=== block 1 ===
Block 1, selected gate families:
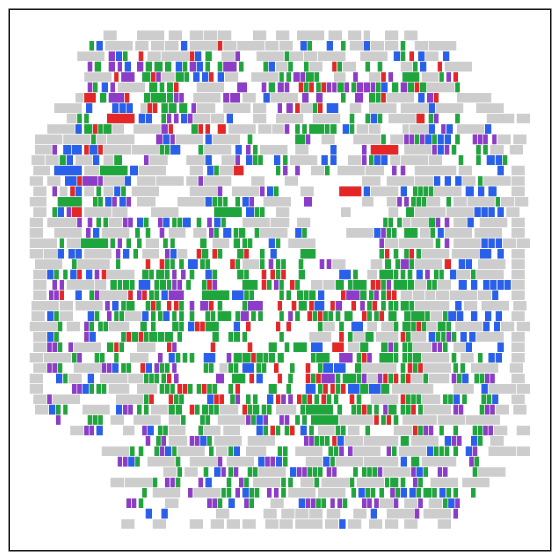

$ cat src/rtl/branch_resolve.sv
// ID-stage branch resolver: decides BEQ/BNE/J, stalls on load-use of compared operands,
// issues a one-cycle PC redirect/flush and keeps saturating branch statistics plus sticky errors.
module branch_resolve #(
   parameter int MAX_STALL = 4,
   parameter int CNT_BITS  = 16
) (
   input  logic                clk,
   input  logic                rst,
   input  logic                br_valid,
   input  logic [1:0]          br_op,
   input  logic                operand_busy,
   input  logic                equal,
   input  logic                not_equal,
   input  logic [31:0]         pc_plus4,
   input  logic [31:0]         br_offset,
   input  logic [25:0]         jump_index,
   output logic                stall_id,
   output logic                redirect,
   output logic [31:0]         redirect_pc,
   output logic                flush_if,
   output logic [CNT_BITS-1:0] branch_count,
   output logic [CNT_BITS-1:0] taken_count,
   output logic                hazard_err,
   output logic                cmp_err
);

   localparam logic [1:0] S_IDLE  = 2'd0;
   localparam logic [1:0] S_STALL = 2'd1;
   localparam logic [1:0] S_REDIR = 2'd2;

   localparam logic [1:0] OP_NONE = 2'd0;
   localparam logic [1:0] OP_BEQ  = 2'd1;
   localparam logic [1:0] OP_BNE  = 2'd2;
   localparam logic [1:0] OP_J    = 2'd3;

   localparam int                  SC_W    = $clog2(MAX_STALL + 1);
   localparam logic [SC_W-1:0]     SC_ONE  = SC_W'(1);
   localparam logic [SC_W-1:0]     SC_MAX  = SC_W'(MAX_STALL);
   localparam logic [CNT_BITS-1:0] CNT_ONE = CNT_BITS'(1);

   logic [1:0]          state_q, state_d;
   logic [1:0]          op_q, op_d;
   logic [31:0]         pc_q, pc_d;
   logic [31:0]         off_q, off_d;
   logic [SC_W-1:0]     scnt_q, scnt_d;
   logic [31:0]         redirect_pc_q, redirect_pc_d;
   logic [CNT_BITS-1:0] branch_count_q, branch_count_d;
   logic [CNT_BITS-1:0] taken_count_q, taken_count_d;
   logic                hazard_err_q, hazard_err_d;
   logic                cmp_err_q, cmp_err_d;

   logic        req, decide, taken, stall;
   logic [1:0]  dec_op;
   logic [31:0] dec_pc, dec_off, target;

   always_comb begin
      state_d        = state_q;
      op_d           = op_q;
      pc_d           = pc_q;
      off_d          = off_q;
      scnt_d         = scnt_q;
      redirect_pc_d  = redirect_pc_q;
      branch_count_d = branch_count_q;
      taken_count_d  = taken_count_q;
      hazard_err_d   = hazard_err_q;
      cmp_err_d      = cmp_err_q;
      req            = br_valid && (br_op != OP_NONE);
      decide         = 1'b0;
      stall          = 1'b0;
      dec_op         = br_op;
      dec_pc         = pc_plus4;
      dec_off        = br_offset;

      case (state_q)
         S_IDLE: begin
            if (req) begin
               if (br_op == OP_J || !operand_busy) begin
                  decide = 1'b1;
               end else begin
                  stall   = 1'b1;
                  op_d    = br_op;
                  pc_d    = pc_plus4;
                  off_d   = br_offset;
                  scnt_d  = SC_ONE;
                  state_d = S_STALL;
               end
            end
         end
         S_STALL: begin
            // Only BEQ/BNE ever reach here, so the live jump_index is never used.
            dec_op  = op_q;
            dec_pc  = pc_q;
            dec_off = off_q;
            if (!operand_busy) begin
               decide = 1'b1;
            end else if (scnt_q < SC_MAX) begin
               stall  = 1'b1;
               scnt_d = scnt_q + SC_ONE;
            end else begin
               // Stall budget spent: release ID and drop the branch without counting it.
               hazard_err_d = 1'b1;
               scnt_d       = '0;
               state_d      = S_IDLE;
            end
         end
         default: state_d = S_IDLE;
      endcase

      taken  = (dec_op == OP_J) || (dec_op == OP_BEQ && equal) || (dec_op == OP_BNE && not_equal);
      target = (dec_op == OP_J) ? {dec_pc[31:28], jump_index, 2'b00} : dec_pc + (dec_off << 2);

      if (decide) begin
         scnt_d = '0;
         if (dec_op != OP_J && equal == not_equal)
            cmp_err_d = 1'b1;
         if (branch_count_q != '1)
            branch_count_d = branch_count_q + CNT_ONE;
         if (taken) begin
            if (taken_count_q != '1)
               taken_count_d = taken_count_q + CNT_ONE;
            redirect_pc_d = target;
            state_d       = S_REDIR;
         end else begin
            state_d = S_IDLE;
         end
      end
   end

   always_ff @(posedge clk) begin
      if (rst) begin
         state_q        <= S_IDLE;
         op_q           <= OP_NONE;
         pc_q           <= '0;
         off_q          <= '0;
         scnt_q         <= '0;
         redirect_pc_q  <= '0;
         branch_count_q <= '0;
         taken_count_q  <= '0;
         hazard_err_q   <= 1'b0;
         cmp_err_q      <= 1'b0;
      end else begin
         state_q        <= state_d;
         op_q           <= op_d;
         pc_q           <= pc_d;
         off_q          <= off_d;
         scnt_q         <= scnt_d;
         redirect_pc_q  <= redirect_pc_d;
         branch_count_q <= branch_count_d;
         taken_count_q  <= taken_count_d;
         hazard_err_q   <= hazard_err_d;
         cmp_err_q      <= cmp_err_d;
      end
   end

   assign stall_id     = stall;
   assign redirect     = (state_q == S_REDIR);
   assign flush_if     = (state_q == S_REDIR);
   assign redirect_pc  = redirect_pc_q;
   assign branch_count = branch_count_q;
   assign taken_count  = taken_count_q;
   assign hazard_err   = hazard_err_q;
   assign cmp_err      = cmp_err_q;

endmodule
$ cat config.mk
export PLATFORM = sky130hd
export DESIGN_NAME = branch_resolve
export DESIGN_NICKNAME = d
export VERILOG_FILES = /design/src/rtl/branch_resolve.sv
export SDC_FILE = /design/constraint.sdc
export NUM_CORES = 1
export LEC_CHECK = 0
export ABC_AREA = 1
export CAP_MARGIN = 20
export CORE_MARGIN = 5
export CORE_UTILIZATION = 49
export CTS_BUF_LIST = sky130_fd_sc_hd__clkbuf_8
export CTS_CLUSTER_SIZE = 12
export DETAILED_ROUTE_END_ITERATION = 12
export GPL_TIMING_DRIVEN = 0
export PLACE_DENSITY = 0.85
export REMOVE_ABC_BUFFERS = 1
export SKIP_CTS_REPAIR_TIMING = 1
export SLEW_MARGIN = 20
export SYNTH_ARGS = -nofsm -noshare
export SYNTH_HDL_FRONTEND = slang
export SYNTH_SLANG_ARGS = --single-unit
$ cat constraint.sdc
create_clock -name clk -period 2.5 [get_ports clk]
set_input_delay 0.5 -clock clk [delete_from_list [all_inputs] [get_ports clk]]
set_output_delay 0.5 -clock clk [all_outputs]
set_load 0.01 [all_outputs]
=== block 2 ===
**src/rtl/exec_issuer.sv**
```systemverilog
// Execute-unit initiator: takes one decoded instruction, pulses the ALU, waits for
// completion and turns the result into a writeback / memory / redirect commit record.
package exec_issuer_pkg;
    typedef struct packed {
        logic [31:0] pc;
        logic [31:0] imm;
        logic        jal;
        logic        jalr;
        logic        beq;
        logic        bne;
        logic        blt;
        logic        bge;
        logic        bltu;
        logic        bgeu;
        logic        lb;
        logic        lh;
        logic        lw;
        logic        lbu;
        logic        lhu;
        logic        sb;
        logic        sh;
        logic        sw;
    } instructions;

    typedef struct packed {
        logic [31:0] rs1;
        logic [31:0] rs2;
    } regvpair;
endpackage

module exec_issuer
    import exec_issuer_pkg::*;
#(
    parameter int unsigned TIMEOUT = 16,
    parameter int unsigned CNT_W   = 5
) (
    input  logic              clk,
    input  logic              rstn,
    input  logic              in_valid,
    output logic              in_ready,
    input  instructions       in_instr,
    input  regvpair           in_reg,
    input  logic [4:0]        in_rd,
    output logic              exe_enabled,
    output instructions       exe_instr,
    output regvpair           exe_reg,
    input  logic              exe_completed,
    input  logic [31:0]       exe_result,
    output logic              out_valid,
    output logic              out_wr_en,
    output logic [4:0]        out_rd,
    output logic [31:0]       out_data,
    output logic              out_mem,
    output logic [31:0]       out_next_pc,
    output logic              out_redirect,
    output logic              err
);
    typedef enum logic [1:0] {
        S_IDLE,
        S_ISSUE,
        S_WAIT,
        S_COMMIT
    } state_t;

    localparam logic [CNT_W-1:0] CNT_LAST = CNT_W'(TIMEOUT - 1);

    state_t           state;
    logic [CNT_W-1:0] cnt;
    logic [4:0]       rd_q;

    logic        is_branch;
    logic        is_mem;
    logic [31:0] pc_seq;
    logic [31:0] nxt_pc;

    // Gated by rstn so decode sees no ready while reset is held.
    assign in_ready = rstn && (state == S_IDLE);

    always_comb begin
        is_branch = exe_instr.beq | exe_instr.bne | exe_instr.blt |
                    exe_instr.bge | exe_instr.bltu | exe_instr.bgeu;
        is_mem    = exe_instr.lb | exe_instr.lh | exe_instr.lw | exe_instr.lbu |
                    exe_instr.lhu | exe_instr.sb | exe_instr.sh | exe_instr.sw;
        pc_seq    = exe_instr.pc + 32'd4;
        nxt_pc    = pc_seq;
        if (exe_instr.jal || (is_branch && exe_result[0]))
            nxt_pc = exe_instr.pc + exe_instr.imm;
        else if (exe_instr.jalr)
            nxt_pc = (exe_reg.rs1 + exe_instr.imm) & ~32'd1;
    end

    always_ff @(posedge clk or negedge rstn) begin
        if (!rstn) begin
            state        <= S_IDLE;
            cnt          <= '0;
            rd_q         <= '0;
            exe_enabled  <= 1'b0;
            exe_instr    <= '0;
            exe_reg      <= '0;
            out_valid    <= 1'b0;
            out_wr_en    <= 1'b0;
            out_rd       <= '0;
            out_data     <= '0;
            out_mem      <= 1'b0;
            out_next_pc  <= '0;
            out_redirect <= 1'b0;
            err          <= 1'b0;
        end else begin
            exe_enabled  <= 1'b0;
            out_valid    <= 1'b0;
            out_wr_en    <= 1'b0;
            out_mem      <= 1'b0;
            out_redirect <= 1'b0;
            case (state)
                S_IDLE: begin
                    if (in_valid) begin
                        exe_instr   <= in_instr;
                        exe_reg     <= in_reg;
                        rd_q        <= in_rd;
                        exe_enabled <= 1'b1;
                        state       <= S_ISSUE;
                    end
                end
                S_ISSUE: begin
                    cnt   <= '0;
                    state <= S_WAIT;
                end
                S_WAIT: begin
                    if (exe_completed) begin
                        out_valid    <= 1'b1;
                        out_rd       <= rd_q;
                        out_data     <= exe_result;
                        out_wr_en    <= !(is_branch || is_mem) && (rd_q != 5'd0);
                        out_mem      <= is_mem;
                        out_next_pc  <= nxt_pc;
                        out_redirect <= (nxt_pc != pc_seq);
                        state        <= S_COMMIT;
                    end else if (cnt == CNT_LAST) begin
                        err   <= 1'b1;
                        state <= S_IDLE;
                    end else begin
                        cnt <= cnt + 1'b1;
                    end
                end
                S_COMMIT: state <= S_IDLE;
                default:  state <= S_IDLE;
            endcase
        end
    end
endmodule
```
**config.mk**
```make
export PLATFORM = sky130hd
export DESIGN_NAME = exec_issuer
export DESIGN_NICKNAME = d
export VERILOG_FILES = /design/src/rtl/exec_issuer.sv
export SDC_FILE = /design/constraint.sdc
export NUM_CORES = 1
export LEC_CHECK = 0
export CAP_MARGIN = 20
export CORE_UTILIZATION = 49
export CTS_CLUSTER_SIZE = 10
export DETAILED_ROUTE_END_ITERATION = 10
export PLACE_DENSITY = 0.83
export SYNTH_ARGS = -nofsm -noshare
export SYNTH_HDL_FRONTEND = slang
export SYNTH_SLANG_ARGS = --single-unit
```
**constraint.sdc**
```tcl
create_clock -name clk -period 4.22 [get_ports clk]
set_input_delay 1.266 -clock clk [delete_from_list [all_inputs] [get_ports clk]]
set_output_delay 1.266 -clock clk [all_outputs]
set_load 0.005 [all_outputs]
```
=== block 3 ===
File: src/rtl/emif_mailbox.sv
`default_nettype none
// ----------------------------------------------------------------------------
// emif_mailbox : EMIF register mailbox, command/response FIFOs to the fabric.
// Rev 1.0
// ----------------------------------------------------------------------------
module emif_mailbox #(
   parameter int          FIFO_AW   = 4,
   parameter logic [15:0] BASE_ADDR = 16'h0000
) (
   input  logic        clk_ref,
   input  logic        rst_n,
   input  logic        emif_dpram_wen,
   input  logic        emif_dpram_ren_2,
   input  logic [23:0] emif_dpram_addr,
   input  logic [15:0] emif_dpram_wdata,
   output logic [15:0] emif_dpram_rdata,
   output logic        cmd_valid,
   input  logic        cmd_ready,
   output logic [15:0] cmd_data,
   input  logic        rsp_valid,
   output logic        rsp_ready,
   input  logic [15:0] rsp_data,
   output logic        irq_o
);

   localparam int                DEPTH    = 1 << FIFO_AW;
   localparam int                CW       = FIFO_AW + 1;
   localparam logic [FIFO_AW-1:0] PTR_ONE = {{(FIFO_AW-1){1'b0}}, 1'b1};
   localparam logic [CW-1:0]     CNT_ONE  = {{FIFO_AW{1'b0}}, 1'b1};
   localparam logic [CW-1:0]     CNT_FULL = {1'b1, {FIFO_AW{1'b0}}};

   localparam logic [7:0] OFF_CMD     = 8'h00;
   localparam logic [7:0] OFF_RSP     = 8'h01;
   localparam logic [7:0] OFF_STATUS  = 8'h02;
   localparam logic [7:0] OFF_CTRL    = 8'h03;
   localparam logic [7:0] OFF_SCRATCH = 8'h04;

   logic [15:0]        cmd_mem_q [DEPTH];
   logic [15:0]        rsp_mem_q [DEPTH];

   logic [FIFO_AW-1:0] cmd_wptr_q, cmd_wptr_d, cmd_rptr_q, cmd_rptr_d;
   logic [FIFO_AW-1:0] rsp_wptr_q, rsp_wptr_d, rsp_rptr_q, rsp_rptr_d;
   logic [CW-1:0]      cmd_cnt_q, cmd_cnt_d, rsp_cnt_q, rsp_cnt_d;
   logic               cmd_ovf_q, cmd_ovf_d, rsp_udf_q, rsp_udf_d;
   logic               irq_en_q, irq_en_d;
   logic               ren_2_q, ren_2_d;
   logic [15:0]        scratch_q, scratch_d;
   logic [15:0]        rdata_q, rdata_d;

   logic               sel, rd_stb;
   logic [7:0]         off;
   logic               wr_cmd, wr_status, wr_ctrl, wr_scratch, rd_rsp;
   logic               cmd_full, cmd_empty, rsp_full, rsp_empty;
   logic               cmd_push, cmd_pop, rsp_push, rsp_pop, flush;
   logic [4:0]         rsp_cnt5;
   logic [15:0]        status;

   assign sel        = (emif_dpram_addr[23:8] == BASE_ADDR);
   assign off        = emif_dpram_addr[7:0];
   assign rd_stb     = emif_dpram_ren_2 & ~ren_2_q;

   assign wr_cmd     = emif_dpram_wen & sel & (off == OFF_CMD);
   assign wr_status  = emif_dpram_wen & sel & (off == OFF_STATUS);
   assign wr_ctrl    = emif_dpram_wen & sel & (off == OFF_CTRL);
   assign wr_scratch = emif_dpram_wen & sel & (off == OFF_SCRATCH);
   assign rd_rsp     = rd_stb & sel & (off == OFF_RSP);

   assign cmd_full   = (cmd_cnt_q == CNT_FULL);
   assign cmd_empty  = (cmd_cnt_q == '0);
   assign rsp_full   = (rsp_cnt_q == CNT_FULL);
   assign rsp_empty  = (rsp_cnt_q == '0);

   // Fullness is judged on the registered count, so a push into a full FIFO
   // is refused even when a pop happens in the same cycle.
   assign cmd_push   = wr_cmd & ~cmd_full;
   assign cmd_pop    = cmd_valid & cmd_ready;
   assign rsp_push   = rsp_valid & rsp_ready;
   assign rsp_pop    = rd_rsp & ~rsp_empty;
   assign flush      = wr_ctrl & emif_dpram_wdata[1];

   assign cmd_valid  = ~cmd_empty;
   assign cmd_data   = cmd_mem_q[cmd_rptr_q];
   assign rsp_ready  = ~rsp_full;
   assign irq_o      = irq_en_q & ~rsp_empty;
   assign emif_dpram_rdata = rdata_q;

   assign rsp_cnt5   = 5'(rsp_cnt_q);
   assign status     = {3'b000, rsp_cnt5, 2'b00, rsp_udf_q, cmd_ovf_q,
                        rsp_empty, rsp_full, cmd_empty, cmd_full};

   always_comb begin
      cmd_wptr_d = cmd_wptr_q;
      cmd_rptr_d = cmd_rptr_q;
      cmd_cnt_d  = cmd_cnt_q;
      rsp_wptr_d = rsp_wptr_q;
      rsp_rptr_d = rsp_rptr_q;
      rsp_cnt_d  = rsp_cnt_q;

      if (cmd_push) cmd_wptr_d = cmd_wptr_q + PTR_ONE;
      if (cmd_pop)  cmd_rptr_d = cmd_rptr_q + PTR_ONE;
      unique case ({cmd_push, cmd_pop})
         2'b10:   cmd_cnt_d = cmd_cnt_q + CNT_ONE;
         2'b01:   cmd_cnt_d = cmd_cnt_q - CNT_ONE;
         default: cmd_cnt_d = cmd_cnt_q;
      endcase

      if (rsp_push) rsp_wptr_d = rsp_wptr_q + PTR_ONE;
      if (rsp_pop)  rsp_rptr_d = rsp_rptr_q + PTR_ONE;
      unique case ({rsp_push, rsp_pop})
         2'b10:   rsp_cnt_d = rsp_cnt_q + CNT_ONE;
         2'b01:   rsp_cnt_d = rsp_cnt_q - CNT_ONE;
         default: rsp_cnt_d = rsp_cnt_q;
      endcase

      if (flush) begin
         cmd_wptr_d = '0;
         cmd_rptr_d = '0;
         cmd_cnt_d  = '0;
         rsp_wptr_d = '0;
         rsp_rptr_d = '0;
         rsp_cnt_d  = '0;
      end
   end

   always_comb begin
      ren_2_d   = emif_dpram_ren_2;
      cmd_ovf_d = cmd_ovf_q;
      rsp_udf_d = rsp_udf_q;
      irq_en_d  = irq_en_q;
      scratch_d = scratch_q;
      rdata_d   = rdata_q;

      if (wr_status) begin
         if (emif_dpram_wdata[4]) cmd_ovf_d = 1'b0;
         if (emif_dpram_wdata[5]) rsp_udf_d = 1'b0;
      end
      if (wr_cmd & cmd_full)  cmd_ovf_d = 1'b1;
      if (rd_rsp & rsp_empty) rsp_udf_d = 1'b1;
      if (wr_ctrl)            irq_en_d  = emif_dpram_wdata[0];
      if (wr_scratch)         scratch_d = emif_dpram_wdata;

      // Read data is captured once per access and held until the next strobe.
      if (rd_stb) begin
         rdata_d = 16'h0000;
         if (sel) begin
            unique case (off)
               OFF_RSP:     if (!rsp_empty) rdata_d = rsp_mem_q[rsp_rptr_q];
               OFF_STATUS:  rdata_d = status;
               OFF_CTRL:    rdata_d = {15'h0000, irq_en_q};
               OFF_SCRATCH: rdata_d = scratch_q;
               default:     rdata_d = 16'h0000;
            endcase
         end
      end
   end

   // ren_2_q resets high so an access in flight across reset never strobes.
   always_ff @(posedge clk_ref or negedge rst_n) begin
      if (!rst_n) begin
         cmd_wptr_q <= '0;
         cmd_rptr_q <= '0;
         cmd_cnt_q  <= '0;
         rsp_wptr_q <= '0;
         rsp_rptr_q <= '0;
         rsp_cnt_q  <= '0;
         cmd_ovf_q  <= 1'b0;
         rsp_udf_q  <= 1'b0;
         irq_en_q   <= 1'b0;
         ren_2_q    <= 1'b1;
         scratch_q  <= 16'h0000;
         rdata_q    <= 16'h0000;
      end else begin
         cmd_wptr_q <= cmd_wptr_d;
         cmd_rptr_q <= cmd_rptr_d;
         cmd_cnt_q  <= cmd_cnt_d;
         rsp_wptr_q <= rsp_wptr_d;
         rsp_rptr_q <= rsp_rptr_d;
         rsp_cnt_q  <= rsp_cnt_d;
         cmd_ovf_q  <= cmd_ovf_d;
         rsp_udf_q  <= rsp_udf_d;
         irq_en_q   <= irq_en_d;
         ren_2_q    <= ren_2_d;
         scratch_q  <= scratch_d;
         rdata_q    <= rdata_d;
      end
   end

   always_ff @(posedge clk_ref) begin
      if (cmd_push) cmd_mem_q[cmd_wptr_q] <= emif_dpram_wdata;
      if (rsp_push) rsp_mem_q[rsp_wptr_q] <= rsp_data;
   end

endmodule
`default_nettype wire
File: config.mk
export PLATFORM = sky130hd
export DESIGN_NAME = emif_mailbox
export DESIGN_NICKNAME = d
export VERILOG_FILES = /design/src/rtl/emif_mailbox.sv
export SDC_FILE = /design/constraint.sdc
export NUM_CORES = 1
export LEC_CHECK = 0
export ABC_AREA = 1
export CAP_MARGIN = 10
export CORE_MARGIN = 2
export CORE_UTILIZATION = 50
export CTS_BUF_LIST = sky130_fd_sc_hd__clkbuf_2 sky130_fd_sc_hd__clkbuf_4 sky130_fd_sc_hd__clkbuf_8
export CTS_CLUSTER_DIAMETER = 30
export DETAILED_ROUTE_END_ITERATION = 8
export GPL_ROUTABILITY_DRIVEN = 0
export PLACE_DENSITY = 0.68
export SETUP_SLACK_MARGIN = 0.1
export SLEW_MARGIN = 20
export SYNTH_ARGS = -nofsm -noshare
export SYNTH_HDL_FRONTEND = slang
export SYNTH_SLANG_ARGS = --single-unit
File: constraint.sdc
create_clock -name clk_ref -period 3.9 [get_ports clk_ref]
set_clock_uncertainty 0.1 [all_clocks]
set_input_delay 0.39 -clock clk_ref [delete_from_list [all_inputs] [get_ports clk_ref]]
set_output_delay 0.39 -clock clk_ref [all_outputs]
set_load 0.03 [all_outputs]
=== block 4 ===
### config.mk
export PLATFORM = sky130hd
export DESIGN_NAME = rf_dump_streamer
export DESIGN_NICKNAME = d
export VERILOG_FILES = /design/src/rtl/rf_dump_streamer.sv
export SDC_FILE = /design/constraint.sdc
export NUM_CORES = 1
export LEC_CHECK = 0
export CORE_ASPECT_RATIO = 1.5
export CORE_MARGIN = 1.5
export CORE_UTILIZATION = 53
export CTS_CLUSTER_SIZE = 28
export DETAILED_ROUTE_END_ITERATION = 6
export PLACE_DENSITY = 0.95
export SLEW_MARGIN = 10
export SYNTH_ARGS = -nofsm -noshare
export SYNTH_HDL_FRONTEND = slang
export SYNTH_SLANG_ARGS = --single-unit
export TNS_END_PERCENT = 50
### constraint.sdc
create_clock -name clk -period 5.95 [get_ports clk]
set_input_delay 1.4875 -clock clk [delete_from_list [all_inputs] [get_ports clk]]
set_output_delay 1.4875 -clock clk [all_outputs]
set_load 0.05 [all_outputs]
### src/rtl/rf_dump_streamer.sv
// rf_dump_streamer: register-file dump engine for the sccomp debug read port.
//
// Counts cycles after reset and waits in IDLE for a halt condition: an explicit
// start pulse, a PC match or the cycle limit. When one fires, it walks the
// register file through reg_sel and streams a fixed word sequence over a
// valid/ready interface: cycle snapshot, PC snapshot, x0..x(NREG-1).
// Exactly one dump is produced per reset.
//
// Optional feature macro: RF_DUMP_CHECKSUM_EN appends one extra word after the
// last register: the XOR of every preceding word in the dump. m_last then marks
// that word instead of the last register.
//
// Ports:
//   clk      rising-edge clock
//   rst      synchronous active-high reset
//   start    single-cycle dump request
//   halt_en  enables the PC-match trigger
//   halt_pc  PC value that triggers a dump
//   pc_in    current CPU PC
//   reg_sel  register index driven to the CPU debug port
//   reg_data combinational register read data for reg_sel
//   m_valid  stream word valid
//   m_ready  consumer accepts the word
//   m_data   stream word
//   m_last   final word of the dump
//   busy     dump in progress
//   done     dump complete, sticky until rst

module rf_dump_streamer #(
  parameter int unsigned NREG        = 32,
  parameter int unsigned SEL_W       = 5,
  parameter int unsigned CYCLE_LIMIT = 20000
) (
  input  logic             clk,
  input  logic             rst,
  input  logic             start,
  input  logic             halt_en,
  input  logic [31:0]      halt_pc,
  input  logic [31:0]      pc_in,
  output logic [SEL_W-1:0] reg_sel,
  input  logic [31:0]      reg_data,
  output logic             m_valid,
  input  logic             m_ready,
  output logic [31:0]      m_data,
  output logic             m_last,
  output logic             busy,
  output logic             done
);

  localparam logic [31:0]      CycTrig = 32'(CYCLE_LIMIT - 1);
  localparam logic [SEL_W-1:0] IdxLast = SEL_W'(NREG - 1);

  typedef enum logic [2:0] {
    StIdle,
    StHdr,
    StSel,
    StSend,
`ifdef RF_DUMP_CHECKSUM_EN
    StCsum,
`endif
    StDone
  } state_e;

  state_e           state_q, state_d;
  logic [31:0]      cyc_q, cyc_d;
  logic [31:0]      pc_snap_q, pc_snap_d;
  logic             hdr_pc_q, hdr_pc_d;  // 0: word0 (cycle) on the bus, 1: word1 (PC)
  logic [SEL_W-1:0] idx_q, idx_d;
  logic             m_valid_q, m_valid_d;
  logic [31:0]      m_data_q, m_data_d;
  logic             m_last_q, m_last_d;
  logic             busy_q, busy_d;
  logic             done_q, done_d;
  logic             hs;
  logic             trigger;
  logic             idx_is_last;

`ifdef RF_DUMP_CHECKSUM_EN
  logic [31:0]      csum_q, csum_d;
`endif

  assign hs          = m_valid_q && m_ready;
  assign trigger     = start || (halt_en && (pc_in == halt_pc)) || (cyc_q == CycTrig);
  assign idx_is_last = (idx_q == IdxLast);

  always_comb begin
    state_d   = state_q;
    cyc_d     = cyc_q;
    pc_snap_d = pc_snap_q;
    hdr_pc_d  = hdr_pc_q;
    idx_d     = idx_q;
    m_valid_d = m_valid_q;
    m_data_d  = m_data_q;
    m_last_d  = m_last_q;
    busy_d    = busy_q;
    done_d    = done_q;

    unique case (state_q)
      StIdle: begin
        if (cyc_q != '1) begin
          cyc_d = cyc_q + 32'd1;
        end
        if (trigger) begin
          // Word0 goes straight onto the bus; the PC waits in pc_snap for word1.
          pc_snap_d = pc_in;
          m_data_d  = cyc_q;
          m_valid_d = 1'b1;
          m_last_d  = 1'b0;
          hdr_pc_d  = 1'b0;
          busy_d    = 1'b1;
          state_d   = StHdr;
        end
      end

      StHdr: begin
        if (hs) begin
          if (!hdr_pc_q) begin
            m_data_d = pc_snap_q;
            hdr_pc_d = 1'b1;
          end else begin
            m_valid_d = 1'b0;
            idx_d     = '0;
            state_d   = StSel;
          end
        end
      end

      StSel: begin
        // x0 is hardwired to zero whatever the debug port returns.
        m_data_d  = (idx_q == '0) ? 32'd0 : reg_data;
        m_valid_d = 1'b1;
`ifdef RF_DUMP_CHECKSUM_EN
        m_last_d  = 1'b0;
`else
        m_last_d  = idx_is_last;
`endif
        state_d   = StSend;
      end

      StSend: begin
        if (hs) begin
          if (idx_is_last) begin
`ifdef RF_DUMP_CHECKSUM_EN
            m_data_d = csum_q ^ m_data_q;
            m_last_d = 1'b1;
            state_d  = StCsum;
`else
            m_valid_d = 1'b0;
            m_last_d  = 1'b0;
            busy_d    = 1'b0;
            done_d    = 1'b1;
            state_d   = StDone;
`endif
          end else begin
            idx_d     = idx_q + SEL_W'(1);
            m_valid_d = 1'b0;
            m_last_d  = 1'b0;
            state_d   = StSel;
          end
        end
      end

`ifdef RF_DUMP_CHECKSUM_EN
      StCsum: begin
        if (hs) begin
          m_valid_d = 1'b0;
          m_last_d  = 1'b0;
          busy_d    = 1'b0;
          done_d    = 1'b1;
          state_d   = StDone;
        end
      end
`endif

      StDone: begin
        // Terminal until reset: no further dumps.
      end

      default: begin
        state_d = StIdle;
      end
    endcase
  end

`ifdef RF_DUMP_CHECKSUM_EN
  // Running XOR of every accepted word; cleared while waiting for a trigger.
  always_comb begin
    csum_d = csum_q;
    if (state_q == StIdle) begin
      csum_d = '0;
    end else if (hs) begin
      csum_d = csum_q ^ m_data_q;
    end
  end

  always_ff @(posedge clk) begin
    if (rst) begin
      csum_q <= '0;
    end else begin
      csum_q <= csum_d;
    end
  end
`endif

  always_ff @(posedge clk) begin
    if (rst) begin
      state_q   <= StIdle;
      cyc_q     <= '0;
      pc_snap_q <= '0;
      hdr_pc_q  <= 1'b0;
      idx_q     <= '0;
      m_valid_q <= 1'b0;
      m_data_q  <= '0;
      m_last_q  <= 1'b0;
      busy_q    <= 1'b0;
      done_q    <= 1'b0;
    end else begin
      state_q   <= state_d;
      cyc_q     <= cyc_d;
      pc_snap_q <= pc_snap_d;
      hdr_pc_q  <= hdr_pc_d;
      idx_q     <= idx_d;
      m_valid_q <= m_valid_d;
      m_data_q  <= m_data_d;
      m_last_q  <= m_last_d;
      busy_q    <= busy_d;
      done_q    <= done_d;
    end
  end

  // reg_sel follows idx, which only moves on entry to SEL, so it holds its
  // last value everywhere else.
  assign reg_sel = idx_q;
  assign m_valid = m_valid_q;
  assign m_data  = m_data_q;
  assign m_last  = m_last_q;
  assign busy    = busy_q;
  assign done    = done_q;

endmodule

==> gallery <==
Register map, names as in the netlist.
shot_01.png
Bar = 50 um.
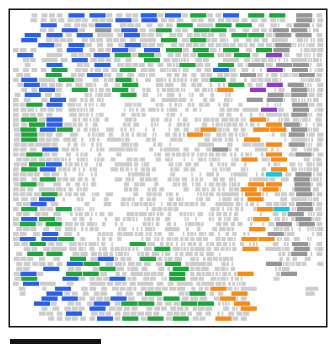
shot_02.png
Bar = 50 um.
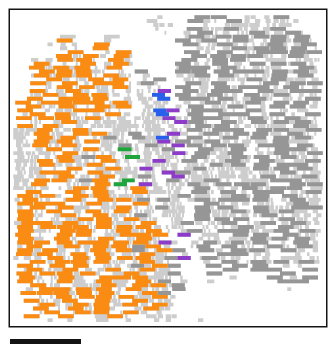
shot_03.png
Bar = 20 um.
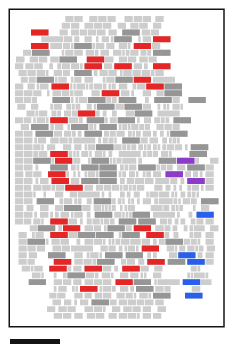
shot_04.png
Bar = 50 um.
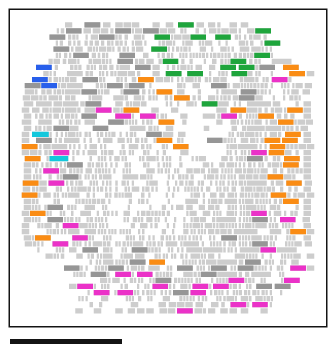
- shot_03.png = block 4
- shot_04.png = block 1
- shot_02.png = block 3
- shot_01.png = block 2
The one with the most sequential cells is shot_02.png.

Key to shot_02.png:
Green stands for rsp_rptr_q, placed flops 4. Blue stands for rsp_cnt5, placed flops 5. Purple stands for scratch_q, placed flops 16, where center. Orange stands for rsp_mem_q, placed flops 256.
Another 293 sequential cells are not colored.

Block 2, metal 4:
Bar = 50 um.
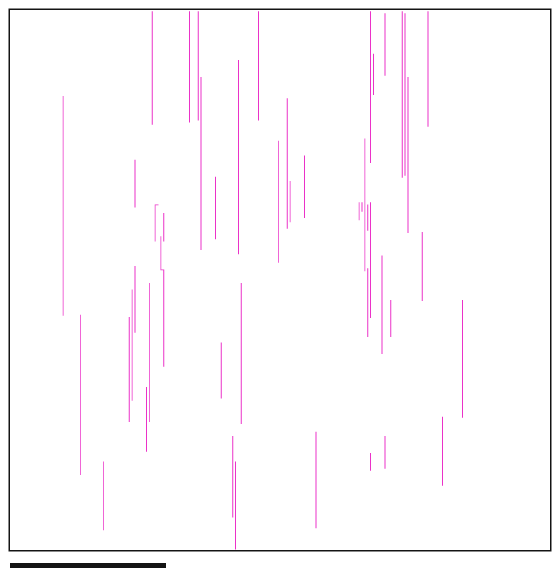
The layer holds 3.1% of the routed length. The layer carries 1440 um of wire.
final WL: 47.32 mm
vias: 13350

==> results.ini, block 2 <==
[setup_path]
rrSetupSlack_ns=0.29
cp-startpoint=exe_instr[16]
r2r_start=exe_instr[16]

[pwr]
p_comb_mw=15.1
power_frac_seq_pct=20.6

[layout]
antenna_cells=0
logic_gates=1152
dominant_cells=multi-input combinational cells
buf_share_pct=22.42
num-fill-cells=2216

[floorplan]
die_x_um=172.9

[grt]
antenna_found_initial=0
grt_max_degree=162

[yosys]
ys_cells=1477

[clock_network]
htree_levels=1

[run_status]
status=complete, no violations

-- block 2: logic make-up after synthesis --
kind of cell | Yosys count | share of synthesized area [%]
and+or+nand+nor | 464 | 14.82
DFF | 231 | 40.39
adders and majority gates | 66 | 5.875
muxes | 162 | 12.65
AOI/OAI and AO/OA | 322 | 14.99
buffers and inverters | 94 | 2.491
xor gates and xnor gates | 138 | 8.786
-- block 2: per-layer routing --
layer	wire length, um	share of wire (%)	GRT usage [%]	up-vias
li1	-	-	-	6109
met1	19880	42	42.53	6445
met2	21970	46	50.89	689
met3	4031	8.5	5.585	107
met4	1441	3.0	7.780	0
met5	0	0	0	-
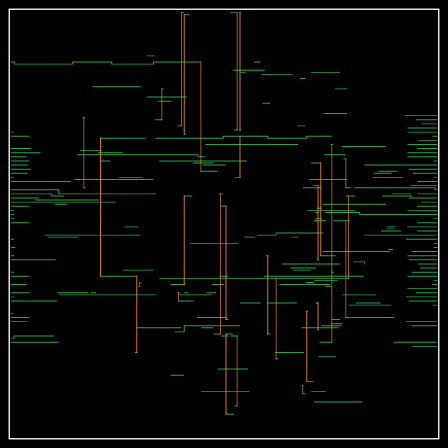
Block 1: routed metal, one color a layer
Only two layers are drawn.
Green stands for met3, wire length 1910 um. Orange stands for met4, wire length 747 um.
vias: 9491
GRT Util Overall: 24.01%
wire per inst: 15.29 um
final WL: 27.35 mm

## Picture notes: 'selected gate families' of block 1
Purple stands for NOR gates, cells 240, most used nor2_1, where spread over the die. Red stands for inverters, cells 135, most used inv_1. Green stands for NAND gates, cells 558, most used nand2_1. Blue stands for inverting AOI/OAI gates, cells 215, most used o21ai_0, where spread over the die.
Comb area share: 48.40%
Post-Layout Cell Count: 1789
Top cell excl fill/tap: nand2_1

==> results.ini, block 1 <==
[run_status]
status=finished with violations
violations=setup timing

[layout]
area_growth_pct=34.22
comb_area_um2=5487
lay_top_cells=445 x nand2_1, 206 x nor2_1, 160 x clkdlybuf4s50_1, 133 x dfxtp_1, 122 x inv_1

[timing]
hold_violations=0
setup_viol=10
fin_setup_tns_ns=-0.8976
setup_ws_ns=-0.1454
relSlewSlack_pct=48.76

[setup_path]
path_common_cell=nand2_1

[yosys]
ys.flops=135
netlist_area_um2=8446

[drt]
drc=0
ant_nets=0

[grt]
grt_pass1_wl_mm=39.97

[block 1: power by group]
part / internal [mW] / switching [mW] / leakage, nW / total (mW)
registers: 2.26 / 0.0624 / 1.10 / 2.32
logic: 0.714 / 1.04 / 3.90 / 1.75
clock network: 0.942 / 0.972 / 0.213 / 1.91
[block 1: cell type report]
type	instances	area share, %
multi-input cells	1076	48.40
flip-flops and latches	135	23.89
repair buffers	186	16.53
inverters	133	4.956
well taps	225	2.483
clock buffers	18	2.185
clock inverters	14	1.435
repair inverters	2	0.1214
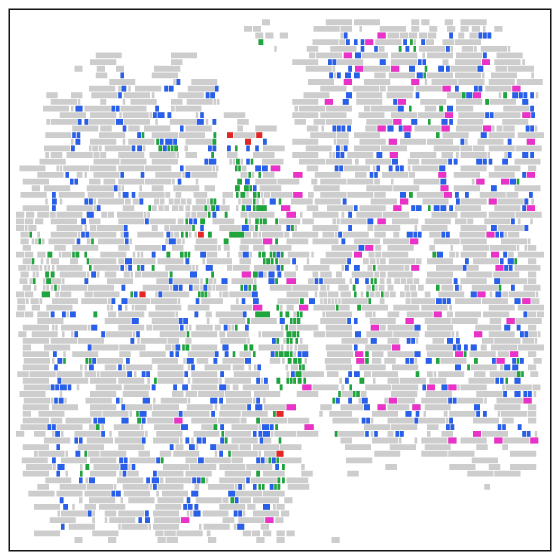
Block 3: selected gate families
Red stands for AND-OR and OR-AND gates, cells 7, most used a21o_1. Blue stands for inverting AOI/OAI gates, cells 485, most used o21ai_0, where spread over the die. Magenta stands for multiplexers, cells 80, most used mux2i_1. Green stands for NAND gates, cells 221, most used nand2_1.
Top cell excl fill/tap: edfxtp_1
Comb area share: 20.84%
Post-Layout Cell Count: 2690

==> results.ini, block 3 <==
[run_status]
status=complete, no violations

[drt]
drt-total-wl_mm=58.43
wl_per_cell_um=21.72

[yosys]
ys_sh_simple_pct=7.809
yosys-stat-area_um2=23600
syn_nets=1904
synthAoiAreaFrac_pct=12.11
mux_share_pct=3.462
synthDistinctLibCells=48

[layout]
drive_gt1_share_pct=15.75
stdcell_area_um2=27940
area_growth_pct=18.40

[pwr]
ir_drop_mv=0.6624
switching_share_pct=29.74
clk-power_mw=6.45
p_comb_mw=3.70
pg_seq_mw=7.24
p_clk_share_pct=37.1

[timing]
finalMaxSlewViolations=0
setup_ws_ns=0.3502

[worst_hold_path]
hold_end=ren_2_q

[clock_network]
numCtsBuffers=110
root_buffer=clkbuf_8

[place]
pre_cts_ws_ns=0.7696

[setup_path]
rrSetupSlack_ns=1.35
crit_family=buffers and inverters

[flow_run]
warnings=34

[grt]
grt_max_degree=131

[floorplan]
die_x_um=221.3

block 3: routing by layer:
metal  global-route usage [%]  vias to the layer above  share of wire, %
met5                        0                        -             0.022
met4                    9.331                        2               3.1
met3                    5.232                      124               7.0
met2                    39.78                      612                50
met1                    29.43                     7622                40
li1                         -                     7062                 -
block 3: layout make-up:
cell class                 count  area share, %
inverter                     128          1.728
clock inverter                59          2.400
tap                          607          2.718
antenna                        1       0.008955
timing repair buffer         154          5.328
clock buffer                 140          6.358
multi-input combinational   1027          20.84
sequential                   574          60.62
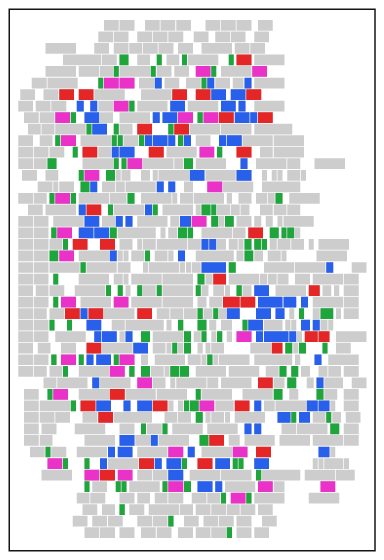
Block 4: selected gate families
Blue stands for inverting AOI/OAI gates, cells 92, most used o21ai_0. Red stands for AND-OR and OR-AND gates, cells 39, most used o311a_1. Green stands for NAND gates, cells 125, most used nand2_1. Magenta stands for multiplexers, cells 35, most used mux2i_1.
Post-Layout Cell Count: 849
Comb area share: 42.69%

==> results.ini, block 4 <==
[run_status]
status=finished with violations
violations=DRC

[setup_path]
crit_path_end=m_data[28]

[yosys]
async_flop_share_pct=0
yosys_warnings=0

[floorplan]
io-pin-count=142
die_area_um2=10940

[grt]
track_usage_pct=31.89

[clock_network]
hold_buffers=0
post_cts_buffers=0
cts.sinks=109

[layout]
area_growth_pct=30.67
nonClockInverterCount=9

[drt]
drc=2
top_layer=met4

[pwr]
clk-power_mw=0.565
power_leader=sequential cells

[timing]
relSlewSlack_pct=24.60
worstMarginPinSlew_ns=1.131
finalMaxSlewViolations=0

-- block 4: metrics by stage --
step           total power [mW]  util [%]  instance area [um^2]
6_report                  1.722     70.88                  7143
5_1_grt                   1.769     70.88                  7143
4_1_cts                   1.717     70.88                  7143
3_5_place_dp              1.167     68.22                  6875
3_3_place_gp              1.157     68.22                  6875
2_1_floorplan             1.011         -                  5466
-- block 4: critical path: stages --
cell and delay (ns):
clkdlybuf4s50_1 0.44, xnor2_1 0.36, nand4_1 0.14, nor3_1 0.44, and4b_2 1.08, o21ai_1 0.22
o311a_1 0.21

=== block 5 ===
Block 5, selected gate families:
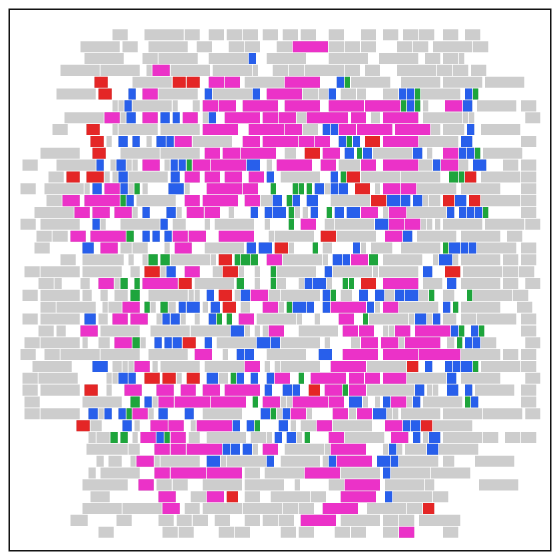

==> config.mk <==
export PLATFORM = sky130hd
export DESIGN_NAME = ocx_dlx_tx_gbx
export DESIGN_NICKNAME = d
export VERILOG_FILES = /design/src/rtl/ocx_dlx_tx_gbx.sv
export SDC_FILE = /design/constraint.sdc
export NUM_CORES = 1
export LEC_CHECK = 0
export CAP_MARGIN = 20
export CORE_MARGIN = 2
export CORE_UTILIZATION = 59
export DETAILED_ROUTE_END_ITERATION = 7
export PLACE_DENSITY = 0.87
export SLEW_MARGIN = 20
export SYNTH_ARGS = -nofsm -noshare
export SYNTH_HDL_FRONTEND = slang
export SYNTH_SLANG_ARGS = --single-unit
==> constraint.sdc <==
create_clock -name dlx_clk -period 5.01 [get_ports dlx_clk]
set_input_delay 1.002 -clock dlx_clk [delete_from_list [all_inputs] [get_ports dlx_clk]]
set_output_delay 1.002 -clock dlx_clk [all_outputs]
set_load 0.01 [all_outputs]
==> src/rtl/ocx_dlx_tx_gbx.sv <==
// ----------------------------------------------------------------------------
// ocx_dlx_tx_gbx
// Per-lane TX gearbox (64b/66b). Each accepted 64b scrambled block gets a 2b
// sync header, and the resulting 66b stream is repacked into 64b PHY words.
// 32 blocks fill 33 words, so after 32 accepts the queue is stalled for one
// cycle while the 64b residue is flushed. The queue's parity sideband for the
// accepted block is registered and returned to lane control.
//
// Ports
//   dlx_clk        in   TX lane clock
//   dlx_reset_n    in   async active-low reset
//   ctl_gb_reset   in   sync link reset; restarts the frame
//   ctl_gb_train   in   1 = training block (HDR_CTL), 0 = data (HDR_DATA)
//   que_gb_data    in   64b scrambled block, bit 0 first on the wire
//   que_gb_odd     in   odd parity of the block's payload
//   gb_que_stall   out  queue holds and re-presents its block next cycle
//   gb_phy_data    out  registered 64b PHY word, bit 0 first on the wire
//   gb_ctl_odd     out  registered parity of the last accepted block
//   gb_ctl_odd_v   out  gb_ctl_odd updated this cycle
// ----------------------------------------------------------------------------
module ocx_dlx_tx_gbx #(
    parameter logic [1:0] HDR_DATA = 2'b01,
    parameter logic [1:0] HDR_CTL  = 2'b10
) (
    input  logic        dlx_clk,
    input  logic        dlx_reset_n,
    input  logic        ctl_gb_reset,
    input  logic        ctl_gb_train,
    input  logic [63:0] que_gb_data,
    input  logic        que_gb_odd,
    output logic        gb_que_stall,
    output logic [63:0] gb_phy_data,
    output logic        gb_ctl_odd,
    output logic        gb_ctl_odd_v
);

    logic [5:0]   seq_q, seq_d;
    logic [63:0]  res_q, res_d;
    logic [63:0]  phy_q, phy_d;
    logic         odd_q, odd_d;
    logic         odd_v_q, odd_v_d;

    logic [1:0]   hdr;
    logic [65:0]  blk;
    logic [5:0]   shamt;
    logic [127:0] cat;

    // Values 33..63 are unreachable; decoding >=32 folds them into the stall state.
    assign gb_que_stall = (seq_q >= 6'd32);

    always_comb begin
        hdr   = ctl_gb_train ? HDR_CTL : HDR_DATA;
        blk   = {que_gb_data, hdr};
        // Residue holds 2*seq_q valid bits (upper bits always zero), so the new
        // block lands right above it. Shift is at most 62 on an accept, so
        // 128 bits is enough to hold 66 + 62.
        shamt = {seq_q[4:0], 1'b0};
        cat   = ({62'd0, blk} << shamt) | {64'd0, res_q};

        seq_d   = seq_q;
        res_d   = res_q;
        phy_d   = phy_q;
        odd_d   = odd_q;
        odd_v_d = 1'b0;

        if (ctl_gb_reset) begin
            // Partial frame is dropped; the presented block goes straight out.
            seq_d = 6'd0;
            res_d = 64'd0;
            phy_d = blk[63:0];
        end else if (gb_que_stall) begin
            // Flush the full 64b residue; input is ignored this cycle.
            seq_d = 6'd0;
            res_d = 64'd0;
            phy_d = res_q;
        end else begin
            seq_d   = seq_q + 6'd1;
            phy_d   = cat[63:0];
            res_d   = cat[127:64];
            odd_d   = que_gb_odd;
            odd_v_d = 1'b1;
        end
    end

    always_ff @(posedge dlx_clk or negedge dlx_reset_n) begin
        if (!dlx_reset_n) begin
            seq_q   <= 6'd0;
            res_q   <= 64'd0;
            phy_q   <= 64'd0;
            odd_q   <= 1'b0;
            odd_v_q <= 1'b0;
        end else begin
            seq_q   <= seq_d;
            res_q   <= res_d;
            phy_q   <= phy_d;
            odd_q   <= odd_d;
            odd_v_q <= odd_v_d;
        end
    end

    assign gb_phy_data  = phy_q;
    assign gb_ctl_odd   = odd_q;
    assign gb_ctl_odd_v = odd_v_q;

endmodule

=== block 6 ===
<file path="config.mk">
export PLATFORM = sky130hd
export DESIGN_NAME = os_array_ctrl_flat
export DESIGN_NICKNAME = d
export VERILOG_FILES = /design/src/rtl/os_array_pkg.sv /design/src/rtl/os_array_ctrl_if.sv /design/src/rtl/os_skew_mask.sv /design/src/rtl/os_array_ctrl.sv /design/src/flat_wrapper.sv
export SDC_FILE = /design/constraint.sdc
export NUM_CORES = 1
export LEC_CHECK = 0
export CORE_UTILIZATION = 30
export DETAILED_ROUTE_END_ITERATION = 10
export HOLD_SLACK_MARGIN = 0.03
export MAX_ROUTING_LAYER = met4
export PLACE_DENSITY_LB_ADDON = 0.12
export SLEW_MARGIN = 40
export SYNTH_ARGS = -nofsm -noshare
export SYNTH_HDL_FRONTEND = slang
export SYNTH_SLANG_ARGS = --single-unit
</file>
<file path="constraint.sdc">
create_clock -name clk -period 10.1 [get_ports clk]
set_clock_uncertainty 0.1 [all_clocks]
set_input_delay 2.525 -clock clk [delete_from_list [all_inputs] [get_ports clk]]
set_output_delay 2.525 -clock clk [all_outputs]
set_load 0.05 [all_outputs]
</file>
<file path="src/rtl/os_array_pkg.sv">
// os_array_pkg: shared state encoding, MAC latency and cycle-counter sizing for the OS array controller.
// No ports; imported by os_array_ctrl.
package os_array_pkg;
    typedef enum logic [1:0] {IDLE, CLEAR, COMPUTE, DRAIN} state_t;
    localparam int MAC_LAT = 2;
    // Bits needed to hold T_END = k + rows + cols - 2 + mac_lat at the largest k.
    function automatic int t_width(input int kw, input int rows, input int cols, input int mac_lat);
        return $clog2((2 ** kw - 1) + rows + cols - 2 + mac_lat + 1);
    endfunction
endpackage

</file>
<file path="src/rtl/os_array_ctrl_if.sv">
// os_array_ctrl_if: scheduler, operand-buffer, array and drain signals of the OS array controller.
// master = controller side (drives busy/done/acc_clr/rd_*/masks/drain_*), slave = surrounding logic.
// OS_ARRAY_CTRL_PERF_EN adds the 32-bit stall_cnt output.
interface os_array_ctrl_if #(
    parameter int ROWS = 4,
    parameter int COLS = 4,
    parameter int KW   = 10
) ();
    localparam int RW = (ROWS > 1) ? $clog2(ROWS) : 1;
    logic            start;
    logic [KW-1:0]   k_len;
    logic            busy;
    logic            done;
    logic            acc_clr;
    logic            rd_en;
    logic [KW-1:0]   rd_addr;
    logic [ROWS-1:0] a_live;
    logic [COLS-1:0] b_live;
    logic [RW-1:0]   drain_row;
    logic            out_valid;
    logic            out_ready;
    logic            out_last;
`ifdef OS_ARRAY_CTRL_PERF_EN
    logic [31:0]     stall_cnt;
`endif
    modport master (
        input  start, k_len, out_ready,
`ifdef OS_ARRAY_CTRL_PERF_EN
        output stall_cnt,
`endif
        output busy, done, acc_clr, rd_en, rd_addr, a_live, b_live, drain_row, out_valid, out_last
    );
    modport slave (
        output start, k_len, out_ready,
`ifdef OS_ARRAY_CTRL_PERF_EN
        input  stall_cnt,
`endif
        input  busy, done, acc_clr, rd_en, rd_addr, a_live, b_live, drain_row, out_valid, out_last
    );
endinterface

</file>
<file path="src/rtl/os_skew_mask.sv">
// os_skew_mask: live mask for N skewed operand lanes; lane i is live for t in [i+1, i+1+k).
// Ports: en (only in COMPUTE), t (cycle counter), k (depth), live (N-bit mask).
module os_skew_mask #(
    parameter int N  = 4,
    parameter int KW = 10,
    parameter int TW = 11
) (
    input  logic          en,
    input  logic [TW-1:0] t,
    input  logic [KW-1:0] k,
    output logic [N-1:0]  live
);
    // The +1 absorbs the one-cycle operand buffer read latency.
    for (genvar i = 0; i < N; i++) begin : g_lane
        assign live[i] = en && (32'(t) >= 32'(i + 1)) && (32'(t) < 32'(i + 1) + 32'(k));
    end
endmodule

</file>
<file path="src/rtl/os_array_ctrl.sv">
// os_array_ctrl: per-tile sequencer for an output-stationary systolic array (clear, feed, drain).
// Ports: clk, rst (sync, active high), bus (os_array_ctrl_if.master: start/k_len/busy/done,
// acc_clr, rd_en/rd_addr, a_live/b_live, drain_row/out_valid/out_ready/out_last).
// OS_ARRAY_CTRL_PERF_EN adds bus.stall_cnt counting drain cycles stalled by out_ready.
module os_array_ctrl #(
    parameter int ROWS    = 4,
    parameter int COLS    = 4,
    parameter int KW      = 10,
    parameter int MAC_LAT = os_array_pkg::MAC_LAT
) (
    input logic             clk,
    input logic             rst,
    os_array_ctrl_if.master bus
);
    import os_array_pkg::*;
    localparam int TW = t_width(KW, ROWS, COLS, MAC_LAT);
    localparam int RW = (ROWS > 1) ? $clog2(ROWS) : 1;

    state_t        state, state_nx;
    logic [KW-1:0] k_reg;
    logic [TW-1:0] t, t_end;
    logic [RW-1:0] row;
    logic          done_q, beat, last;

    assign t_end = TW'(k_reg) + TW'(ROWS + COLS - 2 + MAC_LAT);
    assign beat  = (state == DRAIN) && bus.out_ready;
    assign last  = row == RW'(ROWS - 1);

    always_ff @(posedge clk) begin
        if (rst) state <= IDLE;
        else     state <= state_nx;
    end

    // t restarts at 0 on entry to COMPUTE; row is left at 0 after each drain.
    always_ff @(posedge clk) begin
        if (rst) begin
            k_reg  <= '0;
            t      <= '0;
            row    <= '0;
            done_q <= 1'b0;
        end else begin
            if (state == IDLE && bus.start) k_reg <= bus.k_len;
            t      <= (state == COMPUTE) ? t + TW'(1) : '0;
            row    <= beat ? (last ? '0 : row + RW'(1)) : row;
            done_q <= beat && last;
        end
    end

    always_comb begin
        state_nx = state;
        case (state)
            IDLE:    if (bus.start) state_nx = CLEAR;
            CLEAR:   state_nx = (k_reg == '0) ? DRAIN : COMPUTE;
            COMPUTE: if (t == t_end - TW'(1)) state_nx = DRAIN;
            DRAIN:   if (beat && last) state_nx = IDLE;
            default: state_nx = IDLE;
        endcase
    end

    always_comb begin
        bus.busy      = state != IDLE;
        bus.done      = done_q;
        bus.acc_clr   = state == CLEAR;
        bus.rd_en     = (state == COMPUTE) && (t < TW'(k_reg));
        bus.rd_addr   = ((state == COMPUTE) && (t < TW'(k_reg))) ? t[KW-1:0] : '0;
        bus.drain_row = row;
        bus.out_valid = state == DRAIN;
        bus.out_last  = (state == DRAIN) && last;
    end

    os_skew_mask #(.N(ROWS), .KW(KW), .TW(TW)) a_mask (
        .en(state == COMPUTE), .t(t), .k(k_reg), .live(bus.a_live)
    );
    os_skew_mask #(.N(COLS), .KW(KW), .TW(TW)) b_mask (
        .en(state == COMPUTE), .t(t), .k(k_reg), .live(bus.b_live)
    );

`ifdef OS_ARRAY_CTRL_PERF_EN
    logic [31:0] stall_cnt;
    always_ff @(posedge clk) begin
        if (rst)                                  stall_cnt <= '0;
        else if (state == IDLE && bus.start)      stall_cnt <= '0;
        else if (state == DRAIN && !bus.out_ready && !(&stall_cnt)) stall_cnt <= stall_cnt + 32'd1;
    end
    assign bus.stall_cnt = stall_cnt;
`endif
endmodule

</file>
<file path="src/flat_wrapper.sv">
// flat-port wrapper written by rule: the top's interface ports become plain ports
module os_array_ctrl_flat import os_array_pkg::*;
#(
    parameter int ROWS    = 4,
    parameter int COLS    = 4,
    parameter int KW      = 10,
    parameter int MAC_LAT = os_array_pkg::MAC_LAT
)
  (clk, rst, bus_start, bus_k_len, bus_out_ready, bus_busy, bus_done, bus_acc_clr, bus_rd_en, bus_rd_addr, bus_a_live, bus_b_live, bus_drain_row, bus_out_valid, bus_out_last);
  os_array_ctrl_if #(.ROWS(ROWS), .COLS(COLS), .KW(KW)) bus_i ();
  input logic clk;
  input logic rst;
  input wire logic [$bits(bus_i.start)-1:0] bus_start;
  input wire logic [$bits(bus_i.k_len)-1:0] bus_k_len;
  input wire logic [$bits(bus_i.out_ready)-1:0] bus_out_ready;
  output wire logic [$bits(bus_i.busy)-1:0] bus_busy;
  output wire logic [$bits(bus_i.done)-1:0] bus_done;
  output wire logic [$bits(bus_i.acc_clr)-1:0] bus_acc_clr;
  output wire logic [$bits(bus_i.rd_en)-1:0] bus_rd_en;
  output wire logic [$bits(bus_i.rd_addr)-1:0] bus_rd_addr;
  output wire logic [$bits(bus_i.a_live)-1:0] bus_a_live;
  output wire logic [$bits(bus_i.b_live)-1:0] bus_b_live;
  output wire logic [$bits(bus_i.drain_row)-1:0] bus_drain_row;
  output wire logic [$bits(bus_i.out_valid)-1:0] bus_out_valid;
  output wire logic [$bits(bus_i.out_last)-1:0] bus_out_last;
  assign bus_i.start = bus_start;
  assign bus_i.k_len = bus_k_len;
  assign bus_i.out_ready = bus_out_ready;
  assign bus_busy = bus_i.busy;
  assign bus_done = bus_i.done;
  assign bus_acc_clr = bus_i.acc_clr;
  assign bus_rd_en = bus_i.rd_en;
  assign bus_rd_addr = bus_i.rd_addr;
  assign bus_a_live = bus_i.a_live;
  assign bus_b_live = bus_i.b_live;
  assign bus_drain_row = bus_i.drain_row;
  assign bus_out_valid = bus_i.out_valid;
  assign bus_out_last = bus_i.out_last;
  os_array_ctrl #(.ROWS(ROWS), .COLS(COLS), .KW(KW), .MAC_LAT(MAC_LAT)) u_core (.clk(clk), .rst(rst), .bus(bus_i));
endmodule
</file>
=== block 7 ===
--- src/rtl/riscv_mem_arbiter_if.sv ---
// Signal bundle for riscv_mem_arbiter: fetch port, load/store port and the shared memory port.
// The master modport is the arbiter's view; the slave modport is the core plus memory side.
interface riscv_mem_arbiter_if;
   // Instruction-fetch port (read-only)
   logic        i_req;
   logic [31:0] i_addr;
   logic        i_gnt;
   logic        i_rvalid;
   logic [31:0] i_rdata;
   logic        i_err;

   // Load/store port
   logic        d_req;
   logic        d_we;
   logic [3:0]  d_be;
   logic [31:0] d_addr;
   logic [31:0] d_wdata;
   logic        d_gnt;
   logic        d_rvalid;
   logic [31:0] d_rdata;
   logic        d_err;

   // Unified memory port
   logic        mem_req;
   logic        mem_we;
   logic [3:0]  mem_be;
   logic [31:0] mem_addr;
   logic [31:0] mem_wdata;
   logic        mem_gnt;
   logic        mem_rvalid;
   logic [31:0] mem_rdata;

   modport master (
      input  i_req, i_addr,
      output i_gnt, i_rvalid, i_rdata, i_err,
      input  d_req, d_we, d_be, d_addr, d_wdata,
      output d_gnt, d_rvalid, d_rdata, d_err,
      output mem_req, mem_we, mem_be, mem_addr, mem_wdata,
      input  mem_gnt, mem_rvalid, mem_rdata
   );

   modport slave (
      output i_req, i_addr,
      input  i_gnt, i_rvalid, i_rdata, i_err,
      output d_req, d_we, d_be, d_addr, d_wdata,
      input  d_gnt, d_rvalid, d_rdata, d_err,
      input  mem_req, mem_we, mem_be, mem_addr, mem_wdata,
      output mem_gnt, mem_rvalid, mem_rdata
   );
endinterface

--- src/rtl/riscv_mem_arbiter.sv ---
// Shares one memory port between RV32I fetch (I) and load/store (D), one transaction in flight,
// with a response watchdog that turns a silent memory into an error response.
module riscv_mem_arbiter #(
   parameter int DATA_PRIORITY  = 0,
   parameter int TIMEOUT_CYCLES = 64
) (
   input logic                 clk,
   input logic                 rst_n,
   riscv_mem_arbiter_if.master bus
);

   localparam int TIMER_W = (TIMEOUT_CYCLES < 1) ? 1 : $clog2(TIMEOUT_CYCLES + 1);
   localparam logic [TIMER_W-1:0] TIMER_LAST = TIMER_W'(TIMEOUT_CYCLES - 1);
   localparam bit WATCHDOG_EN = (TIMEOUT_CYCLES != 0);

   typedef enum logic [1:0] {
      ST_IDLE,
      ST_REQ,
      ST_WAIT
   } state_e;

   typedef enum logic {
      PORT_I,
      PORT_D
   } port_e;

   typedef struct packed {
      logic        we;
      logic [3:0]  be;
      logic [31:0] addr;
      logic [31:0] wdata;
   } mem_cmd_t;

   typedef struct packed {
      logic        valid;
      logic [31:0] rdata;
      logic        err;
   } rsp_t;

   state_e             state_q, state_d;
   port_e              owner_q, owner_d;
   port_e              last_q, last_d;
   logic               mem_req_q, mem_req_d;
   mem_cmd_t           cmd_q, cmd_d;
   logic [TIMER_W-1:0] timer_q, timer_d;
   rsp_t               i_rsp_q, i_rsp_d;
   rsp_t               d_rsp_q, d_rsp_d;

   port_e              winner;
   rsp_t               rsp;

   // Arbitration: a lone requester wins; ties go to D or to whoever did not own the last slot.
   always_comb begin
      winner = PORT_D;
      if (bus.i_req && !bus.d_req) begin
         winner = PORT_I;
      end else if (bus.i_req && bus.d_req) begin
         if (DATA_PRIORITY != 0) winner = PORT_D;
         else                    winner = (last_q == PORT_I) ? PORT_D : PORT_I;
      end
   end

   // NOTE: every variable gets its default before the case so no path leaves one unassigned (no latch).
   always_comb begin
      state_d   = state_q;
      owner_d   = owner_q;
      last_d    = last_q;
      mem_req_d = mem_req_q;
      cmd_d     = cmd_q;
      timer_d   = timer_q;
      rsp       = '0;

      case (state_q)
         ST_IDLE: begin
            if (bus.i_req || bus.d_req) begin
               if (winner == PORT_I) begin
                  cmd_d = '{we: 1'b0, be: 4'b1111, addr: bus.i_addr, wdata: 32'h0};
               end else begin
                  cmd_d = '{we: bus.d_we, be: bus.d_be, addr: bus.d_addr, wdata: bus.d_wdata};
               end
               owner_d   = winner;
               last_d    = winner;
               mem_req_d = 1'b1;
               state_d   = ST_REQ;
            end
         end

         // The command stays frozen until memory accepts it; stalls here are unbounded.
         ST_REQ: begin
            if (bus.mem_gnt) begin
               mem_req_d = 1'b0;
               timer_d   = '0;
               state_d   = ST_WAIT;
            end
         end

         ST_WAIT: begin
            timer_d = timer_q + TIMER_W'(1);
            if (bus.mem_rvalid) begin
               rsp     = '{valid: 1'b1, rdata: bus.mem_rdata, err: 1'b0};
               state_d = ST_IDLE;
            end else if (WATCHDOG_EN && (timer_q == TIMER_LAST)) begin
               rsp     = '{valid: 1'b1, rdata: 32'h0, err: 1'b1};
               state_d = ST_IDLE;
            end
         end

         default: state_d = ST_IDLE;
      endcase

      // Only the owner sees the response; the other port stays all-zero.
      i_rsp_d = (owner_q == PORT_I) ? rsp : '0;
      d_rsp_d = (owner_q == PORT_D) ? rsp : '0;
   end

   // NOTE: state registers use non-blocking assignments so every flop samples pre-edge values.
   always_ff @(posedge clk) begin
      if (!rst_n) begin
         state_q   <= ST_IDLE;
         owner_q   <= PORT_D;
         last_q    <= PORT_D;
         mem_req_q <= 1'b0;
         cmd_q     <= '0;
         timer_q   <= '0;
         i_rsp_q   <= '0;
         d_rsp_q   <= '0;
      end else begin
         state_q   <= state_d;
         owner_q   <= owner_d;
         last_q    <= last_d;
         mem_req_q <= mem_req_d;
         cmd_q     <= cmd_d;
         timer_q   <= timer_d;
         i_rsp_q   <= i_rsp_d;
         d_rsp_q   <= d_rsp_d;
      end
   end

   assign bus.mem_req   = mem_req_q;
   assign bus.mem_we    = cmd_q.we;
   assign bus.mem_be    = cmd_q.be;
   assign bus.mem_addr  = cmd_q.addr;
   assign bus.mem_wdata = cmd_q.wdata;

   // Grants pass straight through from memory; a reset cycle suppresses them for the abandoned request.
   assign bus.i_gnt = rst_n && (state_q == ST_REQ) && bus.mem_gnt && (owner_q == PORT_I);
   assign bus.d_gnt = rst_n && (state_q == ST_REQ) && bus.mem_gnt && (owner_q == PORT_D);

   assign bus.i_rvalid = i_rsp_q.valid;
   assign bus.i_rdata  = i_rsp_q.rdata;
   assign bus.i_err    = i_rsp_q.err;
   assign bus.d_rvalid = d_rsp_q.valid;
   assign bus.d_rdata  = d_rsp_q.rdata;
   assign bus.d_err    = d_rsp_q.err;

endmodule

--- src/flat_wrapper.sv ---
// flat-port wrapper written by rule: the top's interface ports become plain ports
module riscv_mem_arbiter_flat 
#(
   parameter int DATA_PRIORITY  = 0,
   parameter int TIMEOUT_CYCLES = 64
)
  (clk, rst_n, bus_i_req, bus_i_addr, bus_i_gnt, bus_i_rvalid, bus_i_rdata, bus_i_err, bus_d_req, bus_d_we, bus_d_be, bus_d_addr, bus_d_wdata, bus_d_gnt, bus_d_rvalid, bus_d_rdata, bus_d_err, bus_mem_req, bus_mem_we, bus_mem_be, bus_mem_addr, bus_mem_wdata, bus_mem_gnt, bus_mem_rvalid, bus_mem_rdata);
  riscv_mem_arbiter_if bus_i ();
  input logic clk;
  input logic rst_n;
  input wire logic [$bits(bus_i.i_req)-1:0] bus_i_req;
  input wire logic [$bits(bus_i.i_addr)-1:0] bus_i_addr;
  output wire logic [$bits(bus_i.i_gnt)-1:0] bus_i_gnt;
  output wire logic [$bits(bus_i.i_rvalid)-1:0] bus_i_rvalid;
  output wire logic [$bits(bus_i.i_rdata)-1:0] bus_i_rdata;
  output wire logic [$bits(bus_i.i_err)-1:0] bus_i_err;
  input wire logic [$bits(bus_i.d_req)-1:0] bus_d_req;
  input wire logic [$bits(bus_i.d_we)-1:0] bus_d_we;
  input wire logic [$bits(bus_i.d_be)-1:0] bus_d_be;
  input wire logic [$bits(bus_i.d_addr)-1:0] bus_d_addr;
  input wire logic [$bits(bus_i.d_wdata)-1:0] bus_d_wdata;
  output wire logic [$bits(bus_i.d_gnt)-1:0] bus_d_gnt;
  output wire logic [$bits(bus_i.d_rvalid)-1:0] bus_d_rvalid;
  output wire logic [$bits(bus_i.d_rdata)-1:0] bus_d_rdata;
  output wire logic [$bits(bus_i.d_err)-1:0] bus_d_err;
  output wire logic [$bits(bus_i.mem_req)-1:0] bus_mem_req;
  output wire logic [$bits(bus_i.mem_we)-1:0] bus_mem_we;
  output wire logic [$bits(bus_i.mem_be)-1:0] bus_mem_be;
  output wire logic [$bits(bus_i.mem_addr)-1:0] bus_mem_addr;
  output wire logic [$bits(bus_i.mem_wdata)-1:0] bus_mem_wdata;
  input wire logic [$bits(bus_i.mem_gnt)-1:0] bus_mem_gnt;
  input wire logic [$bits(bus_i.mem_rvalid)-1:0] bus_mem_rvalid;
  input wire logic [$bits(bus_i.mem_rdata)-1:0] bus_mem_rdata;
  assign bus_i.i_req = bus_i_req;
  assign bus_i.i_addr = bus_i_addr;
  assign bus_i_gnt = bus_i.i_gnt;
  assign bus_i_rvalid = bus_i.i_rvalid;
  assign bus_i_rdata = bus_i.i_rdata;
  assign bus_i_err = bus_i.i_err;
  assign bus_i.d_req = bus_d_req;
  assign bus_i.d_we = bus_d_we;
  assign bus_i.d_be = bus_d_be;
  assign bus_i.d_addr = bus_d_addr;
  assign bus_i.d_wdata = bus_d_wdata;
  assign bus_d_gnt = bus_i.d_gnt;
  assign bus_d_rvalid = bus_i.d_rvalid;
  assign bus_d_rdata = bus_i.d_rdata;
  assign bus_d_err = bus_i.d_err;
  assign bus_mem_req = bus_i.mem_req;
  assign bus_mem_we = bus_i.mem_we;
  assign bus_mem_be = bus_i.mem_be;
  assign bus_mem_addr = bus_i.mem_addr;
  assign bus_mem_wdata = bus_i.mem_wdata;
  assign bus_i.mem_gnt = bus_mem_gnt;
  assign bus_i.mem_rvalid = bus_mem_rvalid;
  assign bus_i.mem_rdata = bus_mem_rdata;
  riscv_mem_arbiter #(.DATA_PRIORITY(DATA_PRIORITY), .TIMEOUT_CYCLES(TIMEOUT_CYCLES)) u_core (.clk(clk), .rst_n(rst_n), .bus(bus_i));
endmodule
--- config.mk ---
export PLATFORM = sky130hd
export DESIGN_NAME = riscv_mem_arbiter_flat
export DESIGN_NICKNAME = d
export VERILOG_FILES = /design/src/rtl/riscv_mem_arbiter_if.sv /design/src/rtl/riscv_mem_arbiter.sv /design/src/flat_wrapper.sv
export SDC_FILE = /design/constraint.sdc
export NUM_CORES = 1
export LEC_CHECK = 0
export CAP_MARGIN = 20
export CORE_MARGIN = 10
export CORE_UTILIZATION = 40
export DETAILED_ROUTE_END_ITERATION = 6
export PLACE_DENSITY = 0.8
export SYNTH_ARGS = -nofsm -noshare
export SYNTH_HDL_FRONTEND = slang
export SYNTH_SLANG_ARGS = --single-unit
--- constraint.sdc ---
create_clock -name clk -period 1.9 [get_ports clk]
set_input_delay 0.285 -clock clk [delete_from_list [all_inputs] [get_ports clk]]
set_output_delay 0.285 -clock clk [all_outputs]
set_load 0.01 [all_outputs]
=== block 8 ===
--- config.mk ---
export PLATFORM = sky130hd
export DESIGN_NAME = dot_accum
export DESIGN_NICKNAME = d
export VERILOG_FILES = /design/src/rtl/dot_accum.sv
export SDC_FILE = /design/constraint.sdc
export NUM_CORES = 1
export LEC_CHECK = 0
export CAP_MARGIN = 20
export CORE_MARGIN = 2
export CORE_UTILIZATION = 33
export CTS_BUF_LIST = sky130_fd_sc_hd__clkbuf_16
export CTS_CLUSTER_DIAMETER = 150
export DETAILED_ROUTE_END_ITERATION = 8
export SYNTH_ARGS = -nofsm -noshare
export SYNTH_HDL_FRONTEND = slang
export SYNTH_SLANG_ARGS = --single-unit
--- constraint.sdc ---
create_clock -name clk -period 5.5 [get_ports clk]
set_input_delay 1.1 -clock clk [delete_from_list [all_inputs] [get_ports clk]]
set_output_delay 1.1 -clock clk [all_outputs]
set_load 0.03 [all_outputs]
--- src/rtl/dot_accum.sv ---
// -----------------------------------------------------------------------------
// dot_accum
// Accumulates the per-chunk partial sums coming out of a registered adder tree
// into one dot-product result. A chunk is "issued" when in_valid and in_ready
// are both high. A LAT-deep valid pipe tracks the chunk through the tree so
// that the matching tree_dout is added exactly LAT cycles later. When every
// issued chunk has been received, the result is held on out_data with
// out_valid until the consumer accepts it.
//
// Build option:
//   DOT_ACCUM_SAT_EN  defined   -> an overflowing add clamps acc to all ones
//                     undefined -> acc wraps modulo 2^ACC_W
//   ovf is a sticky carry-out flag in both builds.
//
// Parameters:
//   IN_W   width of tree_dout
//   NUM    input count of the feeding tree; tree latency LAT = $clog2(NUM)
//   ACC_W  accumulator / result width (ACC_W >= IN_W)
//   CNT_W  chunk-count width
//
// Ports:
//   clk        clock, rising edge
//   rst_n      asynchronous active-low reset
//   start      one-cycle request to begin (honoured only in IDLE)
//   len        number of chunks, sampled with start
//   in_valid   chunk operands enter the tree this cycle
//   in_ready   a chunk may be issued this cycle
//   tree_dout  registered adder-tree output (unsigned)
//   out_valid  result held on out_data
//   out_ready  consumer accept
//   out_data   accumulated sum (equals acc in every state)
//   ovf        sticky overflow flag for the current result
//   busy       FSM not in IDLE
// -----------------------------------------------------------------------------
module dot_accum #(
  parameter int IN_W  = 16,
  parameter int NUM   = 256,
  parameter int ACC_W = 32,
  parameter int CNT_W = 16
) (
  input  logic             clk,
  input  logic             rst_n,
  input  logic             start,
  input  logic [CNT_W-1:0] len,
  input  logic             in_valid,
  output logic             in_ready,
  input  logic [IN_W-1:0]  tree_dout,
  output logic             out_valid,
  input  logic             out_ready,
  output logic [ACC_W-1:0] out_data,
  output logic             ovf,
  output logic             busy
);

  // A single-input tree still has one register stage.
  localparam int LAT = (NUM > 1) ? $clog2(NUM) : 1;

  typedef enum logic [1:0] {
    IDLE  = 2'd0,
    ACCUM = 2'd1,
    DONE  = 2'd2
  } state_t;

  state_t           state_r, state_s;
  logic [CNT_W-1:0] len_r, len_s;
  logic [CNT_W-1:0] issued_r, issued_s;
  logic [CNT_W-1:0] received_r, received_s;
  logic [ACC_W-1:0] acc_r, acc_s;
  logic             ovf_r, ovf_s;
  logic [LAT-1:0]   vpipe_r, vpipe_s;
  logic             in_ready_r, in_ready_s;
  logic             out_valid_r, out_valid_s;
  logic             busy_r, busy_s;

  logic             accept_s;
  logic             pipe_out_s;
  logic [ACC_W:0]   sum_s;

  // Next-state, datapath and next-output computation.
  always_comb begin
    state_s    = state_r;
    len_s      = len_r;
    issued_s   = issued_r;
    received_s = received_r;
    acc_s      = acc_r;
    ovf_s      = ovf_r;

    // in_ready_r already encodes "ACCUM and issued < len" for this cycle,
    // so a not-ready in_valid can never enter the valid pipe.
    accept_s   = in_valid & in_ready_r;
    pipe_out_s = vpipe_r[LAT-1];
    vpipe_s    = LAT'({vpipe_r, accept_s});
    sum_s      = {1'b0, acc_r} + {{(ACC_W + 1 - IN_W){1'b0}}, tree_dout};

    case (state_r)
      IDLE: begin
        if (start) begin
          len_s      = len;
          issued_s   = {CNT_W{1'b0}};
          received_s = {CNT_W{1'b0}};
          acc_s      = {ACC_W{1'b0}};
          ovf_s      = 1'b0;
          if (len != {CNT_W{1'b0}}) begin
            state_s = ACCUM;
          end else begin
            state_s = DONE;
          end
        end else begin
          state_s = IDLE;
        end
      end

      ACCUM: begin
        if (accept_s) begin
          issued_s = issued_r + CNT_W'(1'b1);
        end else begin
          issued_s = issued_r;
        end
        if (pipe_out_s) begin
          received_s = received_r + CNT_W'(1'b1);
          if (sum_s[ACC_W]) begin
            ovf_s = 1'b1;
`ifdef DOT_ACCUM_SAT_EN
            acc_s = {ACC_W{1'b1}};
`else
            acc_s = sum_s[ACC_W-1:0];
`endif
          end else begin
            acc_s = sum_s[ACC_W-1:0];
          end
          // Last chunk lands this cycle: result is visible next cycle.
          if ((received_r + CNT_W'(1'b1)) == len_r) begin
            state_s = DONE;
          end else begin
            state_s = ACCUM;
          end
        end else begin
          state_s = ACCUM;
        end
      end

      DONE: begin
        if (out_ready) begin
          state_s = IDLE;
        end else begin
          state_s = DONE;
        end
      end

      default: begin
        state_s = IDLE;
      end
    endcase

    // Outputs are registered, so they are derived from the next state.
    in_ready_s  = (state_s == ACCUM) && (issued_s < len_s);
    out_valid_s = (state_s == DONE);
    busy_s      = (state_s != IDLE);
  end

  // State, datapath and output registers; reset discards in-flight chunks.
  always_ff @(posedge clk or negedge rst_n) begin
    if (!rst_n) begin
      state_r     <= IDLE;
      len_r       <= {CNT_W{1'b0}};
      issued_r    <= {CNT_W{1'b0}};
      received_r  <= {CNT_W{1'b0}};
      acc_r       <= {ACC_W{1'b0}};
      ovf_r       <= 1'b0;
      vpipe_r     <= {LAT{1'b0}};
      in_ready_r  <= 1'b0;
      out_valid_r <= 1'b0;
      busy_r      <= 1'b0;
    end else begin
      state_r     <= state_s;
      len_r       <= len_s;
      issued_r    <= issued_s;
      received_r  <= received_s;
      acc_r       <= acc_s;
      ovf_r       <= ovf_s;
      vpipe_r     <= vpipe_s;
      in_ready_r  <= in_ready_s;
      out_valid_r <= out_valid_s;
      busy_r      <= busy_s;
    end
  end

  assign in_ready  = in_ready_r;
  assign out_valid = out_valid_r;
  assign out_data  = acc_r;
  assign ovf       = ovf_r;
  assign busy      = busy_r;

endmodule

Block 6, register map, names as in the netlist:
Bar = 20 um.
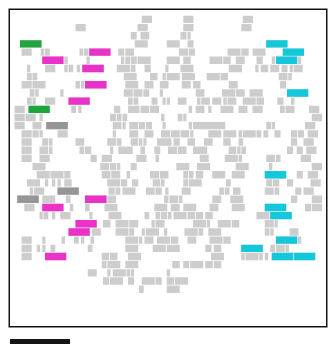
Cyan stands for u_core.t, placed flops 11. Magenta stands for u_core.k_reg, placed flops 10. Green stands for u_core.bus.drain_row, placed flops 2.
register area: 520.5 um^2
post-layout util: 35.90%

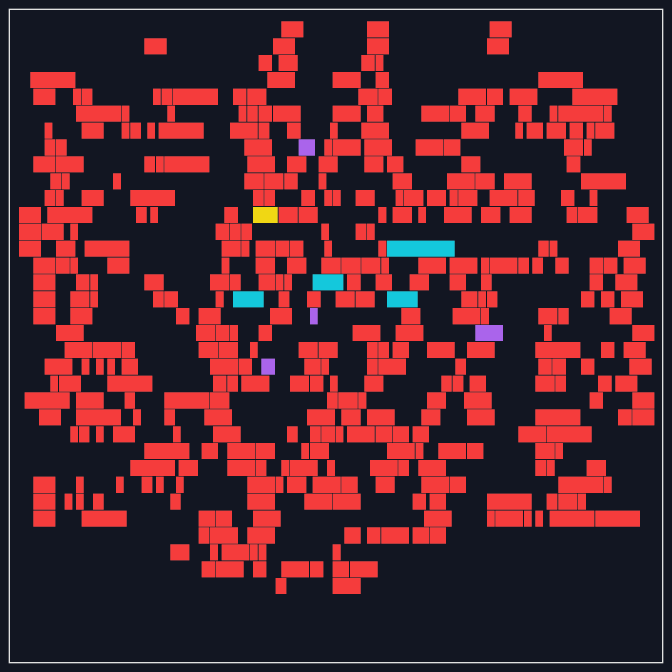
Block 6: cells by drive strength
Cyan stands for drive 6 and up, cells 4, share 0.96%. Yellow stands for drive 3 to 4, cells 1, share 0.24%. Red stands for drive 1 or less, cells 409, share 98%. Purple stands for drive 2, cells 4, share 0.96%.
cell area after layout: 3706 um^2
worst setup margin: 3.293 ns
area grow syn2layout: 16.16%

==> results.ini, block 6 <==
[grt]
gr-total-overflow=0
use_met1_pct=20.72
grt_max_degree=17
grt.met2_usage_pct=27.20

[drt]
route.met2.wl_mm=3.840
drc=0
ant_nets=0

[layout]
lay_top_cells=68 x ha_1, 39 x clkdlybuf4s50_1, 38 x nand2_1, 35 x xnor2_1, 26 x dfxtp_1
buf_share_pct=10.53
drive_gt1_share_pct=2.153
final_net_count=501

[setup_path]
slowest_delay_ns=0.83
cp.required_ns=7.48

[clock_network]
clkTransAtPathRegs_ns=0.11
hold_buffers=0
post_cts_buffers=0

[floorplan]
io-pin-count=40

[timing]
max_freq_mhz=146.9
setup_viol=0

[pwr]
p_leak_nw=1.501
powerDensity_nw_per_um2=134.0

[run_status]
status=complete, no violations

## block 6: final timing paths
check,to,slack [ns],startpoint
worst max-delay path,bus_a_live[2],3.29,u_core.k_reg[3]
worst min-delay path,u_core.bus.drain_row[1],0.39,u_core.bus.drain_row[1]
worst max register to register,u_core.state[0],7.14,u_core.k_reg[1]
worst min register to register,u_core.bus.drain_row[1],0.39,u_core.bus.drain_row[1]
## block 6: power breakdown
part           internal, mW  switching (mW)  leakage, nW
logic                 0.107           0.151         1.25
registers             0.115          0.0336        0.211
clock network        0.0531          0.0374       0.0357
total                 0.274           0.222         1.50
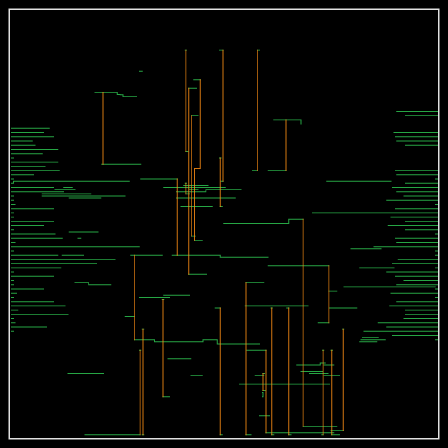
Block 7: routed metal, one color a layer
Only two layers are drawn.
Orange stands for met4, wire length 844 um. Green stands for met3, wire length 1750 um.
vias: 5551
GRT Util Overall: 20.94%

==> results.ini, block 7 <==
[run_status]
status=complete, no violations

[grt]
grt_max_degree=65
antenna_found_initial=0
grt_pass1_vias=5494
gr-total-overflow=0

[yosys]
common_cells=148 x dfxtp_1, 73 x a21oi_1, 64 x and2_1
edf_count=0
top_cells_by_area=dfxtp_1 53%, and2_1 7.2%, a21oi_1 6.6%
ys_seq_share_pct=53.48
ys_sh_simple_pct=15.02
topCombFamilyByArea=AND-OR/OR-AND gates

[timing]
setup_viol=0
relSlewSlack_pct=56.94
hold_violations=0
worstMarginPinSlew_ns=0.6459

[setup_path]
worstReg2RegEnd=u_core.timer_q[6]
r2r_start=u_core.timer_q[0]

[layout]
num-nonclk-buffers=305
nonClockInverterCount=4
dominant_cells=buffers

[place]
place_congestion=0.7981
dpl.hpwl_mm=15.25

[drt]
drt-total-wl_mm=20.76
dr.first_iter.drc_count=344

[floorplan]
fp-utilization_pct=41.34
die_area_um2=18960

[clock_network]
root_buffer=clkbuf_16
numCtsBuffers=17

-- block 7: routing by layer --
metal | global-route usage (%) | up-vias | routed length, um
met3 | 7.575 | 54 | 1745
met1 | 22.02 | 2630 | 7369
met4 | 10.78 | 0 | 843
met2 | 36.06 | 251 | 10800
met5 | 0 | - | 0
li1 | - | 2616 | -
-- block 7: power breakdown --
part           switching [mW]  total (mW)  internal [mW]
registers              0.0837        3.34           3.25
clock network            1.28        3.46           2.18
logic                   0.614        1.33          0.717
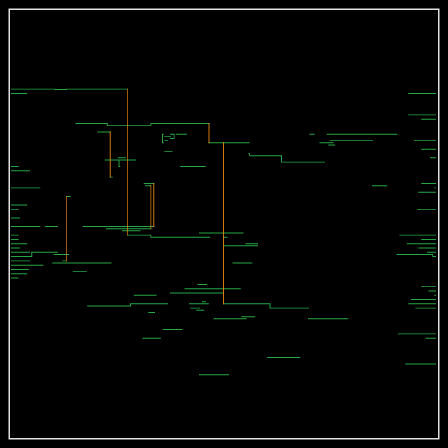
Block 8: routed metal, one color a layer
Only two layers are drawn.
Orange stands for met4, wire length 165 um. Green stands for met3, wire length 769 um.
wire per inst: 15.90 um
GRT Util Overall: 16.64%
vias: 4910
final WL: 14.52 mm

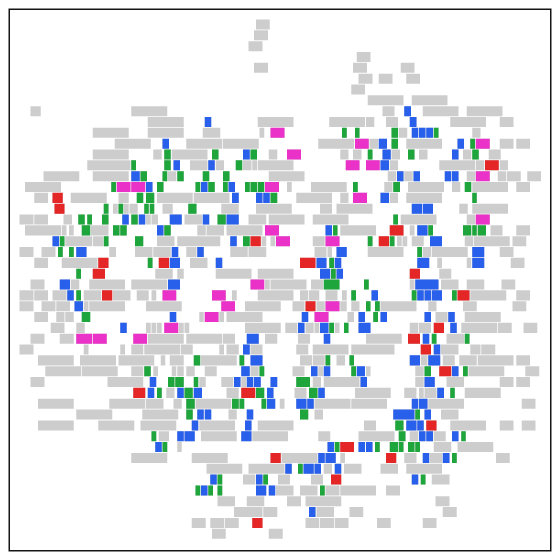
Block 8: selected gate families
Blue stands for inverting AOI/OAI gates, cells 138, most used o21ai_0. Magenta stands for multiplexers, cells 26, most used mux2i_1. Green stands for NAND gates, cells 127, most used nand2_1. Red stands for AND-OR and OR-AND gates, cells 26, most used a21o_1.
Post-Layout Cell Count: 913
Top cell excl fill/tap: dfrtp_1
Comb area share: 45.27%

==> results.ini, block 8 <==
[layout]
num-nonclk-buffers=78
num-fill-cells=1712
final_net_count=756
area_growth_pct=22.19
sh_seq_area_pct=33.70
seq_area_um2=2352

[timing]
period_needed_ns=3.671
fin_setup_tns_ns=0
setup_ws_ns=1.829
hold_violations=0

[floorplan]
die_h_um=135.6
fp-utilization_pct=33.37
fp.coreArea_um2=17120
rows=48

[drt]
dr.first_iter.drc_count=390

[flow_run]
drv_cap=0

[pwr]
p_leak_nw=3.101
pg_seq_mw=1.10

[grt]
grt_pass1_wl_mm=24.50

[setup_path]
worstReg2RegEnd=in_ready
r2r_start=state_r[0]
crit_path_end_kind=flip-flop

[clock_network]
root_buffer=clkbuf_16

[yosys]
synthDistinctLibCells=63
ys_sh_xor_pct=5.367

[run_status]
status=complete, no violations

[place]
dpl.hpwl_mm=10.69

[block 8: critical path, cell delays in order]
cell             delay, ns
clkdlybuf4s50_1       0.53
nor3b_4               0.18
buf_4                 0.42
mux2i_1               0.32
ha_1                  0.29
a21o_1                0.19
a2111oi_0             0.50
a21oi_1               0.12
a211oi_1              0.26
[block 8: flip-flops by register name, summed over array words and instances, names as in the netlist]
name        count
out_valid       1
ovf             1
vpipe_r         8
out_data       32
in_ready        1
len_r          16
busy            1
received_r     16
state_r         2
issued_r       16
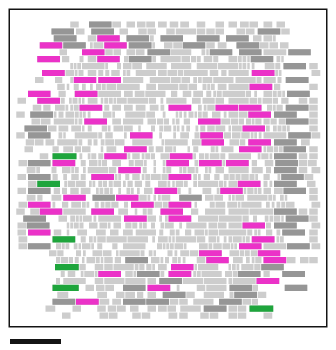
Block 5: register map, names as in the netlist
Bar = 20 um.
Green stands for seq_q, placed flops 6. Magenta stands for res_q, placed flops 64.
fraction of area in registers: 32.95%
seq pwr: 1.23 mW

## Picture notes: 'selected gate families' of block 5
Green stands for NAND gates, cells 68, most used nand2_1. Red stands for AND-OR and OR-AND gates, cells 38, most used a211o_1. Blue stands for inverting AOI/OAI gates, cells 180, most used o21ai_0. Magenta stands for multiplexers, cells 164, most used mux2i_1.
Post-Layout Cell Count: 1098
Top cell excl fill/tap: clkdlybuf4s50_1
Comb area share: 45.35%

==> results.ini, block 5 <==
[grt]
use_met1_pct=51.87
grt.busiest_layer=met2
gr-total-overflow=0
grt_pass1_vias=7531
antenna_found_initial=0

[yosys]
async_flop_share_pct=100.0
synth_top_cell_by_count=dfrtp_1
common_cells=136 x dfrtp_1, 108 x nor2_1, 66 x mux2i_1
netlist_area_um2=8499
ys_sh_adder_pct=0.2944
ys_sh_simple_pct=10.53

[setup_path]
crit_path_end_kind=flip-flop
cp.depth=6
rrSetupSlack_ns=1.69
worstReg2RegEnd=gb_phy_data[49]
crit_type=flip-flop to flip-flop

[drt]
drc=0
dr.first_iter.drc_count=1238

[clock_network]
cts_resized=0
hold_buffers=0
clkTransAtPathRegs_ns=0.05

[timing]
finalMaxSlewViolations=0
setup_viol=0
fin_skew_ns=0.005269

[run_status]
status=complete, no violations

[pwr]
p_leak_nw=4.067

[layout]
stdcell_area_um2=10350

[place]
place_congestion=0.9864

[floorplan]
fp-utilization_pct=60.76

block 5: registers in the layout (all words and copies together) (netlist names):
name and flops:
res_q 64, gb_ctl_odd_v 1, gb_ctl_odd 1, seq_q 6, gb_phy_data 64
block 5: layout make-up:
cell class / instances / share of cell area [%]
multi-input combinational: 595 / 45.35
sequential: 136 / 32.95
timing repair buffer: 144 / 13.67
clock buffer: 24 / 4.750
tap: 180 / 2.176
clock inverter: 7 / 0.6648
inverter: 12 / 0.4351
block 5: routing by layer:
metal / up-vias / part of all wire (%)
li1: 3236 / -
met1: 3716 / 36
met2: 792 / 44
met3: 124 / 15
met4: 0 / 4.8
met5: - / 0

=== block 9 ===
Block 9, routed metal, one color a layer:
Only two layers are drawn.
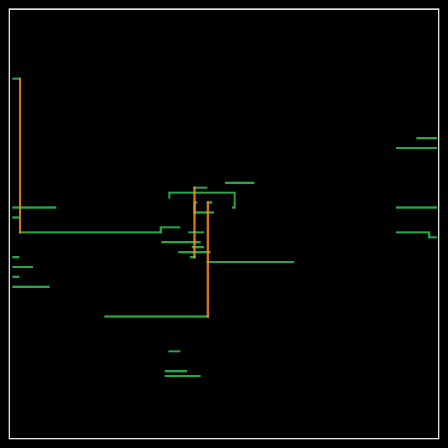

==> config.mk <==
export PLATFORM = sky130hd
export DESIGN_NAME = gate_selftest_ctrl
export DESIGN_NICKNAME = d
export VERILOG_FILES = /design/src/rtl/gate_selftest_ctrl.sv
export SDC_FILE = /design/constraint.sdc
export NUM_CORES = 1
export LEC_CHECK = 0
export CORE_MARGIN = 2
export CORE_UTILIZATION = 45
export CTS_CLUSTER_DIAMETER = 60
export DETAILED_ROUTE_END_ITERATION = 8
export PLACE_DENSITY = 0.71
export SLEW_MARGIN = 25
export SYNTH_ARGS = -nofsm -noshare
export SYNTH_HDL_FRONTEND = slang
export SYNTH_SLANG_ARGS = --single-unit
export TNS_END_PERCENT = 1
==> constraint.sdc <==
create_clock -name clk -period 4.6 [get_ports clk]
set_clock_uncertainty 0.05 [all_clocks]
set_input_delay 0.69 -clock clk [delete_from_list [all_inputs] [get_ports clk]]
set_output_delay 0.69 -clock clk [all_outputs]
set_load 0.02 [all_outputs]
==> src/rtl/gate_selftest_ctrl.sv <==
// Self-test sequencer for the 7-output two-input gate bank; checks all four vectors per run.
// Run takes 4*SETTLE_CYCLES cycles from accepted start to done; start is ignored while busy.
module gate_selftest_ctrl #(
   parameter int unsigned SETTLE_CYCLES = 2
) (
   input  logic       clk,
   input  logic       rst,
   input  logic       start,
   input  logic       man_a,
   input  logic       man_b,
   output logic       gate_a,
   output logic       gate_b,
   input  logic [6:0] gate_y,
   output logic       busy,
   output logic       done,
   output logic       pass,
   output logic [6:0] err_mask,
   output logic [2:0] err_count
);

   typedef enum logic {IDLE, RUN} state_t;

   localparam logic [7:0] RELOAD = 8'(SETTLE_CYCLES - 1);

   state_t     state_q, state_d;
   logic [1:0] idx_q, idx_d;
   logic [7:0] cnt_q, cnt_d;
   logic       gate_a_q, gate_a_d;
   logic       gate_b_q, gate_b_d;
   logic       busy_q, busy_d;
   logic       done_q, done_d;
   logic       pass_q, pass_d;
   logic [6:0] err_mask_q, err_mask_d;
   logic [2:0] err_count_q, err_count_d;

   logic [6:0] exp_y;
   logic [6:0] mism;
   logic [2:0] count_chk;
   logic [1:0] idx_nxt;

   // Expected bank response for the operands currently driven out.
   assign exp_y = {~(gate_a_q ^ gate_b_q), gate_a_q ^ gate_b_q, ~(gate_a_q | gate_b_q),
                   ~(gate_a_q & gate_b_q), gate_a_q | gate_b_q, gate_a_q & gate_b_q, ~gate_a_q};
   assign mism      = gate_y ^ exp_y;
   assign count_chk = err_count_q + {2'b00, |mism};
   assign idx_nxt   = idx_q + 2'd1;

   always_comb begin
      state_d     = state_q;
      idx_d       = idx_q;
      cnt_d       = cnt_q;
      gate_a_d    = gate_a_q;
      gate_b_d    = gate_b_q;
      busy_d      = busy_q;
      done_d      = 1'b0;
      pass_d      = pass_q;
      err_mask_d  = err_mask_q;
      err_count_d = err_count_q;
      case (state_q)
         IDLE: begin
            gate_a_d = man_a;
            gate_b_d = man_b;
            if (start) begin
               state_d     = RUN;
               busy_d      = 1'b1;
               pass_d      = 1'b0;
               err_mask_d  = '0;
               err_count_d = '0;
               idx_d       = 2'd0;
               gate_a_d    = 1'b0;
               gate_b_d    = 1'b0;
               cnt_d       = RELOAD;
            end
         end
         RUN: begin
            if (cnt_q != 8'd0) begin
               cnt_d = cnt_q - 8'd1;
            end else begin
               err_mask_d  = err_mask_q | mism;
               err_count_d = count_chk;
               if (idx_q != 2'd3) begin
                  idx_d    = idx_nxt;
                  gate_a_d = idx_nxt[1];
                  gate_b_d = idx_nxt[0];
                  cnt_d    = RELOAD;
               end else begin
                  state_d = IDLE;
                  busy_d  = 1'b0;
                  done_d  = 1'b1;
                  pass_d  = (count_chk == 3'd0);
               end
            end
         end
         default: state_d = IDLE;
      endcase
   end

   always_ff @(posedge clk) begin
      if (rst) begin
         state_q     <= IDLE;
         idx_q       <= 2'd0;
         cnt_q       <= 8'd0;
         gate_a_q    <= 1'b0;
         gate_b_q    <= 1'b0;
         busy_q      <= 1'b0;
         done_q      <= 1'b0;
         pass_q      <= 1'b0;
         err_mask_q  <= 7'd0;
         err_count_q <= 3'd0;
      end else begin
         state_q     <= state_d;
         idx_q       <= idx_d;
         cnt_q       <= cnt_d;
         gate_a_q    <= gate_a_d;
         gate_b_q    <= gate_b_d;
         busy_q      <= busy_d;
         done_q      <= done_d;
         pass_q      <= pass_d;
         err_mask_q  <= err_mask_d;
         err_count_q <= err_count_d;
      end
   end

   assign gate_a    = gate_a_q;
   assign gate_b    = gate_b_q;
   assign busy      = busy_q;
   assign done      = done_q;
   assign pass      = pass_q;
   assign err_mask  = err_mask_q;
   assign err_count = err_count_q;

endmodule
=== block 10 ===
## src/rtl/eq_pkg.sv

```systemverilog
// Shared types and constants for the equalizer pot scanner.
// Holds the pot enum, the ADC channel map, the 10-slot scan frame table,
// the register reset constants and the optional smoothing helper.
package eq_pkg;

    localparam int unsigned RES_W    = 12;
    localparam int unsigned CH_W     = 3;
    localparam int unsigned N_POT    = 6;
    localparam int unsigned N_SLOT   = 10;
    localparam int unsigned SLOT_W   = 4;
    localparam int unsigned SMOOTH_W = 14;

    typedef enum logic [2:0] {
        POT_LP  = 3'd0,
        POT_B1  = 3'd1,
        POT_B2  = 3'd2,
        POT_B3  = 3'd3,
        POT_HP  = 3'd4,
        POT_VOL = 3'd5
    } pot_e;

    typedef enum logic [1:0] {
        S_IDLE = 2'd0,
        S_REQ  = 2'd1,
        S_WAIT = 2'd2,
        S_UPD  = 2'd3
    } scan_state_e;

    // ADC channel wired to each pot, indexed by pot_e
    localparam logic [CH_W-1:0] CHNL_MAP [N_POT] = '{3'd1, 3'd0, 3'd4, 3'd2, 3'd3, 3'd7};

    // Volume is sampled every other slot so it tracks fastest
    localparam pot_e SLOT_TBL [N_SLOT] = '{POT_VOL, POT_LP, POT_VOL, POT_B1, POT_VOL,
                                           POT_B2,  POT_VOL, POT_B3, POT_VOL, POT_HP};

    localparam logic [RES_W-1:0] GAIN_UNITY = 12'h800;
    localparam logic [RES_W-1:0] VOL_MUTE   = 12'h000;

    // new = (3*old + res) >> 2, 14-bit intermediate so nothing overflows
    function automatic logic [RES_W-1:0] pot_smooth(input logic [RES_W-1:0] old_val,
                                                    input logic [RES_W-1:0] new_val);
        logic [SMOOTH_W-1:0] acc;
        acc = SMOOTH_W'(3) * SMOOTH_W'(old_val) + SMOOTH_W'(new_val);
        return RES_W'(acc >> 2);
    endfunction

endpackage

```

## src/rtl/pot_reg_file.sv

```systemverilog
// Pot setting register file: six 12-bit settings, write decode, first-write
// mask and the all_valid flag.
// Optional feature macro: POT_SMOOTH_EN (IIR smoothing of every write after
// the first one for that pot).
// Ports: clk, rst (async, active-high); wr_en/wr_pot/wr_data write port;
//        lp/b1/b2/b3/hp_gain and volume setting outputs; all_valid.
module pot_reg_file
    import eq_pkg::*;
(
    input  logic             clk,
    input  logic             rst,
    input  logic             wr_en,
    input  pot_e             wr_pot,
    input  logic [RES_W-1:0] wr_data,
    output logic [RES_W-1:0] lp_gain,
    output logic [RES_W-1:0] b1_gain,
    output logic [RES_W-1:0] b2_gain,
    output logic [RES_W-1:0] b3_gain,
    output logic [RES_W-1:0] hp_gain,
    output logic [RES_W-1:0] volume,
    output logic             all_valid
);

    logic [RES_W-1:0] regs_q [N_POT];
    logic [N_POT-1:0] mask_q;
    logic [N_POT-1:0] mask_nxt;
    logic [RES_W-1:0] wr_val;

    // Mask update and value to store
    always_comb begin
        mask_nxt = mask_q;
        if (wr_en) begin
            mask_nxt[wr_pot] = 1'b1;
        end
`ifdef POT_SMOOTH_EN
        // First write after reset loads directly so the filter does not start from unity
        wr_val = mask_q[wr_pot] ? pot_smooth(regs_q[wr_pot], wr_data) : wr_data;
`else
        wr_val = wr_data;
`endif
    end

    // Storage
    always_ff @(posedge clk or posedge rst) begin
        if (rst) begin
            for (int i = 0; i < int'(N_POT); i++) begin
                regs_q[i] <= (i == int'(POT_VOL)) ? VOL_MUTE : GAIN_UNITY;
            end
            mask_q    <= '0;
            all_valid <= 1'b0;
        end else begin
            if (wr_en) begin
                regs_q[wr_pot] <= wr_val;
            end
            mask_q    <= mask_nxt;
            all_valid <= &mask_nxt;
        end
    end

    assign lp_gain = regs_q[POT_LP];
    assign b1_gain = regs_q[POT_B1];
    assign b2_gain = regs_q[POT_B2];
    assign b3_gain = regs_q[POT_B3];
    assign hp_gain = regs_q[POT_HP];
    assign volume  = regs_q[POT_VOL];

endmodule

```

## src/rtl/pot_scan_sched.sv

```systemverilog
// Scan scheduler sharing one A2D SPI master among the six equalizer pots.
// Walks a fixed 10-slot frame (VOL every even slot), requests a conversion
// per slot after an idle gap, abandons a slot on timeout and stores results
// in pot_reg_file.
// Optional feature macro: POT_SMOOTH_EN (handled inside pot_reg_file).
// Ports: clk, rst (async, active-high), en; strt_cnv/chnnl request to the
//        SPI master, cnv_cmplt/res completion from it; gain and volume
//        outputs; all_valid, frame_done, timeout_err status.
module pot_scan_sched
    import eq_pkg::*;
#(
    parameter int unsigned GAP_CYCLES     = 1024,
    parameter int unsigned TIMEOUT_CYCLES = 65535
) (
    input  logic             clk,
    input  logic             rst,
    input  logic             en,
    output logic             strt_cnv,
    output logic [CH_W-1:0]  chnnl,
    input  logic             cnv_cmplt,
    input  logic [RES_W-1:0] res,
    output logic [RES_W-1:0] lp_gain,
    output logic [RES_W-1:0] b1_gain,
    output logic [RES_W-1:0] b2_gain,
    output logic [RES_W-1:0] b3_gain,
    output logic [RES_W-1:0] hp_gain,
    output logic [RES_W-1:0] volume,
    output logic             all_valid,
    output logic             frame_done,
    output logic             timeout_err
);

    localparam int unsigned GAP_W = $clog2(GAP_CYCLES);
    localparam int unsigned TO_W  = $clog2(TIMEOUT_CYCLES);

    scan_state_e       state, state_nxt;
    logic [GAP_W-1:0]  gap_cnt;
    logic [TO_W-1:0]   to_cnt;
    logic [SLOT_W-1:0] slot_q;
    logic              cap_vld;
    logic [RES_W-1:0]  cap_data;
    logic              gap_done;
    logic              to_done;
    logic              strt_nxt;
    logic              cap_nxt;
    logic              to_err_set;

    assign gap_done = (gap_cnt == GAP_W'(GAP_CYCLES - 1));
    assign to_done  = (to_cnt == TO_W'(TIMEOUT_CYCLES - 1));

    // State register
    always_ff @(posedge clk or posedge rst) begin
        if (rst) begin
            state <= S_IDLE;
        end else begin
            state <= state_nxt;
        end
    end

    // Next state and per-state controls; completion beats timeout in WAIT
    always_comb begin
        state_nxt  = state;
        strt_nxt   = 1'b0;
        cap_nxt    = 1'b0;
        to_err_set = 1'b0;
        case (state)
            S_IDLE: begin
                if (gap_done && en) begin
                    state_nxt = S_REQ;
                    strt_nxt  = 1'b1;
                end
            end
            S_REQ: begin
                state_nxt = S_WAIT;
            end
            S_WAIT: begin
                if (cnv_cmplt) begin
                    state_nxt = S_UPD;
                    cap_nxt   = 1'b1;
                end else if (to_done) begin
                    state_nxt  = S_UPD;
                    to_err_set = 1'b1;
                end
            end
            S_UPD: begin
                state_nxt = S_IDLE;
            end
            default: begin
                state_nxt = S_IDLE;
            end
        endcase
    end

    // Counters, slot pointer, capture and registered outputs
    always_ff @(posedge clk or posedge rst) begin
        if (rst) begin
            gap_cnt     <= '0;
            to_cnt      <= '0;
            slot_q      <= '0;
            cap_vld     <= 1'b0;
            cap_data    <= '0;
            strt_cnv    <= 1'b0;
            chnnl       <= '0;
            frame_done  <= 1'b0;
            timeout_err <= 1'b0;
        end else begin
            // Gap counter saturates at terminal count while en is low
            if (state == S_IDLE && state_nxt == S_IDLE) begin
                if (!gap_done) begin
                    gap_cnt <= gap_cnt + GAP_W'(1);
                end
            end else begin
                gap_cnt <= '0;
            end

            if (state == S_WAIT) begin
                to_cnt <= to_cnt + TO_W'(1);
            end else begin
                to_cnt <= '0;
            end

            cap_vld <= cap_nxt;
            if (cap_nxt) begin
                cap_data <= res;
            end

            strt_cnv <= strt_nxt;
            if (strt_nxt) begin
                chnnl <= CHNL_MAP[SLOT_TBL[slot_q]];
            end

            frame_done <= (state == S_UPD) && (slot_q == SLOT_W'(N_SLOT - 1));
            if (state == S_UPD) begin
                slot_q <= (slot_q == SLOT_W'(N_SLOT - 1)) ? '0 : slot_q + SLOT_W'(1);
            end

            if (to_err_set) begin
                timeout_err <= 1'b1;
            end
        end
    end

    // cap_vld is high only during UPD, so it doubles as the write strobe
    pot_reg_file u_regs (
        .clk       (clk),
        .rst       (rst),
        .wr_en     (cap_vld),
        .wr_pot    (SLOT_TBL[slot_q]),
        .wr_data   (cap_data),
        .lp_gain   (lp_gain),
        .b1_gain   (b1_gain),
        .b2_gain   (b2_gain),
        .b3_gain   (b3_gain),
        .hp_gain   (hp_gain),
        .volume    (volume),
        .all_valid (all_valid)
    );

endmodule

```

## config.mk

```make
export PLATFORM = sky130hd
export DESIGN_NAME = pot_scan_sched
export DESIGN_NICKNAME = d
export VERILOG_FILES = /design/src/rtl/eq_pkg.sv /design/src/rtl/pot_reg_file.sv /design/src/rtl/pot_scan_sched.sv
export SDC_FILE = /design/constraint.sdc
export NUM_CORES = 1
export LEC_CHECK = 0
export ABC_AREA = 1
export CAP_MARGIN = 0
export CORE_MARGIN = 10
export CORE_UTILIZATION = 45
export CTS_CLUSTER_SIZE = 24
export DETAILED_ROUTE_END_ITERATION = 7
export HOLD_SLACK_MARGIN = 0.12
export PLACE_DENSITY_LB_ADDON = 0.25
export SLEW_MARGIN = 10
export SYNTH_ARGS = -nofsm -noshare
export SYNTH_HDL_FRONTEND = slang
export SYNTH_SLANG_ARGS = --single-unit
```

## constraint.sdc

```tcl
create_clock -name clk -period 4 [get_ports clk]
set_input_delay 0.4 -clock clk [delete_from_list [all_inputs] [get_ports clk]]
set_output_delay 0.4 -clock clk [all_outputs]
set_load 0.1 [all_outputs]
```

Block 9, congestion heat map:
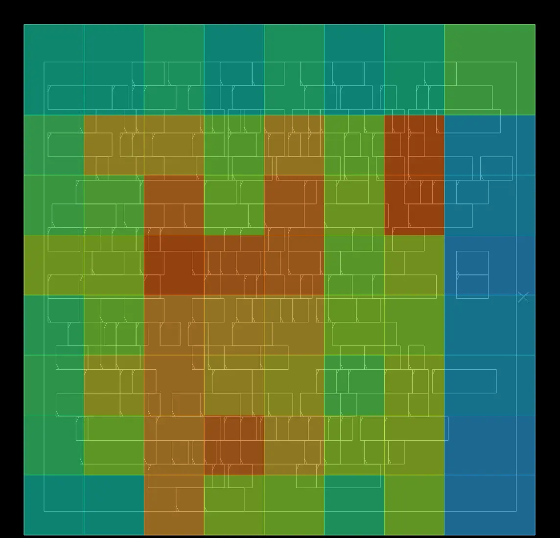
post-layout util: 58.92%
GRT Util Overall: 19.71%
wire per inst: 14.62 um

Notes on 'routed metal, one color a layer' of block 9 above:
Orange stands for met4, wire length 46.2 um. Green stands for met3, wire length 126 um.
vias: 1237
final WL: 3.113 mm

==> results.ini, block 9 <==
[setup_path]
crit_family=simple AND/OR/NAND/NOR gates
start_kind=primary input

[drt]
drc=1
wl_met3_um=126

[run_status]
violations=DRC
status=finished with violations

[yosys]
synthDominantCellAreaShare_pct=38.63
syn_inst=157
ys.flops=26
ys_sh_simple_pct=25.35
yosys_warnings=0

[clock_network]
clock_path_buffers=2

[floorplan]
fp.coreArea_um2=2805
io-pin-count=27

[layout]
buf_share_pct=15.75
seq_area_um2=520.5
largest_register_ff_count=8

[pwr]
p_leak_nw=0.6342

[grt]
grt_max_degree=15

[timing]
finalMaxSlewViolations=0

[worst_hold_path]
min_path_cells=2

## block 9: power by group
group | total (mW) | switching, mW | internal [mW]
sequential | 0.264 | 0.0204 | 0.244
clock | 0.0968 | 0.0660 | 0.0308
combinational | 0.169 | 0.0904 | 0.0788
## block 9: through the flow
stage | utilization [%] | total power, mW
after floorplan | - | 0.3812
after global routing | 58.92 | 0.5626
final | 58.92 | 0.5303
after detailed placement | 58.12 | 0.4372
after CTS | 58.92 | 0.5310
after global placement | 58.12 | 0.4318
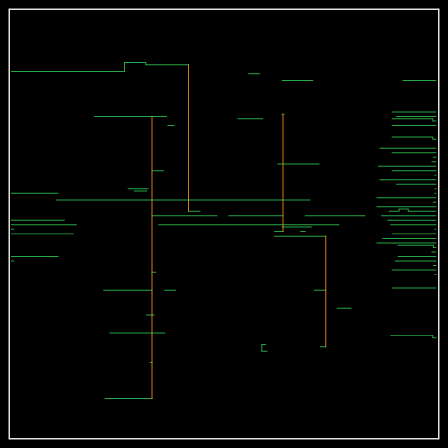
Block 10: routed metal, one color a layer
Only two layers are drawn.
Orange stands for met4, wire length 198 um. Green stands for met3, wire length 879 um.
final WL: 13.36 mm
vias: 4120
GRT Util Overall: 16.42%
wire per inst: 16.41 um

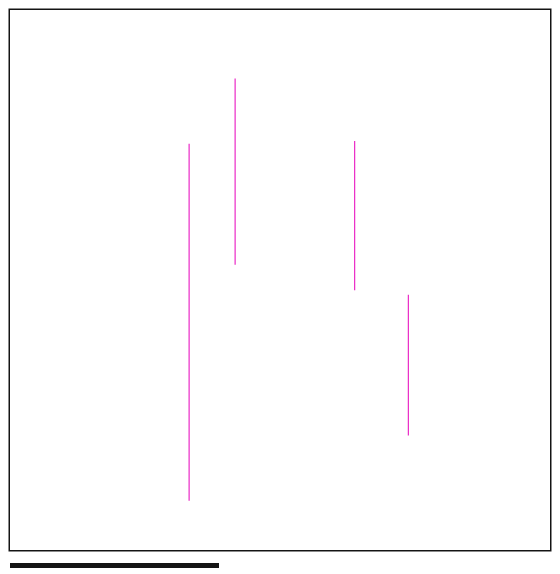
Block 10: metal 4
Bar = 50 um.
The layer carries 198 um of wire. The layer holds 1.5% of the routed length. The longest straight run is 85.0 um. The wires run mostly vertical. 2 nets have wire on it.

==> results.ini, block 10 <==
[run_status]
status=complete, no violations

[timing]
period_needed_ns=2.481
worstMarginPinSlew_ns=1.032
rsz0062_at_grt=no

[yosys]
syn_nets=582
ys_seq_share_pct=60.92
ys_sh_simple_pct=18.52
yosys.area.top_type=dfrtp_1

[pwr]
comb_power_share_pct=2.3
power_leader=the clock network

[grt]
grt_pass1_wl_mm=21.26
grt.busiest_layer=met2

[clock_network]
cts_resized=0

[setup_path]
crit_family=buffers and inverters
start_kind=flip-flop
cp_max_fo=2

[layout]
final_net_count=681
flops=130
fin_cells=814
nonClockInverterCount=63

[drt]
viasPerCell=5.061
top_layer=met4

==> block 10: state kept, by name (all words and copies together) (netlist names), 4 cells and up <==
| register | flops |
|---|---|
| to_cnt | 16 |
| cap_data | 12 |
| u_regs.b1_gain | 12 |
| u_regs.b2_gain | 12 |
| u_regs.b3_gain | 12 |
| u_regs.hp_gain | 12 |
| u_regs.lp_gain | 12 |
| u_regs.volume | 12 |
| gap_cnt | 10 |
| u_regs.mask_q | 6 |
| slot_q | 4 |

==> layout pictures side by side <==
Register map, names as in the netlist.
image #1
Bar = 50 um.
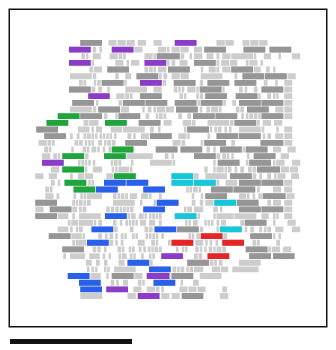
image #2
Bar = 20 um.
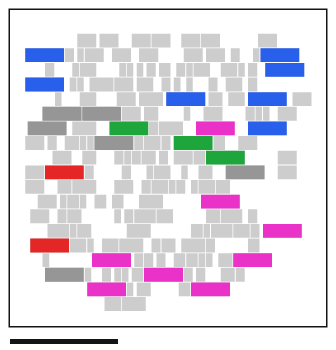
| from | picture |
|---|---|
| block 9 | image #2 |
| block 10 | image #1 |

Key to image #2:
Blue stands for err_mask, placed flops 7. Magenta stands for cnt_q, placed flops 8. Red stands for idx_q, placed flops 2. Green stands for err_count, placed flops 3.


=== block 11 ===
Block 11, selected gate families:
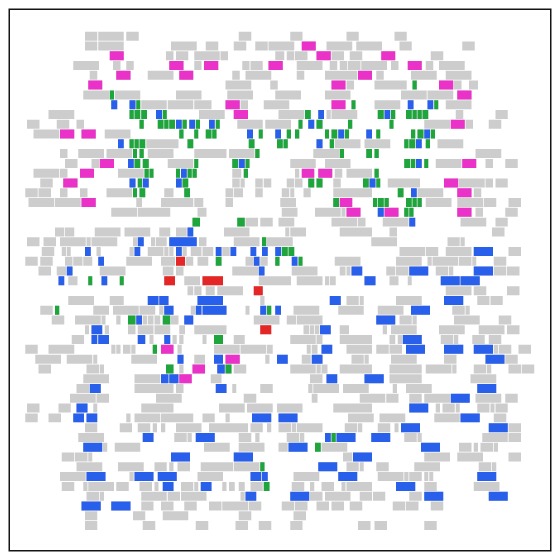

**config.mk**
```make
export PLATFORM = sky130hd
export DESIGN_NAME = jtag_host
export DESIGN_NICKNAME = d
export VERILOG_FILES = /design/src/rtl/jtag_host_pkg.sv /design/src/rtl/jtag_host_synch.sv /design/src/rtl/jtag_host.sv
export SDC_FILE = /design/constraint.sdc
export NUM_CORES = 1
export LEC_CHECK = 0
export CORE_MARGIN = 4
export CORE_UTILIZATION = 35
export CTS_CLUSTER_DIAMETER = 200
export DETAILED_ROUTE_END_ITERATION = 8
export PLACE_DENSITY_LB_ADDON = 0.05
export SLEW_MARGIN = 5
export SYNTH_ARGS = -nofsm -noshare
export SYNTH_HDL_FRONTEND = slang
export SYNTH_HIERARCHICAL = 1
export SYNTH_SLANG_ARGS = --single-unit
```
**constraint.sdc**
```tcl
create_clock -name i_clk -period 3.4 [get_ports i_clk]
set_input_delay 0.51 -clock i_clk [delete_from_list [all_inputs] [get_ports i_clk]]
set_output_delay 0.51 -clock i_clk [all_outputs]
set_load 0.05 [all_outputs]
```
**src/rtl/jtag_host_pkg.sv**
```systemverilog
// Shared types and defaults for the JTAG host: FSM state encoding, vector sizing
// and the TCK divider terminal count.
package jtag_host_pkg;

   typedef enum logic [1:0] {
      IDLE,
      LOW,
      HIGH,
      DONE
   } jtagStateT;

   localparam int MAX_LEN_DEFAULT = 32;
   localparam int LEN_W_DEFAULT   = 6;

   // Last divider count of a TCK half-period; the divider runs 0..clkDiv-1.
   function automatic int divTermCount(input int clkDiv);
      return clkDiv - 1;
   endfunction

endpackage

```
**src/rtl/jtag_host_synch.sv**
```systemverilog
// Two-flop synchronizer for the asynchronous TDO line from the target,
// with a synchronous active-high clear.
module jtag_host_synch (
   input  logic i_clk,
   input  logic i_rst,
   input  logic i_async,
   output logic o_sync
);

   logic [1:0] syncReg;

   always_ff @(posedge i_clk) begin
      if (i_rst) begin
         syncReg <= '0;
      end else begin
         syncReg <= {syncReg[0], i_async};
      end
   end

   assign o_sync = syncReg[1];

endmodule

```
**src/rtl/jtag_host.sv**
```systemverilog
// JTAG initiator: turns one {len, TMS, TDI} command into a divided TCK burst
// and returns the TDO bits captured at the end of each TCK high phase.
module jtag_host
   import jtag_host_pkg::*;
#(
   parameter int CLK_DIV = 4,
   parameter int MAX_LEN = MAX_LEN_DEFAULT,
   parameter int LEN_W   = LEN_W_DEFAULT
) (
   input  logic               i_clk,
   input  logic               i_rst,
   input  logic               i_cmdValid,
   output logic               o_cmdReady,
   input  logic [LEN_W-1:0]   i_cmdLen,
   input  logic [MAX_LEN-1:0] i_cmdTms,
   input  logic [MAX_LEN-1:0] i_cmdTdi,
   output logic               o_rspValid,
   output logic [MAX_LEN-1:0] o_rspTdo,
   output logic               o_TCK,
   output logic               o_TMS,
   output logic               o_TDI,
   input  logic               i_TDO
);

   localparam int DIV_W = $clog2(CLK_DIV);
   localparam logic [DIV_W-1:0] DIV_TC  = DIV_W'(divTermCount(CLK_DIV));
   localparam logic [LEN_W-1:0] LEN_MAX = LEN_W'(MAX_LEN);

   jtagStateT          stateReg, stateNext;
   logic [DIV_W-1:0]   divCntReg, divCntNext;
   logic [LEN_W-1:0]   bitIdxReg, bitIdxNext;
   logic [LEN_W-1:0]   lenReg, lenNext;
   logic [MAX_LEN-1:0] tmsShReg, tmsShNext;
   logic [MAX_LEN-1:0] tdiShReg, tdiShNext;
   logic [MAX_LEN-1:0] tdoReg, tdoNext;
   logic [MAX_LEN-1:0] rspTdoReg, rspTdoNext;
   logic               tckReg, tckNext;
   logic               tmsReg, tmsNext;
   logic               tdiReg, tdiNext;
   logic               rspValidReg, rspValidNext;

   logic               tdoS;
   logic               accept;
   logic               capture;
   logic               lastBit;
   logic [LEN_W-1:0]   lenSat;

   jtag_host_synch uTdoSynch (
      .i_clk   (i_clk),
      .i_rst   (i_rst),
      .i_async (i_TDO),
      .o_sync  (tdoS)
   );

   assign lenSat  = (i_cmdLen > LEN_MAX) ? LEN_MAX : i_cmdLen;
   assign lastBit = (bitIdxReg == (lenReg - LEN_W'(1)));

   always_comb begin
      stateNext  = stateReg;
      divCntNext = divCntReg;
      bitIdxNext = bitIdxReg;
      lenNext    = lenReg;
      tmsShNext  = tmsShReg;
      tdiShNext  = tdiShReg;
      accept     = 1'b0;
      capture    = 1'b0;
      case (stateReg)
         IDLE: begin
            if (i_cmdValid) begin
               accept     = 1'b1;
               lenNext    = lenSat;
               tmsShNext  = i_cmdTms;
               tdiShNext  = i_cmdTdi;
               bitIdxNext = '0;
               divCntNext = '0;
               stateNext  = (lenSat == '0) ? DONE : LOW;
            end
         end
         LOW: begin
            if (divCntReg == DIV_TC) begin
               divCntNext = '0;
               stateNext  = HIGH;
            end else begin
               divCntNext = divCntReg + 1'b1;
            end
         end
         HIGH: begin
            if (divCntReg == DIV_TC) begin
               divCntNext = '0;
               capture    = 1'b1;
               if (lastBit) begin
                  stateNext = DONE;
               end else begin
                  // Shift so the next bit to drive is always at index 0.
                  bitIdxNext = bitIdxReg + 1'b1;
                  tmsShNext  = tmsShReg >> 1;
                  tdiShNext  = tdiShReg >> 1;
                  stateNext  = LOW;
               end
            end else begin
               divCntNext = divCntReg + 1'b1;
            end
         end
         DONE: begin
            stateNext = IDLE;
         end
         default: begin
            stateNext = IDLE;
         end
      endcase
   end

   // Pin outputs are registered from the next state so they change cleanly on
   // the clock edge that enters each phase; TMS/TDI only move on LOW entry.
   always_comb begin
      tckNext      = (stateNext == HIGH);
      rspValidNext = (stateNext == DONE);
      tmsNext      = tmsReg;
      tdiNext      = tdiReg;
      if (stateNext == LOW) begin
         tmsNext = tmsShNext[0];
         tdiNext = tdiShNext[0];
      end
   end

   // Capture vector clears on accept, so bits at index len and above stay 0.
   for (genvar gi = 0; gi < MAX_LEN; gi++) begin : gTdoBit
      assign tdoNext[gi] = accept ? 1'b0 :
                           (capture && (bitIdxReg == LEN_W'(gi))) ? tdoS :
                           tdoReg[gi];
   end

   assign rspTdoNext = (stateNext == DONE) ? tdoNext : rspTdoReg;

   always_ff @(posedge i_clk) begin
      if (i_rst) begin
         stateReg    <= IDLE;
         divCntReg   <= '0;
         bitIdxReg   <= '0;
         lenReg      <= '0;
         tmsShReg    <= '0;
         tdiShReg    <= '0;
         tdoReg      <= '0;
         rspTdoReg   <= '0;
         tckReg      <= 1'b0;
         tmsReg      <= 1'b1;
         tdiReg      <= 1'b0;
         rspValidReg <= 1'b0;
      end else begin
         stateReg    <= stateNext;
         divCntReg   <= divCntNext;
         bitIdxReg   <= bitIdxNext;
         lenReg      <= lenNext;
         tmsShReg    <= tmsShNext;
         tdiShReg    <= tdiShNext;
         tdoReg      <= tdoNext;
         rspTdoReg   <= rspTdoNext;
         tckReg      <= tckNext;
         tmsReg      <= tmsNext;
         tdiReg      <= tdiNext;
         rspValidReg <= rspValidNext;
      end
   end

   assign o_cmdReady = (stateReg == IDLE);
   assign o_rspValid = rspValidReg;
   assign o_rspTdo   = rspTdoReg;
   assign o_TCK      = tckReg;
   assign o_TMS      = tmsReg;
   assign o_TDI      = tdiReg;

endmodule

```
=== block 12 ===
--- src/rtl/fetch_ctrl_pkg.sv ---
// Shared definitions for the fetch controller: FSM state encoding and the
// default reset PC / instruction-memory depth used by fetch_ctrl and
// fetch_tgt_chk.
package fetch_ctrl_pkg;

  typedef enum logic [1:0] {
    BOOT = 2'd0,
    RUN  = 2'd1,
    HOLD = 2'd2,
    ERR  = 2'd3
  } fetch_state_t;

  localparam logic [31:0] RESET_PC_DEFAULT = 32'h0000_3000;
  localparam int unsigned IM_WORDS_DEFAULT = 4096;

endpackage

--- src/rtl/fetch_tgt_chk.sv ---
// Combinational legality check of a redirect target: word aligned and inside
// the instruction memory window [RESET_PC, RESET_PC + 4*IM_WORDS).
// Ports: tgt (candidate address) -> legal (1 when the target may be fetched).
module fetch_tgt_chk
  import fetch_ctrl_pkg::*;
#(
  parameter logic [31:0] RESET_PC = RESET_PC_DEFAULT,
  parameter int unsigned IM_WORDS = IM_WORDS_DEFAULT
) (
  input  logic [31:0] tgt,
  output logic        legal
);

  // Bounds are widened to 34 bits so the upper limit cannot wrap when the
  // window ends at the top of the 32-bit address space.
  localparam logic [33:0] LO = {2'b00, RESET_PC};
  localparam logic [33:0] HI = LO + (34'(IM_WORDS) << 2);

  logic [33:0] tgt_x;

  assign tgt_x = {2'b00, tgt};
  assign legal = (tgt[1:0] == 2'b00) && (tgt_x >= LO) && (tgt_x < HI);

endmodule

--- src/rtl/fetch_ctrl.sv ---
// Fetch-stage PC controller: selects the next fetch PC, freezes fetch on
// stall, buffers redirects that arrive while fetch is frozen, injects nops,
// and traps on illegal redirect targets.
// Ports: clk, reset (async active-low), stall, br_valid/br_target (D-stage
// redirect), F_PC (current fetch PC) -> NPC, F_en, clear, pc_err, redir_cnt.
// Build option: FETCH_CTRL_DELAY_SLOT_EN keeps the F-stage instruction on an
// applied redirect (delay slot); undefined, the wrong-path instruction is
// cleared.
module fetch_ctrl
  import fetch_ctrl_pkg::*;
#(
  parameter logic [31:0] RESET_PC = RESET_PC_DEFAULT,
  parameter int unsigned IM_WORDS = IM_WORDS_DEFAULT
) (
  input  logic        clk,
  input  logic        reset,
  input  logic        stall,
  input  logic        br_valid,
  input  logic [31:0] br_target,
  input  logic [31:0] F_PC,
  output logic [31:0] NPC,
  output logic        F_en,
  output logic        clear,
  output logic        pc_err,
  output logic [15:0] redir_cnt
);

  fetch_state_t state_q, state_d;
  logic         pend_v_q, pend_v_d;
  logic [31:0]  pend_tgt_q, pend_tgt_d;
  logic         pc_err_q;
  logic [15:0]  redir_cnt_q;
  logic         tgt_legal;
  logic         set_err;
  logic         redir;

  fetch_tgt_chk #(
    .RESET_PC (RESET_PC),
    .IM_WORDS (IM_WORDS)
  ) u_tgt_chk (
    .tgt   (br_target),
    .legal (tgt_legal)
  );

  always_comb begin
    state_d    = state_q;
    NPC        = F_PC;
    F_en       = 1'b0;
    clear      = 1'b0;
    pend_v_d   = pend_v_q;
    pend_tgt_d = pend_tgt_q;
    set_err    = 1'b0;
    redir      = 1'b0;
    case (state_q)
      BOOT: begin
        NPC     = RESET_PC;
        clear   = 1'b1;
        state_d = RUN;
        // Fetch is frozen here, so a legal redirect is held for the first
        // RUN cycle rather than lost.
        if (br_valid && tgt_legal) begin
          pend_v_d   = 1'b1;
          pend_tgt_d = br_target;
        end
      end
      RUN, HOLD: begin
        if (br_valid && !tgt_legal) begin
          // Trap without applying or buffering the bad target; the F-stage
          // instruction is killed since fetch stops here.
          set_err = 1'b1;
          clear   = 1'b1;
          state_d = ERR;
        end else if (stall) begin
          state_d = HOLD;
          if (br_valid) begin
            pend_v_d   = 1'b1;
            pend_tgt_d = br_target;
          end
        end else begin
          state_d = RUN;
          F_en    = 1'b1;
          if (br_valid) begin
            NPC   = br_target;
            redir = 1'b1;
          end else if (pend_v_q) begin
            NPC   = pend_tgt_q;
            redir = 1'b1;
          end else begin
            NPC = F_PC + 32'd4;
          end
          // A fresh redirect supersedes any buffered one, so the pending
          // entry is retired on every applied redirect.
          if (redir) begin
            pend_v_d = 1'b0;
          end
`ifdef FETCH_CTRL_DELAY_SLOT_EN
          clear = 1'b0;
`else
          clear = redir;
`endif
        end
      end
      ERR: begin
        clear = 1'b1;
      end
      default: begin
        state_d = BOOT;
      end
    endcase
  end

  always_ff @(posedge clk or negedge reset) begin
    if (!reset) begin
      state_q     <= BOOT;
      pend_v_q    <= 1'b0;
      pend_tgt_q  <= 32'd0;
      pc_err_q    <= 1'b0;
      redir_cnt_q <= 16'd0;
    end else begin
      state_q    <= state_d;
      pend_v_q   <= pend_v_d;
      pend_tgt_q <= pend_tgt_d;
      if (set_err) begin
        pc_err_q <= 1'b1;
      end
      if (redir && (redir_cnt_q != 16'hFFFF)) begin
        redir_cnt_q <= redir_cnt_q + 16'd1;
      end
    end
  end

  assign pc_err    = pc_err_q;
  assign redir_cnt = redir_cnt_q;

endmodule
--- config.mk ---
export PLATFORM = sky130hd
export DESIGN_NAME = fetch_ctrl
export DESIGN_NICKNAME = d
export VERILOG_FILES = /design/src/rtl/fetch_ctrl_pkg.sv /design/src/rtl/fetch_tgt_chk.sv /design/src/rtl/fetch_ctrl.sv
export SDC_FILE = /design/constraint.sdc
export NUM_CORES = 1
export LEC_CHECK = 0
export CORE_MARGIN = 5
export CORE_UTILIZATION = 48
export CTS_CLUSTER_SIZE = 12
export DETAILED_ROUTE_END_ITERATION = 6
export PLACE_DENSITY = 0.86
export REMOVE_ABC_BUFFERS = 1
export SLEW_MARGIN = 0
export SYNTH_ARGS = -nofsm -noshare
export SYNTH_HDL_FRONTEND = slang
export SYNTH_SLANG_ARGS = --single-unit
--- constraint.sdc ---
create_clock -name clk -period 2.8 [get_ports clk]
set_input_delay 0.28 -clock clk [delete_from_list [all_inputs] [get_ports clk]]
set_output_delay 0.28 -clock clk [all_outputs]
set_load 0.01 [all_outputs]
Block 12, register map, names as in the netlist:
Bar = 20 um.
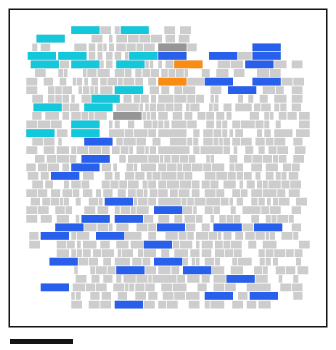
Orange stands for state_q, placed flops 2. Cyan stands for redir_cnt, placed flops 16, where north-west. Blue stands for pend_tgt_q, placed flops 32, where spread over the die.
post-layout util: 74.35%
register area: 1301 um^2

==> results.ini, block 12 <==
[drt]
route.met2.wl_mm=7.008
dr.first_iter.drc_count=400

[run_status]
status=finished with violations
violations=setup timing

[timing]
min_period_over_period_pct=100.7
setup_ws_ns=-0.01855
relSlewSlack_pct=45.69
setup_viol=1

[setup_path]
rr_worst_depth=8
critPathBufInv=4

[yosys]
ys.flops=52
top_cells_by_area=dfrtp_1 33%, mux2_1 7.8%, nand2_1 2.9%
syn_inst=429

[grt]
track_usage_pct=27.73

[layout]
buf_share_pct=31.61
final_net_count=693

[worst_hold_path]
hold_class=primary input to asynchronous set/reset pin

[pwr]
powerDensity_nw_per_um2=835.2

[place]
dp.cells=709

[clock_network]
root_buffer=clkbuf_8
numCtsBuffers=5

## block 12: power by group through the flow
stage               sequential, mW  combinational (mW)  clock (mW)
finish                        1.27                3.29       0.474
global route                  1.29                3.52       0.510
CTS                           1.26                3.19       0.476
detailed placement            1.27                3.24           0
global placement              1.25                3.14           0
floorplan                     1.26                1.63           0
## block 12: repair_timing
| item | 4_1_cts | 5_1_grt |
|---|---|---|
| gates resized | 77 | 27 |
| endpoints found under the hold margin | 0 | 0 |
| cloned | 0 | 0 |
| pin swaps | 4 | 11 |
| setup endpoints to repair | 34 | 28 |
| setup buffers | 7 | 4 |
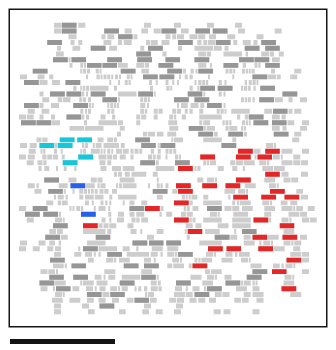
Block 11: register map, names as in the netlist
Bar = 50 um.
Red stands for tdiShReg, placed flops 32. Cyan stands for lenReg, placed flops 6, where west. Blue stands for stateReg, placed flops 2.
Another 110 sequential cells are not colored.
seq pwr: 2.25 mW
register area: 3003 um^2
fraction of area in registers: 33.50%

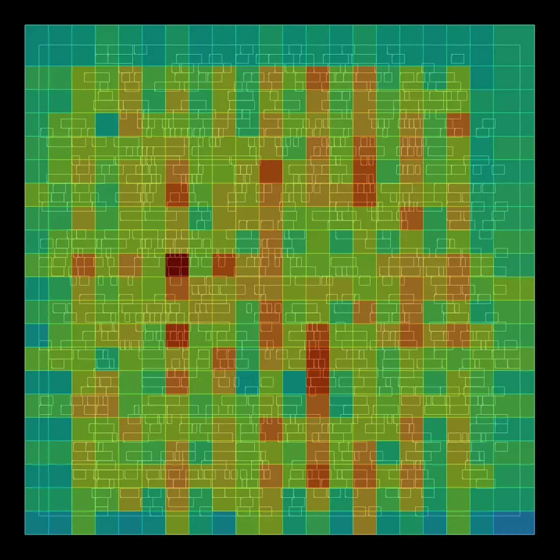
Block 11: congestion heat map
GRT Util Overall: 15.38%
wire per inst: 15.49 um
post-layout util: 45.61%
gr busiest metal: met2
GRT met3 Usage: 2.998%

Notes on 'selected gate families' of block 11 above:
Magenta stands for multiplexers, cells 38, most used mux2_1. Blue stands for inverting AOI/OAI gates, cells 131, most used a21oi_1, where spread over the die. Red stands for AND-OR and OR-AND gates, cells 5. Green stands for NAND gates, cells 114, most used nand2_1.
Top cell excl fill/tap: dfxtp_1
Post-Layout Cell Count: 1102
Comb area share: 41.44%

==> results.ini, block 11 <==
[clock_network]
numCtsBuffers=17
cts.sinks=150
clock_path_buffers=2

[timing]
rsz0062_at_grt=no
max_freq_mhz=347.3

[setup_path]
cp-startpoint=lenReg[0]

[run_status]
status=complete, no violations

[layout]
clk_share_pct=6.700
lay_top_cells=150 x dfxtp_1, 109 x clkdlybuf4s50_1, 84 x nor2_1, 70 x nand2_1
num-fill-cells=1902
logic_gates=521
drive_gt1_share_pct=18.16

[yosys]
syn_nets=833
topCombFamilyByArea=simple AND/OR/NAND/NOR gates

[pwr]
clk-power_mw=1.94
power_leader=combinational logic

[worst_hold_path]
min_path_cells=1

[floorplan]
io-pin-count=111

[grt]
gr-total-overflow=0

## block 11: stage by stage
step	setup WS, ns	power, mW	utilization (%)
6_report	0.5208	7.350	45.61
3_3_place_gp	0.6526	5.387	42.55
4_1_cts	0.5235	7.455	45.61
2_1_floorplan	0.8794	4.844	-
5_1_grt	0.3586	7.869	45.61
3_5_place_dp	0.5611	5.483	42.55
## block 11: cell families after synthesis
family                   count (synthesis)
AND-OR/OR-AND                          136
flip-flops                             150
multiplexers                            38
adder cells (fa/ha/maj)                  9
XOR/XNOR                                 6
buffers and inverters                   79
AND/OR/NAND/NOR                        332

==> screenshots <==
Routed metal, one color a layer.
Only two layers are drawn.
(a)
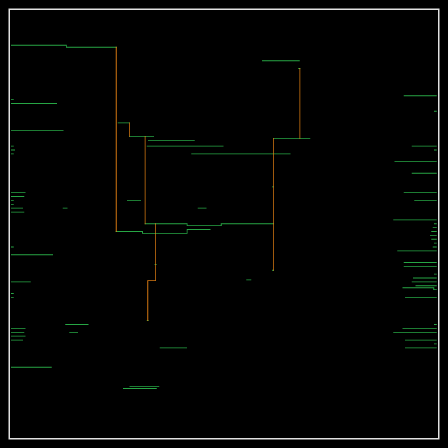
(b)
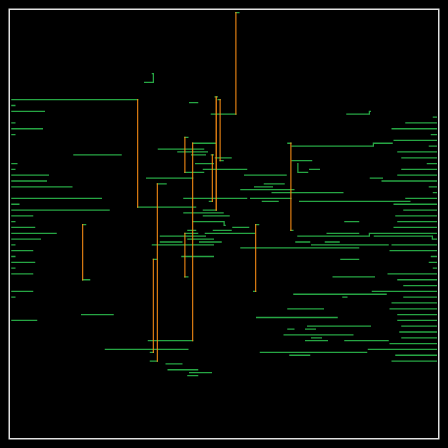
Of these, most wire: (a)
(b) is block 12.
(a) is block 11.


=== block 13 ===
Block 13, register map, names as in the netlist:
Bar = 10 um.
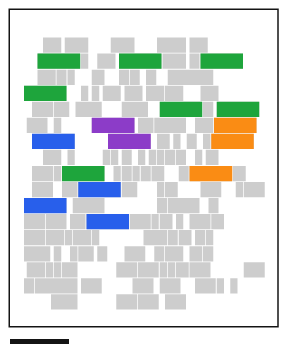

==> src/rtl/park_pkg.sv <==
// Shared types and helpers for the parking gate controller.
package park_pkg;

  typedef enum logic [2:0] {
    S_IDLE    = 3'd0,
    S_CHECK   = 3'd1,
    S_OPEN    = 3'd2,
    S_CLOSE   = 3'd3,
    S_LOCKOUT = 3'd4
  } state_t;

  function automatic int max_int(input int a, input int b);
    return (a > b) ? a : b;
  endfunction

endpackage

==> src/rtl/park_timer.sv <==
// Loadable saturating down-counter; done is high while the count sits at zero.
module park_timer #(
  parameter int W = 7
) (
  input  logic         clk,
  input  logic         rst,
  input  logic         load_i,
  input  logic [W-1:0] load_val_i,
  output logic         done_o
);

  logic [W-1:0] cnt_q, cnt_d;

  always_comb begin
    cnt_d = cnt_q;
    if (load_i) cnt_d = load_val_i;
    else if (cnt_q != '0) cnt_d = cnt_q - W'(1);
  end

  always_ff @(posedge clk) begin
    if (rst) cnt_q <= '0;
    else     cnt_q <= cnt_d;
  end

  assign done_o = (cnt_q == '0);

endmodule

==> src/rtl/park_ctrl.sv <==
// Single-lane parking gate controller: password entry, retry lockout,
// open-gate timeout and lot occupancy counting.
//   state   | meaning
//   IDLE    | waiting for a car at the entry gate
//   CHECK   | requesting / checking a password
//   OPEN    | gate held open until the car passes or the timer expires
//   CLOSE   | one-cycle gate close command
//   LOCKOUT | alarm after too many wrong entries, inputs ignored
module park_ctrl
  import park_pkg::*;
#(
  parameter int               CAPACITY    = 8,
  parameter int               PWD_W       = 4,
  parameter logic [PWD_W-1:0] PASSWORD    = 4'b1011,
  parameter int               MAX_TRIES   = 3,
  parameter int               OPEN_CYCLES = 16,
  parameter int               LOCK_CYCLES = 64,
  parameter int               CW          = $clog2(CAPACITY + 1)
) (
  input  logic             clk,
  input  logic             rst,
  input  logic             sensor_entry,
  input  logic             sensor_pass,
  input  logic             sensor_exit,
  input  logic             pwd_valid,
  input  logic [PWD_W-1:0] pwd_in,
  output logic             pwd_rqst,
  output logic             gate_open,
  output logic             gate_close,
  output logic             alarm,
  output logic             full,
  output logic [CW-1:0]    count
);

  localparam int TW  = $clog2(max_int(OPEN_CYCLES, LOCK_CYCLES) + 1);
  localparam int TRW = $clog2(MAX_TRIES + 1);

  state_t         state_q, state_d;
  logic [TRW-1:0] tries_q, tries_d;
  logic [CW-1:0]  count_q, count_d;
  logic           tmr_load, tmr_done;
  logic [TW-1:0]  tmr_val;
  logic           inc, dec;

  always_ff @(posedge clk) begin
    if (rst) state_q <= S_IDLE;
    else     state_q <= state_d;
  end

  always_comb begin
    state_d = state_q;
    tries_d = tries_q;
    case (state_q)
      S_IDLE: if (sensor_entry && !full) state_d = S_CHECK;
      S_CHECK: begin
        if (pwd_valid) begin
          if (pwd_in == PASSWORD) begin
            state_d = S_OPEN;
            tries_d = '0;
          end else begin
            tries_d = tries_q + TRW'(1);
            if (tries_d == TRW'(MAX_TRIES)) state_d = S_LOCKOUT;
          end
        end else if (!sensor_entry) begin
          state_d = S_IDLE;
        end
      end
      S_OPEN:  if (sensor_pass || tmr_done) state_d = S_CLOSE;
      S_CLOSE: state_d = S_IDLE;
      S_LOCKOUT: begin
        if (tmr_done) begin
          state_d = S_IDLE;
          tries_d = '0;
        end
      end
      default: state_d = S_IDLE;
    endcase
  end

  always_comb begin
    pwd_rqst   = (state_q == S_CHECK);
    gate_open  = (state_q == S_OPEN);
    gate_close = (state_q == S_CLOSE);
    alarm      = (state_q == S_LOCKOUT);
  end

  // Timer is loaded with N-1 so the state lasts exactly N cycles.
  assign tmr_load = (state_d != state_q) &&
                    (state_d == S_OPEN || state_d == S_LOCKOUT);
  assign tmr_val  = (state_d == S_OPEN) ? TW'(OPEN_CYCLES - 1)
                                        : TW'(LOCK_CYCLES - 1);

  park_timer #(.W(TW)) u_timer (
    .clk        (clk),
    .rst        (rst),
    .load_i     (tmr_load),
    .load_val_i (tmr_val),
    .done_o     (tmr_done)
  );

  assign inc = (state_q == S_OPEN) && sensor_pass;
  assign dec = sensor_exit;

  always_comb begin
    count_d = count_q;
    case ({inc, dec})
      2'b10: if (count_q != CW'(CAPACITY)) count_d = count_q + CW'(1);
      2'b01: if (count_q != '0) count_d = count_q - CW'(1);
      default: count_d = count_q;
    endcase
  end

  always_ff @(posedge clk) begin
    if (rst) begin
      tries_q <= '0;
      count_q <= '0;
    end else begin
      tries_q <= tries_d;
      count_q <= count_d;
    end
  end

  assign count = count_q;
  assign full  = (count_q == CW'(CAPACITY));

endmodule

==> config.mk <==
export PLATFORM = sky130hd
export DESIGN_NAME = park_ctrl
export DESIGN_NICKNAME = d
export VERILOG_FILES = /design/src/rtl/park_pkg.sv /design/src/rtl/park_timer.sv /design/src/rtl/park_ctrl.sv
export SDC_FILE = /design/constraint.sdc
export NUM_CORES = 1
export LEC_CHECK = 0
export ABC_AREA = 0
export CAP_MARGIN = 15
export CORE_ASPECT_RATIO = 1.2
export CORE_MARGIN = 2
export CORE_UTILIZATION = 50
export DETAILED_ROUTE_END_ITERATION = 10
export PLACE_DENSITY_LB_ADDON = 0.1
export SLEW_MARGIN = 20
export SYNTH_ARGS = -nofsm -noshare
export SYNTH_HDL_FRONTEND = slang
export SYNTH_SLANG_ARGS = --single-unit
export TNS_END_PERCENT = 30
==> constraint.sdc <==
create_clock -name clk -period 3.4 [get_ports clk]
set_input_delay 0.68 -clock clk [delete_from_list [all_inputs] [get_ports clk]]
set_output_delay 0.68 -clock clk [all_outputs]
set_load 0.02 [all_outputs]
=== block 14 ===
$ cat src/rtl/oversample_serial_tx.sv
// Oversampling UART-style serial transmitter for the clk_div domain.
// Each byte is sent as start, d0..d7 (LSB first), then stop bits. Every bit is
// repeated BIT_SAMPLES times, and WORD_W samples leave per enabled clock with
// sample_word[WORD_W-1] first in time.
module oversample_serial_tx #(
    parameter int unsigned WORD_W      = 8,
    parameter int unsigned BIT_SAMPLES = 4,
    parameter int unsigned STOP_BITS   = 1
) (
    input  logic              clk,
    input  logic              aresetn,
    input  logic              tx_en,
    input  logic [7:0]        s_data,
    input  logic              s_valid,
    output logic              s_ready,
    output logic [WORD_W-1:0] sample_word,
    output logic              tx_busy,
    output logic [15:0]       frame_cnt
);

    localparam int unsigned FRAME_BITS = 9 + STOP_BITS;
    localparam int unsigned BIT_W      = $clog2(FRAME_BITS);
    localparam int unsigned SUB_W      = (BIT_SAMPLES > 1) ? $clog2(BIT_SAMPLES) : 1;

    typedef enum logic {
        ST_IDLE  = 1'b0,
        ST_FRAME = 1'b1
    } state_t;

    // Frame engine state
    state_t             state;
    state_t             state_nxt;
    logic [7:0]         frame_data;
    logic [7:0]         frame_data_nxt;
    logic [BIT_W-1:0]   bit_idx;
    logic [BIT_W-1:0]   bit_idx_nxt;
    logic [SUB_W-1:0]   sub_cnt;
    logic [SUB_W-1:0]   sub_cnt_nxt;

    // Holding register
    logic               hold_full;
    logic               hold_full_nxt;
    logic [7:0]         hold_data;
    logic [7:0]         hold_data_nxt;

    // Engine results for this cycle, applied only when tx_en is high
    logic [WORD_W-1:0]  eng_word;
    logic               eng_taken;
    logic               eng_done;

    // Registered output next values
    logic [WORD_W-1:0]  word_nxt;
    logic               ready_nxt;
    logic               busy_nxt;
    logic [15:0]        cnt_nxt;

    // Line level for a given frame bit position
    function automatic logic bit_value(input logic [BIT_W-1:0] b, input logic [7:0] d);
        if (b == '0) begin
            return 1'b0;
        end else if (b <= BIT_W'(8)) begin
            return d[3'(b - BIT_W'(1))];
        end else begin
            return 1'b1;
        end
    endfunction

    // State register: frame engine advances only when enabled
    always_ff @(posedge clk or negedge aresetn) begin
        if (!aresetn) begin
            state      <= ST_IDLE;
            frame_data <= '0;
            bit_idx    <= '0;
            sub_cnt    <= '0;
        end else if (tx_en) begin
            state      <= state_nxt;
            frame_data <= frame_data_nxt;
            bit_idx    <= bit_idx_nxt;
            sub_cnt    <= sub_cnt_nxt;
        end
    end

    // Next state: walk WORD_W samples, chaining into the held byte at frame end
    always_comb begin
        logic             act;
        logic [7:0]       dat;
        logic [BIT_W-1:0] bi;
        logic [SUB_W-1:0] sc;
        logic [WORD_W-1:0] w;
        logic             tk;
        logic             dn;
        act = (state == ST_FRAME);
        dat = frame_data;
        bi  = bit_idx;
        sc  = sub_cnt;
        w   = '0;
        tk  = 1'b0;
        dn  = 1'b0;
        for (int i = 0; i < WORD_W; i++) begin
            if (!act && hold_full && !tk) begin
                act = 1'b1;
                dat = hold_data;
                bi  = '0;
                sc  = '0;
                tk  = 1'b1;
            end
            if (act) begin
                w = {w[WORD_W-2:0], bit_value(bi, dat)};
                if (sc == SUB_W'(BIT_SAMPLES - 1)) begin
                    sc = '0;
                    if (bi == BIT_W'(FRAME_BITS - 1)) begin
                        bi  = '0;
                        act = 1'b0;
                        dn  = 1'b1;
                    end else begin
                        bi = bi + BIT_W'(1);
                    end
                end else begin
                    sc = sc + SUB_W'(1);
                end
            end else begin
                w = {w[WORD_W-2:0], 1'b1};
            end
        end
        state_nxt      = act ? ST_FRAME : ST_IDLE;
        frame_data_nxt = dat;
        bit_idx_nxt    = bi;
        sub_cnt_nxt    = sc;
        eng_word       = w;
        eng_taken      = tk;
        eng_done       = dn;
    end

    // Output logic: holding register, ready, busy, word and frame counter
    always_comb begin
        hold_full_nxt = hold_full;
        hold_data_nxt = hold_data;
        if (tx_en && eng_taken) begin
            hold_full_nxt = 1'b0;
        end
        if (s_valid && s_ready) begin
            hold_full_nxt = 1'b1;
            hold_data_nxt = s_data;
        end
        ready_nxt = !hold_full_nxt;
        word_nxt  = tx_en ? eng_word : sample_word;
        cnt_nxt   = (tx_en && eng_done) ? frame_cnt + 16'd1 : frame_cnt;
        busy_nxt  = hold_full_nxt || (tx_en ? (state_nxt == ST_FRAME) : (state == ST_FRAME));
    end

    // Registered outputs and holding register
    always_ff @(posedge clk or negedge aresetn) begin
        if (!aresetn) begin
            hold_full   <= 1'b0;
            hold_data   <= '0;
            s_ready     <= 1'b1;
            sample_word <= '1;
            tx_busy     <= 1'b0;
            frame_cnt   <= '0;
        end else begin
            hold_full   <= hold_full_nxt;
            hold_data   <= hold_data_nxt;
            s_ready     <= ready_nxt;
            sample_word <= word_nxt;
            tx_busy     <= busy_nxt;
            frame_cnt   <= cnt_nxt;
        end
    end

endmodule
$ cat config.mk
export PLATFORM = sky130hd
export DESIGN_NAME = oversample_serial_tx
export DESIGN_NICKNAME = d
export VERILOG_FILES = /design/src/rtl/oversample_serial_tx.sv
export SDC_FILE = /design/constraint.sdc
export NUM_CORES = 1
export LEC_CHECK = 0
export ABC_AREA = 0
export CAP_MARGIN = 15
export CORE_MARGIN = 3
export CORE_UTILIZATION = 65
export CTS_BUF_LIST = sky130_fd_sc_hd__clkbuf_8
export DETAILED_ROUTE_END_ITERATION = 8
export PLACE_DENSITY = 0.86
export SETUP_SLACK_MARGIN = 0.1
export SYNTH_ARGS = -nofsm -noshare
export SYNTH_HDL_FRONTEND = slang
export SYNTH_SLANG_ARGS = --single-unit
export TNS_END_PERCENT = 20
$ cat constraint.sdc
create_clock -name clk -period 32.2 [get_ports clk]
set_clock_uncertainty 0.05 [all_clocks]
set_input_delay 8.05 -clock clk [delete_from_list [all_inputs] [get_ports clk]]
set_output_delay 8.05 -clock clk [all_outputs]
set_load 0.01 [all_outputs]
=== block 15 ===
### src/rtl/scan_link_receiver_pkg.sv
// Shared definitions for the scanner serial link: receiver states and command bytes.
// The scanner transmitter imports the same package so both ends agree on the encodings.
package scan_link_receiver_pkg;

  typedef enum logic [1:0] {
    IDLE = 2'b00,
    DATA = 2'b01
  } rx_state_t;

  localparam logic [7:0] CMD_READY_TO_TRANSFER = 8'd2;
  localparam logic [7:0] CMD_START_SCANNING    = 8'd3;
  localparam logic [7:0] CMD_BUFFER_FULL       = 8'd4;
  localparam logic [7:0] CMD_DATA_TRANSFER     = 8'd7;

  // Commands that are acknowledged without opening a payload slot.
  function automatic logic is_plain_cmd(input logic [7:0] b);
    return (b == CMD_READY_TO_TRANSFER) || (b == CMD_START_SCANNING) ||
           (b == CMD_BUFFER_FULL);
  endfunction

endpackage

### src/rtl/scan_link_receiver_if.sv
// Scanner-to-receiver link bundle: serial strobe/data in, flow control and decoded results out.
interface scan_link_receiver_if;
  logic       linkClk;
  logic       linkData;
  logic       rxEnable;
  logic       readyForTransfer;
  logic       cmdValid;
  logic [7:0] cmdCode;
  logic       dataValid;
  logic [7:0] dataByte;
  logic [7:0] dataCount;
  logic       cmdError;
  logic       timeoutError;

  modport master (
    output linkClk, linkData, rxEnable,
    input  readyForTransfer, cmdValid, cmdCode, dataValid, dataByte, dataCount,
           cmdError, timeoutError
  );

  modport slave (
    input  linkClk, linkData, rxEnable,
    output readyForTransfer, cmdValid, cmdCode, dataValid, dataByte, dataCount,
           cmdError, timeoutError
  );
endinterface

### src/rtl/scan_link_receiver_link_deserializer.sv
// Bit assembler for the scanner link: LSB-first shift register, bit counter and stall timer.
// byteDone/byteOut/timeout are combinational so the FSM can register its result on the same edge.
module link_deserializer #(
  parameter int TIMEOUT = 16
) (
  input  logic       clk,
  input  logic       rst,
  input  logic       linkClk,
  input  logic       linkData,
  input  logic       inData,
  output logic       byteDone,
  output logic [7:0] byteOut,
  output logic       timeout
);

  localparam int CW = $clog2(TIMEOUT + 1);

  logic [7:0]    shift;
  logic [2:0]    bitCount;
  logic [CW-1:0] idleCount;
  logic          counting;

  // A frame is in flight if bits are pending or a payload byte is owed.
  assign counting = (bitCount != 3'd0) || inData;
  assign byteDone = linkClk && (bitCount == 3'd7);
  assign timeout  = !linkClk && counting && (idleCount == CW'(TIMEOUT - 1));

  always_comb begin
    byteOut           = shift;
    byteOut[bitCount] = linkData;
  end

  always_ff @(posedge clk) begin
    if (rst) begin
      shift     <= '0;
      bitCount  <= '0;
      idleCount <= '0;
    end else if (linkClk) begin
      shift[bitCount] <= linkData;
      bitCount        <= bitCount + 3'd1;
      idleCount       <= '0;
    end else if (timeout) begin
      shift     <= '0;
      bitCount  <= '0;
      idleCount <= '0;
    end else if (counting) begin
      idleCount <= idleCount + CW'(1);
    end else begin
      idleCount <= '0;
    end
  end

endmodule

### src/rtl/scan_link_receiver.sv
// Scanner link receiver: decodes command bytes, captures the payload byte after DATA_TRANSFER,
// and aborts stalled frames.
//   state | meaning
//   IDLE  | expecting a command byte; ready for transfer when enabled
//   DATA  | expecting exactly one payload byte
module scan_link_receiver
  import scan_link_receiver_pkg::*;
#(
  parameter int TIMEOUT = 16
) (
  input logic              clk,
  input logic              rst,
  scan_link_receiver_if.slave bus
);

  rx_state_t  state;
  logic       byteDone;
  logic [7:0] byteOut;
  logic       timeout;

  logic       cmdValid;
  logic [7:0] cmdCode;
  logic       dataValid;
  logic [7:0] dataByte;
  logic [7:0] dataCount;
  logic       cmdError;
  logic       timeoutError;

  link_deserializer #(.TIMEOUT(TIMEOUT)) u_deser (
    .clk      (clk),
    .rst      (rst),
    .linkClk  (bus.linkClk),
    .linkData (bus.linkData),
    .inData   (state == DATA),
    .byteDone (byteDone),
    .byteOut  (byteOut),
    .timeout  (timeout)
  );

  always_ff @(posedge clk) begin
    if (rst) begin
      state        <= IDLE;
      cmdValid     <= 1'b0;
      cmdCode      <= '0;
      dataValid    <= 1'b0;
      dataByte     <= '0;
      dataCount    <= '0;
      cmdError     <= 1'b0;
      timeoutError <= 1'b0;
    end else begin
      cmdValid     <= 1'b0;
      dataValid    <= 1'b0;
      cmdError     <= 1'b0;
      timeoutError <= 1'b0;
      case (state)
        IDLE: begin
          if (timeout) begin
            timeoutError <= 1'b1;
          end else if (byteDone) begin
            if (is_plain_cmd(byteOut)) begin
              cmdValid <= 1'b1;
              cmdCode  <= byteOut;
            end else if (byteOut == CMD_DATA_TRANSFER) begin
              cmdValid <= 1'b1;
              cmdCode  <= byteOut;
              state    <= DATA;
            end else begin
              cmdError <= 1'b1;
            end
          end
        end
        DATA: begin
          if (timeout) begin
            timeoutError <= 1'b1;
            state        <= IDLE;
          end else if (byteDone) begin
            dataValid <= 1'b1;
            dataByte  <= byteOut;
            dataCount <= dataCount + 8'd1;
            state     <= IDLE;
          end
        end
        default: state <= IDLE;
      endcase
    end
  end

  assign bus.readyForTransfer = bus.rxEnable && (state == IDLE) && !rst;
  assign bus.cmdValid         = cmdValid;
  assign bus.cmdCode          = cmdCode;
  assign bus.dataValid        = dataValid;
  assign bus.dataByte         = dataByte;
  assign bus.dataCount        = dataCount;
  assign bus.cmdError         = cmdError;
  assign bus.timeoutError     = timeoutError;

endmodule
### src/flat_wrapper.sv
// flat-port wrapper written by rule: the top's interface ports become plain ports
module scan_link_receiver_flat import scan_link_receiver_pkg::*;
#(
  parameter int TIMEOUT = 16
)
  (clk, rst, bus_linkClk, bus_linkData, bus_rxEnable, bus_readyForTransfer, bus_cmdValid, bus_cmdCode, bus_dataValid, bus_dataByte, bus_dataCount, bus_cmdError, bus_timeoutError);
  scan_link_receiver_if bus_i ();
  input logic clk;
  input logic rst;
  input wire logic [$bits(bus_i.linkClk)-1:0] bus_linkClk;
  input wire logic [$bits(bus_i.linkData)-1:0] bus_linkData;
  input wire logic [$bits(bus_i.rxEnable)-1:0] bus_rxEnable;
  output wire logic [$bits(bus_i.readyForTransfer)-1:0] bus_readyForTransfer;
  output wire logic [$bits(bus_i.cmdValid)-1:0] bus_cmdValid;
  output wire logic [$bits(bus_i.cmdCode)-1:0] bus_cmdCode;
  output wire logic [$bits(bus_i.dataValid)-1:0] bus_dataValid;
  output wire logic [$bits(bus_i.dataByte)-1:0] bus_dataByte;
  output wire logic [$bits(bus_i.dataCount)-1:0] bus_dataCount;
  output wire logic [$bits(bus_i.cmdError)-1:0] bus_cmdError;
  output wire logic [$bits(bus_i.timeoutError)-1:0] bus_timeoutError;
  assign bus_i.linkClk = bus_linkClk;
  assign bus_i.linkData = bus_linkData;
  assign bus_i.rxEnable = bus_rxEnable;
  assign bus_readyForTransfer = bus_i.readyForTransfer;
  assign bus_cmdValid = bus_i.cmdValid;
  assign bus_cmdCode = bus_i.cmdCode;
  assign bus_dataValid = bus_i.dataValid;
  assign bus_dataByte = bus_i.dataByte;
  assign bus_dataCount = bus_i.dataCount;
  assign bus_cmdError = bus_i.cmdError;
  assign bus_timeoutError = bus_i.timeoutError;
  scan_link_receiver #(.TIMEOUT(TIMEOUT)) u_core (.clk(clk), .rst(rst), .bus(bus_i));
endmodule
### config.mk
export PLATFORM = sky130hd
export DESIGN_NAME = scan_link_receiver_flat
export DESIGN_NICKNAME = d
export VERILOG_FILES = /design/src/rtl/scan_link_receiver_pkg.sv /design/src/rtl/scan_link_receiver_if.sv /design/src/rtl/scan_link_receiver_link_deserializer.sv /design/src/rtl/scan_link_receiver.sv /design/src/flat_wrapper.sv
export SDC_FILE = /design/constraint.sdc
export NUM_CORES = 1
export LEC_CHECK = 0
export ABC_AREA = 1
export CAP_MARGIN = 20
export CORE_UTILIZATION = 55
export CTS_CLUSTER_DIAMETER = 200
export DETAILED_ROUTE_END_ITERATION = 10
export GPL_TIMING_DRIVEN = 0
export PLACE_DENSITY = 0.82
export SLEW_MARGIN = 25
export SYNTH_ARGS = -nofsm -noshare
export SYNTH_HDL_FRONTEND = slang
export SYNTH_SLANG_ARGS = --single-unit
### constraint.sdc
create_clock -name clk -period 5 [get_ports clk]
set_clock_uncertainty 0.2 [all_clocks]
set_input_delay 1 -clock clk [delete_from_list [all_inputs] [get_ports clk]]
set_output_delay 1 -clock clk [all_outputs]
set_load 0.02 [all_outputs]
Block 15, register map, names as in the netlist:
Bar = 20 um.
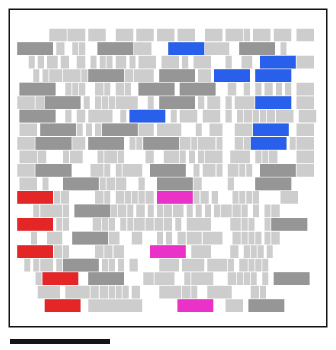
Magenta stands for u_core.u_deser.bitCount, placed flops 3. Red stands for u_core.u_deser.idleCount, placed flops 5, where south-west. Blue stands for u_core.bus.cmdCode, placed flops 8, where north-east.
Another 29 sequential cells are not colored.
fraction of area in registers: 35.05%
post-layout util: 74.10%

==> results.ini, block 15 <==
[drt]
dr.first_iter.drc_count=132
dr_total_vias=1855

[place]
place_congestion=0.8265

[yosys]
topCombFamilyByArea=simple AND/OR/NAND/NOR gates
ys_sh_xor_pct=0.8419
ys.flops=45
ys_sh_simple_pct=33.13
synthAoiAreaFrac_pct=9.020
synthDistinctLibCells=29

[layout]
flops=45
buf_share_pct=15.09

[grt]
track_usage_pct=24.83

[floorplan]
num_tap_cells=46

[setup_path]
crit_path_end_kind=output pin

[run_status]
status=complete, no violations

==> block 15: Yosys cell counts, drive strengths merged <==
library cell	n	area [um^2]
a21oi	19	95.09
nor2	25	118.9
ha	6	75.07
o32ai	1	8.760
dfxtp	45	900.9
o211ai	8	60.06
nand4	5	31.28
clkbuf	5	28.77
a31oi	1	6.260
nand2	78	330.3
o21ai	2	10.01
xor2	2	17.52
inv	37	138.9
buf	4	38.78
nand3	29	175.2
clkinv	1	3.750
and3	1	6.260
nor3b	1	7.510
o21bai	1	7.510
nor3	3	20.02
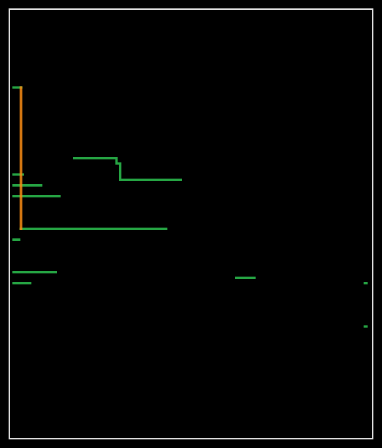
Block 13: routed metal, one color a layer
Only two layers are drawn.
Orange stands for met4, wire length 17.7 um. Green stands for met3, wire length 56.3 um.
wire per inst: 13.54 um
vias: 906
GRT Util Overall: 20.78%
final WL: 2.140 mm

## Picture notes: 'register map, names as in the netlist' of block 13
Purple stands for tries_q, placed flops 2. Blue stands for count, placed flops 4, where west. Orange stands for state_q, placed flops 3. Green stands for u_timer.cnt_q, placed flops 7.
post-layout util: 65.90%
register area: 320.3 um^2
fraction of area in registers: 25.68%

==> results.ini, block 13 <==
[floorplan]
fp-utilization_pct=54.06

[setup_path]
cp-startpoint=sensor_pass
crit_path_end=count[3]
r2r_start=u_timer.cnt_q[0]
worstReg2RegEnd=u_timer.cnt_q[0]
crit_family=buffers and inverters

[worst_hold_path]
hold_class=flip-flop to flip-flop
min_path_cells=2

[timing]
rsz0062_at_grt=no
setup_viol=0
period_needed_ns=2.525
fin_setup_tns_ns=0

[yosys]
ys_cells=121
ys_sh_simple_pct=28.24
yosys-stat-area_um2=1023
ys_sh_xor_pct=5.990

[clock_network]
htree_levels=1

[layout]
drive_gt1_share_pct=10.79

[run_status]
status=complete, no violations

[grt]
grt_pass1_wl_mm=3.691

-- block 13: per-layer routing --
layer  global-route usage [%]  wire, um  up-vias
li1                         -         -      467
met1                    24.90       958      423
met2                    35.48      1108       14
met3                    4.362        56        2
met4                    8.824        17        0
met5                        0         0        -
-- block 13: area by class of cell --
type / count / area share [%]
inverter: 8 / 2.407
multi-input combinational: 93 / 52.66
clock buffer: 4 / 2.909
timing repair buffer: 18 / 14.44
sequential: 16 / 25.68
tap: 19 / 1.906
-- block 13: registers in the layout, summed over array words and instances (netlist names) --
name / count
state_q: 3
tries_q: 2
u_timer.cnt_q: 7
count: 4
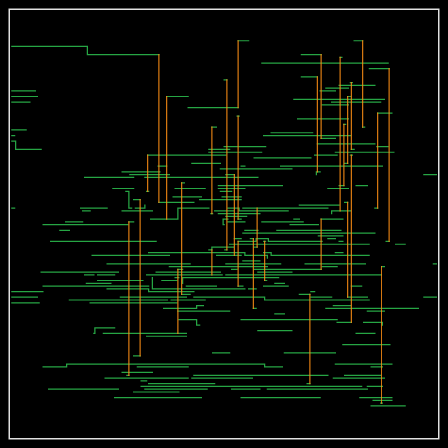
Block 14: routed metal, one color a layer
Only two layers are drawn.
Orange stands for met4, wire length 716 um. Green stands for met3, wire length 2020 um.
wire per inst: 21.19 um
final WL: 19.07 mm
GRT Util Overall: 34.67%
vias: 6301

==> results.ini, block 14 <==
[flow_run]
drv_cap=0

[layout]
sh_comb_area_pct=69.98
clk_share_pct=1.407
lay_top_cells=89 x nor2_1, 67 x nand2_1, 48 x a21oi_1, 41 x dfrtp_1, 40 x ha_1
final_net_count=822
largest_register_ff_count=16
area_growth_pct=7.415
num-fill-cells=751

[clock_network]
numCtsBuffers=5
root_buffer=clkbuf_8

[grt]
grt_pass1_wl_mm=30.92
gr-total-overflow=0
antenna_found_initial=0

[yosys]
yosys.area.top_type=dfrtp_1
synthAoiAreaFrac_pct=27.44
ys_cells=758
top_cells_by_area=dfrtp_1 16%, ha_1 8.0%, nor2_1 5.3%
syn_nets=810
netlist_area_um2=6294

[timing]
rsz0062_at_grt=no
worstMarginPinSlew_ns=0.8910
max_freq_mhz=74.62

[setup_path]
path_common_cell=ha_1

[run_status]
status=complete, no violations

[floorplan]
fp-utilization_pct=67.47
io-pin-count=38

[place]
place_area_um2=6665

[drt]
dr.first_iter.drc_count=748

-- block 14: final timing paths --
| kind | from | end | depth (start not counted) |
|---|---|---|---|
| worst max-delay path | hold_full | sample_word[0] | 49 |
| worst max register to register | hold_full | sample_word[0] | 49 |
| min in group asynchronous | aresetn | frame_cnt[12] | 2 |
| worst min register to register | frame_cnt[15] | frame_cnt[15] | 1 |
| max in group asynchronous | aresetn | frame_data[5] | 2 |
| worst min-delay path | frame_cnt[15] | frame_cnt[15] | 1 |

==> screenshots <==
Selected gate families.
picture 1
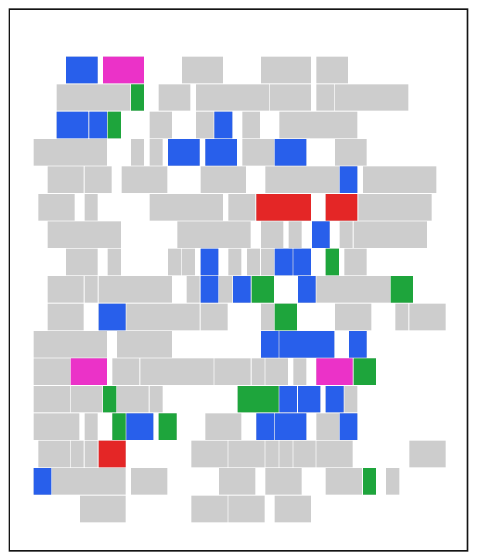
picture 2
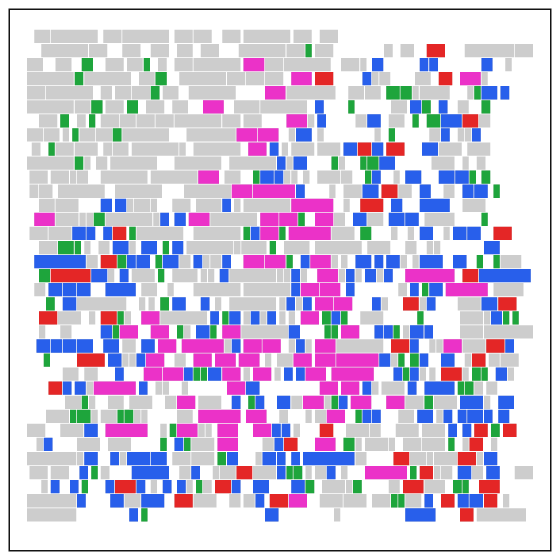
picture 3
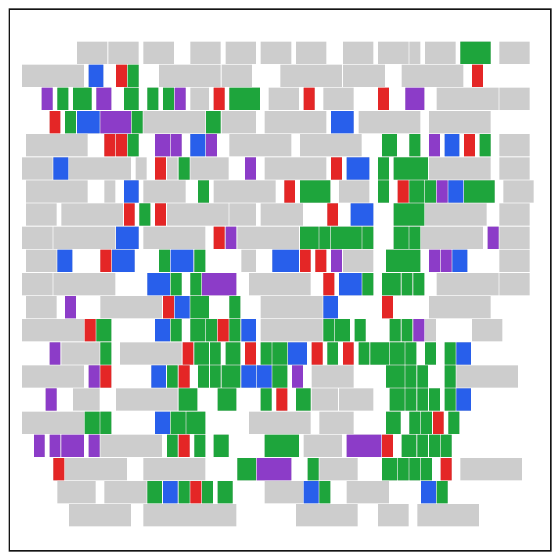
- picture 3 = block 15
- picture 2 = block 14
- picture 1 = block 13
The one with the fewest cells is picture 1.
The one with the most cells is picture 2.

Key to picture 3:
Blue stands for inverting AOI/OAI gates, cells 32, most used a21oi_1. Purple stands for NOR gates, cells 29, most used nor2_1, where spread over the die. Red stands for inverters, cells 38, most used inv_1. Green stands for NAND gates, cells 112, most used nand2_1.


=== block 16 ===
Block 16, metal 4:
Bar = 50 um.
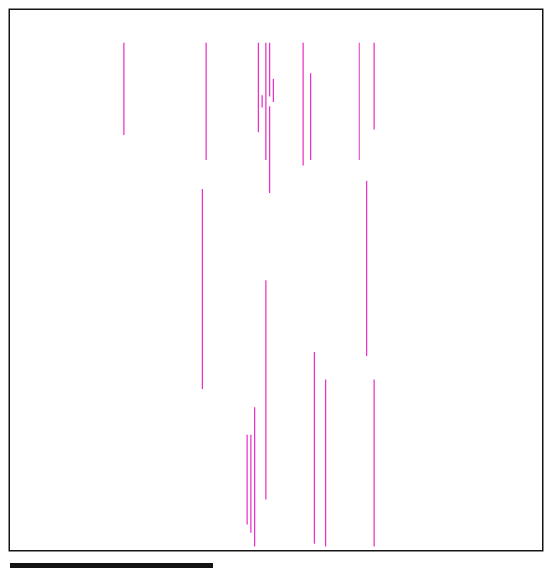

## src/rtl/memory_arbiter.sv

```systemverilog
// rtl/memory_arbiter.sv - two-requester round-robin arbiter in front of a single-port memory
// Optional word-alignment check enabled by defining MEMORY_ARBITER_ALIGN_CHECK_EN.
module memory_arbiter #(
    parameter int ADDR_WIDTH = 32
) (
    input  logic                  clk,
    input  logic                  reset,
    input  logic                  ma_valid,
    input  logic                  ma_write,
    input  logic [ADDR_WIDTH-1:0] ma_addr,
    input  logic [31:0]           ma_wdata,
    output logic                  ma_ready,
    output logic [31:0]           ma_rdata,
    output logic                  ma_error,
    input  logic                  mb_valid,
    input  logic                  mb_write,
    input  logic [ADDR_WIDTH-1:0] mb_addr,
    input  logic [31:0]           mb_wdata,
    output logic                  mb_ready,
    output logic [31:0]           mb_rdata,
    output logic                  mb_error,
    output logic [ADDR_WIDTH-1:0] mem_in_addr,
    output logic [31:0]           mem_in_data,
    output logic                  mem_in_valid,
    input  logic                  mem_in_ready,
    output logic [ADDR_WIDTH-1:0] mem_out_addr,
    output logic                  mem_out_valid,
    input  logic                  mem_out_ready,
    input  logic [31:0]           mem_out_data,
    input  logic                  mem_addr_error
);

    typedef enum logic [1:0] {
        IDLE,
        ISSUE,
        RESP
    } state_t;

    state_t                  state_q, state_d;
    logic                    grant_q;
    logic                    prio_q;
    logic                    lat_write_q;
    logic [ADDR_WIDTH-1:0]   lat_addr_q;
    logic [31:0]             lat_wdata_q;
    logic                    err_q;
    logic [31:0]             rdata_a_q, rdata_b_q;

    logic                    req_any;
    logic                    sel;
    logic                    sel_write;
    logic [ADDR_WIDTH-1:0]   sel_addr;
    logic [31:0]             sel_wdata;
    logic                    misaligned;
    logic                    mem_ready_sel;

    // 0 selects requester a, 1 selects b; prio_q names the side that wins a tie
    assign req_any   = ma_valid | mb_valid;
    assign sel       = (ma_valid && mb_valid) ? prio_q : mb_valid;
    assign sel_write = sel ? mb_write : ma_write;
    assign sel_addr  = sel ? mb_addr  : ma_addr;
    assign sel_wdata = sel ? mb_wdata : ma_wdata;

`ifdef MEMORY_ARBITER_ALIGN_CHECK_EN
    assign misaligned = |sel_addr[1:0];
`else
    assign misaligned = 1'b0;
`endif

    assign mem_ready_sel = lat_write_q ? mem_in_ready : mem_out_ready;

    always_ff @(posedge clk or posedge reset) begin
        if (reset) begin
            state_q <= IDLE;
        end else begin
            state_q <= state_d;
        end
    end

    always_comb begin
        state_d       = state_q;
        mem_in_valid  = 1'b0;
        mem_out_valid = 1'b0;
        ma_ready      = 1'b0;
        mb_ready      = 1'b0;
        ma_error      = 1'b0;
        mb_error      = 1'b0;
        case (state_q)
            IDLE: begin
                if (req_any) begin
                    state_d = misaligned ? RESP : ISSUE;
                end
            end
            ISSUE: begin
                mem_in_valid  = lat_write_q;
                mem_out_valid = ~lat_write_q;
                if (mem_ready_sel) begin
                    state_d = RESP;
                end
            end
            RESP: begin
                ma_ready = ~grant_q;
                mb_ready = grant_q;
                ma_error = ~grant_q & err_q;
                mb_error = grant_q & err_q;
                state_d  = IDLE;
            end
            default: begin
                state_d = IDLE;
            end
        endcase
    end

    // Latched fields only change on a grant, so memory-side outputs stay stable through ISSUE
    always_ff @(posedge clk or posedge reset) begin
        if (reset) begin
            grant_q     <= 1'b0;
            prio_q      <= 1'b0;
            lat_write_q <= 1'b0;
            lat_addr_q  <= '0;
            lat_wdata_q <= '0;
            err_q       <= 1'b0;
            rdata_a_q   <= '0;
            rdata_b_q   <= '0;
        end else begin
            case (state_q)
                IDLE: begin
                    if (req_any) begin
                        grant_q     <= sel;
                        prio_q      <= ~sel;
                        lat_write_q <= sel_write;
                        lat_addr_q  <= sel_addr;
                        lat_wdata_q <= sel_wdata;
                        err_q       <= misaligned;
                    end
                end
                ISSUE: begin
                    if (mem_ready_sel) begin
                        err_q <= mem_addr_error;
                        if (!lat_write_q) begin
                            if (grant_q) begin
                                rdata_b_q <= mem_out_data;
                            end else begin
                                rdata_a_q <= mem_out_data;
                            end
                        end
                    end
                end
                default: begin
                end
            endcase
        end
    end

    assign mem_in_addr  = lat_addr_q;
    assign mem_out_addr = lat_addr_q;
    assign mem_in_data  = lat_wdata_q;
    assign ma_rdata     = rdata_a_q;
    assign mb_rdata     = rdata_b_q;

endmodule

```

## config.mk

```make
export PLATFORM = sky130hd
export DESIGN_NAME = memory_arbiter
export DESIGN_NICKNAME = d
export VERILOG_FILES = /design/src/rtl/memory_arbiter.sv
export SDC_FILE = /design/constraint.sdc
export NUM_CORES = 1
export LEC_CHECK = 0
export CAP_MARGIN = 20
export CORE_AREA = 2 2 129 131
export CTS_BUF_LIST = sky130_fd_sc_hd__clkbuf_4
export CTS_CLUSTER_DIAMETER = 30
export CTS_CLUSTER_SIZE = 28
export DETAILED_ROUTE_END_ITERATION = 6
export DIE_AREA = 0 0 131 133
export HOLD_SLACK_MARGIN = 0.1
export PLACE_DENSITY_LB_ADDON = 0.15
export SLEW_MARGIN = 20
export SYNTH_ARGS = -nofsm -noshare
export SYNTH_HDL_FRONTEND = slang
export SYNTH_SLANG_ARGS = --single-unit
```

## constraint.sdc

```tcl
create_clock -name clk -period 7 [get_ports clk]
set_input_delay 1.05 -clock clk [delete_from_list [all_inputs] [get_ports clk]]
set_output_delay 1.05 -clock clk [all_outputs]
set_load 0.02 [all_outputs]
```

=== block 17 ===
### src/rtl/seg7_scan_driver.sv
// Multiplexed 7-segment scan driver: buffers DIGITS active-low patterns and scans them onto one bus.
// Optional macro SEG_GHOST_BLANK_EN blanks the first two cycles of every digit slot (dead time).
module seg7_scan_driver #(
  parameter int DIGITS   = 4,
  parameter int SCAN_DIV = 50000,
  parameter int IDX_W    = 2
) (
  input  logic              clk,
  input  logic              rst,
  input  logic [6:0]        seg_in,
  input  logic              wr_en,
  input  logic [IDX_W-1:0]  wr_idx,
  output logic [6:0]        seg_out,
  output logic [DIGITS-1:0] an_out,
  output logic              frame_tick
);

  localparam int CNT_W = (SCAN_DIV > 1) ? $clog2(SCAN_DIV) : 1;
  localparam int PTR_W = (DIGITS > 1) ? $clog2(DIGITS) : 1;

  localparam logic [CNT_W-1:0]  CNT_LAST   = CNT_W'(SCAN_DIV - 1);
  localparam logic [PTR_W-1:0]  PTR_LAST   = PTR_W'(DIGITS - 1);
  localparam logic [IDX_W:0]    DIGITS_EXT = (IDX_W + 1)'(DIGITS);
  localparam logic [DIGITS-1:0] AN_ONE     = DIGITS'(1);

  logic [6:0]       seg_buf [DIGITS];
  logic [CNT_W-1:0] cnt;
  logic [PTR_W-1:0] ptr;

  logic             slot_end;
  logic             frame_end;
  logic             idx_ok;
  logic [PTR_W-1:0] wr_ptr;
  logic             blank;

  // wr_en is a fire-and-forget strobe (no ready): every cycle it is high with an
  // in-range index the pattern is captured; out-of-range indices are discarded.
  assign idx_ok    = ({1'b0, wr_idx} < DIGITS_EXT);
  assign wr_ptr    = PTR_W'(wr_idx);
  assign slot_end  = (cnt == CNT_LAST);
  assign frame_end = slot_end && (ptr == PTR_LAST);

`ifdef SEG_GHOST_BLANK_EN
  assign blank = (cnt < CNT_W'(2));
`else
  assign blank = 1'b0;
`endif

  always_ff @(posedge clk) begin
    if (rst) begin
      for (int i = 0; i < DIGITS; i++) begin
        seg_buf[i] <= 7'b1111111;
      end
      cnt        <= '0;
      ptr        <= '0;
      seg_out    <= 7'b1111111;
      an_out     <= '1;
      frame_tick <= 1'b0;
    end else begin
      if (wr_en && idx_ok) begin
        seg_buf[wr_ptr] <= seg_in;
      end

      if (slot_end) begin
        cnt <= '0;
        ptr <= (ptr == PTR_LAST) ? '0 : ptr + PTR_W'(1);
      end else begin
        cnt <= cnt + CNT_W'(1);
      end

      frame_tick <= frame_end;

      // Outputs reflect the pre-edge pointer and buffer, hence the one-cycle lag.
      if (blank) begin
        seg_out <= 7'b1111111;
        an_out  <= '1;
      end else begin
        seg_out <= seg_buf[ptr];
        an_out  <= ~(AN_ONE << ptr);
      end
    end
  end

endmodule

### config.mk
export PLATFORM = sky130hd
export DESIGN_NAME = seg7_scan_driver
export DESIGN_NICKNAME = d
export VERILOG_FILES = /design/src/rtl/seg7_scan_driver.sv
export SDC_FILE = /design/constraint.sdc
export NUM_CORES = 1
export LEC_CHECK = 0
export CAP_MARGIN = 40
export CORE_MARGIN = 3
export CORE_UTILIZATION = 45
export CTS_CLUSTER_DIAMETER = 30
export DETAILED_ROUTE_END_ITERATION = 12
export GPL_TIMING_DRIVEN = 0
export PLACE_DENSITY = 0.66
export REMOVE_ABC_BUFFERS = 1
export SYNTH_ARGS = -nofsm -noshare
export SYNTH_HDL_FRONTEND = slang
export SYNTH_SLANG_ARGS = --single-unit
### constraint.sdc
create_clock -name clk -period 1.5 [get_ports clk]
set_input_delay 0.3 -clock clk [delete_from_list [all_inputs] [get_ports clk]]
set_output_delay 0.3 -clock clk [all_outputs]
set_load 0.02 [all_outputs]
=== block 18 ===
[config.mk]
export PLATFORM = sky130hd
export DESIGN_NAME = writeback_stage
export DESIGN_NICKNAME = d
export VERILOG_FILES = /design/src/rtl/writeback_stage.sv
export SDC_FILE = /design/constraint.sdc
export NUM_CORES = 1
export LEC_CHECK = 0
export CAP_MARGIN = 20
export CORE_UTILIZATION = 25
export DETAILED_ROUTE_END_ITERATION = 10
export PLACE_DENSITY = 0.48
export RECOVER_POWER = 100
export SLEW_MARGIN = 20
export SYNTH_ARGS = -nofsm -noshare
export SYNTH_HDL_FRONTEND = slang
export SYNTH_SLANG_ARGS = --single-unit
[constraint.sdc]
create_clock -name clk -period 7.1 [get_ports clk]
set_input_delay 2.13 -clock clk [delete_from_list [all_inputs] [get_ports clk]]
set_output_delay 2.13 -clock clk [all_outputs]
set_load 0.02 [all_outputs]
[src/rtl/writeback_stage.sv]
// MEM/WB pipeline register and writeback formatter with a small FIFO that merges long-latency results.
// Optional statistics counters (stat_wb, stat_lblock) are built when WB_STATS_EN is defined.
module writeback_stage #(
  parameter int XLEN     = 64,
  parameter int LQ_DEPTH = 2
) (
  input  logic            clk,
  input  logic            clrn,
  input  logic            mvalid,
  input  logic            mwreg,
  input  logic [4:0]      mrd,
  input  logic [1:0]      msel,
  input  logic [XLEN-1:0] malu,
  input  logic [XLEN-1:0] mmem,
  input  logic [2:0]      mfunct3,
  input  logic [2:0]      maddr_lo,
  input  logic [XLEN-1:0] mpc4,
  input  logic            lvalid,
  output logic            lready,
  input  logic [4:0]      lrd,
  input  logic [XLEN-1:0] ldata,
  output logic [4:0]      wrd,
  output logic [XLEN-1:0] wbd,
  output logic            wwreg,
  output logic [31:0]     pend_mask,
`ifdef WB_STATS_EN
  output logic [1:0]      lq_count,
  output logic [31:0]     stat_wb,
  output logic [31:0]     stat_lblock
`else
  output logic [1:0]      lq_count
`endif
);

  localparam int PW = (LQ_DEPTH > 1) ? $clog2(LQ_DEPTH) : 1;
  localparam int CW = $clog2(LQ_DEPTH + 1);

  typedef enum logic [1:0] {
    SRC_MEM    = 2'b00,
    SRC_QUEUE  = 2'b01,
    SRC_BYPASS = 2'b10,
    SRC_NONE   = 2'b11
  } wsrc_e;

  logic [7:0]          ld_byte;
  logic [15:0]         ld_half;
  logic [31:0]         ld_word;
  logic [XLEN-1:0]     load_val;
  logic [XLEN-1:0]     m_result;

  logic [4:0]          q_rd   [LQ_DEPTH];
  logic [XLEN-1:0]     q_data [LQ_DEPTH];
  logic [LQ_DEPTH-1:0] q_vld;
  logic [LQ_DEPTH-1:0] push_mask;
  logic [LQ_DEPTH-1:0] pop_mask;
  logic [PW-1:0]       head;
  logic [PW-1:0]       tail;
  logic [CW-1:0]       count;
  logic                q_empty;
  logic                do_push;
  logic                do_pop;
  wsrc_e               wsrc;

  logic                w_valid;
  logic                w_write;
  logic [4:0]          w_rd;
  logic [XLEN-1:0]     w_data;
  logic [31:0]         pend;

  // Unused low offset bits simply fall out of the part-select bases.
  always_comb begin
    ld_byte = mmem[{maddr_lo, 3'b000} +: 8];
    ld_half = mmem[{maddr_lo[2:1], 4'b0000} +: 16];
    ld_word = mmem[{maddr_lo[2], 5'b00000} +: 32];
    case (mfunct3)
      3'b000:  load_val = {{(XLEN-8){ld_byte[7]}}, ld_byte};
      3'b001:  load_val = {{(XLEN-16){ld_half[15]}}, ld_half};
      3'b010:  load_val = {{(XLEN-32){ld_word[31]}}, ld_word};
      3'b011:  load_val = mmem;
      3'b100:  load_val = {{(XLEN-8){1'b0}}, ld_byte};
      3'b101:  load_val = {{(XLEN-16){1'b0}}, ld_half};
      3'b110:  load_val = {{(XLEN-32){1'b0}}, ld_word};
      default: load_val = '0;
    endcase
  end

  always_comb begin
    case (msel)
      2'b01:   m_result = load_val;
      2'b10:   m_result = mpc4;
      default: m_result = malu;
    endcase
  end

  assign q_empty = (count == '0);
  assign lready  = clrn & (count < CW'(LQ_DEPTH));

  // MEM always wins; the queue head drains before a fresh long result may bypass it.
  always_comb begin
    wsrc      = SRC_NONE;
    do_pop    = 1'b0;
    push_mask = '0;
    pop_mask  = '0;
    if (mvalid) begin
      wsrc = SRC_MEM;
    end else if (!q_empty) begin
      wsrc   = SRC_QUEUE;
      do_pop = 1'b1;
    end else if (lvalid) begin
      wsrc = SRC_BYPASS;
    end
    do_push = lvalid & lready & (wsrc != SRC_BYPASS);
    if (do_push) push_mask[tail] = 1'b1;
    if (do_pop)  pop_mask[head]  = 1'b1;
  end

  always_ff @(posedge clk or negedge clrn) begin
    if (!clrn) begin
      head  <= '0;
      tail  <= '0;
      count <= '0;
      q_vld <= '0;
    end else begin
      if (do_push) tail <= tail + 1'b1;
      if (do_pop)  head <= head + 1'b1;
      case ({do_push, do_pop})
        2'b10:   count <= count + 1'b1;
        2'b01:   count <= count - 1'b1;
        default: count <= count;
      endcase
      q_vld <= (q_vld | push_mask) & ~pop_mask;
    end
  end

  always_ff @(posedge clk) begin
    if (do_push) begin
      q_rd[tail]   <= lrd;
      q_data[tail] <= ldata;
    end
  end

  // On a bubble only the valid bit drops; destination and data are held.
  always_ff @(posedge clk or negedge clrn) begin
    if (!clrn) begin
      w_valid <= 1'b0;
      w_write <= 1'b0;
      w_rd    <= '0;
      w_data  <= '0;
    end else begin
      case (wsrc)
        SRC_MEM: begin
          w_valid <= 1'b1;
          w_write <= mwreg;
          w_rd    <= mrd;
          w_data  <= m_result;
        end
        SRC_QUEUE: begin
          w_valid <= 1'b1;
          w_write <= 1'b1;
          w_rd    <= q_rd[head];
          w_data  <= q_data[head];
        end
        SRC_BYPASS: begin
          w_valid <= 1'b1;
          w_write <= 1'b1;
          w_rd    <= lrd;
          w_data  <= ldata;
        end
        default: w_valid <= 1'b0;
      endcase
    end
  end

  assign wrd      = w_rd;
  assign wbd      = w_data;
  assign wwreg    = w_valid & w_write & (w_rd != 5'd0);
  assign lq_count = 2'(count);

  always_comb begin
    pend = '0;
    if (wwreg) pend[w_rd] = 1'b1;
    for (int i = 0; i < LQ_DEPTH; i++) begin
      if (q_vld[i]) pend[q_rd[i]] = 1'b1;
    end
    pend[0] = 1'b0;
  end

  assign pend_mask = pend;

`ifdef WB_STATS_EN
  // stat_lblock counts cycles where a queued long result was held off by MEM.
  always_ff @(posedge clk or negedge clrn) begin
    if (!clrn) begin
      stat_wb     <= '0;
      stat_lblock <= '0;
    end else begin
      if (wwreg)               stat_wb     <= stat_wb + 32'd1;
      if (!q_empty && mvalid)  stat_lblock <= stat_lblock + 32'd1;
    end
  end
`endif

endmodule

=== block 19 ===
## src/rtl/urv_mem_arb_pkg.sv

```systemverilog
// Shared configuration and memory-bus types for the uRV memory arbiter.
// urv_cfg holds the bus widths and urv_typedef holds the request/response types.

package urv_cfg;
    localparam int MEM_ADDR_W = 32;
    localparam int MEM_DATA_W = 32;
    localparam int MEM_STRB_W = MEM_DATA_W / 8;
endpackage

package urv_typedef;
    import urv_cfg::*;

    typedef enum logic [0:0] {
        MEM_READ  = 1'b0,
        MEM_WRITE = 1'b1
    } mem_req_type_t;

    typedef struct packed {
        mem_req_type_t           req_type;
        logic [MEM_ADDR_W-1:0]   addr;
        logic [MEM_DATA_W-1:0]   wdata;
        logic [MEM_STRB_W-1:0]   wstrb;
    } mem_req_t;

    typedef struct packed {
        logic [MEM_DATA_W-1:0]   rdata;
        logic                    err;
    } mem_resp_t;
endpackage

```

## src/rtl/urv_mem_arb_if.sv

```systemverilog
// Bus bundle between the requesting channels, the arbiter and downstream memory.
// slave is the arbiter's view; master is the view of the surrounding environment.

interface urv_mem_arb_if #(
    parameter int NUM_CH = 2
) ();
    import urv_typedef::*;

    logic [NUM_CH-1:0]           ch_req_valid;
    logic [NUM_CH-1:0]           ch_req_ready;
    mem_req_t [NUM_CH-1:0]       ch_req;
    logic [NUM_CH-1:0]           ch_resp_valid;
    logic [NUM_CH-1:0]           ch_resp_ready;
    mem_resp_t                   ch_resp;
    logic                        mem_req_valid;
    logic                        mem_req_ready;
    mem_req_t                    mem_req;
    logic                        mem_resp_valid;
    logic                        mem_resp_ready;
    mem_resp_t                   mem_resp;

    modport slave (
        input  ch_req_valid,
        output ch_req_ready,
        input  ch_req,
        output ch_resp_valid,
        input  ch_resp_ready,
        output ch_resp,
        output mem_req_valid,
        input  mem_req_ready,
        output mem_req,
        input  mem_resp_valid,
        output mem_resp_ready,
        input  mem_resp
    );

    modport master (
        output ch_req_valid,
        input  ch_req_ready,
        output ch_req,
        input  ch_resp_valid,
        output ch_resp_ready,
        input  ch_resp,
        input  mem_req_valid,
        output mem_req_ready,
        input  mem_req,
        output mem_resp_valid,
        input  mem_resp_ready,
        output mem_resp
    );
endinterface

```

## src/rtl/urv_ostd_fifo.sv

```systemverilog
// Order FIFO of channel indices for requests still awaiting a response.
// DEPTH is a power of two so the pointers wrap naturally; the count is one bit wider.

module urv_ostd_fifo #(
    parameter int DEPTH = 4,
    parameter int WIDTH = 1
) (
    input  logic             clk,
    input  logic             rst,
    input  logic             push,
    input  logic [WIDTH-1:0] din,
    input  logic             pop,
    output logic [WIDTH-1:0] dout,
    output logic             empty,
    output logic             full
);
    localparam int PTR_W = (DEPTH > 1) ? $clog2(DEPTH) : 1;
    localparam int CNT_W = PTR_W + 1;

    logic [WIDTH-1:0] mem_r [DEPTH];
    logic [PTR_W-1:0] wr_ptr_r;
    logic [PTR_W-1:0] rd_ptr_r;
    logic [CNT_W-1:0] count_r;
    logic             push_ok_s;
    logic             pop_ok_s;

    assign full      = (count_r == CNT_W'(DEPTH));
    assign empty     = (count_r == {CNT_W{1'b0}});
    assign push_ok_s = push & ~full;
    assign pop_ok_s  = pop & ~empty;
    assign dout      = mem_r[rd_ptr_r];

    // Pointer and occupancy bookkeeping; a full FIFO refuses pushes even while popping.
    always_ff @(posedge clk or posedge rst) begin
        if (rst) begin
            wr_ptr_r <= {PTR_W{1'b0}};
            rd_ptr_r <= {PTR_W{1'b0}};
            count_r  <= {CNT_W{1'b0}};
        end else begin
            if (push_ok_s) begin
                wr_ptr_r <= wr_ptr_r + PTR_W'(1);
            end
            if (pop_ok_s) begin
                rd_ptr_r <= rd_ptr_r + PTR_W'(1);
            end
            case ({push_ok_s, pop_ok_s})
                2'b10:   count_r <= count_r + CNT_W'(1);
                2'b01:   count_r <= count_r - CNT_W'(1);
                default: count_r <= count_r;
            endcase
        end
    end

    // Entry storage; contents are only meaningful between push and pop, so no reset.
    always_ff @(posedge clk) begin
        if (push_ok_s) begin
            mem_r[wr_ptr_r] <= din;
        end
    end
endmodule

```

## src/rtl/urv_mem_arb.sv

```systemverilog
// Round-robin arbiter merging NUM_CH memory request channels onto one downstream port.
// Requests pass through a one-entry output register; responses come back in order
// and are routed to the channel recorded at the head of the order FIFO.

module urv_mem_arb
    import urv_typedef::*;
#(
    parameter int NUM_CH     = 2,
    parameter int OSTD_DEPTH = 4
) (
    input  logic          clk,
    input  logic          rst,
    urv_mem_arb_if.slave  bus,
    output logic          err_unexp_resp
);
    localparam int CH_W = (NUM_CH > 1) ? $clog2(NUM_CH) : 1;

    logic [CH_W-1:0] prio_r;
    logic [CH_W-1:0] grant_s;
    logic [CH_W-1:0] idx_s;
    logic            grant_found_s;
    logic            can_accept_s;
    logic            accept_s;
    logic            out_valid_r;
    mem_req_t        out_req_r;

    logic            fifo_pop_s;
    logic            fifo_empty_s;
    logic            fifo_full_s;
    logic [CH_W-1:0] fifo_head_s;

    // Pick the first valid channel at or after the priority pointer.
    always_comb begin
        grant_s       = {CH_W{1'b0}};
        grant_found_s = 1'b0;
        idx_s         = {CH_W{1'b0}};
        for (int k = 0; k < NUM_CH; k++) begin
            idx_s = CH_W'((int'(prio_r) + k) % NUM_CH);
            if (!grant_found_s && bus.ch_req_valid[idx_s]) begin
                grant_s       = idx_s;
                grant_found_s = 1'b1;
            end else begin
                grant_found_s = grant_found_s;
            end
        end
    end

    // Accept only when the output slot frees this cycle and the FIFO has room;
    // a pop in the same cycle does not count as room.
    assign can_accept_s = (!out_valid_r || bus.mem_req_ready) && !fifo_full_s && !rst;
    assign accept_s     = grant_found_s && can_accept_s;

    // Ready is one-hot on the granted channel and only when it will be accepted.
    always_comb begin
        bus.ch_req_ready = {NUM_CH{1'b0}};
        if (accept_s) begin
            bus.ch_req_ready[grant_s] = 1'b1;
        end else begin
            bus.ch_req_ready = {NUM_CH{1'b0}};
        end
    end

    // Output register and priority pointer; payload held until downstream takes it.
    always_ff @(posedge clk or posedge rst) begin
        if (rst) begin
            prio_r      <= {CH_W{1'b0}};
            out_valid_r <= 1'b0;
            out_req_r   <= '0;
        end else if (accept_s) begin
            out_valid_r <= 1'b1;
            out_req_r   <= bus.ch_req[grant_s];
            if (grant_s == CH_W'(NUM_CH - 1)) begin
                prio_r <= {CH_W{1'b0}};
            end else begin
                prio_r <= grant_s + CH_W'(1);
            end
        end else if (bus.mem_req_ready) begin
            out_valid_r <= 1'b0;
        end
    end

    assign bus.mem_req_valid = out_valid_r;
    assign bus.mem_req       = out_req_r;

    // Route the downstream response to the head channel; with nothing outstanding
    // the response is swallowed and routed nowhere.
    always_comb begin
        bus.ch_resp       = bus.mem_resp;
        bus.ch_resp_valid = {NUM_CH{1'b0}};
        if (fifo_empty_s) begin
            bus.mem_resp_ready = 1'b1;
        end else begin
            bus.mem_resp_ready             = bus.ch_resp_ready[fifo_head_s];
            bus.ch_resp_valid[fifo_head_s] = bus.mem_resp_valid;
        end
    end

    assign fifo_pop_s = !fifo_empty_s && bus.mem_resp_valid && bus.ch_resp_ready[fifo_head_s];

    // Sticky flag for a response that arrives with no request outstanding.
    always_ff @(posedge clk or posedge rst) begin
        if (rst) begin
            err_unexp_resp <= 1'b0;
        end else if (bus.mem_resp_valid && fifo_empty_s) begin
            err_unexp_resp <= 1'b1;
        end
    end

    urv_ostd_fifo #(
        .DEPTH (OSTD_DEPTH),
        .WIDTH (CH_W)
    ) u_order_fifo (
        .clk   (clk),
        .rst   (rst),
        .push  (accept_s),
        .din   (grant_s),
        .pop   (fifo_pop_s),
        .dout  (fifo_head_s),
        .empty (fifo_empty_s),
        .full  (fifo_full_s)
    );
endmodule

```

## src/flat_wrapper.sv

```systemverilog
// flat-port wrapper written by rule: the top's interface ports become plain ports
module urv_mem_arb_flat import urv_typedef::*;
#(
    parameter int NUM_CH     = 2,
    parameter int OSTD_DEPTH = 4
)
  (clk, rst, err_unexp_resp, bus_ch_req_valid, bus_ch_req_ready, bus_ch_req, bus_ch_resp_valid, bus_ch_resp_ready, bus_ch_resp, bus_mem_req_valid, bus_mem_req_ready, bus_mem_req, bus_mem_resp_valid, bus_mem_resp_ready, bus_mem_resp);
  urv_mem_arb_if #(.NUM_CH(NUM_CH)) bus_i ();
  input  logic clk;
  input  logic rst;
  output logic err_unexp_resp;
  input wire logic [$bits(bus_i.ch_req_valid)-1:0] bus_ch_req_valid;
  output wire logic [$bits(bus_i.ch_req_ready)-1:0] bus_ch_req_ready;
  input wire logic [$bits(bus_i.ch_req)-1:0] bus_ch_req;
  output wire logic [$bits(bus_i.ch_resp_valid)-1:0] bus_ch_resp_valid;
  input wire logic [$bits(bus_i.ch_resp_ready)-1:0] bus_ch_resp_ready;
  output wire logic [$bits(bus_i.ch_resp)-1:0] bus_ch_resp;
  output wire logic [$bits(bus_i.mem_req_valid)-1:0] bus_mem_req_valid;
  input wire logic [$bits(bus_i.mem_req_ready)-1:0] bus_mem_req_ready;
  output wire logic [$bits(bus_i.mem_req)-1:0] bus_mem_req;
  input wire logic [$bits(bus_i.mem_resp_valid)-1:0] bus_mem_resp_valid;
  output wire logic [$bits(bus_i.mem_resp_ready)-1:0] bus_mem_resp_ready;
  input wire logic [$bits(bus_i.mem_resp)-1:0] bus_mem_resp;
  assign bus_i.ch_req_valid = bus_ch_req_valid;
  assign bus_ch_req_ready = bus_i.ch_req_ready;
  assign bus_i.ch_req = bus_ch_req;
  assign bus_ch_resp_valid = bus_i.ch_resp_valid;
  assign bus_i.ch_resp_ready = bus_ch_resp_ready;
  assign bus_ch_resp = bus_i.ch_resp;
  assign bus_mem_req_valid = bus_i.mem_req_valid;
  assign bus_i.mem_req_ready = bus_mem_req_ready;
  assign bus_mem_req = bus_i.mem_req;
  assign bus_i.mem_resp_valid = bus_mem_resp_valid;
  assign bus_mem_resp_ready = bus_i.mem_resp_ready;
  assign bus_i.mem_resp = bus_mem_resp;
  urv_mem_arb #(.NUM_CH(NUM_CH), .OSTD_DEPTH(OSTD_DEPTH)) u_core (.clk(clk), .rst(rst), .bus(bus_i), .err_unexp_resp(err_unexp_resp));
endmodule
```

## config.mk

```make
export PLATFORM = sky130hd
export DESIGN_NAME = urv_mem_arb_flat
export DESIGN_NICKNAME = d
export VERILOG_FILES = /design/src/rtl/urv_mem_arb_pkg.sv /design/src/rtl/urv_mem_arb_if.sv /design/src/rtl/urv_ostd_fifo.sv /design/src/rtl/urv_mem_arb.sv /design/src/flat_wrapper.sv
export SDC_FILE = /design/constraint.sdc
export NUM_CORES = 1
export LEC_CHECK = 0
export CAP_MARGIN = 20
export CORE_MARGIN = 10
export CORE_UTILIZATION = 35
export DETAILED_ROUTE_END_ITERATION = 10
export GPL_TIMING_DRIVEN = 0
export PLACE_DENSITY = 0.93
export SLEW_MARGIN = 20
export SYNTH_ARGS = -nofsm -noshare
export SYNTH_HDL_FRONTEND = slang
export SYNTH_SLANG_ARGS = --single-unit
```

## constraint.sdc

```tcl
create_clock -name clk -period 3.2 [get_ports clk]
set_clock_uncertainty 0.1 [all_clocks]
set_input_delay 0.48 -clock clk [delete_from_list [all_inputs] [get_ports clk]]
set_output_delay 0.48 -clock clk [all_outputs]
set_load 0.005 [all_outputs]
```

Block 16, register map, names as in the netlist:
Bar = 50 um.
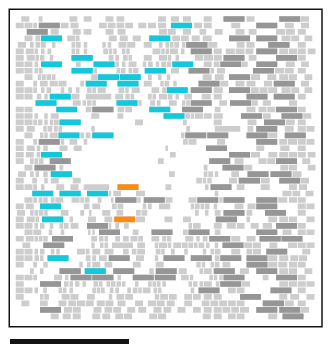
Cyan stands for mem_in_data, placed flops 32. Orange stands for state_q, placed flops 2.
Another 100 sequential cells are not colored.
fraction of area in registers: 34.76%
post-layout util: 59.66%
seq pwr: 1.42 mW

Notes on 'metal 4' of block 16 above:
18 nets have wire on it. The layer carries 598 um of wire. The longest straight run is 53.7 um. The wires run mostly vertical.
final WL: 20.00 mm
vias: 5654

==> results.ini, block 16 <==
[run_status]
status=complete, no violations

[drt]
drc=0
top_layer=met4
wl_met3_mm=1.914
route.met2.wl_mm=9.910
ant_nets=0

[worst_hold_path]
hold_end=ma_rdata[25]

[layout]
area_growth_pct=56.28
buf_share_pct=35.22
num-fill-cells=1351

[clock_network]
cts.sinks=134
root_buffer=clkbuf_4
clk_latency_ns=0.53

[timing]
whs_ns=0.4939

[floorplan]
rows=47

[grt]
antenna_found_initial=1
track_usage_pct=22.95

[flow_run]
drv_cap=0

[yosys]
top_cells_by_area=dfrtp_1 54%, a31oi_1 6.6%, mux2_1 6.0%

block 16: cells by family (layout without fill, tap and decap cells):
family | Yosys count | after routing | share of synthesized area (%)
mux | 66 | 66 | 12.02
other cells | 0 | 1 | 0
buf+inv | 93 | 377 | 8.715
simple gates | 84 | 84 | 7.337
flops | 134 | 134 | 54.32
compound gates | 200 | 200 | 17.61
block 16: how the worst max path moves through the flow:
stage	end	slack (ns)	cells past startpoint
floorplan	err_q	2.37	1
global placement	grant_q	3.86	5
detailed placement	mem_in_addr[23]	3.81	5
CTS	ma_error	3.79	3
global route	ma_error	3.75	3
finish	ma_error	3.86	3
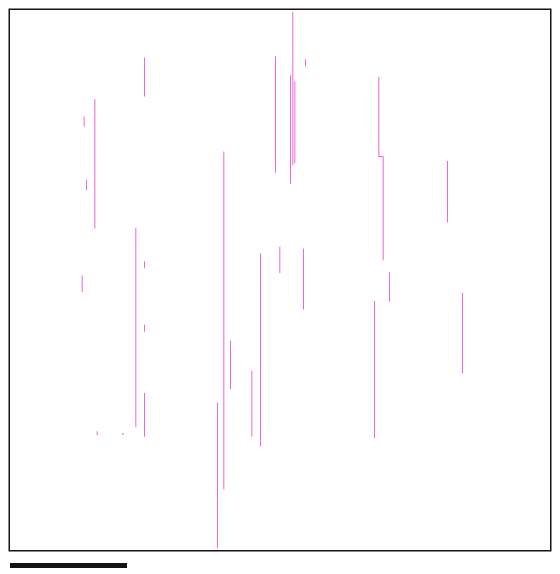
Block 18: metal 4
Bar = 50 um.
The layer holds 1.6% of the routed length. The longest straight run is 144 um. 20 nets have wire on it. The layer carries 980 um of wire. The wires run mostly vertical.
vias: 12540
final WL: 59.67 mm

==> results.ini, block 18 <==
[run_status]
status=finished with violations
violations=capacitance limit, slew limit

[layout]
area_growth_pct=40.72
num-fill-cells=5203

[yosys]
yosys_warnings=0
async_flop_share_pct=35.81
ys.flops=215
synthAoiAreaFrac_pct=22.96
yosys-stat-area_um2=13110
syn_nets=1571
ys_sh_xor_pct=0.3339
mux_share_pct=10.60

[place]
pre_cts_ws_ns=1.401

[timing]
max_freq_mhz=172.2
finalMaxSlewViolations=167

[floorplan]
fp-utilization_pct=25.41
die_x_um=231.0
fp.coreArea_um2=51610

[grt]
grt_use_met3_pct=5.573

[setup_path]
critical_path.slowest_cell=ha_1
rrSetupSlack_ns=2.98
start_kind=primary input

[drt]
route.met2.wl_mm=27.57
drc=0
wl_met3_mm=4.712

[clock_network]
cts_resized=0
post_cts_buffers=0
clock_path_buffers=3

[worst_hold_path]
min_path_cells=1

[flow_run]
drv_cap=3

==> block 18: where the power goes <==
part	leakage, nW	total (mW)	switching, mW	internal [mW]
clock	0.463	1.43	0.573	0.861
sequential	2.19	1.94	0.291	1.65
combinational	4.03	2.54	1.45	1.09
total	6.68	5.91	2.31	3.60
==> block 18: sequential cells by signal, summed over array words and instances, names as in the netlist <==
| signal | flops |
|---|---|
| q_vld | 2 |
| q_rd | 10 |
| tail | 1 |
| wrd | 5 |
| head | 1 |
| q_data | 128 |
| w_write | 1 |
| w_valid | 1 |
| lq_count | 2 |
| wbd | 64 |
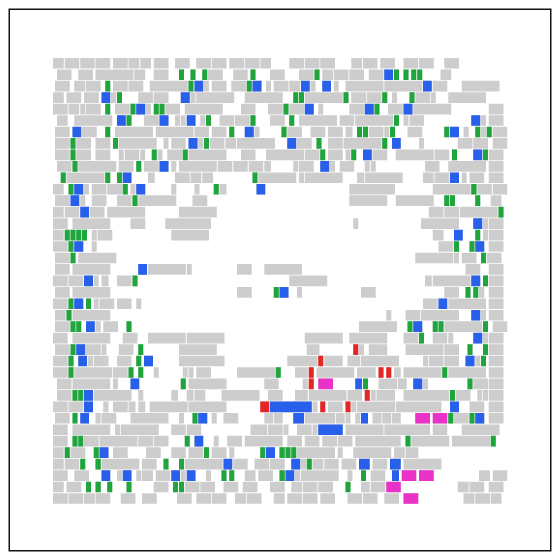
Block 19: selected gate families
Green stands for NAND gates, cells 141, most used nand2_1, where spread over the die. Magenta stands for multiplexers, cells 7, most used mux2i_1, where south-east. Red stands for inverters, cells 10, most used inv_1. Blue stands for inverting AOI/OAI gates, cells 77, most used a31oi_1, where spread over the die.
Comb area share: 22.04%
Top cell excl fill/tap: clkdlybuf4s50_1
Post-Layout Cell Count: 891

==> results.ini, block 19 <==
[yosys]
ys_sh_xor_pct=1.068
synthDominantCellAreaShare_pct=48.20
ys_cells=478

[drt]
wl_per_cell_um=18.23
first_pass_iters=5

[setup_path]
rr_worst_depth=10
cp.depth=7
start_kind=primary input

[run_status]
status=complete, no violations

[grt]
grt_pass1_wl_mm=24.74

[timing]
setup_viol=0
worstMarginPinSlew_ns=0.6134

[flow_run]
drv_cap=0

[place]
dpl.hpwl_mm=13.16
place_congestion=0.8196

[floorplan]
die_h_um=128.3
fp.coreArea_um2=11470

[layout]
num-nonclk-buffers=317
area_growth_pct=75.35
antenna_cells=0

[pwr]
pg_seq_mw=1.83
power.switching_mw=1.670

[clock_network]
htree_levels=3

[worst_hold_path]
hold_class=flip-flop to flip-flop

==> block 19: per-layer routing <==
layer / wire [um] / GRT usage (%)
met5: 8 / 0
met1: 5914 / 19.34
met2: 8415 / 33.89
met4: 252 / 6.358
met3: 1654 / 7.858
==> block 19: placed cells by master (no fill, tap or decap), types with 7 or more instances in the layout <==
master           instances
a31oi_1                 69
buf_2                   10
buf_4                   38
clkbuf_1                14
clkbuf_16                9
clkdlybuf4s50_1        254
dfrtp_1                 79
inv_1                    8
mux2i_1                  7
nand2_1                141
nor2_1                  77
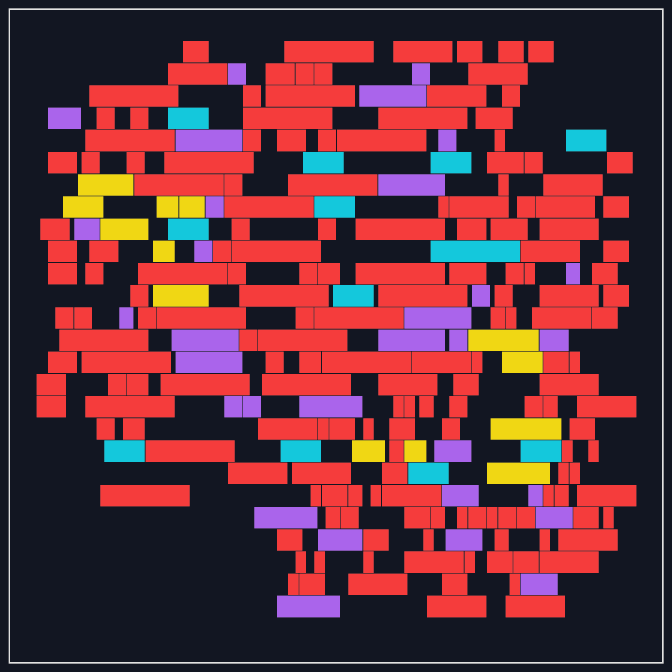
Block 17: cells by drive strength
Purple stands for drive 2, cells 31, share 14%. Red stands for drive 1 or less, cells 173, share 76%. Yellow stands for drive 3 to 4, cells 13, share 5.7%. Cyan stands for drive 6 and up, cells 12, share 5.2%.
cell area after layout: 3018 um^2
worst setup margin: 0.02829 ns
bufs w/o clock: 25

==> results.ini, block 17 <==
[clock_network]
cts_tree=done

[floorplan]
die_x_um=79.92
io-pin-count=24

[yosys]
ys_sh_xor_pct=4.631

[layout]
post-route-util_pct=57.98
flops=58
area_growth_pct=22.75
nonClockInverterCount=5

[setup_path]
crit_path_end_kind=flip-flop
cp.required_ns=1.75

[drt]
met1_length_mm=1.871
dr.first_iter.drc_count=77

[run_status]
status=complete, no violations

[timing]
max_freq_mhz=679.5
finalMaxSlewViolations=0

[worst_hold_path]
hold_end=cnt[0]

[place]
portBuffers=23

[flow_run]
warnings=29

block 17: where the power goes:
group | internal (mW) | leakage [nW] | switching, mW | total (mW)
combinational | 0.0994 | 0.406 | 0.0961 | 0.195
sequential | 1.74 | 0.525 | 0.0227 | 1.76
clock | 0.848 | 0.105 | 0.602 | 1.45
block 17: critical path, cell delays in order (launching register included):
cell	delay (ns)
dfxtp_2	0.35
ha_2	0.20
and3_4	0.23
nand4_4	0.16
or3_1	0.34
a21oi_1	0.12

=== block 20 ===
Block 20, selected gate families:
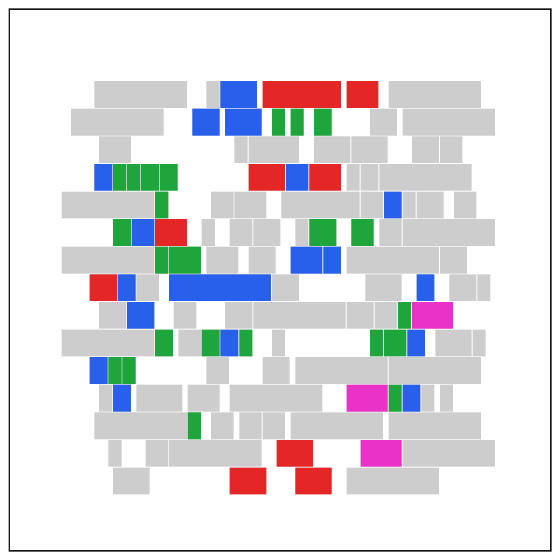

## config.mk

```make
export PLATFORM = sky130hd
export DESIGN_NAME = playfield_mem_arbiter_flat
export DESIGN_NICKNAME = d
export VERILOG_FILES = /design/src/rtl/playfield_mem_arbiter_if.sv /design/src/rtl/playfield_mem_arbiter.sv /design/src/flat_wrapper.sv
export SDC_FILE = /design/constraint.sdc
export NUM_CORES = 1
export LEC_CHECK = 0
export ABC_AREA = 0
export CAP_MARGIN = 20
export CORE_MARGIN = 5
export CORE_UTILIZATION = 61
export DETAILED_ROUTE_END_ITERATION = 10
export DONT_BUFFER_PORTS = 1
export PLACE_DENSITY_LB_ADDON = 0.1
export SLEW_MARGIN = 0
export SYNTH_ARGS = -nofsm -noshare
export SYNTH_HDL_FRONTEND = slang
export SYNTH_SLANG_ARGS = --single-unit
export TNS_END_PERCENT = 50
```

## constraint.sdc

```tcl
create_clock -name pixclk -period 1.94 [get_ports pixclk]
set_input_delay 0.194 -clock pixclk [delete_from_list [all_inputs] [get_ports pixclk]]
set_output_delay 0.194 -clock pixclk [all_outputs]
set_load 0.03 [all_outputs]
```

## src/rtl/playfield_mem_arbiter_if.sv

```systemverilog
// Bus bundle between the playfield RAM arbiter and its three users plus the RAM.
// The slave modport is the arbiter's view; master is the surrounding logic and RAM.
interface playfield_mem_arbiter_if #(
  parameter int AW = 8,
  parameter int CW = 3
);
  logic          disp_req;
  logic [AW-1:0] disp_addr;
  logic [CW-1:0] disp_data;
  logic          disp_vld;
  logic          game_req;
  logic          game_we;
  logic [AW-1:0] game_addr;
  logic [CW-1:0] game_wdata;
  logic          game_gnt;
  logic [CW-1:0] game_rdata;
  logic          game_rvld;
  logic          clear_start;
  logic          clear_busy;
  logic          addr_err;
  logic          mem_en;
  logic          mem_we;
  logic [AW-1:0] mem_addr;
  logic [CW-1:0] mem_wdata;
  logic [CW-1:0] mem_rdata;

  modport slave (
    input  disp_req, disp_addr, game_req, game_we, game_addr, game_wdata,
           clear_start, mem_rdata,
    output disp_data, disp_vld, game_gnt, game_rdata, game_rvld,
           clear_busy, addr_err, mem_en, mem_we, mem_addr, mem_wdata
  );

  modport master (
    output disp_req, disp_addr, game_req, game_we, game_addr, game_wdata,
           clear_start, mem_rdata,
    input  disp_data, disp_vld, game_gnt, game_rdata, game_rvld,
           clear_busy, addr_err, mem_en, mem_we, mem_addr, mem_wdata
  );
endinterface

```

## src/rtl/playfield_mem_arbiter.sv

```systemverilog
// Single-port playfield RAM arbiter: scanout > board clear > game access,
// with a two-stage owner-tagged read pipeline returning data to scanout or game.
module playfield_mem_arbiter #(
  parameter int COLS = 10,
  parameter int ROWS = 20,
  parameter int CW   = 3,
  parameter int AW   = 8
) (
  input logic                     pixclk,
  input logic                     reset,
  playfield_mem_arbiter_if.slave  bus
);

  localparam int            NCELLS    = COLS * ROWS;
  localparam logic [AW-1:0] LAST_CELL = AW'(NCELLS - 1);

  typedef enum logic {
    IDLE  = 1'b0,
    CLEAR = 1'b1
  } state_t;

  typedef enum logic [1:0] {
    TAG_NONE     = 2'd0,
    TAG_DISP     = 2'd1,
    TAG_GAME     = 2'd2,
    TAG_GAME_OOR = 2'd3
  } tag_t;

  state_t        r_state;
  state_t        w_next_state;
  logic [AW-1:0] r_clr_cnt;
  tag_t          r_tag;
  tag_t          w_tag;
  logic [CW-1:0] r_disp_data;
  logic          r_disp_vld;
  logic [CW-1:0] r_game_rdata;
  logic          r_game_rvld;
  logic          r_addr_err;

  logic          w_mem_en;
  logic          w_mem_we;
  logic [AW-1:0] w_mem_addr;
  logic [CW-1:0] w_mem_wdata;
  logic          w_game_gnt;
  logic          w_clr_issue;
  logic          w_addr_err_set;
  logic          w_game_in_range;

  assign w_game_in_range = (bus.game_addr <= LAST_CELL);

  always_ff @(posedge pixclk or posedge reset) begin
    if (reset) begin
      r_state <= IDLE;
    end else begin
      r_state <= w_next_state;
    end
  end

  // A clear_start in IDLE blocks the game grant that same cycle; the first
  // clear write goes out once the FSM is in CLEAR.
  always_comb begin
    w_next_state   = r_state;
    w_mem_en       = 1'b0;
    w_mem_we       = 1'b0;
    w_mem_addr     = '0;
    w_mem_wdata    = '0;
    w_game_gnt     = 1'b0;
    w_clr_issue    = 1'b0;
    w_addr_err_set = 1'b0;
    w_tag          = TAG_NONE;

    if (bus.disp_req) begin
      w_mem_en   = 1'b1;
      w_mem_addr = bus.disp_addr;
      w_tag      = TAG_DISP;
    end else if (r_state == CLEAR) begin
      w_mem_en    = 1'b1;
      w_mem_we    = 1'b1;
      w_mem_addr  = r_clr_cnt;
      w_clr_issue = 1'b1;
    end else if (bus.game_req && !bus.clear_start) begin
      w_game_gnt = 1'b1;
      if (w_game_in_range) begin
        w_mem_en    = 1'b1;
        w_mem_we    = bus.game_we;
        w_mem_addr  = bus.game_addr;
        w_mem_wdata = bus.game_wdata;
        w_tag       = bus.game_we ? TAG_NONE : TAG_GAME;
      end else begin
        w_addr_err_set = 1'b1;
        w_tag          = bus.game_we ? TAG_NONE : TAG_GAME_OOR;
      end
    end

    case (r_state)
      IDLE:    if (bus.clear_start) w_next_state = CLEAR;
      CLEAR:   if (w_clr_issue && (r_clr_cnt == LAST_CELL)) w_next_state = IDLE;
      default: w_next_state = IDLE;
    endcase
  end

  always_ff @(posedge pixclk or posedge reset) begin
    if (reset) begin
      r_clr_cnt <= '0;
    end else if (r_state == IDLE) begin
      r_clr_cnt <= '0;
    end else if (w_clr_issue) begin
      r_clr_cnt <= (r_clr_cnt == LAST_CELL) ? '0 : r_clr_cnt + AW'(1);
    end
  end

  // Stage 1 tag lines up with mem_rdata; stage 2 registers the routed result.
  always_ff @(posedge pixclk or posedge reset) begin
    if (reset) begin
      r_tag        <= TAG_NONE;
      r_disp_data  <= '0;
      r_disp_vld   <= 1'b0;
      r_game_rdata <= '0;
      r_game_rvld  <= 1'b0;
    end else begin
      r_tag       <= w_tag;
      r_disp_vld  <= (r_tag == TAG_DISP);
      r_game_rvld <= (r_tag == TAG_GAME) || (r_tag == TAG_GAME_OOR);
      if (r_tag == TAG_DISP) begin
        r_disp_data <= bus.mem_rdata;
      end
      if (r_tag == TAG_GAME) begin
        r_game_rdata <= bus.mem_rdata;
      end else if (r_tag == TAG_GAME_OOR) begin
        r_game_rdata <= '0;
      end
    end
  end

  always_ff @(posedge pixclk or posedge reset) begin
    if (reset) begin
      r_addr_err <= 1'b0;
    end else if (w_addr_err_set) begin
      r_addr_err <= 1'b1;
    end
  end

  assign bus.disp_data  = r_disp_data;
  assign bus.disp_vld   = r_disp_vld;
  assign bus.game_gnt   = w_game_gnt;
  assign bus.game_rdata = r_game_rdata;
  assign bus.game_rvld  = r_game_rvld;
  assign bus.clear_busy = (r_state == CLEAR);
  assign bus.addr_err   = r_addr_err;
  assign bus.mem_en     = w_mem_en;
  assign bus.mem_we     = w_mem_we;
  assign bus.mem_addr   = w_mem_addr;
  assign bus.mem_wdata  = w_mem_wdata;

endmodule

```

## src/flat_wrapper.sv

```systemverilog
// flat-port wrapper written by rule: the top's interface ports become plain ports
module playfield_mem_arbiter_flat 
#(
  parameter int COLS = 10,
  parameter int ROWS = 20,
  parameter int CW   = 3,
  parameter int AW   = 8
)
  (pixclk, reset, bus_disp_req, bus_disp_addr, bus_game_req, bus_game_we, bus_game_addr, bus_game_wdata, bus_clear_start, bus_mem_rdata, bus_disp_data, bus_disp_vld, bus_game_gnt, bus_game_rdata, bus_game_rvld, bus_clear_busy, bus_addr_err, bus_mem_en, bus_mem_we, bus_mem_addr, bus_mem_wdata);
  playfield_mem_arbiter_if #(.AW(AW), .CW(CW)) bus_i ();
  input logic pixclk;
  input logic reset;
  input wire logic [$bits(bus_i.disp_req)-1:0] bus_disp_req;
  input wire logic [$bits(bus_i.disp_addr)-1:0] bus_disp_addr;
  input wire logic [$bits(bus_i.game_req)-1:0] bus_game_req;
  input wire logic [$bits(bus_i.game_we)-1:0] bus_game_we;
  input wire logic [$bits(bus_i.game_addr)-1:0] bus_game_addr;
  input wire logic [$bits(bus_i.game_wdata)-1:0] bus_game_wdata;
  input wire logic [$bits(bus_i.clear_start)-1:0] bus_clear_start;
  input wire logic [$bits(bus_i.mem_rdata)-1:0] bus_mem_rdata;
  output wire logic [$bits(bus_i.disp_data)-1:0] bus_disp_data;
  output wire logic [$bits(bus_i.disp_vld)-1:0] bus_disp_vld;
  output wire logic [$bits(bus_i.game_gnt)-1:0] bus_game_gnt;
  output wire logic [$bits(bus_i.game_rdata)-1:0] bus_game_rdata;
  output wire logic [$bits(bus_i.game_rvld)-1:0] bus_game_rvld;
  output wire logic [$bits(bus_i.clear_busy)-1:0] bus_clear_busy;
  output wire logic [$bits(bus_i.addr_err)-1:0] bus_addr_err;
  output wire logic [$bits(bus_i.mem_en)-1:0] bus_mem_en;
  output wire logic [$bits(bus_i.mem_we)-1:0] bus_mem_we;
  output wire logic [$bits(bus_i.mem_addr)-1:0] bus_mem_addr;
  output wire logic [$bits(bus_i.mem_wdata)-1:0] bus_mem_wdata;
  assign bus_i.disp_req = bus_disp_req;
  assign bus_i.disp_addr = bus_disp_addr;
  assign bus_i.game_req = bus_game_req;
  assign bus_i.game_we = bus_game_we;
  assign bus_i.game_addr = bus_game_addr;
  assign bus_i.game_wdata = bus_game_wdata;
  assign bus_i.clear_start = bus_clear_start;
  assign bus_i.mem_rdata = bus_mem_rdata;
  assign bus_disp_data = bus_i.disp_data;
  assign bus_disp_vld = bus_i.disp_vld;
  assign bus_game_gnt = bus_i.game_gnt;
  assign bus_game_rdata = bus_i.game_rdata;
  assign bus_game_rvld = bus_i.game_rvld;
  assign bus_clear_busy = bus_i.clear_busy;
  assign bus_addr_err = bus_i.addr_err;
  assign bus_mem_en = bus_i.mem_en;
  assign bus_mem_we = bus_i.mem_we;
  assign bus_mem_addr = bus_i.mem_addr;
  assign bus_mem_wdata = bus_i.mem_wdata;
  playfield_mem_arbiter #(.COLS(COLS), .ROWS(ROWS), .CW(CW), .AW(AW)) u_core (.pixclk(pixclk), .reset(reset), .bus(bus_i));
endmodule
```

=== block 21 ===
==> config.mk <==
export PLATFORM = sky130hd
export DESIGN_NAME = pipe_stage_reg
export DESIGN_NICKNAME = d
export VERILOG_FILES = /design/src/rtl/pipe_stage_reg_pkg.sv /design/src/rtl/pipe_slot.sv /design/src/rtl/pipe_stage_reg.sv
export SDC_FILE = /design/constraint.sdc
export NUM_CORES = 1
export LEC_CHECK = 0
export ABC_AREA = 1
export CAP_MARGIN = 10
export CORE_MARGIN = 2
export CORE_UTILIZATION = 43
export DETAILED_ROUTE_END_ITERATION = 10
export HOLD_SLACK_MARGIN = 0.12
export PLACE_DENSITY = 0.91
export REMOVE_ABC_BUFFERS = 1
export SLEW_MARGIN = 20
export SYNTH_ARGS = -nofsm -noshare
export SYNTH_HDL_FRONTEND = slang
export SYNTH_SLANG_ARGS = --single-unit
==> constraint.sdc <==
create_clock -name clk -period 13.4 [get_ports clk]
set_input_delay 3.35 -clock clk [delete_from_list [all_inputs] [get_ports clk]]
set_output_delay 3.35 -clock clk [all_outputs]
set_load 0.02 [all_outputs]
==> src/rtl/pipe_stage_reg_pkg.sv <==
// Shared constants for the pipeline stage register: reset PC, exception code
// width and the exception codes carried through the pipe.
package pipe_stage_reg_pkg;

    localparam logic [31:0] PC_RESET_DEFAULT = 32'h0000_3000;
    localparam int          EXC_W            = 5;

    typedef logic [EXC_W-1:0] exccode_t;

    localparam exccode_t EXC_INT  = 5'd0;
    localparam exccode_t EXC_ADEL = 5'd4;
    localparam exccode_t EXC_ADES = 5'd5;
    localparam exccode_t EXC_RI   = 5'd10;
    localparam exccode_t EXC_OV   = 5'd12;

endpackage

==> src/rtl/pipe_slot.sv <==
// One pipeline slot: holds, loads a bubble, or captures its inputs each edge.
// Bubble load has priority over hold so a flush always clears the slot.
module pipe_slot
    import pipe_stage_reg_pkg::*;
#(
    parameter int          DATA_W   = 96,
    parameter logic [31:0] PC_RESET = PC_RESET_DEFAULT
) (
    input  logic              clk_i,
    input  logic              rst_i,
    input  logic              hold_i,
    input  logic              bubble_i,
    input  logic              valid_i,
    input  logic [31:0]       pc_i,
    input  logic [DATA_W-1:0] data_i,
    input  logic              exc_i,
    input  logic [EXC_W-1:0]  exccode_i,
    output logic              valid_o,
    output logic [31:0]       pc_o,
    output logic [DATA_W-1:0] data_o,
    output logic              exc_o,
    output logic [EXC_W-1:0]  exccode_o
);

    logic              valid_q, valid_d;
    logic [31:0]       pc_q, pc_d;
    logic [DATA_W-1:0] data_q, data_d;
    logic              exc_q, exc_d;
    logic [EXC_W-1:0]  exccode_q, exccode_d;

    always_comb begin
        valid_d   = valid_q;
        pc_d      = pc_q;
        data_d    = data_q;
        exc_d     = exc_q;
        exccode_d = exccode_q;
        if (bubble_i) begin
            valid_d   = 1'b0;
            pc_d      = PC_RESET;
            data_d    = '0;
            exc_d     = 1'b0;
            exccode_d = EXC_INT;
        end else if (!hold_i) begin
            valid_d   = valid_i;
            pc_d      = pc_i;
            data_d    = data_i;
            exc_d     = exc_i;
            exccode_d = exccode_i;
        end
    end

    always_ff @(posedge clk_i or posedge rst_i) begin
        if (rst_i) begin
            valid_q   <= 1'b0;
            pc_q      <= PC_RESET;
            data_q    <= '0;
            exc_q     <= 1'b0;
            exccode_q <= EXC_INT;
        end else begin
            valid_q   <= valid_d;
            pc_q      <= pc_d;
            data_q    <= data_d;
            exc_q     <= exc_d;
            exccode_q <= exccode_d;
        end
    end

    assign valid_o   = valid_q;
    assign pc_o      = pc_q;
    assign data_o    = data_q;
    assign exc_o     = exc_q;
    assign exccode_o = exccode_q;

endmodule

==> src/rtl/pipe_stage_reg.sv <==
// Pipeline boundary register: DEPTH slots in series with stall/flush, exception
// merge on entry, registered occupancy and a saturating stall-cycle counter.
module pipe_stage_reg
    import pipe_stage_reg_pkg::*;
#(
    parameter int          DATA_W   = 96,
    parameter int          DEPTH    = 1,
    parameter logic [31:0] PC_RESET = PC_RESET_DEFAULT
) (
    input  logic                       clk,
    input  logic                       reset,
    input  logic                       stall,
    input  logic                       flush,
    input  logic                       in_valid,
    input  logic [31:0]                in_pc,
    input  logic [DATA_W-1:0]          in_data,
    input  logic                       in_exc,
    input  logic [EXC_W-1:0]           in_exccode,
    input  logic                       loc_exc,
    input  logic [EXC_W-1:0]           loc_exccode,
    output logic                       out_valid,
    output logic [31:0]                out_pc,
    output logic [DATA_W-1:0]          out_data,
    output logic                       out_exc,
    output logic [EXC_W-1:0]           out_exccode,
    output logic [$clog2(DEPTH+1)-1:0] occupancy,
    output logic [15:0]                stall_cycles
);

    localparam int OCC_W = $clog2(DEPTH+1);

    // Entry value for slot 0; an invalid input always enters as a bubble.
    logic              m_valid;
    logic [31:0]       m_pc;
    logic [DATA_W-1:0] m_data;
    logic              m_exc;
    logic [EXC_W-1:0]  m_exccode;

    always_comb begin
        m_valid   = 1'b0;
        m_pc      = PC_RESET;
        m_data    = '0;
        m_exc     = 1'b0;
        m_exccode = EXC_INT;
        if (in_valid) begin
            m_valid = 1'b1;
            m_pc    = in_pc;
            m_data  = in_data;
            m_exc   = in_exc | loc_exc;
            // The older upstream exception wins over one raised here.
            if (in_exc)
                m_exccode = in_exccode;
            else if (loc_exc)
                m_exccode = loc_exccode;
        end
    end

    logic              sin_valid   [DEPTH];
    logic [31:0]       sin_pc      [DEPTH];
    logic [DATA_W-1:0] sin_data    [DEPTH];
    logic              sin_exc     [DEPTH];
    logic [EXC_W-1:0]  sin_exccode [DEPTH];

    logic              slot_valid   [DEPTH];
    logic [31:0]       slot_pc      [DEPTH];
    logic [DATA_W-1:0] slot_data    [DEPTH];
    logic              slot_exc     [DEPTH];
    logic [EXC_W-1:0]  slot_exccode [DEPTH];

    for (genvar k = 0; k < DEPTH; k++) begin : g_slot
        if (k == 0) begin : g_head
            assign sin_valid[k]   = m_valid;
            assign sin_pc[k]      = m_pc;
            assign sin_data[k]    = m_data;
            assign sin_exc[k]     = m_exc;
            assign sin_exccode[k] = m_exccode;
        end else begin : g_chain
            assign sin_valid[k]   = slot_valid[k-1];
            assign sin_pc[k]      = slot_pc[k-1];
            assign sin_data[k]    = slot_data[k-1];
            assign sin_exc[k]     = slot_exc[k-1];
            assign sin_exccode[k] = slot_exccode[k-1];
        end

        pipe_slot #(
            .DATA_W   (DATA_W),
            .PC_RESET (PC_RESET)
        ) u_slot (
            .clk_i     (clk),
            .rst_i     (reset),
            .hold_i    (stall),
            .bubble_i  (flush),
            .valid_i   (sin_valid[k]),
            .pc_i      (sin_pc[k]),
            .data_i    (sin_data[k]),
            .exc_i     (sin_exc[k]),
            .exccode_i (sin_exccode[k]),
            .valid_o   (slot_valid[k]),
            .pc_o      (slot_pc[k]),
            .data_o    (slot_data[k]),
            .exc_o     (slot_exc[k]),
            .exccode_o (slot_exccode[k])
        );
    end

    logic [OCC_W-1:0] occ_q, occ_d;
    logic [OCC_W-1:0] occ_shift;
    logic [15:0]      stall_cnt_q, stall_cnt_d;

    // Occupancy after an advance: the entry plus every slot but the last.
    always_comb begin
        occ_shift = OCC_W'(m_valid);
        for (int k = 0; k < DEPTH - 1; k++) begin
            if (slot_valid[k])
                occ_shift = occ_shift + OCC_W'(1);
        end
        if (flush)
            occ_d = '0;
        else if (stall)
            occ_d = occ_q;
        else
            occ_d = occ_shift;
    end

    always_comb begin
        stall_cnt_d = stall_cnt_q;
        if (stall && !flush && stall_cnt_q != 16'hFFFF)
            stall_cnt_d = stall_cnt_q + 16'd1;
    end

    always_ff @(posedge clk or posedge reset) begin
        if (reset) begin
            occ_q       <= '0;
            stall_cnt_q <= '0;
        end else begin
            occ_q       <= occ_d;
            stall_cnt_q <= stall_cnt_d;
        end
    end

    assign out_valid    = slot_valid[DEPTH-1];
    assign out_pc       = slot_pc[DEPTH-1];
    assign out_data     = slot_data[DEPTH-1];
    assign out_exc      = slot_exc[DEPTH-1];
    assign out_exccode  = slot_exccode[DEPTH-1];
    assign occupancy    = occ_q;
    assign stall_cycles = stall_cnt_q;

endmodule


## Gallery

Routed metal, one color a layer.
Only two layers are drawn.
panel A
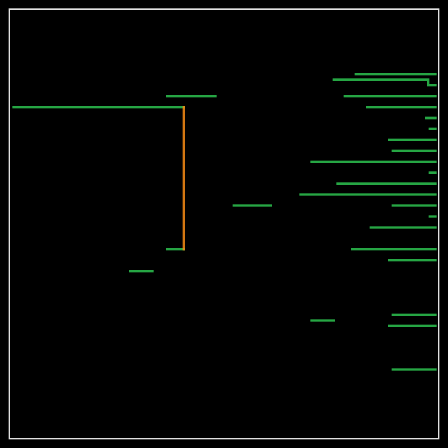
panel B
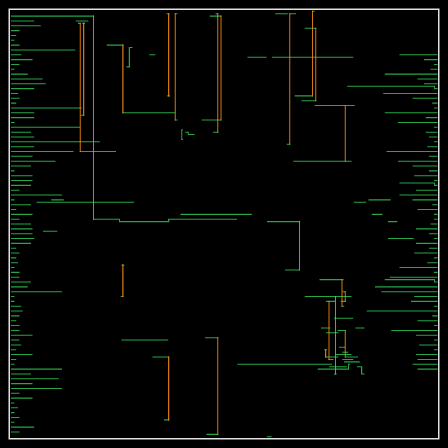
block 20 -> panel A
block 21 -> panel B
- most wire: panel B

Block 21, selected gate families:
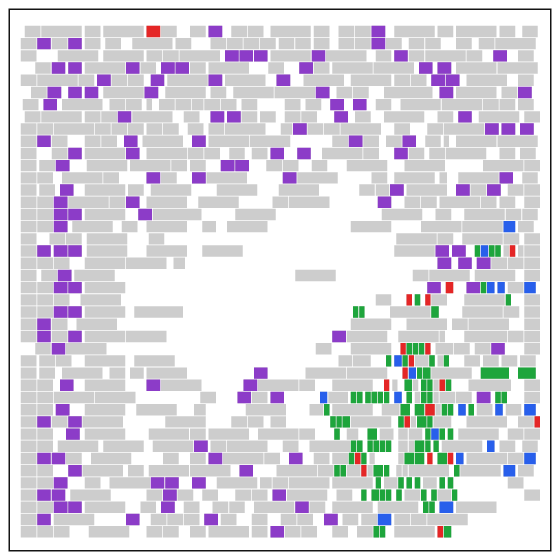
Purple stands for AND-OR and OR-AND gates, cells 128, most used a22o_1, where spread over the die. Green stands for NAND gates, cells 90, most used nand2_1, where south-east. Red stands for inverters, cells 19, most used inv_1. Blue stands for inverting AOI/OAI gates, cells 19, most used o21ai_0.
Comb area share: 19.08%
Top cell excl fill/tap: clkdlybuf4s50_1
Post-Layout Cell Count: 944

==> results.ini, block 21 <==
[place]
dpl.hpwl_mm=12.35

[setup_path]
path_cells=clkdlybuf4s50_1, inv_2, nand2_4, nand3_4, clkinv_2, buf_4, a22o_1
critPathBufInv=4
crit_path_end=g_slot[0].u_slot.data_o[70]

[grt]
track_usage_pct=23.80
use_met1_pct=28.66
grt.busiest_layer=met2

[drt]
met1_length_mm=6.809
wl_per_cell_um=18.54

[yosys]
syn_inst=466
ys_sh_adder_pct=0.2148
netlist_area_um2=5824

[run_status]
status=complete, no violations

[timing]
rsz0062_at_grt=no
min_period_over_period_pct=40.12

[pwr]
powerDensity_nw_per_um2=127.1

block 21: report_power, final:
| group | total, mW | switching, mW | internal, mW |
|---|---|---|---|
| combinational | 0.210 | 0.100 | 0.109 |
| sequential | 0.511 | 0.0268 | 0.485 |
| clock | 0.484 | 0.188 | 0.296 |
| total | 1.20 | 0.315 | 0.890 |
block 21: final cells by class:
class	instances	area, um^2	area share (%)
Inverter	19	80.08	0.8446
Clock inverter	13	172.7	1.821
Sequential cell	151	3781	39.88
Multi-Input combinational cell	267	1809	19.08
Tap cell	176	220.2	2.323
Clock buffer	19	432.9	4.566
Timing Repair Buffer	299	2985	31.49
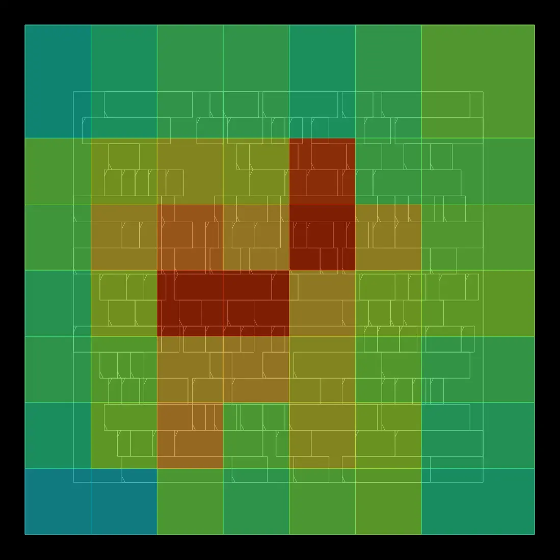
Block 20: congestion heat map
grt met2 use: 32.65%
gr busiest metal: met2
wire per inst: 16.90 um

Notes on 'selected gate families' of block 20 above:
Magenta stands for multiplexers, cells 3, most used mux2_2. Red stands for AND-OR and OR-AND gates, cells 9, most used a221o_1. Blue stands for inverting AOI/OAI gates, cells 18, most used o21ai_0. Green stands for NAND gates, cells 23, most used nand2_1.
Post-Layout Cell Count: 151
Top cell excl fill/tap: dfrtp_1
Comb area share: 45.13%

==> results.ini, block 20 <==
[setup_path]
cp-startpoint=u_core.bus.clear_busy
crit_path_end_kind=output pin
critPathBufInv=1

[layout]
flops=20
num-nonclk-buffers=11
dominant_cells=multi-input combinational cells
lay_top_cells=20 x dfrtp_1, 13 x nand2_1, 10 x inv_1, 7 x o21ai_0, 7 x buf_4

[timing]
max_freq_mhz=571.0

[run_status]
status=complete, no violations

[drt]
dr_total_vias=891
ant_nets=0

[yosys]
ys_cells=117
synthDistinctLibCells=40

[pwr]
powerDensity_nw_per_um2=812.0

[floorplan]
die_area_um2=2831

## block 20: sequential cells by signal (all words and copies together) (netlist names)
signal,cells
u_core.bus.addr_err,1
u_core.r_tag,2
u_core.bus.disp_vld,1
u_core.bus.clear_busy,1
u_core.r_clr_cnt,8
u_core.bus.game_rvld,1
u_core.bus.game_rdata,3
u_core.bus.disp_data,3
## block 20: cells by family after synthesis
| family | synth area share (%) |
|---|---|
| xor+xnor | 2.308 |
| compound gates | 20.11 |
| flops | 43.96 |
| simple gates | 23.52 |
| mux | 2.967 |
| fa+ha+maj | 1.099 |
| buf+inv | 6.043 |

=== block 22 ===
**src/rtl/write_back_unit_if.sv**
```systemverilog
// Writeback-stage bus: MEM-side instruction handshake, data-memory response, and register-file write port.
// Latency: none, plain wires between the MEM stage, the writeback unit and the register file.
// Backpressure: ready_o is the only backpressure signal; the register-file write side has none.
package write_back_unit_pkg;
  typedef enum logic [1:0] {
    WB_NONE = 2'd0,
    WB_ALU  = 2'd1,
    WB_MEM  = 2'd2,
    WB_PC4  = 2'd3
  } wb_sel_e;
endpackage

interface write_back_unit_if #(
  parameter int DATA_WIDTH = 32,
  parameter int REG_ADDR_W = 5
);
  import write_back_unit_pkg::*;

  logic                  valid_i;
  logic                  ready_o;
  wb_sel_e               WBSel_i;
  logic [REG_ADDR_W-1:0] rd_addr_i;
  logic [2:0]            funct3_i;
  logic [DATA_WIDTH-1:0] alu_result_i;
  logic [DATA_WIDTH-1:0] pc_plus4_i;
  logic                  mem_rvalid_i;
  logic [DATA_WIDTH-1:0] mem_rdata_i;
  logic                  stall_i;
  logic                  flush_i;
  logic                  wb_we_o;
  logic [REG_ADDR_W-1:0] wb_rd_o;
  logic [DATA_WIDTH-1:0] wb_data_o;
  logic                  err_o;

  // Writeback unit side
  modport slave (
    input  valid_i, WBSel_i, rd_addr_i, funct3_i, alu_result_i, pc_plus4_i,
    input  mem_rvalid_i, mem_rdata_i, stall_i, flush_i,
    output ready_o, wb_we_o, wb_rd_o, wb_data_o, err_o
  );

  // Pipeline / memory / register-file side
  modport master (
    output valid_i, WBSel_i, rd_addr_i, funct3_i, alu_result_i, pc_plus4_i,
    output mem_rvalid_i, mem_rdata_i, stall_i, flush_i,
    input  ready_o, wb_we_o, wb_rd_o, wb_data_o, err_o
  );
endinterface

```
**src/rtl/write_back_unit.sv**
```systemverilog
// Registered writeback stage: selects ALU / PC+4 / extracted load data and issues one register-file write.
// Latency: 1 cycle from accept for ALU and PC+4; 1 cycle after mem_rvalid_i for loads.
// Backpressure: ready_o low while a load is outstanding or on stall_i/flush_i; the write port never stalls.
module write_back_unit #(
  parameter int DATA_WIDTH  = 32,
  parameter int REG_ADDR_W  = 5,
  parameter int MEM_TIMEOUT = 16
) (
  input logic              clk,
  input logic              rst_n,
  write_back_unit_if.slave bus
);
  import write_back_unit_pkg::*;

  localparam int OFF_W = $clog2(DATA_WIDTH / 8);
  localparam int CNT_W = $clog2(MEM_TIMEOUT);

  localparam logic [2:0] F3_LB  = 3'b000;
  localparam logic [2:0] F3_LH  = 3'b001;
  localparam logic [2:0] F3_LD  = 3'b011;
  localparam logic [2:0] F3_LBU = 3'b100;
  localparam logic [2:0] F3_LHU = 3'b101;
  localparam logic [2:0] F3_LWU = 3'b110;

  typedef enum logic {
    IDLE     = 1'b0,
    WAIT_MEM = 1'b1
  } state_e;

  state_e                state_q,   state_d;
  logic [CNT_W-1:0]      cnt_q,     cnt_d;
  logic [REG_ADDR_W-1:0] rd_q,      rd_d;
  logic [2:0]            f3_q,      f3_d;
  logic [OFF_W-1:0]      off_q,     off_d;
  logic                  wb_we_q,   wb_we_d;
  logic [REG_ADDR_W-1:0] wb_rd_q,   wb_rd_d;
  logic [DATA_WIDTH-1:0] wb_data_q, wb_data_d;
  logic                  err_q,     err_d;

  logic                  ready;
  logic                  accept;
  logic [OFF_W-1:0]      off_h;
  logic [OFF_W-1:0]      off_w;
  logic [7:0]            ld_b;
  logic [15:0]           ld_h;
  logic [31:0]           ld_w;
  logic [DATA_WIDTH-1:0] ld_data;

  assign ready  = (state_q == IDLE) & ~bus.stall_i & ~bus.flush_i;
  assign accept = bus.valid_i & ready;

  assign bus.ready_o   = ready;
  assign bus.wb_we_o   = wb_we_q;
  assign bus.wb_rd_o   = wb_rd_q;
  assign bus.wb_data_o = wb_data_q;
  assign bus.err_o     = err_q;

  // Load extraction: pick byte/half/word lane by captured offset (half ignores bit0, word ignores bits 1:0), then extend.
  always_comb begin
    off_h   = off_q & ~OFF_W'(1);
    off_w   = off_q & ~OFF_W'(3);
    ld_b    = bus.mem_rdata_i[{off_q, 3'b000} +: 8];
    ld_h    = bus.mem_rdata_i[{off_h, 3'b000} +: 16];
    ld_w    = bus.mem_rdata_i[{off_w, 3'b000} +: 32];
    ld_data = DATA_WIDTH'($signed(ld_w));
    case (f3_q)
      F3_LB:   ld_data = DATA_WIDTH'($signed(ld_b));
      F3_LBU:  ld_data = DATA_WIDTH'(ld_b);
      F3_LH:   ld_data = DATA_WIDTH'($signed(ld_h));
      F3_LHU:  ld_data = DATA_WIDTH'(ld_h);
      F3_LWU:  if (DATA_WIDTH == 64) ld_data = DATA_WIDTH'(ld_w);
      F3_LD:   if (DATA_WIDTH == 64) ld_data = bus.mem_rdata_i;
      default: ld_data = DATA_WIDTH'($signed(ld_w));
    endcase
  end

  // Next-state: accept in IDLE, then in WAIT_MEM resolve flush > rvalid > timeout > keep counting.
  always_comb begin
    state_d   = state_q;
    cnt_d     = cnt_q;
    rd_d      = rd_q;
    f3_d      = f3_q;
    off_d     = off_q;
    wb_we_d   = 1'b0;
    wb_rd_d   = wb_rd_q;
    wb_data_d = wb_data_q;
    err_d     = err_q;
    case (state_q)
      IDLE: begin
        if (accept) begin
          case (bus.WBSel_i)
            WB_ALU: begin
              wb_we_d   = |bus.rd_addr_i;
              wb_rd_d   = bus.rd_addr_i;
              wb_data_d = bus.alu_result_i;
            end
            WB_PC4: begin
              wb_we_d   = |bus.rd_addr_i;
              wb_rd_d   = bus.rd_addr_i;
              wb_data_d = bus.pc_plus4_i;
            end
            WB_MEM: begin
              state_d = WAIT_MEM;
              cnt_d   = '0;
              rd_d    = bus.rd_addr_i;
              f3_d    = bus.funct3_i;
              off_d   = bus.alu_result_i[OFF_W-1:0];
            end
            default: begin
            end
          endcase
        end
      end
      WAIT_MEM: begin
        if (bus.flush_i) begin
          state_d = IDLE;
          cnt_d   = '0;
        end else if (bus.mem_rvalid_i) begin
          state_d   = IDLE;
          cnt_d     = '0;
          wb_we_d   = |rd_q;
          wb_rd_d   = rd_q;
          wb_data_d = ld_data;
        end else if (cnt_q == CNT_W'(MEM_TIMEOUT - 1)) begin
          state_d = IDLE;
          cnt_d   = '0;
          err_d   = 1'b1;
        end else begin
          cnt_d = cnt_q + CNT_W'(1);
        end
      end
      default: state_d = IDLE;
    endcase
  end

  // State, load context and all registered outputs; reset abandons any outstanding load.
  always_ff @(posedge clk or negedge rst_n) begin
    if (!rst_n) begin
      state_q   <= IDLE;
      cnt_q     <= '0;
      rd_q      <= '0;
      f3_q      <= '0;
      off_q     <= '0;
      wb_we_q   <= 1'b0;
      wb_rd_q   <= '0;
      wb_data_q <= '0;
      err_q     <= 1'b0;
    end else begin
      state_q   <= state_d;
      cnt_q     <= cnt_d;
      rd_q      <= rd_d;
      f3_q      <= f3_d;
      off_q     <= off_d;
      wb_we_q   <= wb_we_d;
      wb_rd_q   <= wb_rd_d;
      wb_data_q <= wb_data_d;
      err_q     <= err_d;
    end
  end

endmodule

```
**src/flat_wrapper.sv**
```systemverilog
// flat-port wrapper written by rule: the top's interface ports become plain ports
module write_back_unit_flat import write_back_unit_pkg::*;
#(
  parameter int DATA_WIDTH  = 32,
  parameter int REG_ADDR_W  = 5,
  parameter int MEM_TIMEOUT = 16
)
  (clk, rst_n, bus_valid_i, bus_WBSel_i, bus_rd_addr_i, bus_funct3_i, bus_alu_result_i, bus_pc_plus4_i, bus_mem_rvalid_i, bus_mem_rdata_i, bus_stall_i, bus_flush_i, bus_ready_o, bus_wb_we_o, bus_wb_rd_o, bus_wb_data_o, bus_err_o);
  write_back_unit_if #(.DATA_WIDTH(DATA_WIDTH), .REG_ADDR_W(REG_ADDR_W)) bus_i ();
  input logic clk;
  input logic rst_n;
  input wire logic [$bits(bus_i.valid_i)-1:0] bus_valid_i;
  input wire logic [$bits(bus_i.WBSel_i)-1:0] bus_WBSel_i;
  input wire logic [$bits(bus_i.rd_addr_i)-1:0] bus_rd_addr_i;
  input wire logic [$bits(bus_i.funct3_i)-1:0] bus_funct3_i;
  input wire logic [$bits(bus_i.alu_result_i)-1:0] bus_alu_result_i;
  input wire logic [$bits(bus_i.pc_plus4_i)-1:0] bus_pc_plus4_i;
  input wire logic [$bits(bus_i.mem_rvalid_i)-1:0] bus_mem_rvalid_i;
  input wire logic [$bits(bus_i.mem_rdata_i)-1:0] bus_mem_rdata_i;
  input wire logic [$bits(bus_i.stall_i)-1:0] bus_stall_i;
  input wire logic [$bits(bus_i.flush_i)-1:0] bus_flush_i;
  output wire logic [$bits(bus_i.ready_o)-1:0] bus_ready_o;
  output wire logic [$bits(bus_i.wb_we_o)-1:0] bus_wb_we_o;
  output wire logic [$bits(bus_i.wb_rd_o)-1:0] bus_wb_rd_o;
  output wire logic [$bits(bus_i.wb_data_o)-1:0] bus_wb_data_o;
  output wire logic [$bits(bus_i.err_o)-1:0] bus_err_o;
  assign bus_i.valid_i = bus_valid_i;
  assign bus_i.WBSel_i = bus_WBSel_i;
  assign bus_i.rd_addr_i = bus_rd_addr_i;
  assign bus_i.funct3_i = bus_funct3_i;
  assign bus_i.alu_result_i = bus_alu_result_i;
  assign bus_i.pc_plus4_i = bus_pc_plus4_i;
  assign bus_i.mem_rvalid_i = bus_mem_rvalid_i;
  assign bus_i.mem_rdata_i = bus_mem_rdata_i;
  assign bus_i.stall_i = bus_stall_i;
  assign bus_i.flush_i = bus_flush_i;
  assign bus_ready_o = bus_i.ready_o;
  assign bus_wb_we_o = bus_i.wb_we_o;
  assign bus_wb_rd_o = bus_i.wb_rd_o;
  assign bus_wb_data_o = bus_i.wb_data_o;
  assign bus_err_o = bus_i.err_o;
  write_back_unit #(.DATA_WIDTH(DATA_WIDTH), .REG_ADDR_W(REG_ADDR_W), .MEM_TIMEOUT(MEM_TIMEOUT)) u_core (.clk(clk), .rst_n(rst_n), .bus(bus_i));
endmodule
```
**config.mk**
```make
export PLATFORM = sky130hd
export DESIGN_NAME = write_back_unit_flat
export DESIGN_NICKNAME = d
export VERILOG_FILES = /design/src/rtl/write_back_unit_if.sv /design/src/rtl/write_back_unit.sv /design/src/flat_wrapper.sv
export SDC_FILE = /design/constraint.sdc
export NUM_CORES = 1
export LEC_CHECK = 0
export ABC_AREA = 1
export CAP_MARGIN = 15
export CORE_MARGIN = 2
export CORE_UTILIZATION = 41
export CTS_CLUSTER_DIAMETER = 150
export DETAILED_ROUTE_END_ITERATION = 6
export PLACE_DENSITY_LB_ADDON = 0.1
export SYNTH_ARGS = -nofsm -noshare
export SYNTH_HDL_FRONTEND = slang
export SYNTH_SLANG_ARGS = --single-unit
```
**constraint.sdc**
```tcl
create_clock -name clk -period 2.2 [get_ports clk]
set_clock_uncertainty 0.05 [all_clocks]
set_input_delay 0.44 -clock clk [delete_from_list [all_inputs] [get_ports clk]]
set_output_delay 0.44 -clock clk [all_outputs]
set_load 0.02 [all_outputs]
```
=== block 23 ===
[src/rtl/lfo_pkg.sv]
// Shared types and saturation helpers for the LFO / tone generator.
package lfo_pkg;

  typedef enum logic [1:0] {
    SINE   = 2'd0,
    TRI    = 2'd1,
    SAW    = 2'd2,
    SQUARE = 2'd3
  } wave_e;

  function automatic longint sat_max(input int unsigned w);
    return (longint'(1) << (w - 1)) - 1;
  endfunction

  function automatic longint sat_min(input int unsigned w);
    return -(longint'(1) << (w - 1));
  endfunction

  localparam longint LFO_MAX = sat_max(16);
  localparam longint LFO_MIN = sat_min(16);

endpackage

[src/rtl/sine_quarter_rom.sv]
// Quarter-wave sine ROM, half-step sampled, with a registered read port.
module sine_quarter_rom #(
  parameter int unsigned OUT_W      = 16,
  parameter int unsigned LUT_ADDR_W = 8
) (
  input  logic                  CLK,
  input  logic                  RST_N,
  input  logic [LUT_ADDR_W-1:0] addr,
  output logic [OUT_W-1:0]      data
);

  localparam int unsigned DEPTH = 2 ** LUT_ADDR_W;

  function automatic logic [OUT_W-1:0] rom_entry(input int unsigned k);
    real full;
    real ang;
    full = real'((longint'(1) << (OUT_W - 1)) - 1);
    ang  = 1.5707963267948966 * (real'(k) + 0.5) / real'(DEPTH);
    return OUT_W'($rtoi(full * $sin(ang) + 0.5));
  endfunction

  logic [OUT_W-1:0] rom_tbl [DEPTH];

  for (genvar k = 0; k < DEPTH; k++) begin : g_rom
    assign rom_tbl[k] = rom_entry(k);
  end

  always_ff @(posedge CLK or negedge RST_N) begin
    if (!RST_N) data <= '0;
    else        data <= rom_tbl[addr];
  end

endmodule

[src/rtl/lfo_generator.sv]
// Phase-accumulator NCO: sine/triangle/saw/square with amplitude scaling.
// Optional phase-reset input `sync` is present when LFO_SYNC_EN is defined.
module lfo_generator
  import lfo_pkg::*;
#(
  parameter int unsigned OUT_W      = 16,
  parameter int unsigned PHASE_W    = 24,
  parameter int unsigned LUT_ADDR_W = 8,
  parameter int unsigned AMP_W      = 16
) (
  input  logic                    CLK,
  input  logic                    RST_N,
  input  logic                    tick,
  input  logic [PHASE_W-1:0]      phase_inc,
  input  wave_e                   mode,
  input  logic [AMP_W-1:0]        amp,
`ifdef LFO_SYNC_EN
  input  logic                    sync,
`endif
  output logic signed [OUT_W-1:0] sample,
  output logic                    sample_valid
);

  // Only the top OUT_W+1 phase bits ever reach the waveform logic.
  localparam int unsigned TOP_W  = OUT_W + 1;
  localparam int unsigned PROD_W = OUT_W + AMP_W + 1;
  localparam logic signed [OUT_W-1:0]  SMAX = OUT_W'(sat_max(OUT_W));
  localparam logic signed [OUT_W-1:0]  SMIN = OUT_W'(sat_min(OUT_W));
  localparam logic signed [PROD_W-1:0] PMAX = PROD_W'(sat_max(OUT_W));
  localparam logic signed [PROD_W-1:0] PMIN = PROD_W'(sat_min(OUT_W));

  logic               zero_phase;
  logic [PHASE_W-1:0] acc_q, p_sel;

`ifdef LFO_SYNC_EN
  assign zero_phase = sync;
`else
  assign zero_phase = 1'b0;
`endif
  assign p_sel = zero_phase ? '0 : acc_q;

  // Capture stage: parameters and pre-increment phase travel with the sample.
  logic             c_valid_q;
  logic [TOP_W-1:0] c_phase_q;
  wave_e            c_mode_q;
  logic [AMP_W-1:0] c_amp_q;

  always_ff @(posedge CLK or negedge RST_N) begin
    if (!RST_N) begin
      acc_q     <= '0;
      c_valid_q <= 1'b0;
      c_phase_q <= '0;
      c_mode_q  <= SINE;
      c_amp_q   <= '0;
    end else begin
      c_valid_q <= tick;
      if (tick) begin
        c_phase_q <= p_sel[PHASE_W-1 -: TOP_W];
        c_mode_q  <= mode;
        c_amp_q   <= amp;
        acc_q     <= p_sel + phase_inc;
      end else if (zero_phase) begin
        acc_q <= '0;
      end
    end
  end

  // S1: quadrant decode and ROM read (index mirrored in quadrants 1 and 3).
  logic [LUT_ADDR_W-1:0] rom_idx, rom_addr;
  logic [OUT_W-1:0]      rom_data;

  assign rom_idx  = c_phase_q[TOP_W-3 -: LUT_ADDR_W];
  assign rom_addr = c_phase_q[TOP_W-2] ? ~rom_idx : rom_idx;

  sine_quarter_rom #(
    .OUT_W      (OUT_W),
    .LUT_ADDR_W (LUT_ADDR_W)
  ) u_rom (
    .CLK  (CLK),
    .RST_N(RST_N),
    .addr (rom_addr),
    .data (rom_data)
  );

  logic             s1_valid_q;
  logic [TOP_W-1:0] s1_phase_q;
  wave_e            s1_mode_q;
  logic [AMP_W-1:0] s1_amp_q;

  always_ff @(posedge CLK or negedge RST_N) begin
    if (!RST_N) begin
      s1_valid_q <= 1'b0;
      s1_phase_q <= '0;
      s1_mode_q  <= SINE;
      s1_amp_q   <= '0;
    end else begin
      s1_valid_q <= c_valid_q;
      s1_phase_q <= c_phase_q;
      s1_mode_q  <= c_mode_q;
      s1_amp_q   <= c_amp_q;
    end
  end

  // S2: sign/mirror and waveform select.
  logic                    msb;
  logic [OUT_W-1:0]        tri_t;
  logic signed [OUT_W-1:0] wave;

  assign msb = s1_phase_q[TOP_W-1];

  always_comb begin
    wave  = '0;
    tri_t = s1_phase_q[TOP_W-2 -: OUT_W];
    unique case (s1_mode_q)
      SINE:   wave = msb ? -$signed(rom_data) : $signed(rom_data);
      TRI: begin
        if (msb) tri_t = ~tri_t;
        wave = {~tri_t[OUT_W-1], tri_t[OUT_W-2:0]};
      end
      SAW:    wave = {~msb, s1_phase_q[TOP_W-2 -: OUT_W-1]};
      SQUARE: wave = msb ? -SMAX : SMAX;
    endcase
  end

  logic                    s2_valid_q;
  logic signed [OUT_W-1:0] s2_wave_q;
  logic [AMP_W-1:0]        s2_amp_q;

  always_ff @(posedge CLK or negedge RST_N) begin
    if (!RST_N) begin
      s2_valid_q <= 1'b0;
      s2_wave_q  <= '0;
      s2_amp_q   <= '0;
    end else begin
      s2_valid_q <= s1_valid_q;
      s2_wave_q  <= wave;
      s2_amp_q   <= s1_amp_q;
    end
  end

  // S3: signed x unsigned multiply, floor shift, saturate.
  logic signed [PROD_W-1:0] prod, shifted;
  logic signed [OUT_W-1:0]  sat_out;

  assign prod = $signed({{(AMP_W + 1){s2_wave_q[OUT_W-1]}}, s2_wave_q})
              * $signed({{(OUT_W + 1){1'b0}}, s2_amp_q});
  assign shifted = prod >>> (AMP_W - 1);

  always_comb begin
    if (shifted > PMAX)      sat_out = SMAX;
    else if (shifted < PMIN) sat_out = SMIN;
    else                     sat_out = shifted[OUT_W-1:0];
  end

  always_ff @(posedge CLK or negedge RST_N) begin
    if (!RST_N) begin
      sample       <= '0;
      sample_valid <= 1'b0;
    end else begin
      sample_valid <= s2_valid_q;
      if (s2_valid_q) sample <= sat_out;
    end
  end

endmodule

[config.mk]
export PLATFORM = sky130hd
export DESIGN_NAME = lfo_generator
export DESIGN_NICKNAME = d
export VERILOG_FILES = /design/src/rtl/lfo_pkg.sv /design/src/rtl/sine_quarter_rom.sv /design/src/rtl/lfo_generator.sv
export SDC_FILE = /design/constraint.sdc
export NUM_CORES = 1
export LEC_CHECK = 0
export CORE_MARGIN = 2
export CORE_UTILIZATION = 28
export DETAILED_ROUTE_END_ITERATION = 16
export DONT_BUFFER_PORTS = 1
export GPL_ROUTABILITY_DRIVEN = 0
export SYNTH_ARGS = -nofsm -noshare
export SYNTH_HDL_FRONTEND = slang
export SYNTH_HIERARCHICAL = 1
export SYNTH_SLANG_ARGS = --single-unit
export TNS_END_PERCENT = 5
[constraint.sdc]
create_clock -name CLK -period 10.1 [get_ports CLK]
set_input_delay 2.02 -clock CLK [delete_from_list [all_inputs] [get_ports CLK]]
set_output_delay 2.02 -clock CLK [all_outputs]
set_load 0.01 [all_outputs]
=== block 24 ===
### config.mk
export PLATFORM = sky130hd
export DESIGN_NAME = sm_request_arbiter
export DESIGN_NICKNAME = d
export VERILOG_FILES = /design/src/rtl/sm_arb_pkg.sv /design/src/rtl/rr_pick.sv /design/src/rtl/sm_request_arbiter.sv
export SDC_FILE = /design/constraint.sdc
export NUM_CORES = 1
export LEC_CHECK = 0
export CAP_MARGIN = 40
export CORE_UTILIZATION = 46
export DETAILED_ROUTE_END_ITERATION = 6
export PLACE_DENSITY = 0.76
export SLEW_MARGIN = 20
export SYNTH_ARGS = -nofsm -noshare
export SYNTH_HDL_FRONTEND = slang
export SYNTH_HIERARCHICAL = 1
export SYNTH_SLANG_ARGS = --single-unit
### constraint.sdc
create_clock -name clk -period 2.52 [get_ports clk]
set_input_delay 0.504 -clock clk [delete_from_list [all_inputs] [get_ports clk]]
set_output_delay 0.504 -clock clk [all_outputs]
set_load 0.005 [all_outputs]
### src/rtl/sm_arb_pkg.sv
`default_nettype none
// ============================================================================
//  Module  : sm_arb_pkg
//  Purpose : Shared encodings and widths for the state-machine request
//            arbiter (FSM state codes, id and counter widths).
//  Ports   : none (package)
//  Revision: 1.0  initial release
// ============================================================================
package sm_arb_pkg;

   localparam int ID_W  = 3;
   localparam int CNT_W = 4;

   localparam logic [1:0] ST_IDLE    = 2'd0;
   localparam logic [1:0] ST_APPLY   = 2'd1;
   localparam logic [1:0] ST_SAMPLE  = 2'd2;
   localparam logic [1:0] ST_RELEASE = 2'd3;

   typedef enum logic [1:0] {
      S_IDLE    = ST_IDLE,
      S_APPLY   = ST_APPLY,
      S_SAMPLE  = ST_SAMPLE,
      S_RELEASE = ST_RELEASE
   } state_t;

endpackage
`default_nettype wire

### src/rtl/rr_pick.sv
`default_nettype none
// ============================================================================
//  Module  : rr_pick
//  Purpose : Combinational round-robin picker. Returns the first asserted
//            request at or after rr_ptr, searching upward and wrapping at
//            NUM_REQ.
//  Ports   : req     in  NUM_REQ  request vector
//            rr_ptr  in  ID_W     search start index (always < NUM_REQ)
//            any     out 1        at least one request present
//            id      out ID_W     index of the selected requester
//  Revision: 1.0  initial release
// ============================================================================
module rr_pick
   import sm_arb_pkg::*;
#(
   parameter int NUM_REQ = 4
) (
   input  logic [NUM_REQ-1:0] req,
   input  logic [ID_W-1:0]    rr_ptr,
   output logic               any,
   output logic [ID_W-1:0]    id
);

   // Padded to 16 bits so a 4-bit index addresses it exactly.
   logic [15:0] req_pad;
   logic [3:0]  idx;

   // Walk offsets from the farthest to the nearest; the last hit wins, so
   // the smallest offset from rr_ptr is the one that ends up in id.
   always_comb begin
      req_pad = 16'(req);
      any     = |req;
      id      = '0;
      idx     = '0;
      for (int k = NUM_REQ - 1; k >= 0; k--) begin
         idx = {1'b0, rr_ptr} + 4'(k);
         if (idx >= 4'(NUM_REQ)) begin
            idx = idx - 4'(NUM_REQ);
         end
         if (req_pad[idx]) begin
            id = idx[ID_W-1:0];
         end
      end
   end

endmodule
`default_nettype wire

### src/rtl/sm_request_arbiter.sv
`default_nettype none
// ============================================================================
//  Module  : sm_request_arbiter
//  Purpose : Shares one 3-in/2-out control state machine between NUM_REQ
//            requesters, round-robin. The winner's vector is held on x1..x3
//            for HOLD_CYCLES, then {z2,z1} is sampled and returned.
//  Ports   : clk      in  1            system clock, rising edge
//            rst_n    in  1            asynchronous active-low reset
//            req      in  NUM_REQ      level request per requester
//            req_x    in  3*NUM_REQ    vector per requester {x3,x2,x1}
//            gnt      out NUM_REQ      one-hot grant, registered
//            done     out 1            one-cycle pulse, response valid
//            resp_id  out 3            requester being answered
//            resp_z   out 2            sampled {z2,z1}
//            x1..x3   out 1 each       drive to the state machine
//            z1,z2    in  1 each       from the state machine
//  Revision: 1.0  initial release
// ============================================================================
module sm_request_arbiter
   import sm_arb_pkg::*;
#(
   parameter int NUM_REQ     = 4,
   parameter int HOLD_CYCLES = 2
) (
   input  logic                   clk,
   input  logic                   rst_n,
   input  logic [NUM_REQ-1:0]     req,
   input  logic [3*NUM_REQ-1:0]   req_x,
   output logic [NUM_REQ-1:0]     gnt,
   output logic                   done,
   output logic [ID_W-1:0]        resp_id,
   output logic [1:0]             resp_z,
   output logic                   x1,
   output logic                   x2,
   output logic                   x3,
   input  logic                   z1,
   input  logic                   z2
);

   state_t              state, next_state;
   logic [ID_W-1:0]     cur_id, next_id;
   logic [ID_W-1:0]     rr_ptr, next_rr_ptr;
   logic [CNT_W-1:0]    cnt, next_cnt;
   logic [2:0]          x_vec, next_x;
   logic [NUM_REQ-1:0]  next_gnt;
   logic                next_done;
   logic [ID_W-1:0]     next_resp_id;
   logic [1:0]          next_resp_z;

   logic                pick_any;
   logic [ID_W-1:0]     pick_id;
   logic [2:0]          pick_x;

   rr_pick #(
      .NUM_REQ (NUM_REQ)
   ) u_rr_pick (
      .req    (req),
      .rr_ptr (rr_ptr),
      .any    (pick_any),
      .id     (pick_id)
   );

   // Vector of the requester the picker selected this cycle.
   always_comb begin
      pick_x = '0;
      for (int i = 0; i < NUM_REQ; i++) begin
         if (pick_id == ID_W'(i)) begin
            pick_x = req_x[3*i +: 3];
         end
      end
   end

   assign {x3, x2, x1} = x_vec;

   // Next-state and next-output logic.
   always_comb begin
      next_state   = state;
      next_id      = cur_id;
      next_rr_ptr  = rr_ptr;
      next_cnt     = cnt;
      next_x       = x_vec;
      next_gnt     = gnt;
      next_done    = 1'b0;
      next_resp_id = resp_id;
      next_resp_z  = resp_z;

      case (state)
         S_IDLE: begin
            if (pick_any) begin
               next_id    = pick_id;
               next_x     = pick_x;
               next_gnt   = NUM_REQ'(1) << pick_id;
               next_cnt   = CNT_W'(HOLD_CYCLES - 1);
               next_state = S_APPLY;
            end
         end
         S_APPLY: begin
            if (cnt == '0) begin
               next_state = S_SAMPLE;
            end else begin
               next_cnt = cnt - CNT_W'(1);
            end
         end
         S_SAMPLE: begin
            next_resp_z  = {z2, z1};
            next_resp_id = cur_id;
            next_done    = 1'b1;
            // Modulo NUM_REQ wrap, which need not be a power of two.
            next_rr_ptr  = (cur_id == ID_W'(NUM_REQ - 1)) ? '0 : cur_id + ID_W'(1);
            next_state   = S_RELEASE;
         end
         S_RELEASE: begin
            next_gnt   = '0;
            next_state = S_IDLE;
         end
         default: begin
            next_state = S_IDLE;
         end
      endcase
   end

   always_ff @(posedge clk or negedge rst_n) begin
      if (!rst_n) begin
         state   <= S_IDLE;
         cur_id  <= '0;
         rr_ptr  <= '0;
         cnt     <= '0;
         x_vec   <= '0;
         gnt     <= '0;
         done    <= 1'b0;
         resp_id <= '0;
         resp_z  <= '0;
      end else begin
         state   <= next_state;
         cur_id  <= next_id;
         rr_ptr  <= next_rr_ptr;
         cnt     <= next_cnt;
         x_vec   <= next_x;
         gnt     <= next_gnt;
         done    <= next_done;
         resp_id <= next_resp_id;
         resp_z  <= next_resp_z;
      end
   end

endmodule
`default_nettype wire

Block 22, register map, names as in the netlist:
Bar = 20 um.
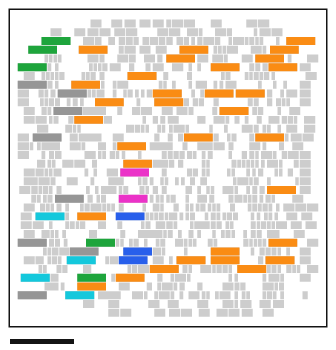
Orange stands for u_core.bus.wb_data_o, placed flops 32, where spread over the die. Cyan stands for u_core.cnt_q, placed flops 4, where south-west. Magenta stands for u_core.off_q, placed flops 2. Blue stands for u_core.f3_q, placed flops 3. Green stands for u_core.bus.wb_rd_o, placed flops 5.
Another 8 sequential cells are not colored.
post-layout util: 62.08%
fraction of area in registers: 25.20%
register area: 1351 um^2

==> results.ini, block 22 <==
[run_status]
status=complete, no violations

[timing]
whs_ns=0.09773
relSlewSlack_pct=55.82
min_period_over_period_pct=82.81
max_freq_mhz=548.9

[setup_path]
cp.depth=1
start_kind=flip-flop

[clock_network]
hold_buffers=0
numCtsBuffers=5
clk_latency_ns=0.31

[yosys]
ys_sh_simple_pct=38.13
yosys_warnings=0
synthAoiAreaFrac_pct=15.72
syn_inst=553
ys_cells=553

[layout]
final_net_count=811
lay_top_cells=199 x nand2_1, 149 x clkdlybuf4s50_1, 70 x a21oi_1, 54 x dfrtp_1, 52 x nand3_1
logic_gates=438
num-fill-cells=823
stdcell_area_um2=5361

[flow_run]
drv_cap=0

[worst_hold_path]
hold_class=primary input to asynchronous set/reset pin

==> block 22: per-layer routing <==
layer / GRT usage [%] / up-vias / part of all wire (%)
li1: - / 2074 / -
met1: 33.55 / 1938 / 42
met2: 43.10 / 135 / 50
met3: 4.080 / 11 / 6.8
met4: 4.594 / 0 / 0.94
met5: 0 / - / 0
==> block 22: kinds of logic after synthesis <==
family | count (synthesis)
simple gates | 325
compound gates | 111
buf+inv | 61
flops | 54
xor+xnor | 1
fa+ha+maj | 1
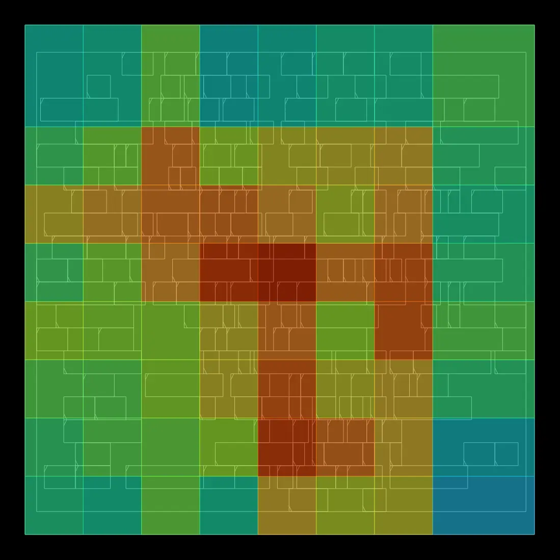
Block 24: congestion heat map
GRT Util Overall: 20.70%
grt met2 use: 39.40%
gr busiest metal: met2
wire per inst: 14.56 um

==> results.ini, block 24 <==
[clock_network]
numCtsBuffers=3
cts_tree=done

[setup_path]
slowest_delay_ns=0.51
critPathBufInv=3
start_kind=primary input
cp.depth=8
worstReg2RegEnd=x_vec[2]
crit_family=buffers and inverters
crit_path_end_kind=flip-flop

[grt]
grt_pass1_vias=1287
grt_max_degree=26

[layout]
drive_gt1_share_pct=18.46
post-route-util_pct=64.09

[worst_hold_path]
min_path_cells=2
min_from=gnt[1]

[place]
portBuffers=32

[yosys]
edf_count=0
ys_cells=154
synthDistinctLibCells=40
yosys.area.top_type=dfrtp_1
synth_top_cell_by_count=dfrtp_1
ys.flops=25

[drt]
dr_total_vias=1326
dr.first_iter.drc_count=60

[run_status]
status=complete, no violations

==> block 24: layout make-up <==
cell class | instances | area share [%]
Sequential cell | 25 | 30.96
Tap cell | 44 | 2.724
Timing Repair Buffer | 44 | 20.31
Clock buffer | 4 | 1.300
Multi-Input combinational cell | 112 | 42.85
Inverter | 10 | 1.858
==> block 24: routing by layer <==
metal / GRT usage, % / share of wire [%] / vias to the layer above
met5: 0 / 0 / -
met4: 1.993 / 0.46 / 0
met3: 4.264 / 3.9 / 2
met2: 39.40 / 53 / 43
met1: 24.59 / 42 / 648
li1: - / - / 633
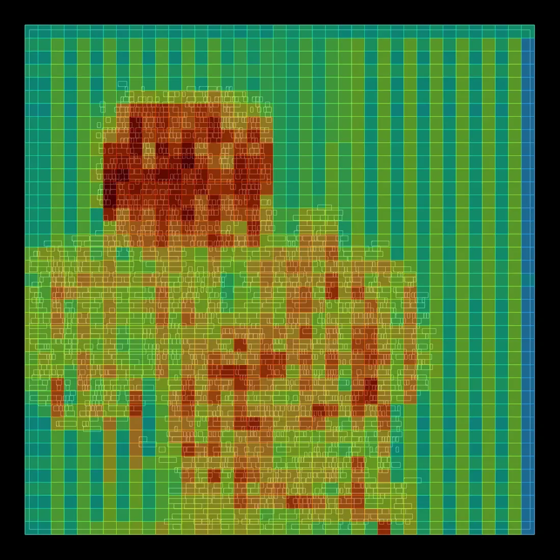
Block 23: congestion heat map
post-layout util: 30.15%
GRT met3 Usage: 2.966%
grt met2 use: 23.79%
GRT Util Overall: 15.42%
gr busiest metal: met2

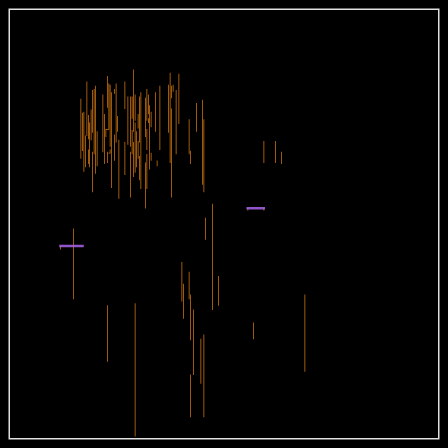
Block 23: routed metal, one color a layer
Only two layers are drawn.
Orange stands for met4, wire length 2350 um. Purple stands for met5, wire length 23.9 um.
vias: 16080
wire per inst: 18.23 um
final WL: 56.06 mm

==> results.ini, block 23 <==
[drt]
ant_nets=0

[setup_path]
path_cells=and2_1, fa_1, inv_1, fa_1, inv_1, fa_1, fa_1, fa_1, inv_1, fa_1, inv_1, ha_1, a21oi_2, o21ai_1, a221oi_1, o221ai_1, o32a_4, mux2i_1, o2111a_1, nor4b_4, a221o_1
crit_path_end=sample[8]
crit_path_end_kind=flip-flop
worstReg2RegEnd=sample[8]
slowest_delay_ns=0.70

[layout]
fin_cells=3075
buf_share_pct=0.6423
sh_comb_area_pct=67.21
nonClockInverterCount=263

[timing]
whs_ns=0.3502
fin_skew_ns=0.02283
fin_setup_tns_ns=0

[run_status]
status=complete, no violations

[yosys]
syn_avg_cell_area_um2=8.830

[place]
pre_cts_ws_ns=2.838
dp.cells=3043

[worst_hold_path]
hold_end=s2_amp_q[0]

[block 23: kinds of logic after synthesis]
family,Yosys count,synth area share (%)
other,1,0.01905
buffers and inverters,407,8.334
adders and majority gates,353,29.84
muxes,71,4.189
and+or+nand+nor,676,17.21
DFF,161,20.47
xor gates and xnor gates,68,3.026
AOI/OAI and AO/OA,492,16.91

==> gallery <==
Selected gate families.
Plate I
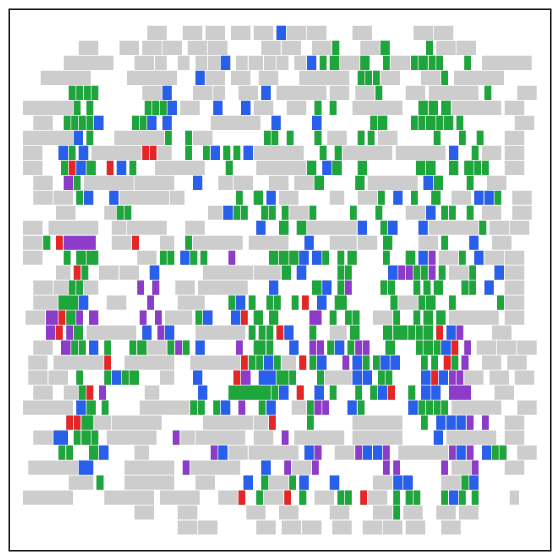
Plate II
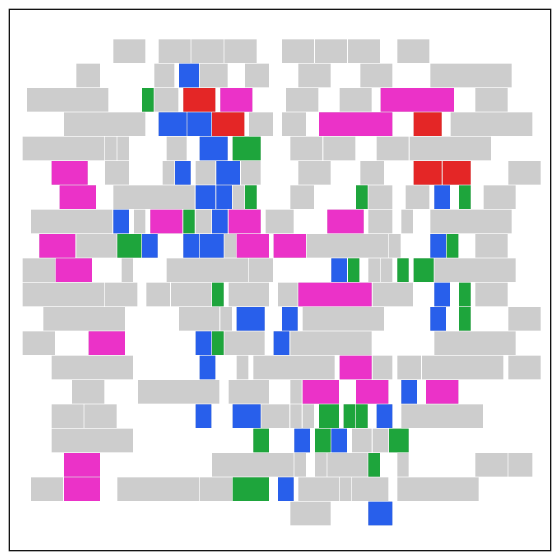
Plate III
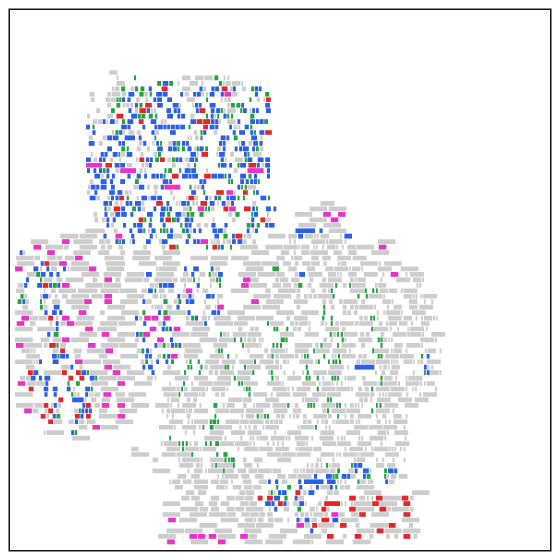
Plate I comes from block 22.
Plate II comes from block 24.
Plate III comes from block 23.
The one with the most cells is Plate III.



==> gallery <==
Cells by drive strength.
panel A
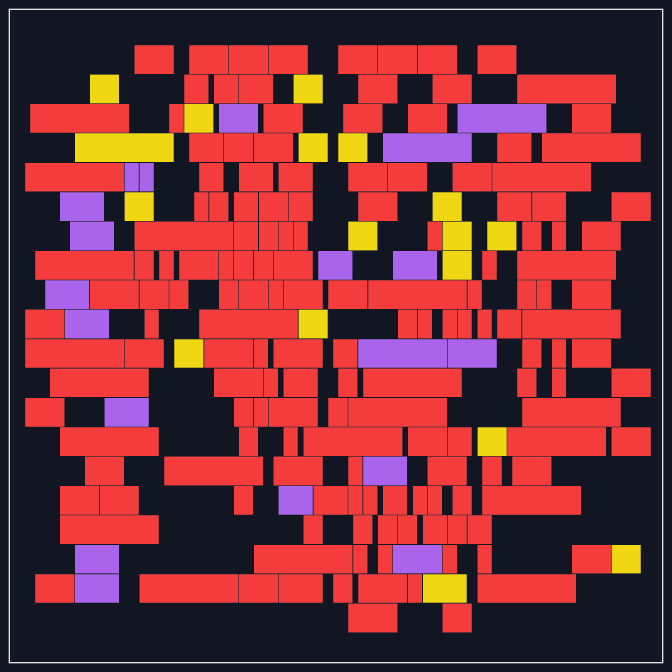
panel B
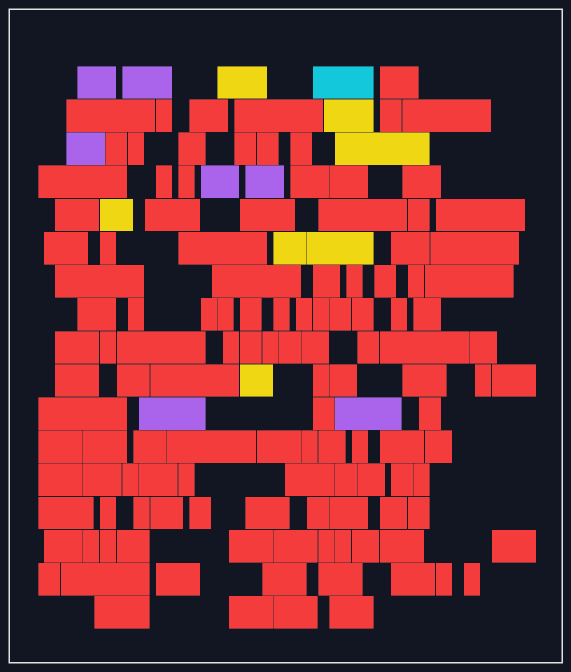
panel C
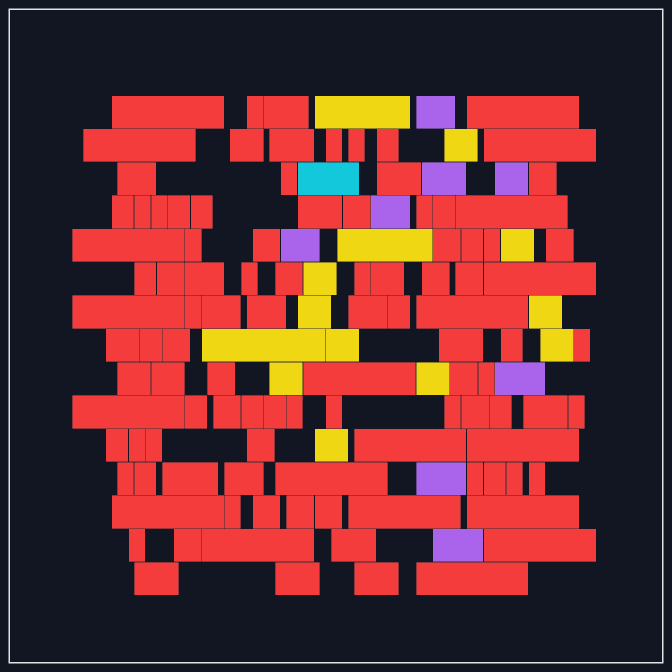
panel D
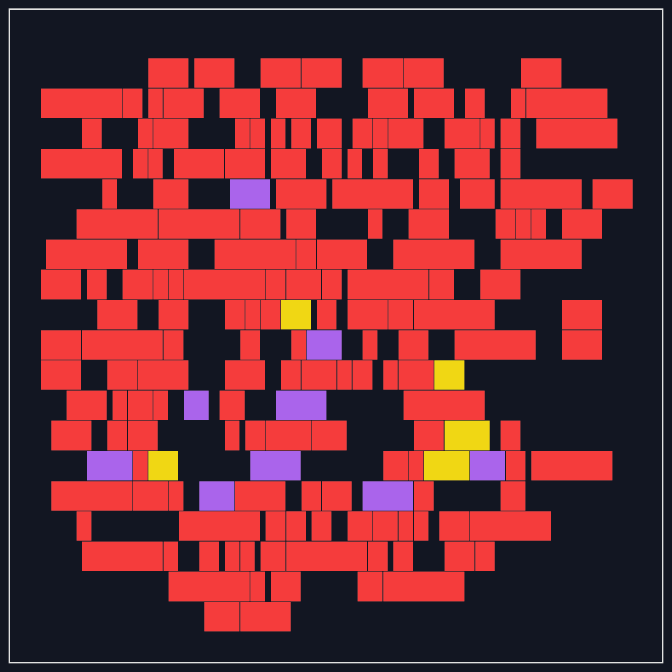
panel E
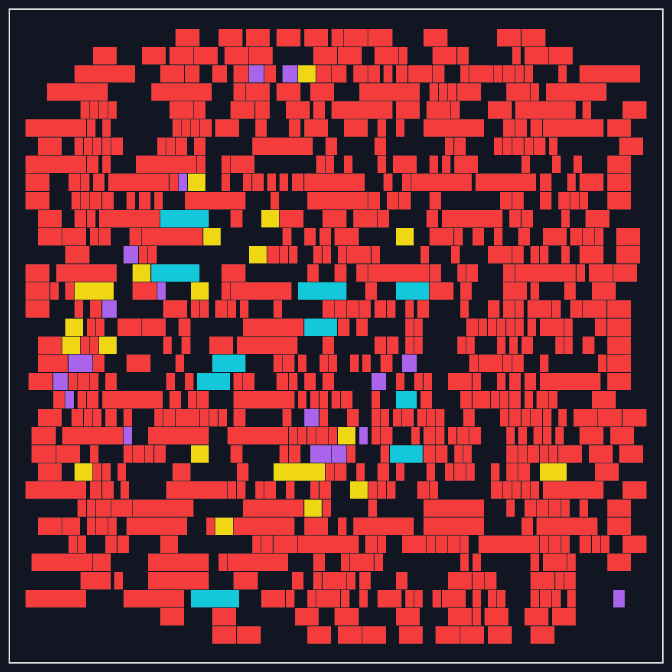
Panel E comes from block 22.
Panel D comes from block 9.
Panel C comes from block 20.
Panel B comes from block 13.
Panel A comes from block 24.

Key to panel C:
Purple stands for drive 2, cells 8, share 6.3%. Cyan stands for drive 6 and up, cells 1, share 0.79%. Yellow stands for drive 3 to 4, cells 13, share 10%. Red stands for drive 1 or less, cells 104, share 83%.


==> notes/layouts.md <==
Pictures saved along the way, in no particular order.

Register map, names as in the netlist.
picture 1
Bar = 100 um.
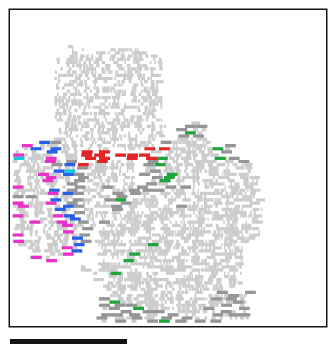
picture 2
Bar = 20 um.
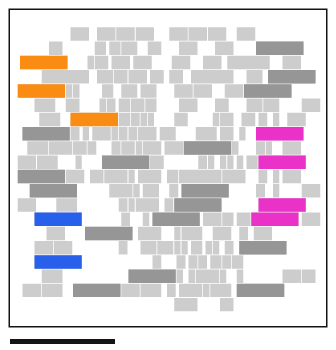
picture 3
Bar = 50 um.
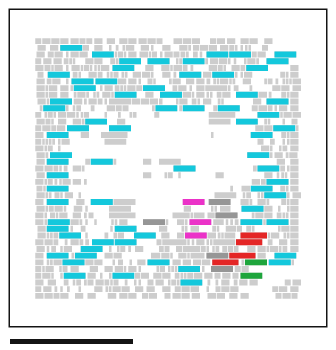
picture 4
Bar = 20 um.
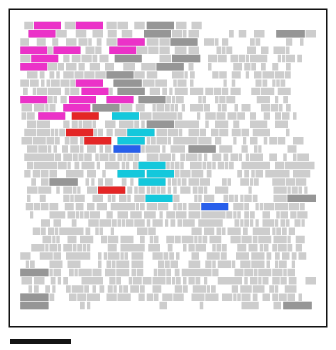
picture 5
Bar = 50 um.
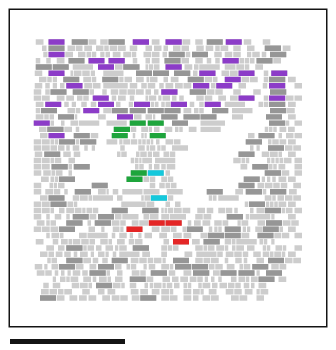
picture 6
Bar = 20 um.
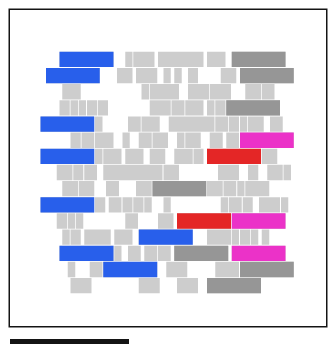
Of these, largest die: picture 1
Of these, fewest cells: picture 6
picture 1: block 23
picture 6: block 20
picture 3: block 19
picture 4: block 14
picture 2: block 24
picture 5: block 7

Key to picture 2:
Blue stands for resp_z, placed flops 2. Magenta stands for gnt, placed flops 4, where east. Orange stands for rr_ptr, placed flops 3.

Power figures rest on the tool's default switching activity, not on a simulated workload.
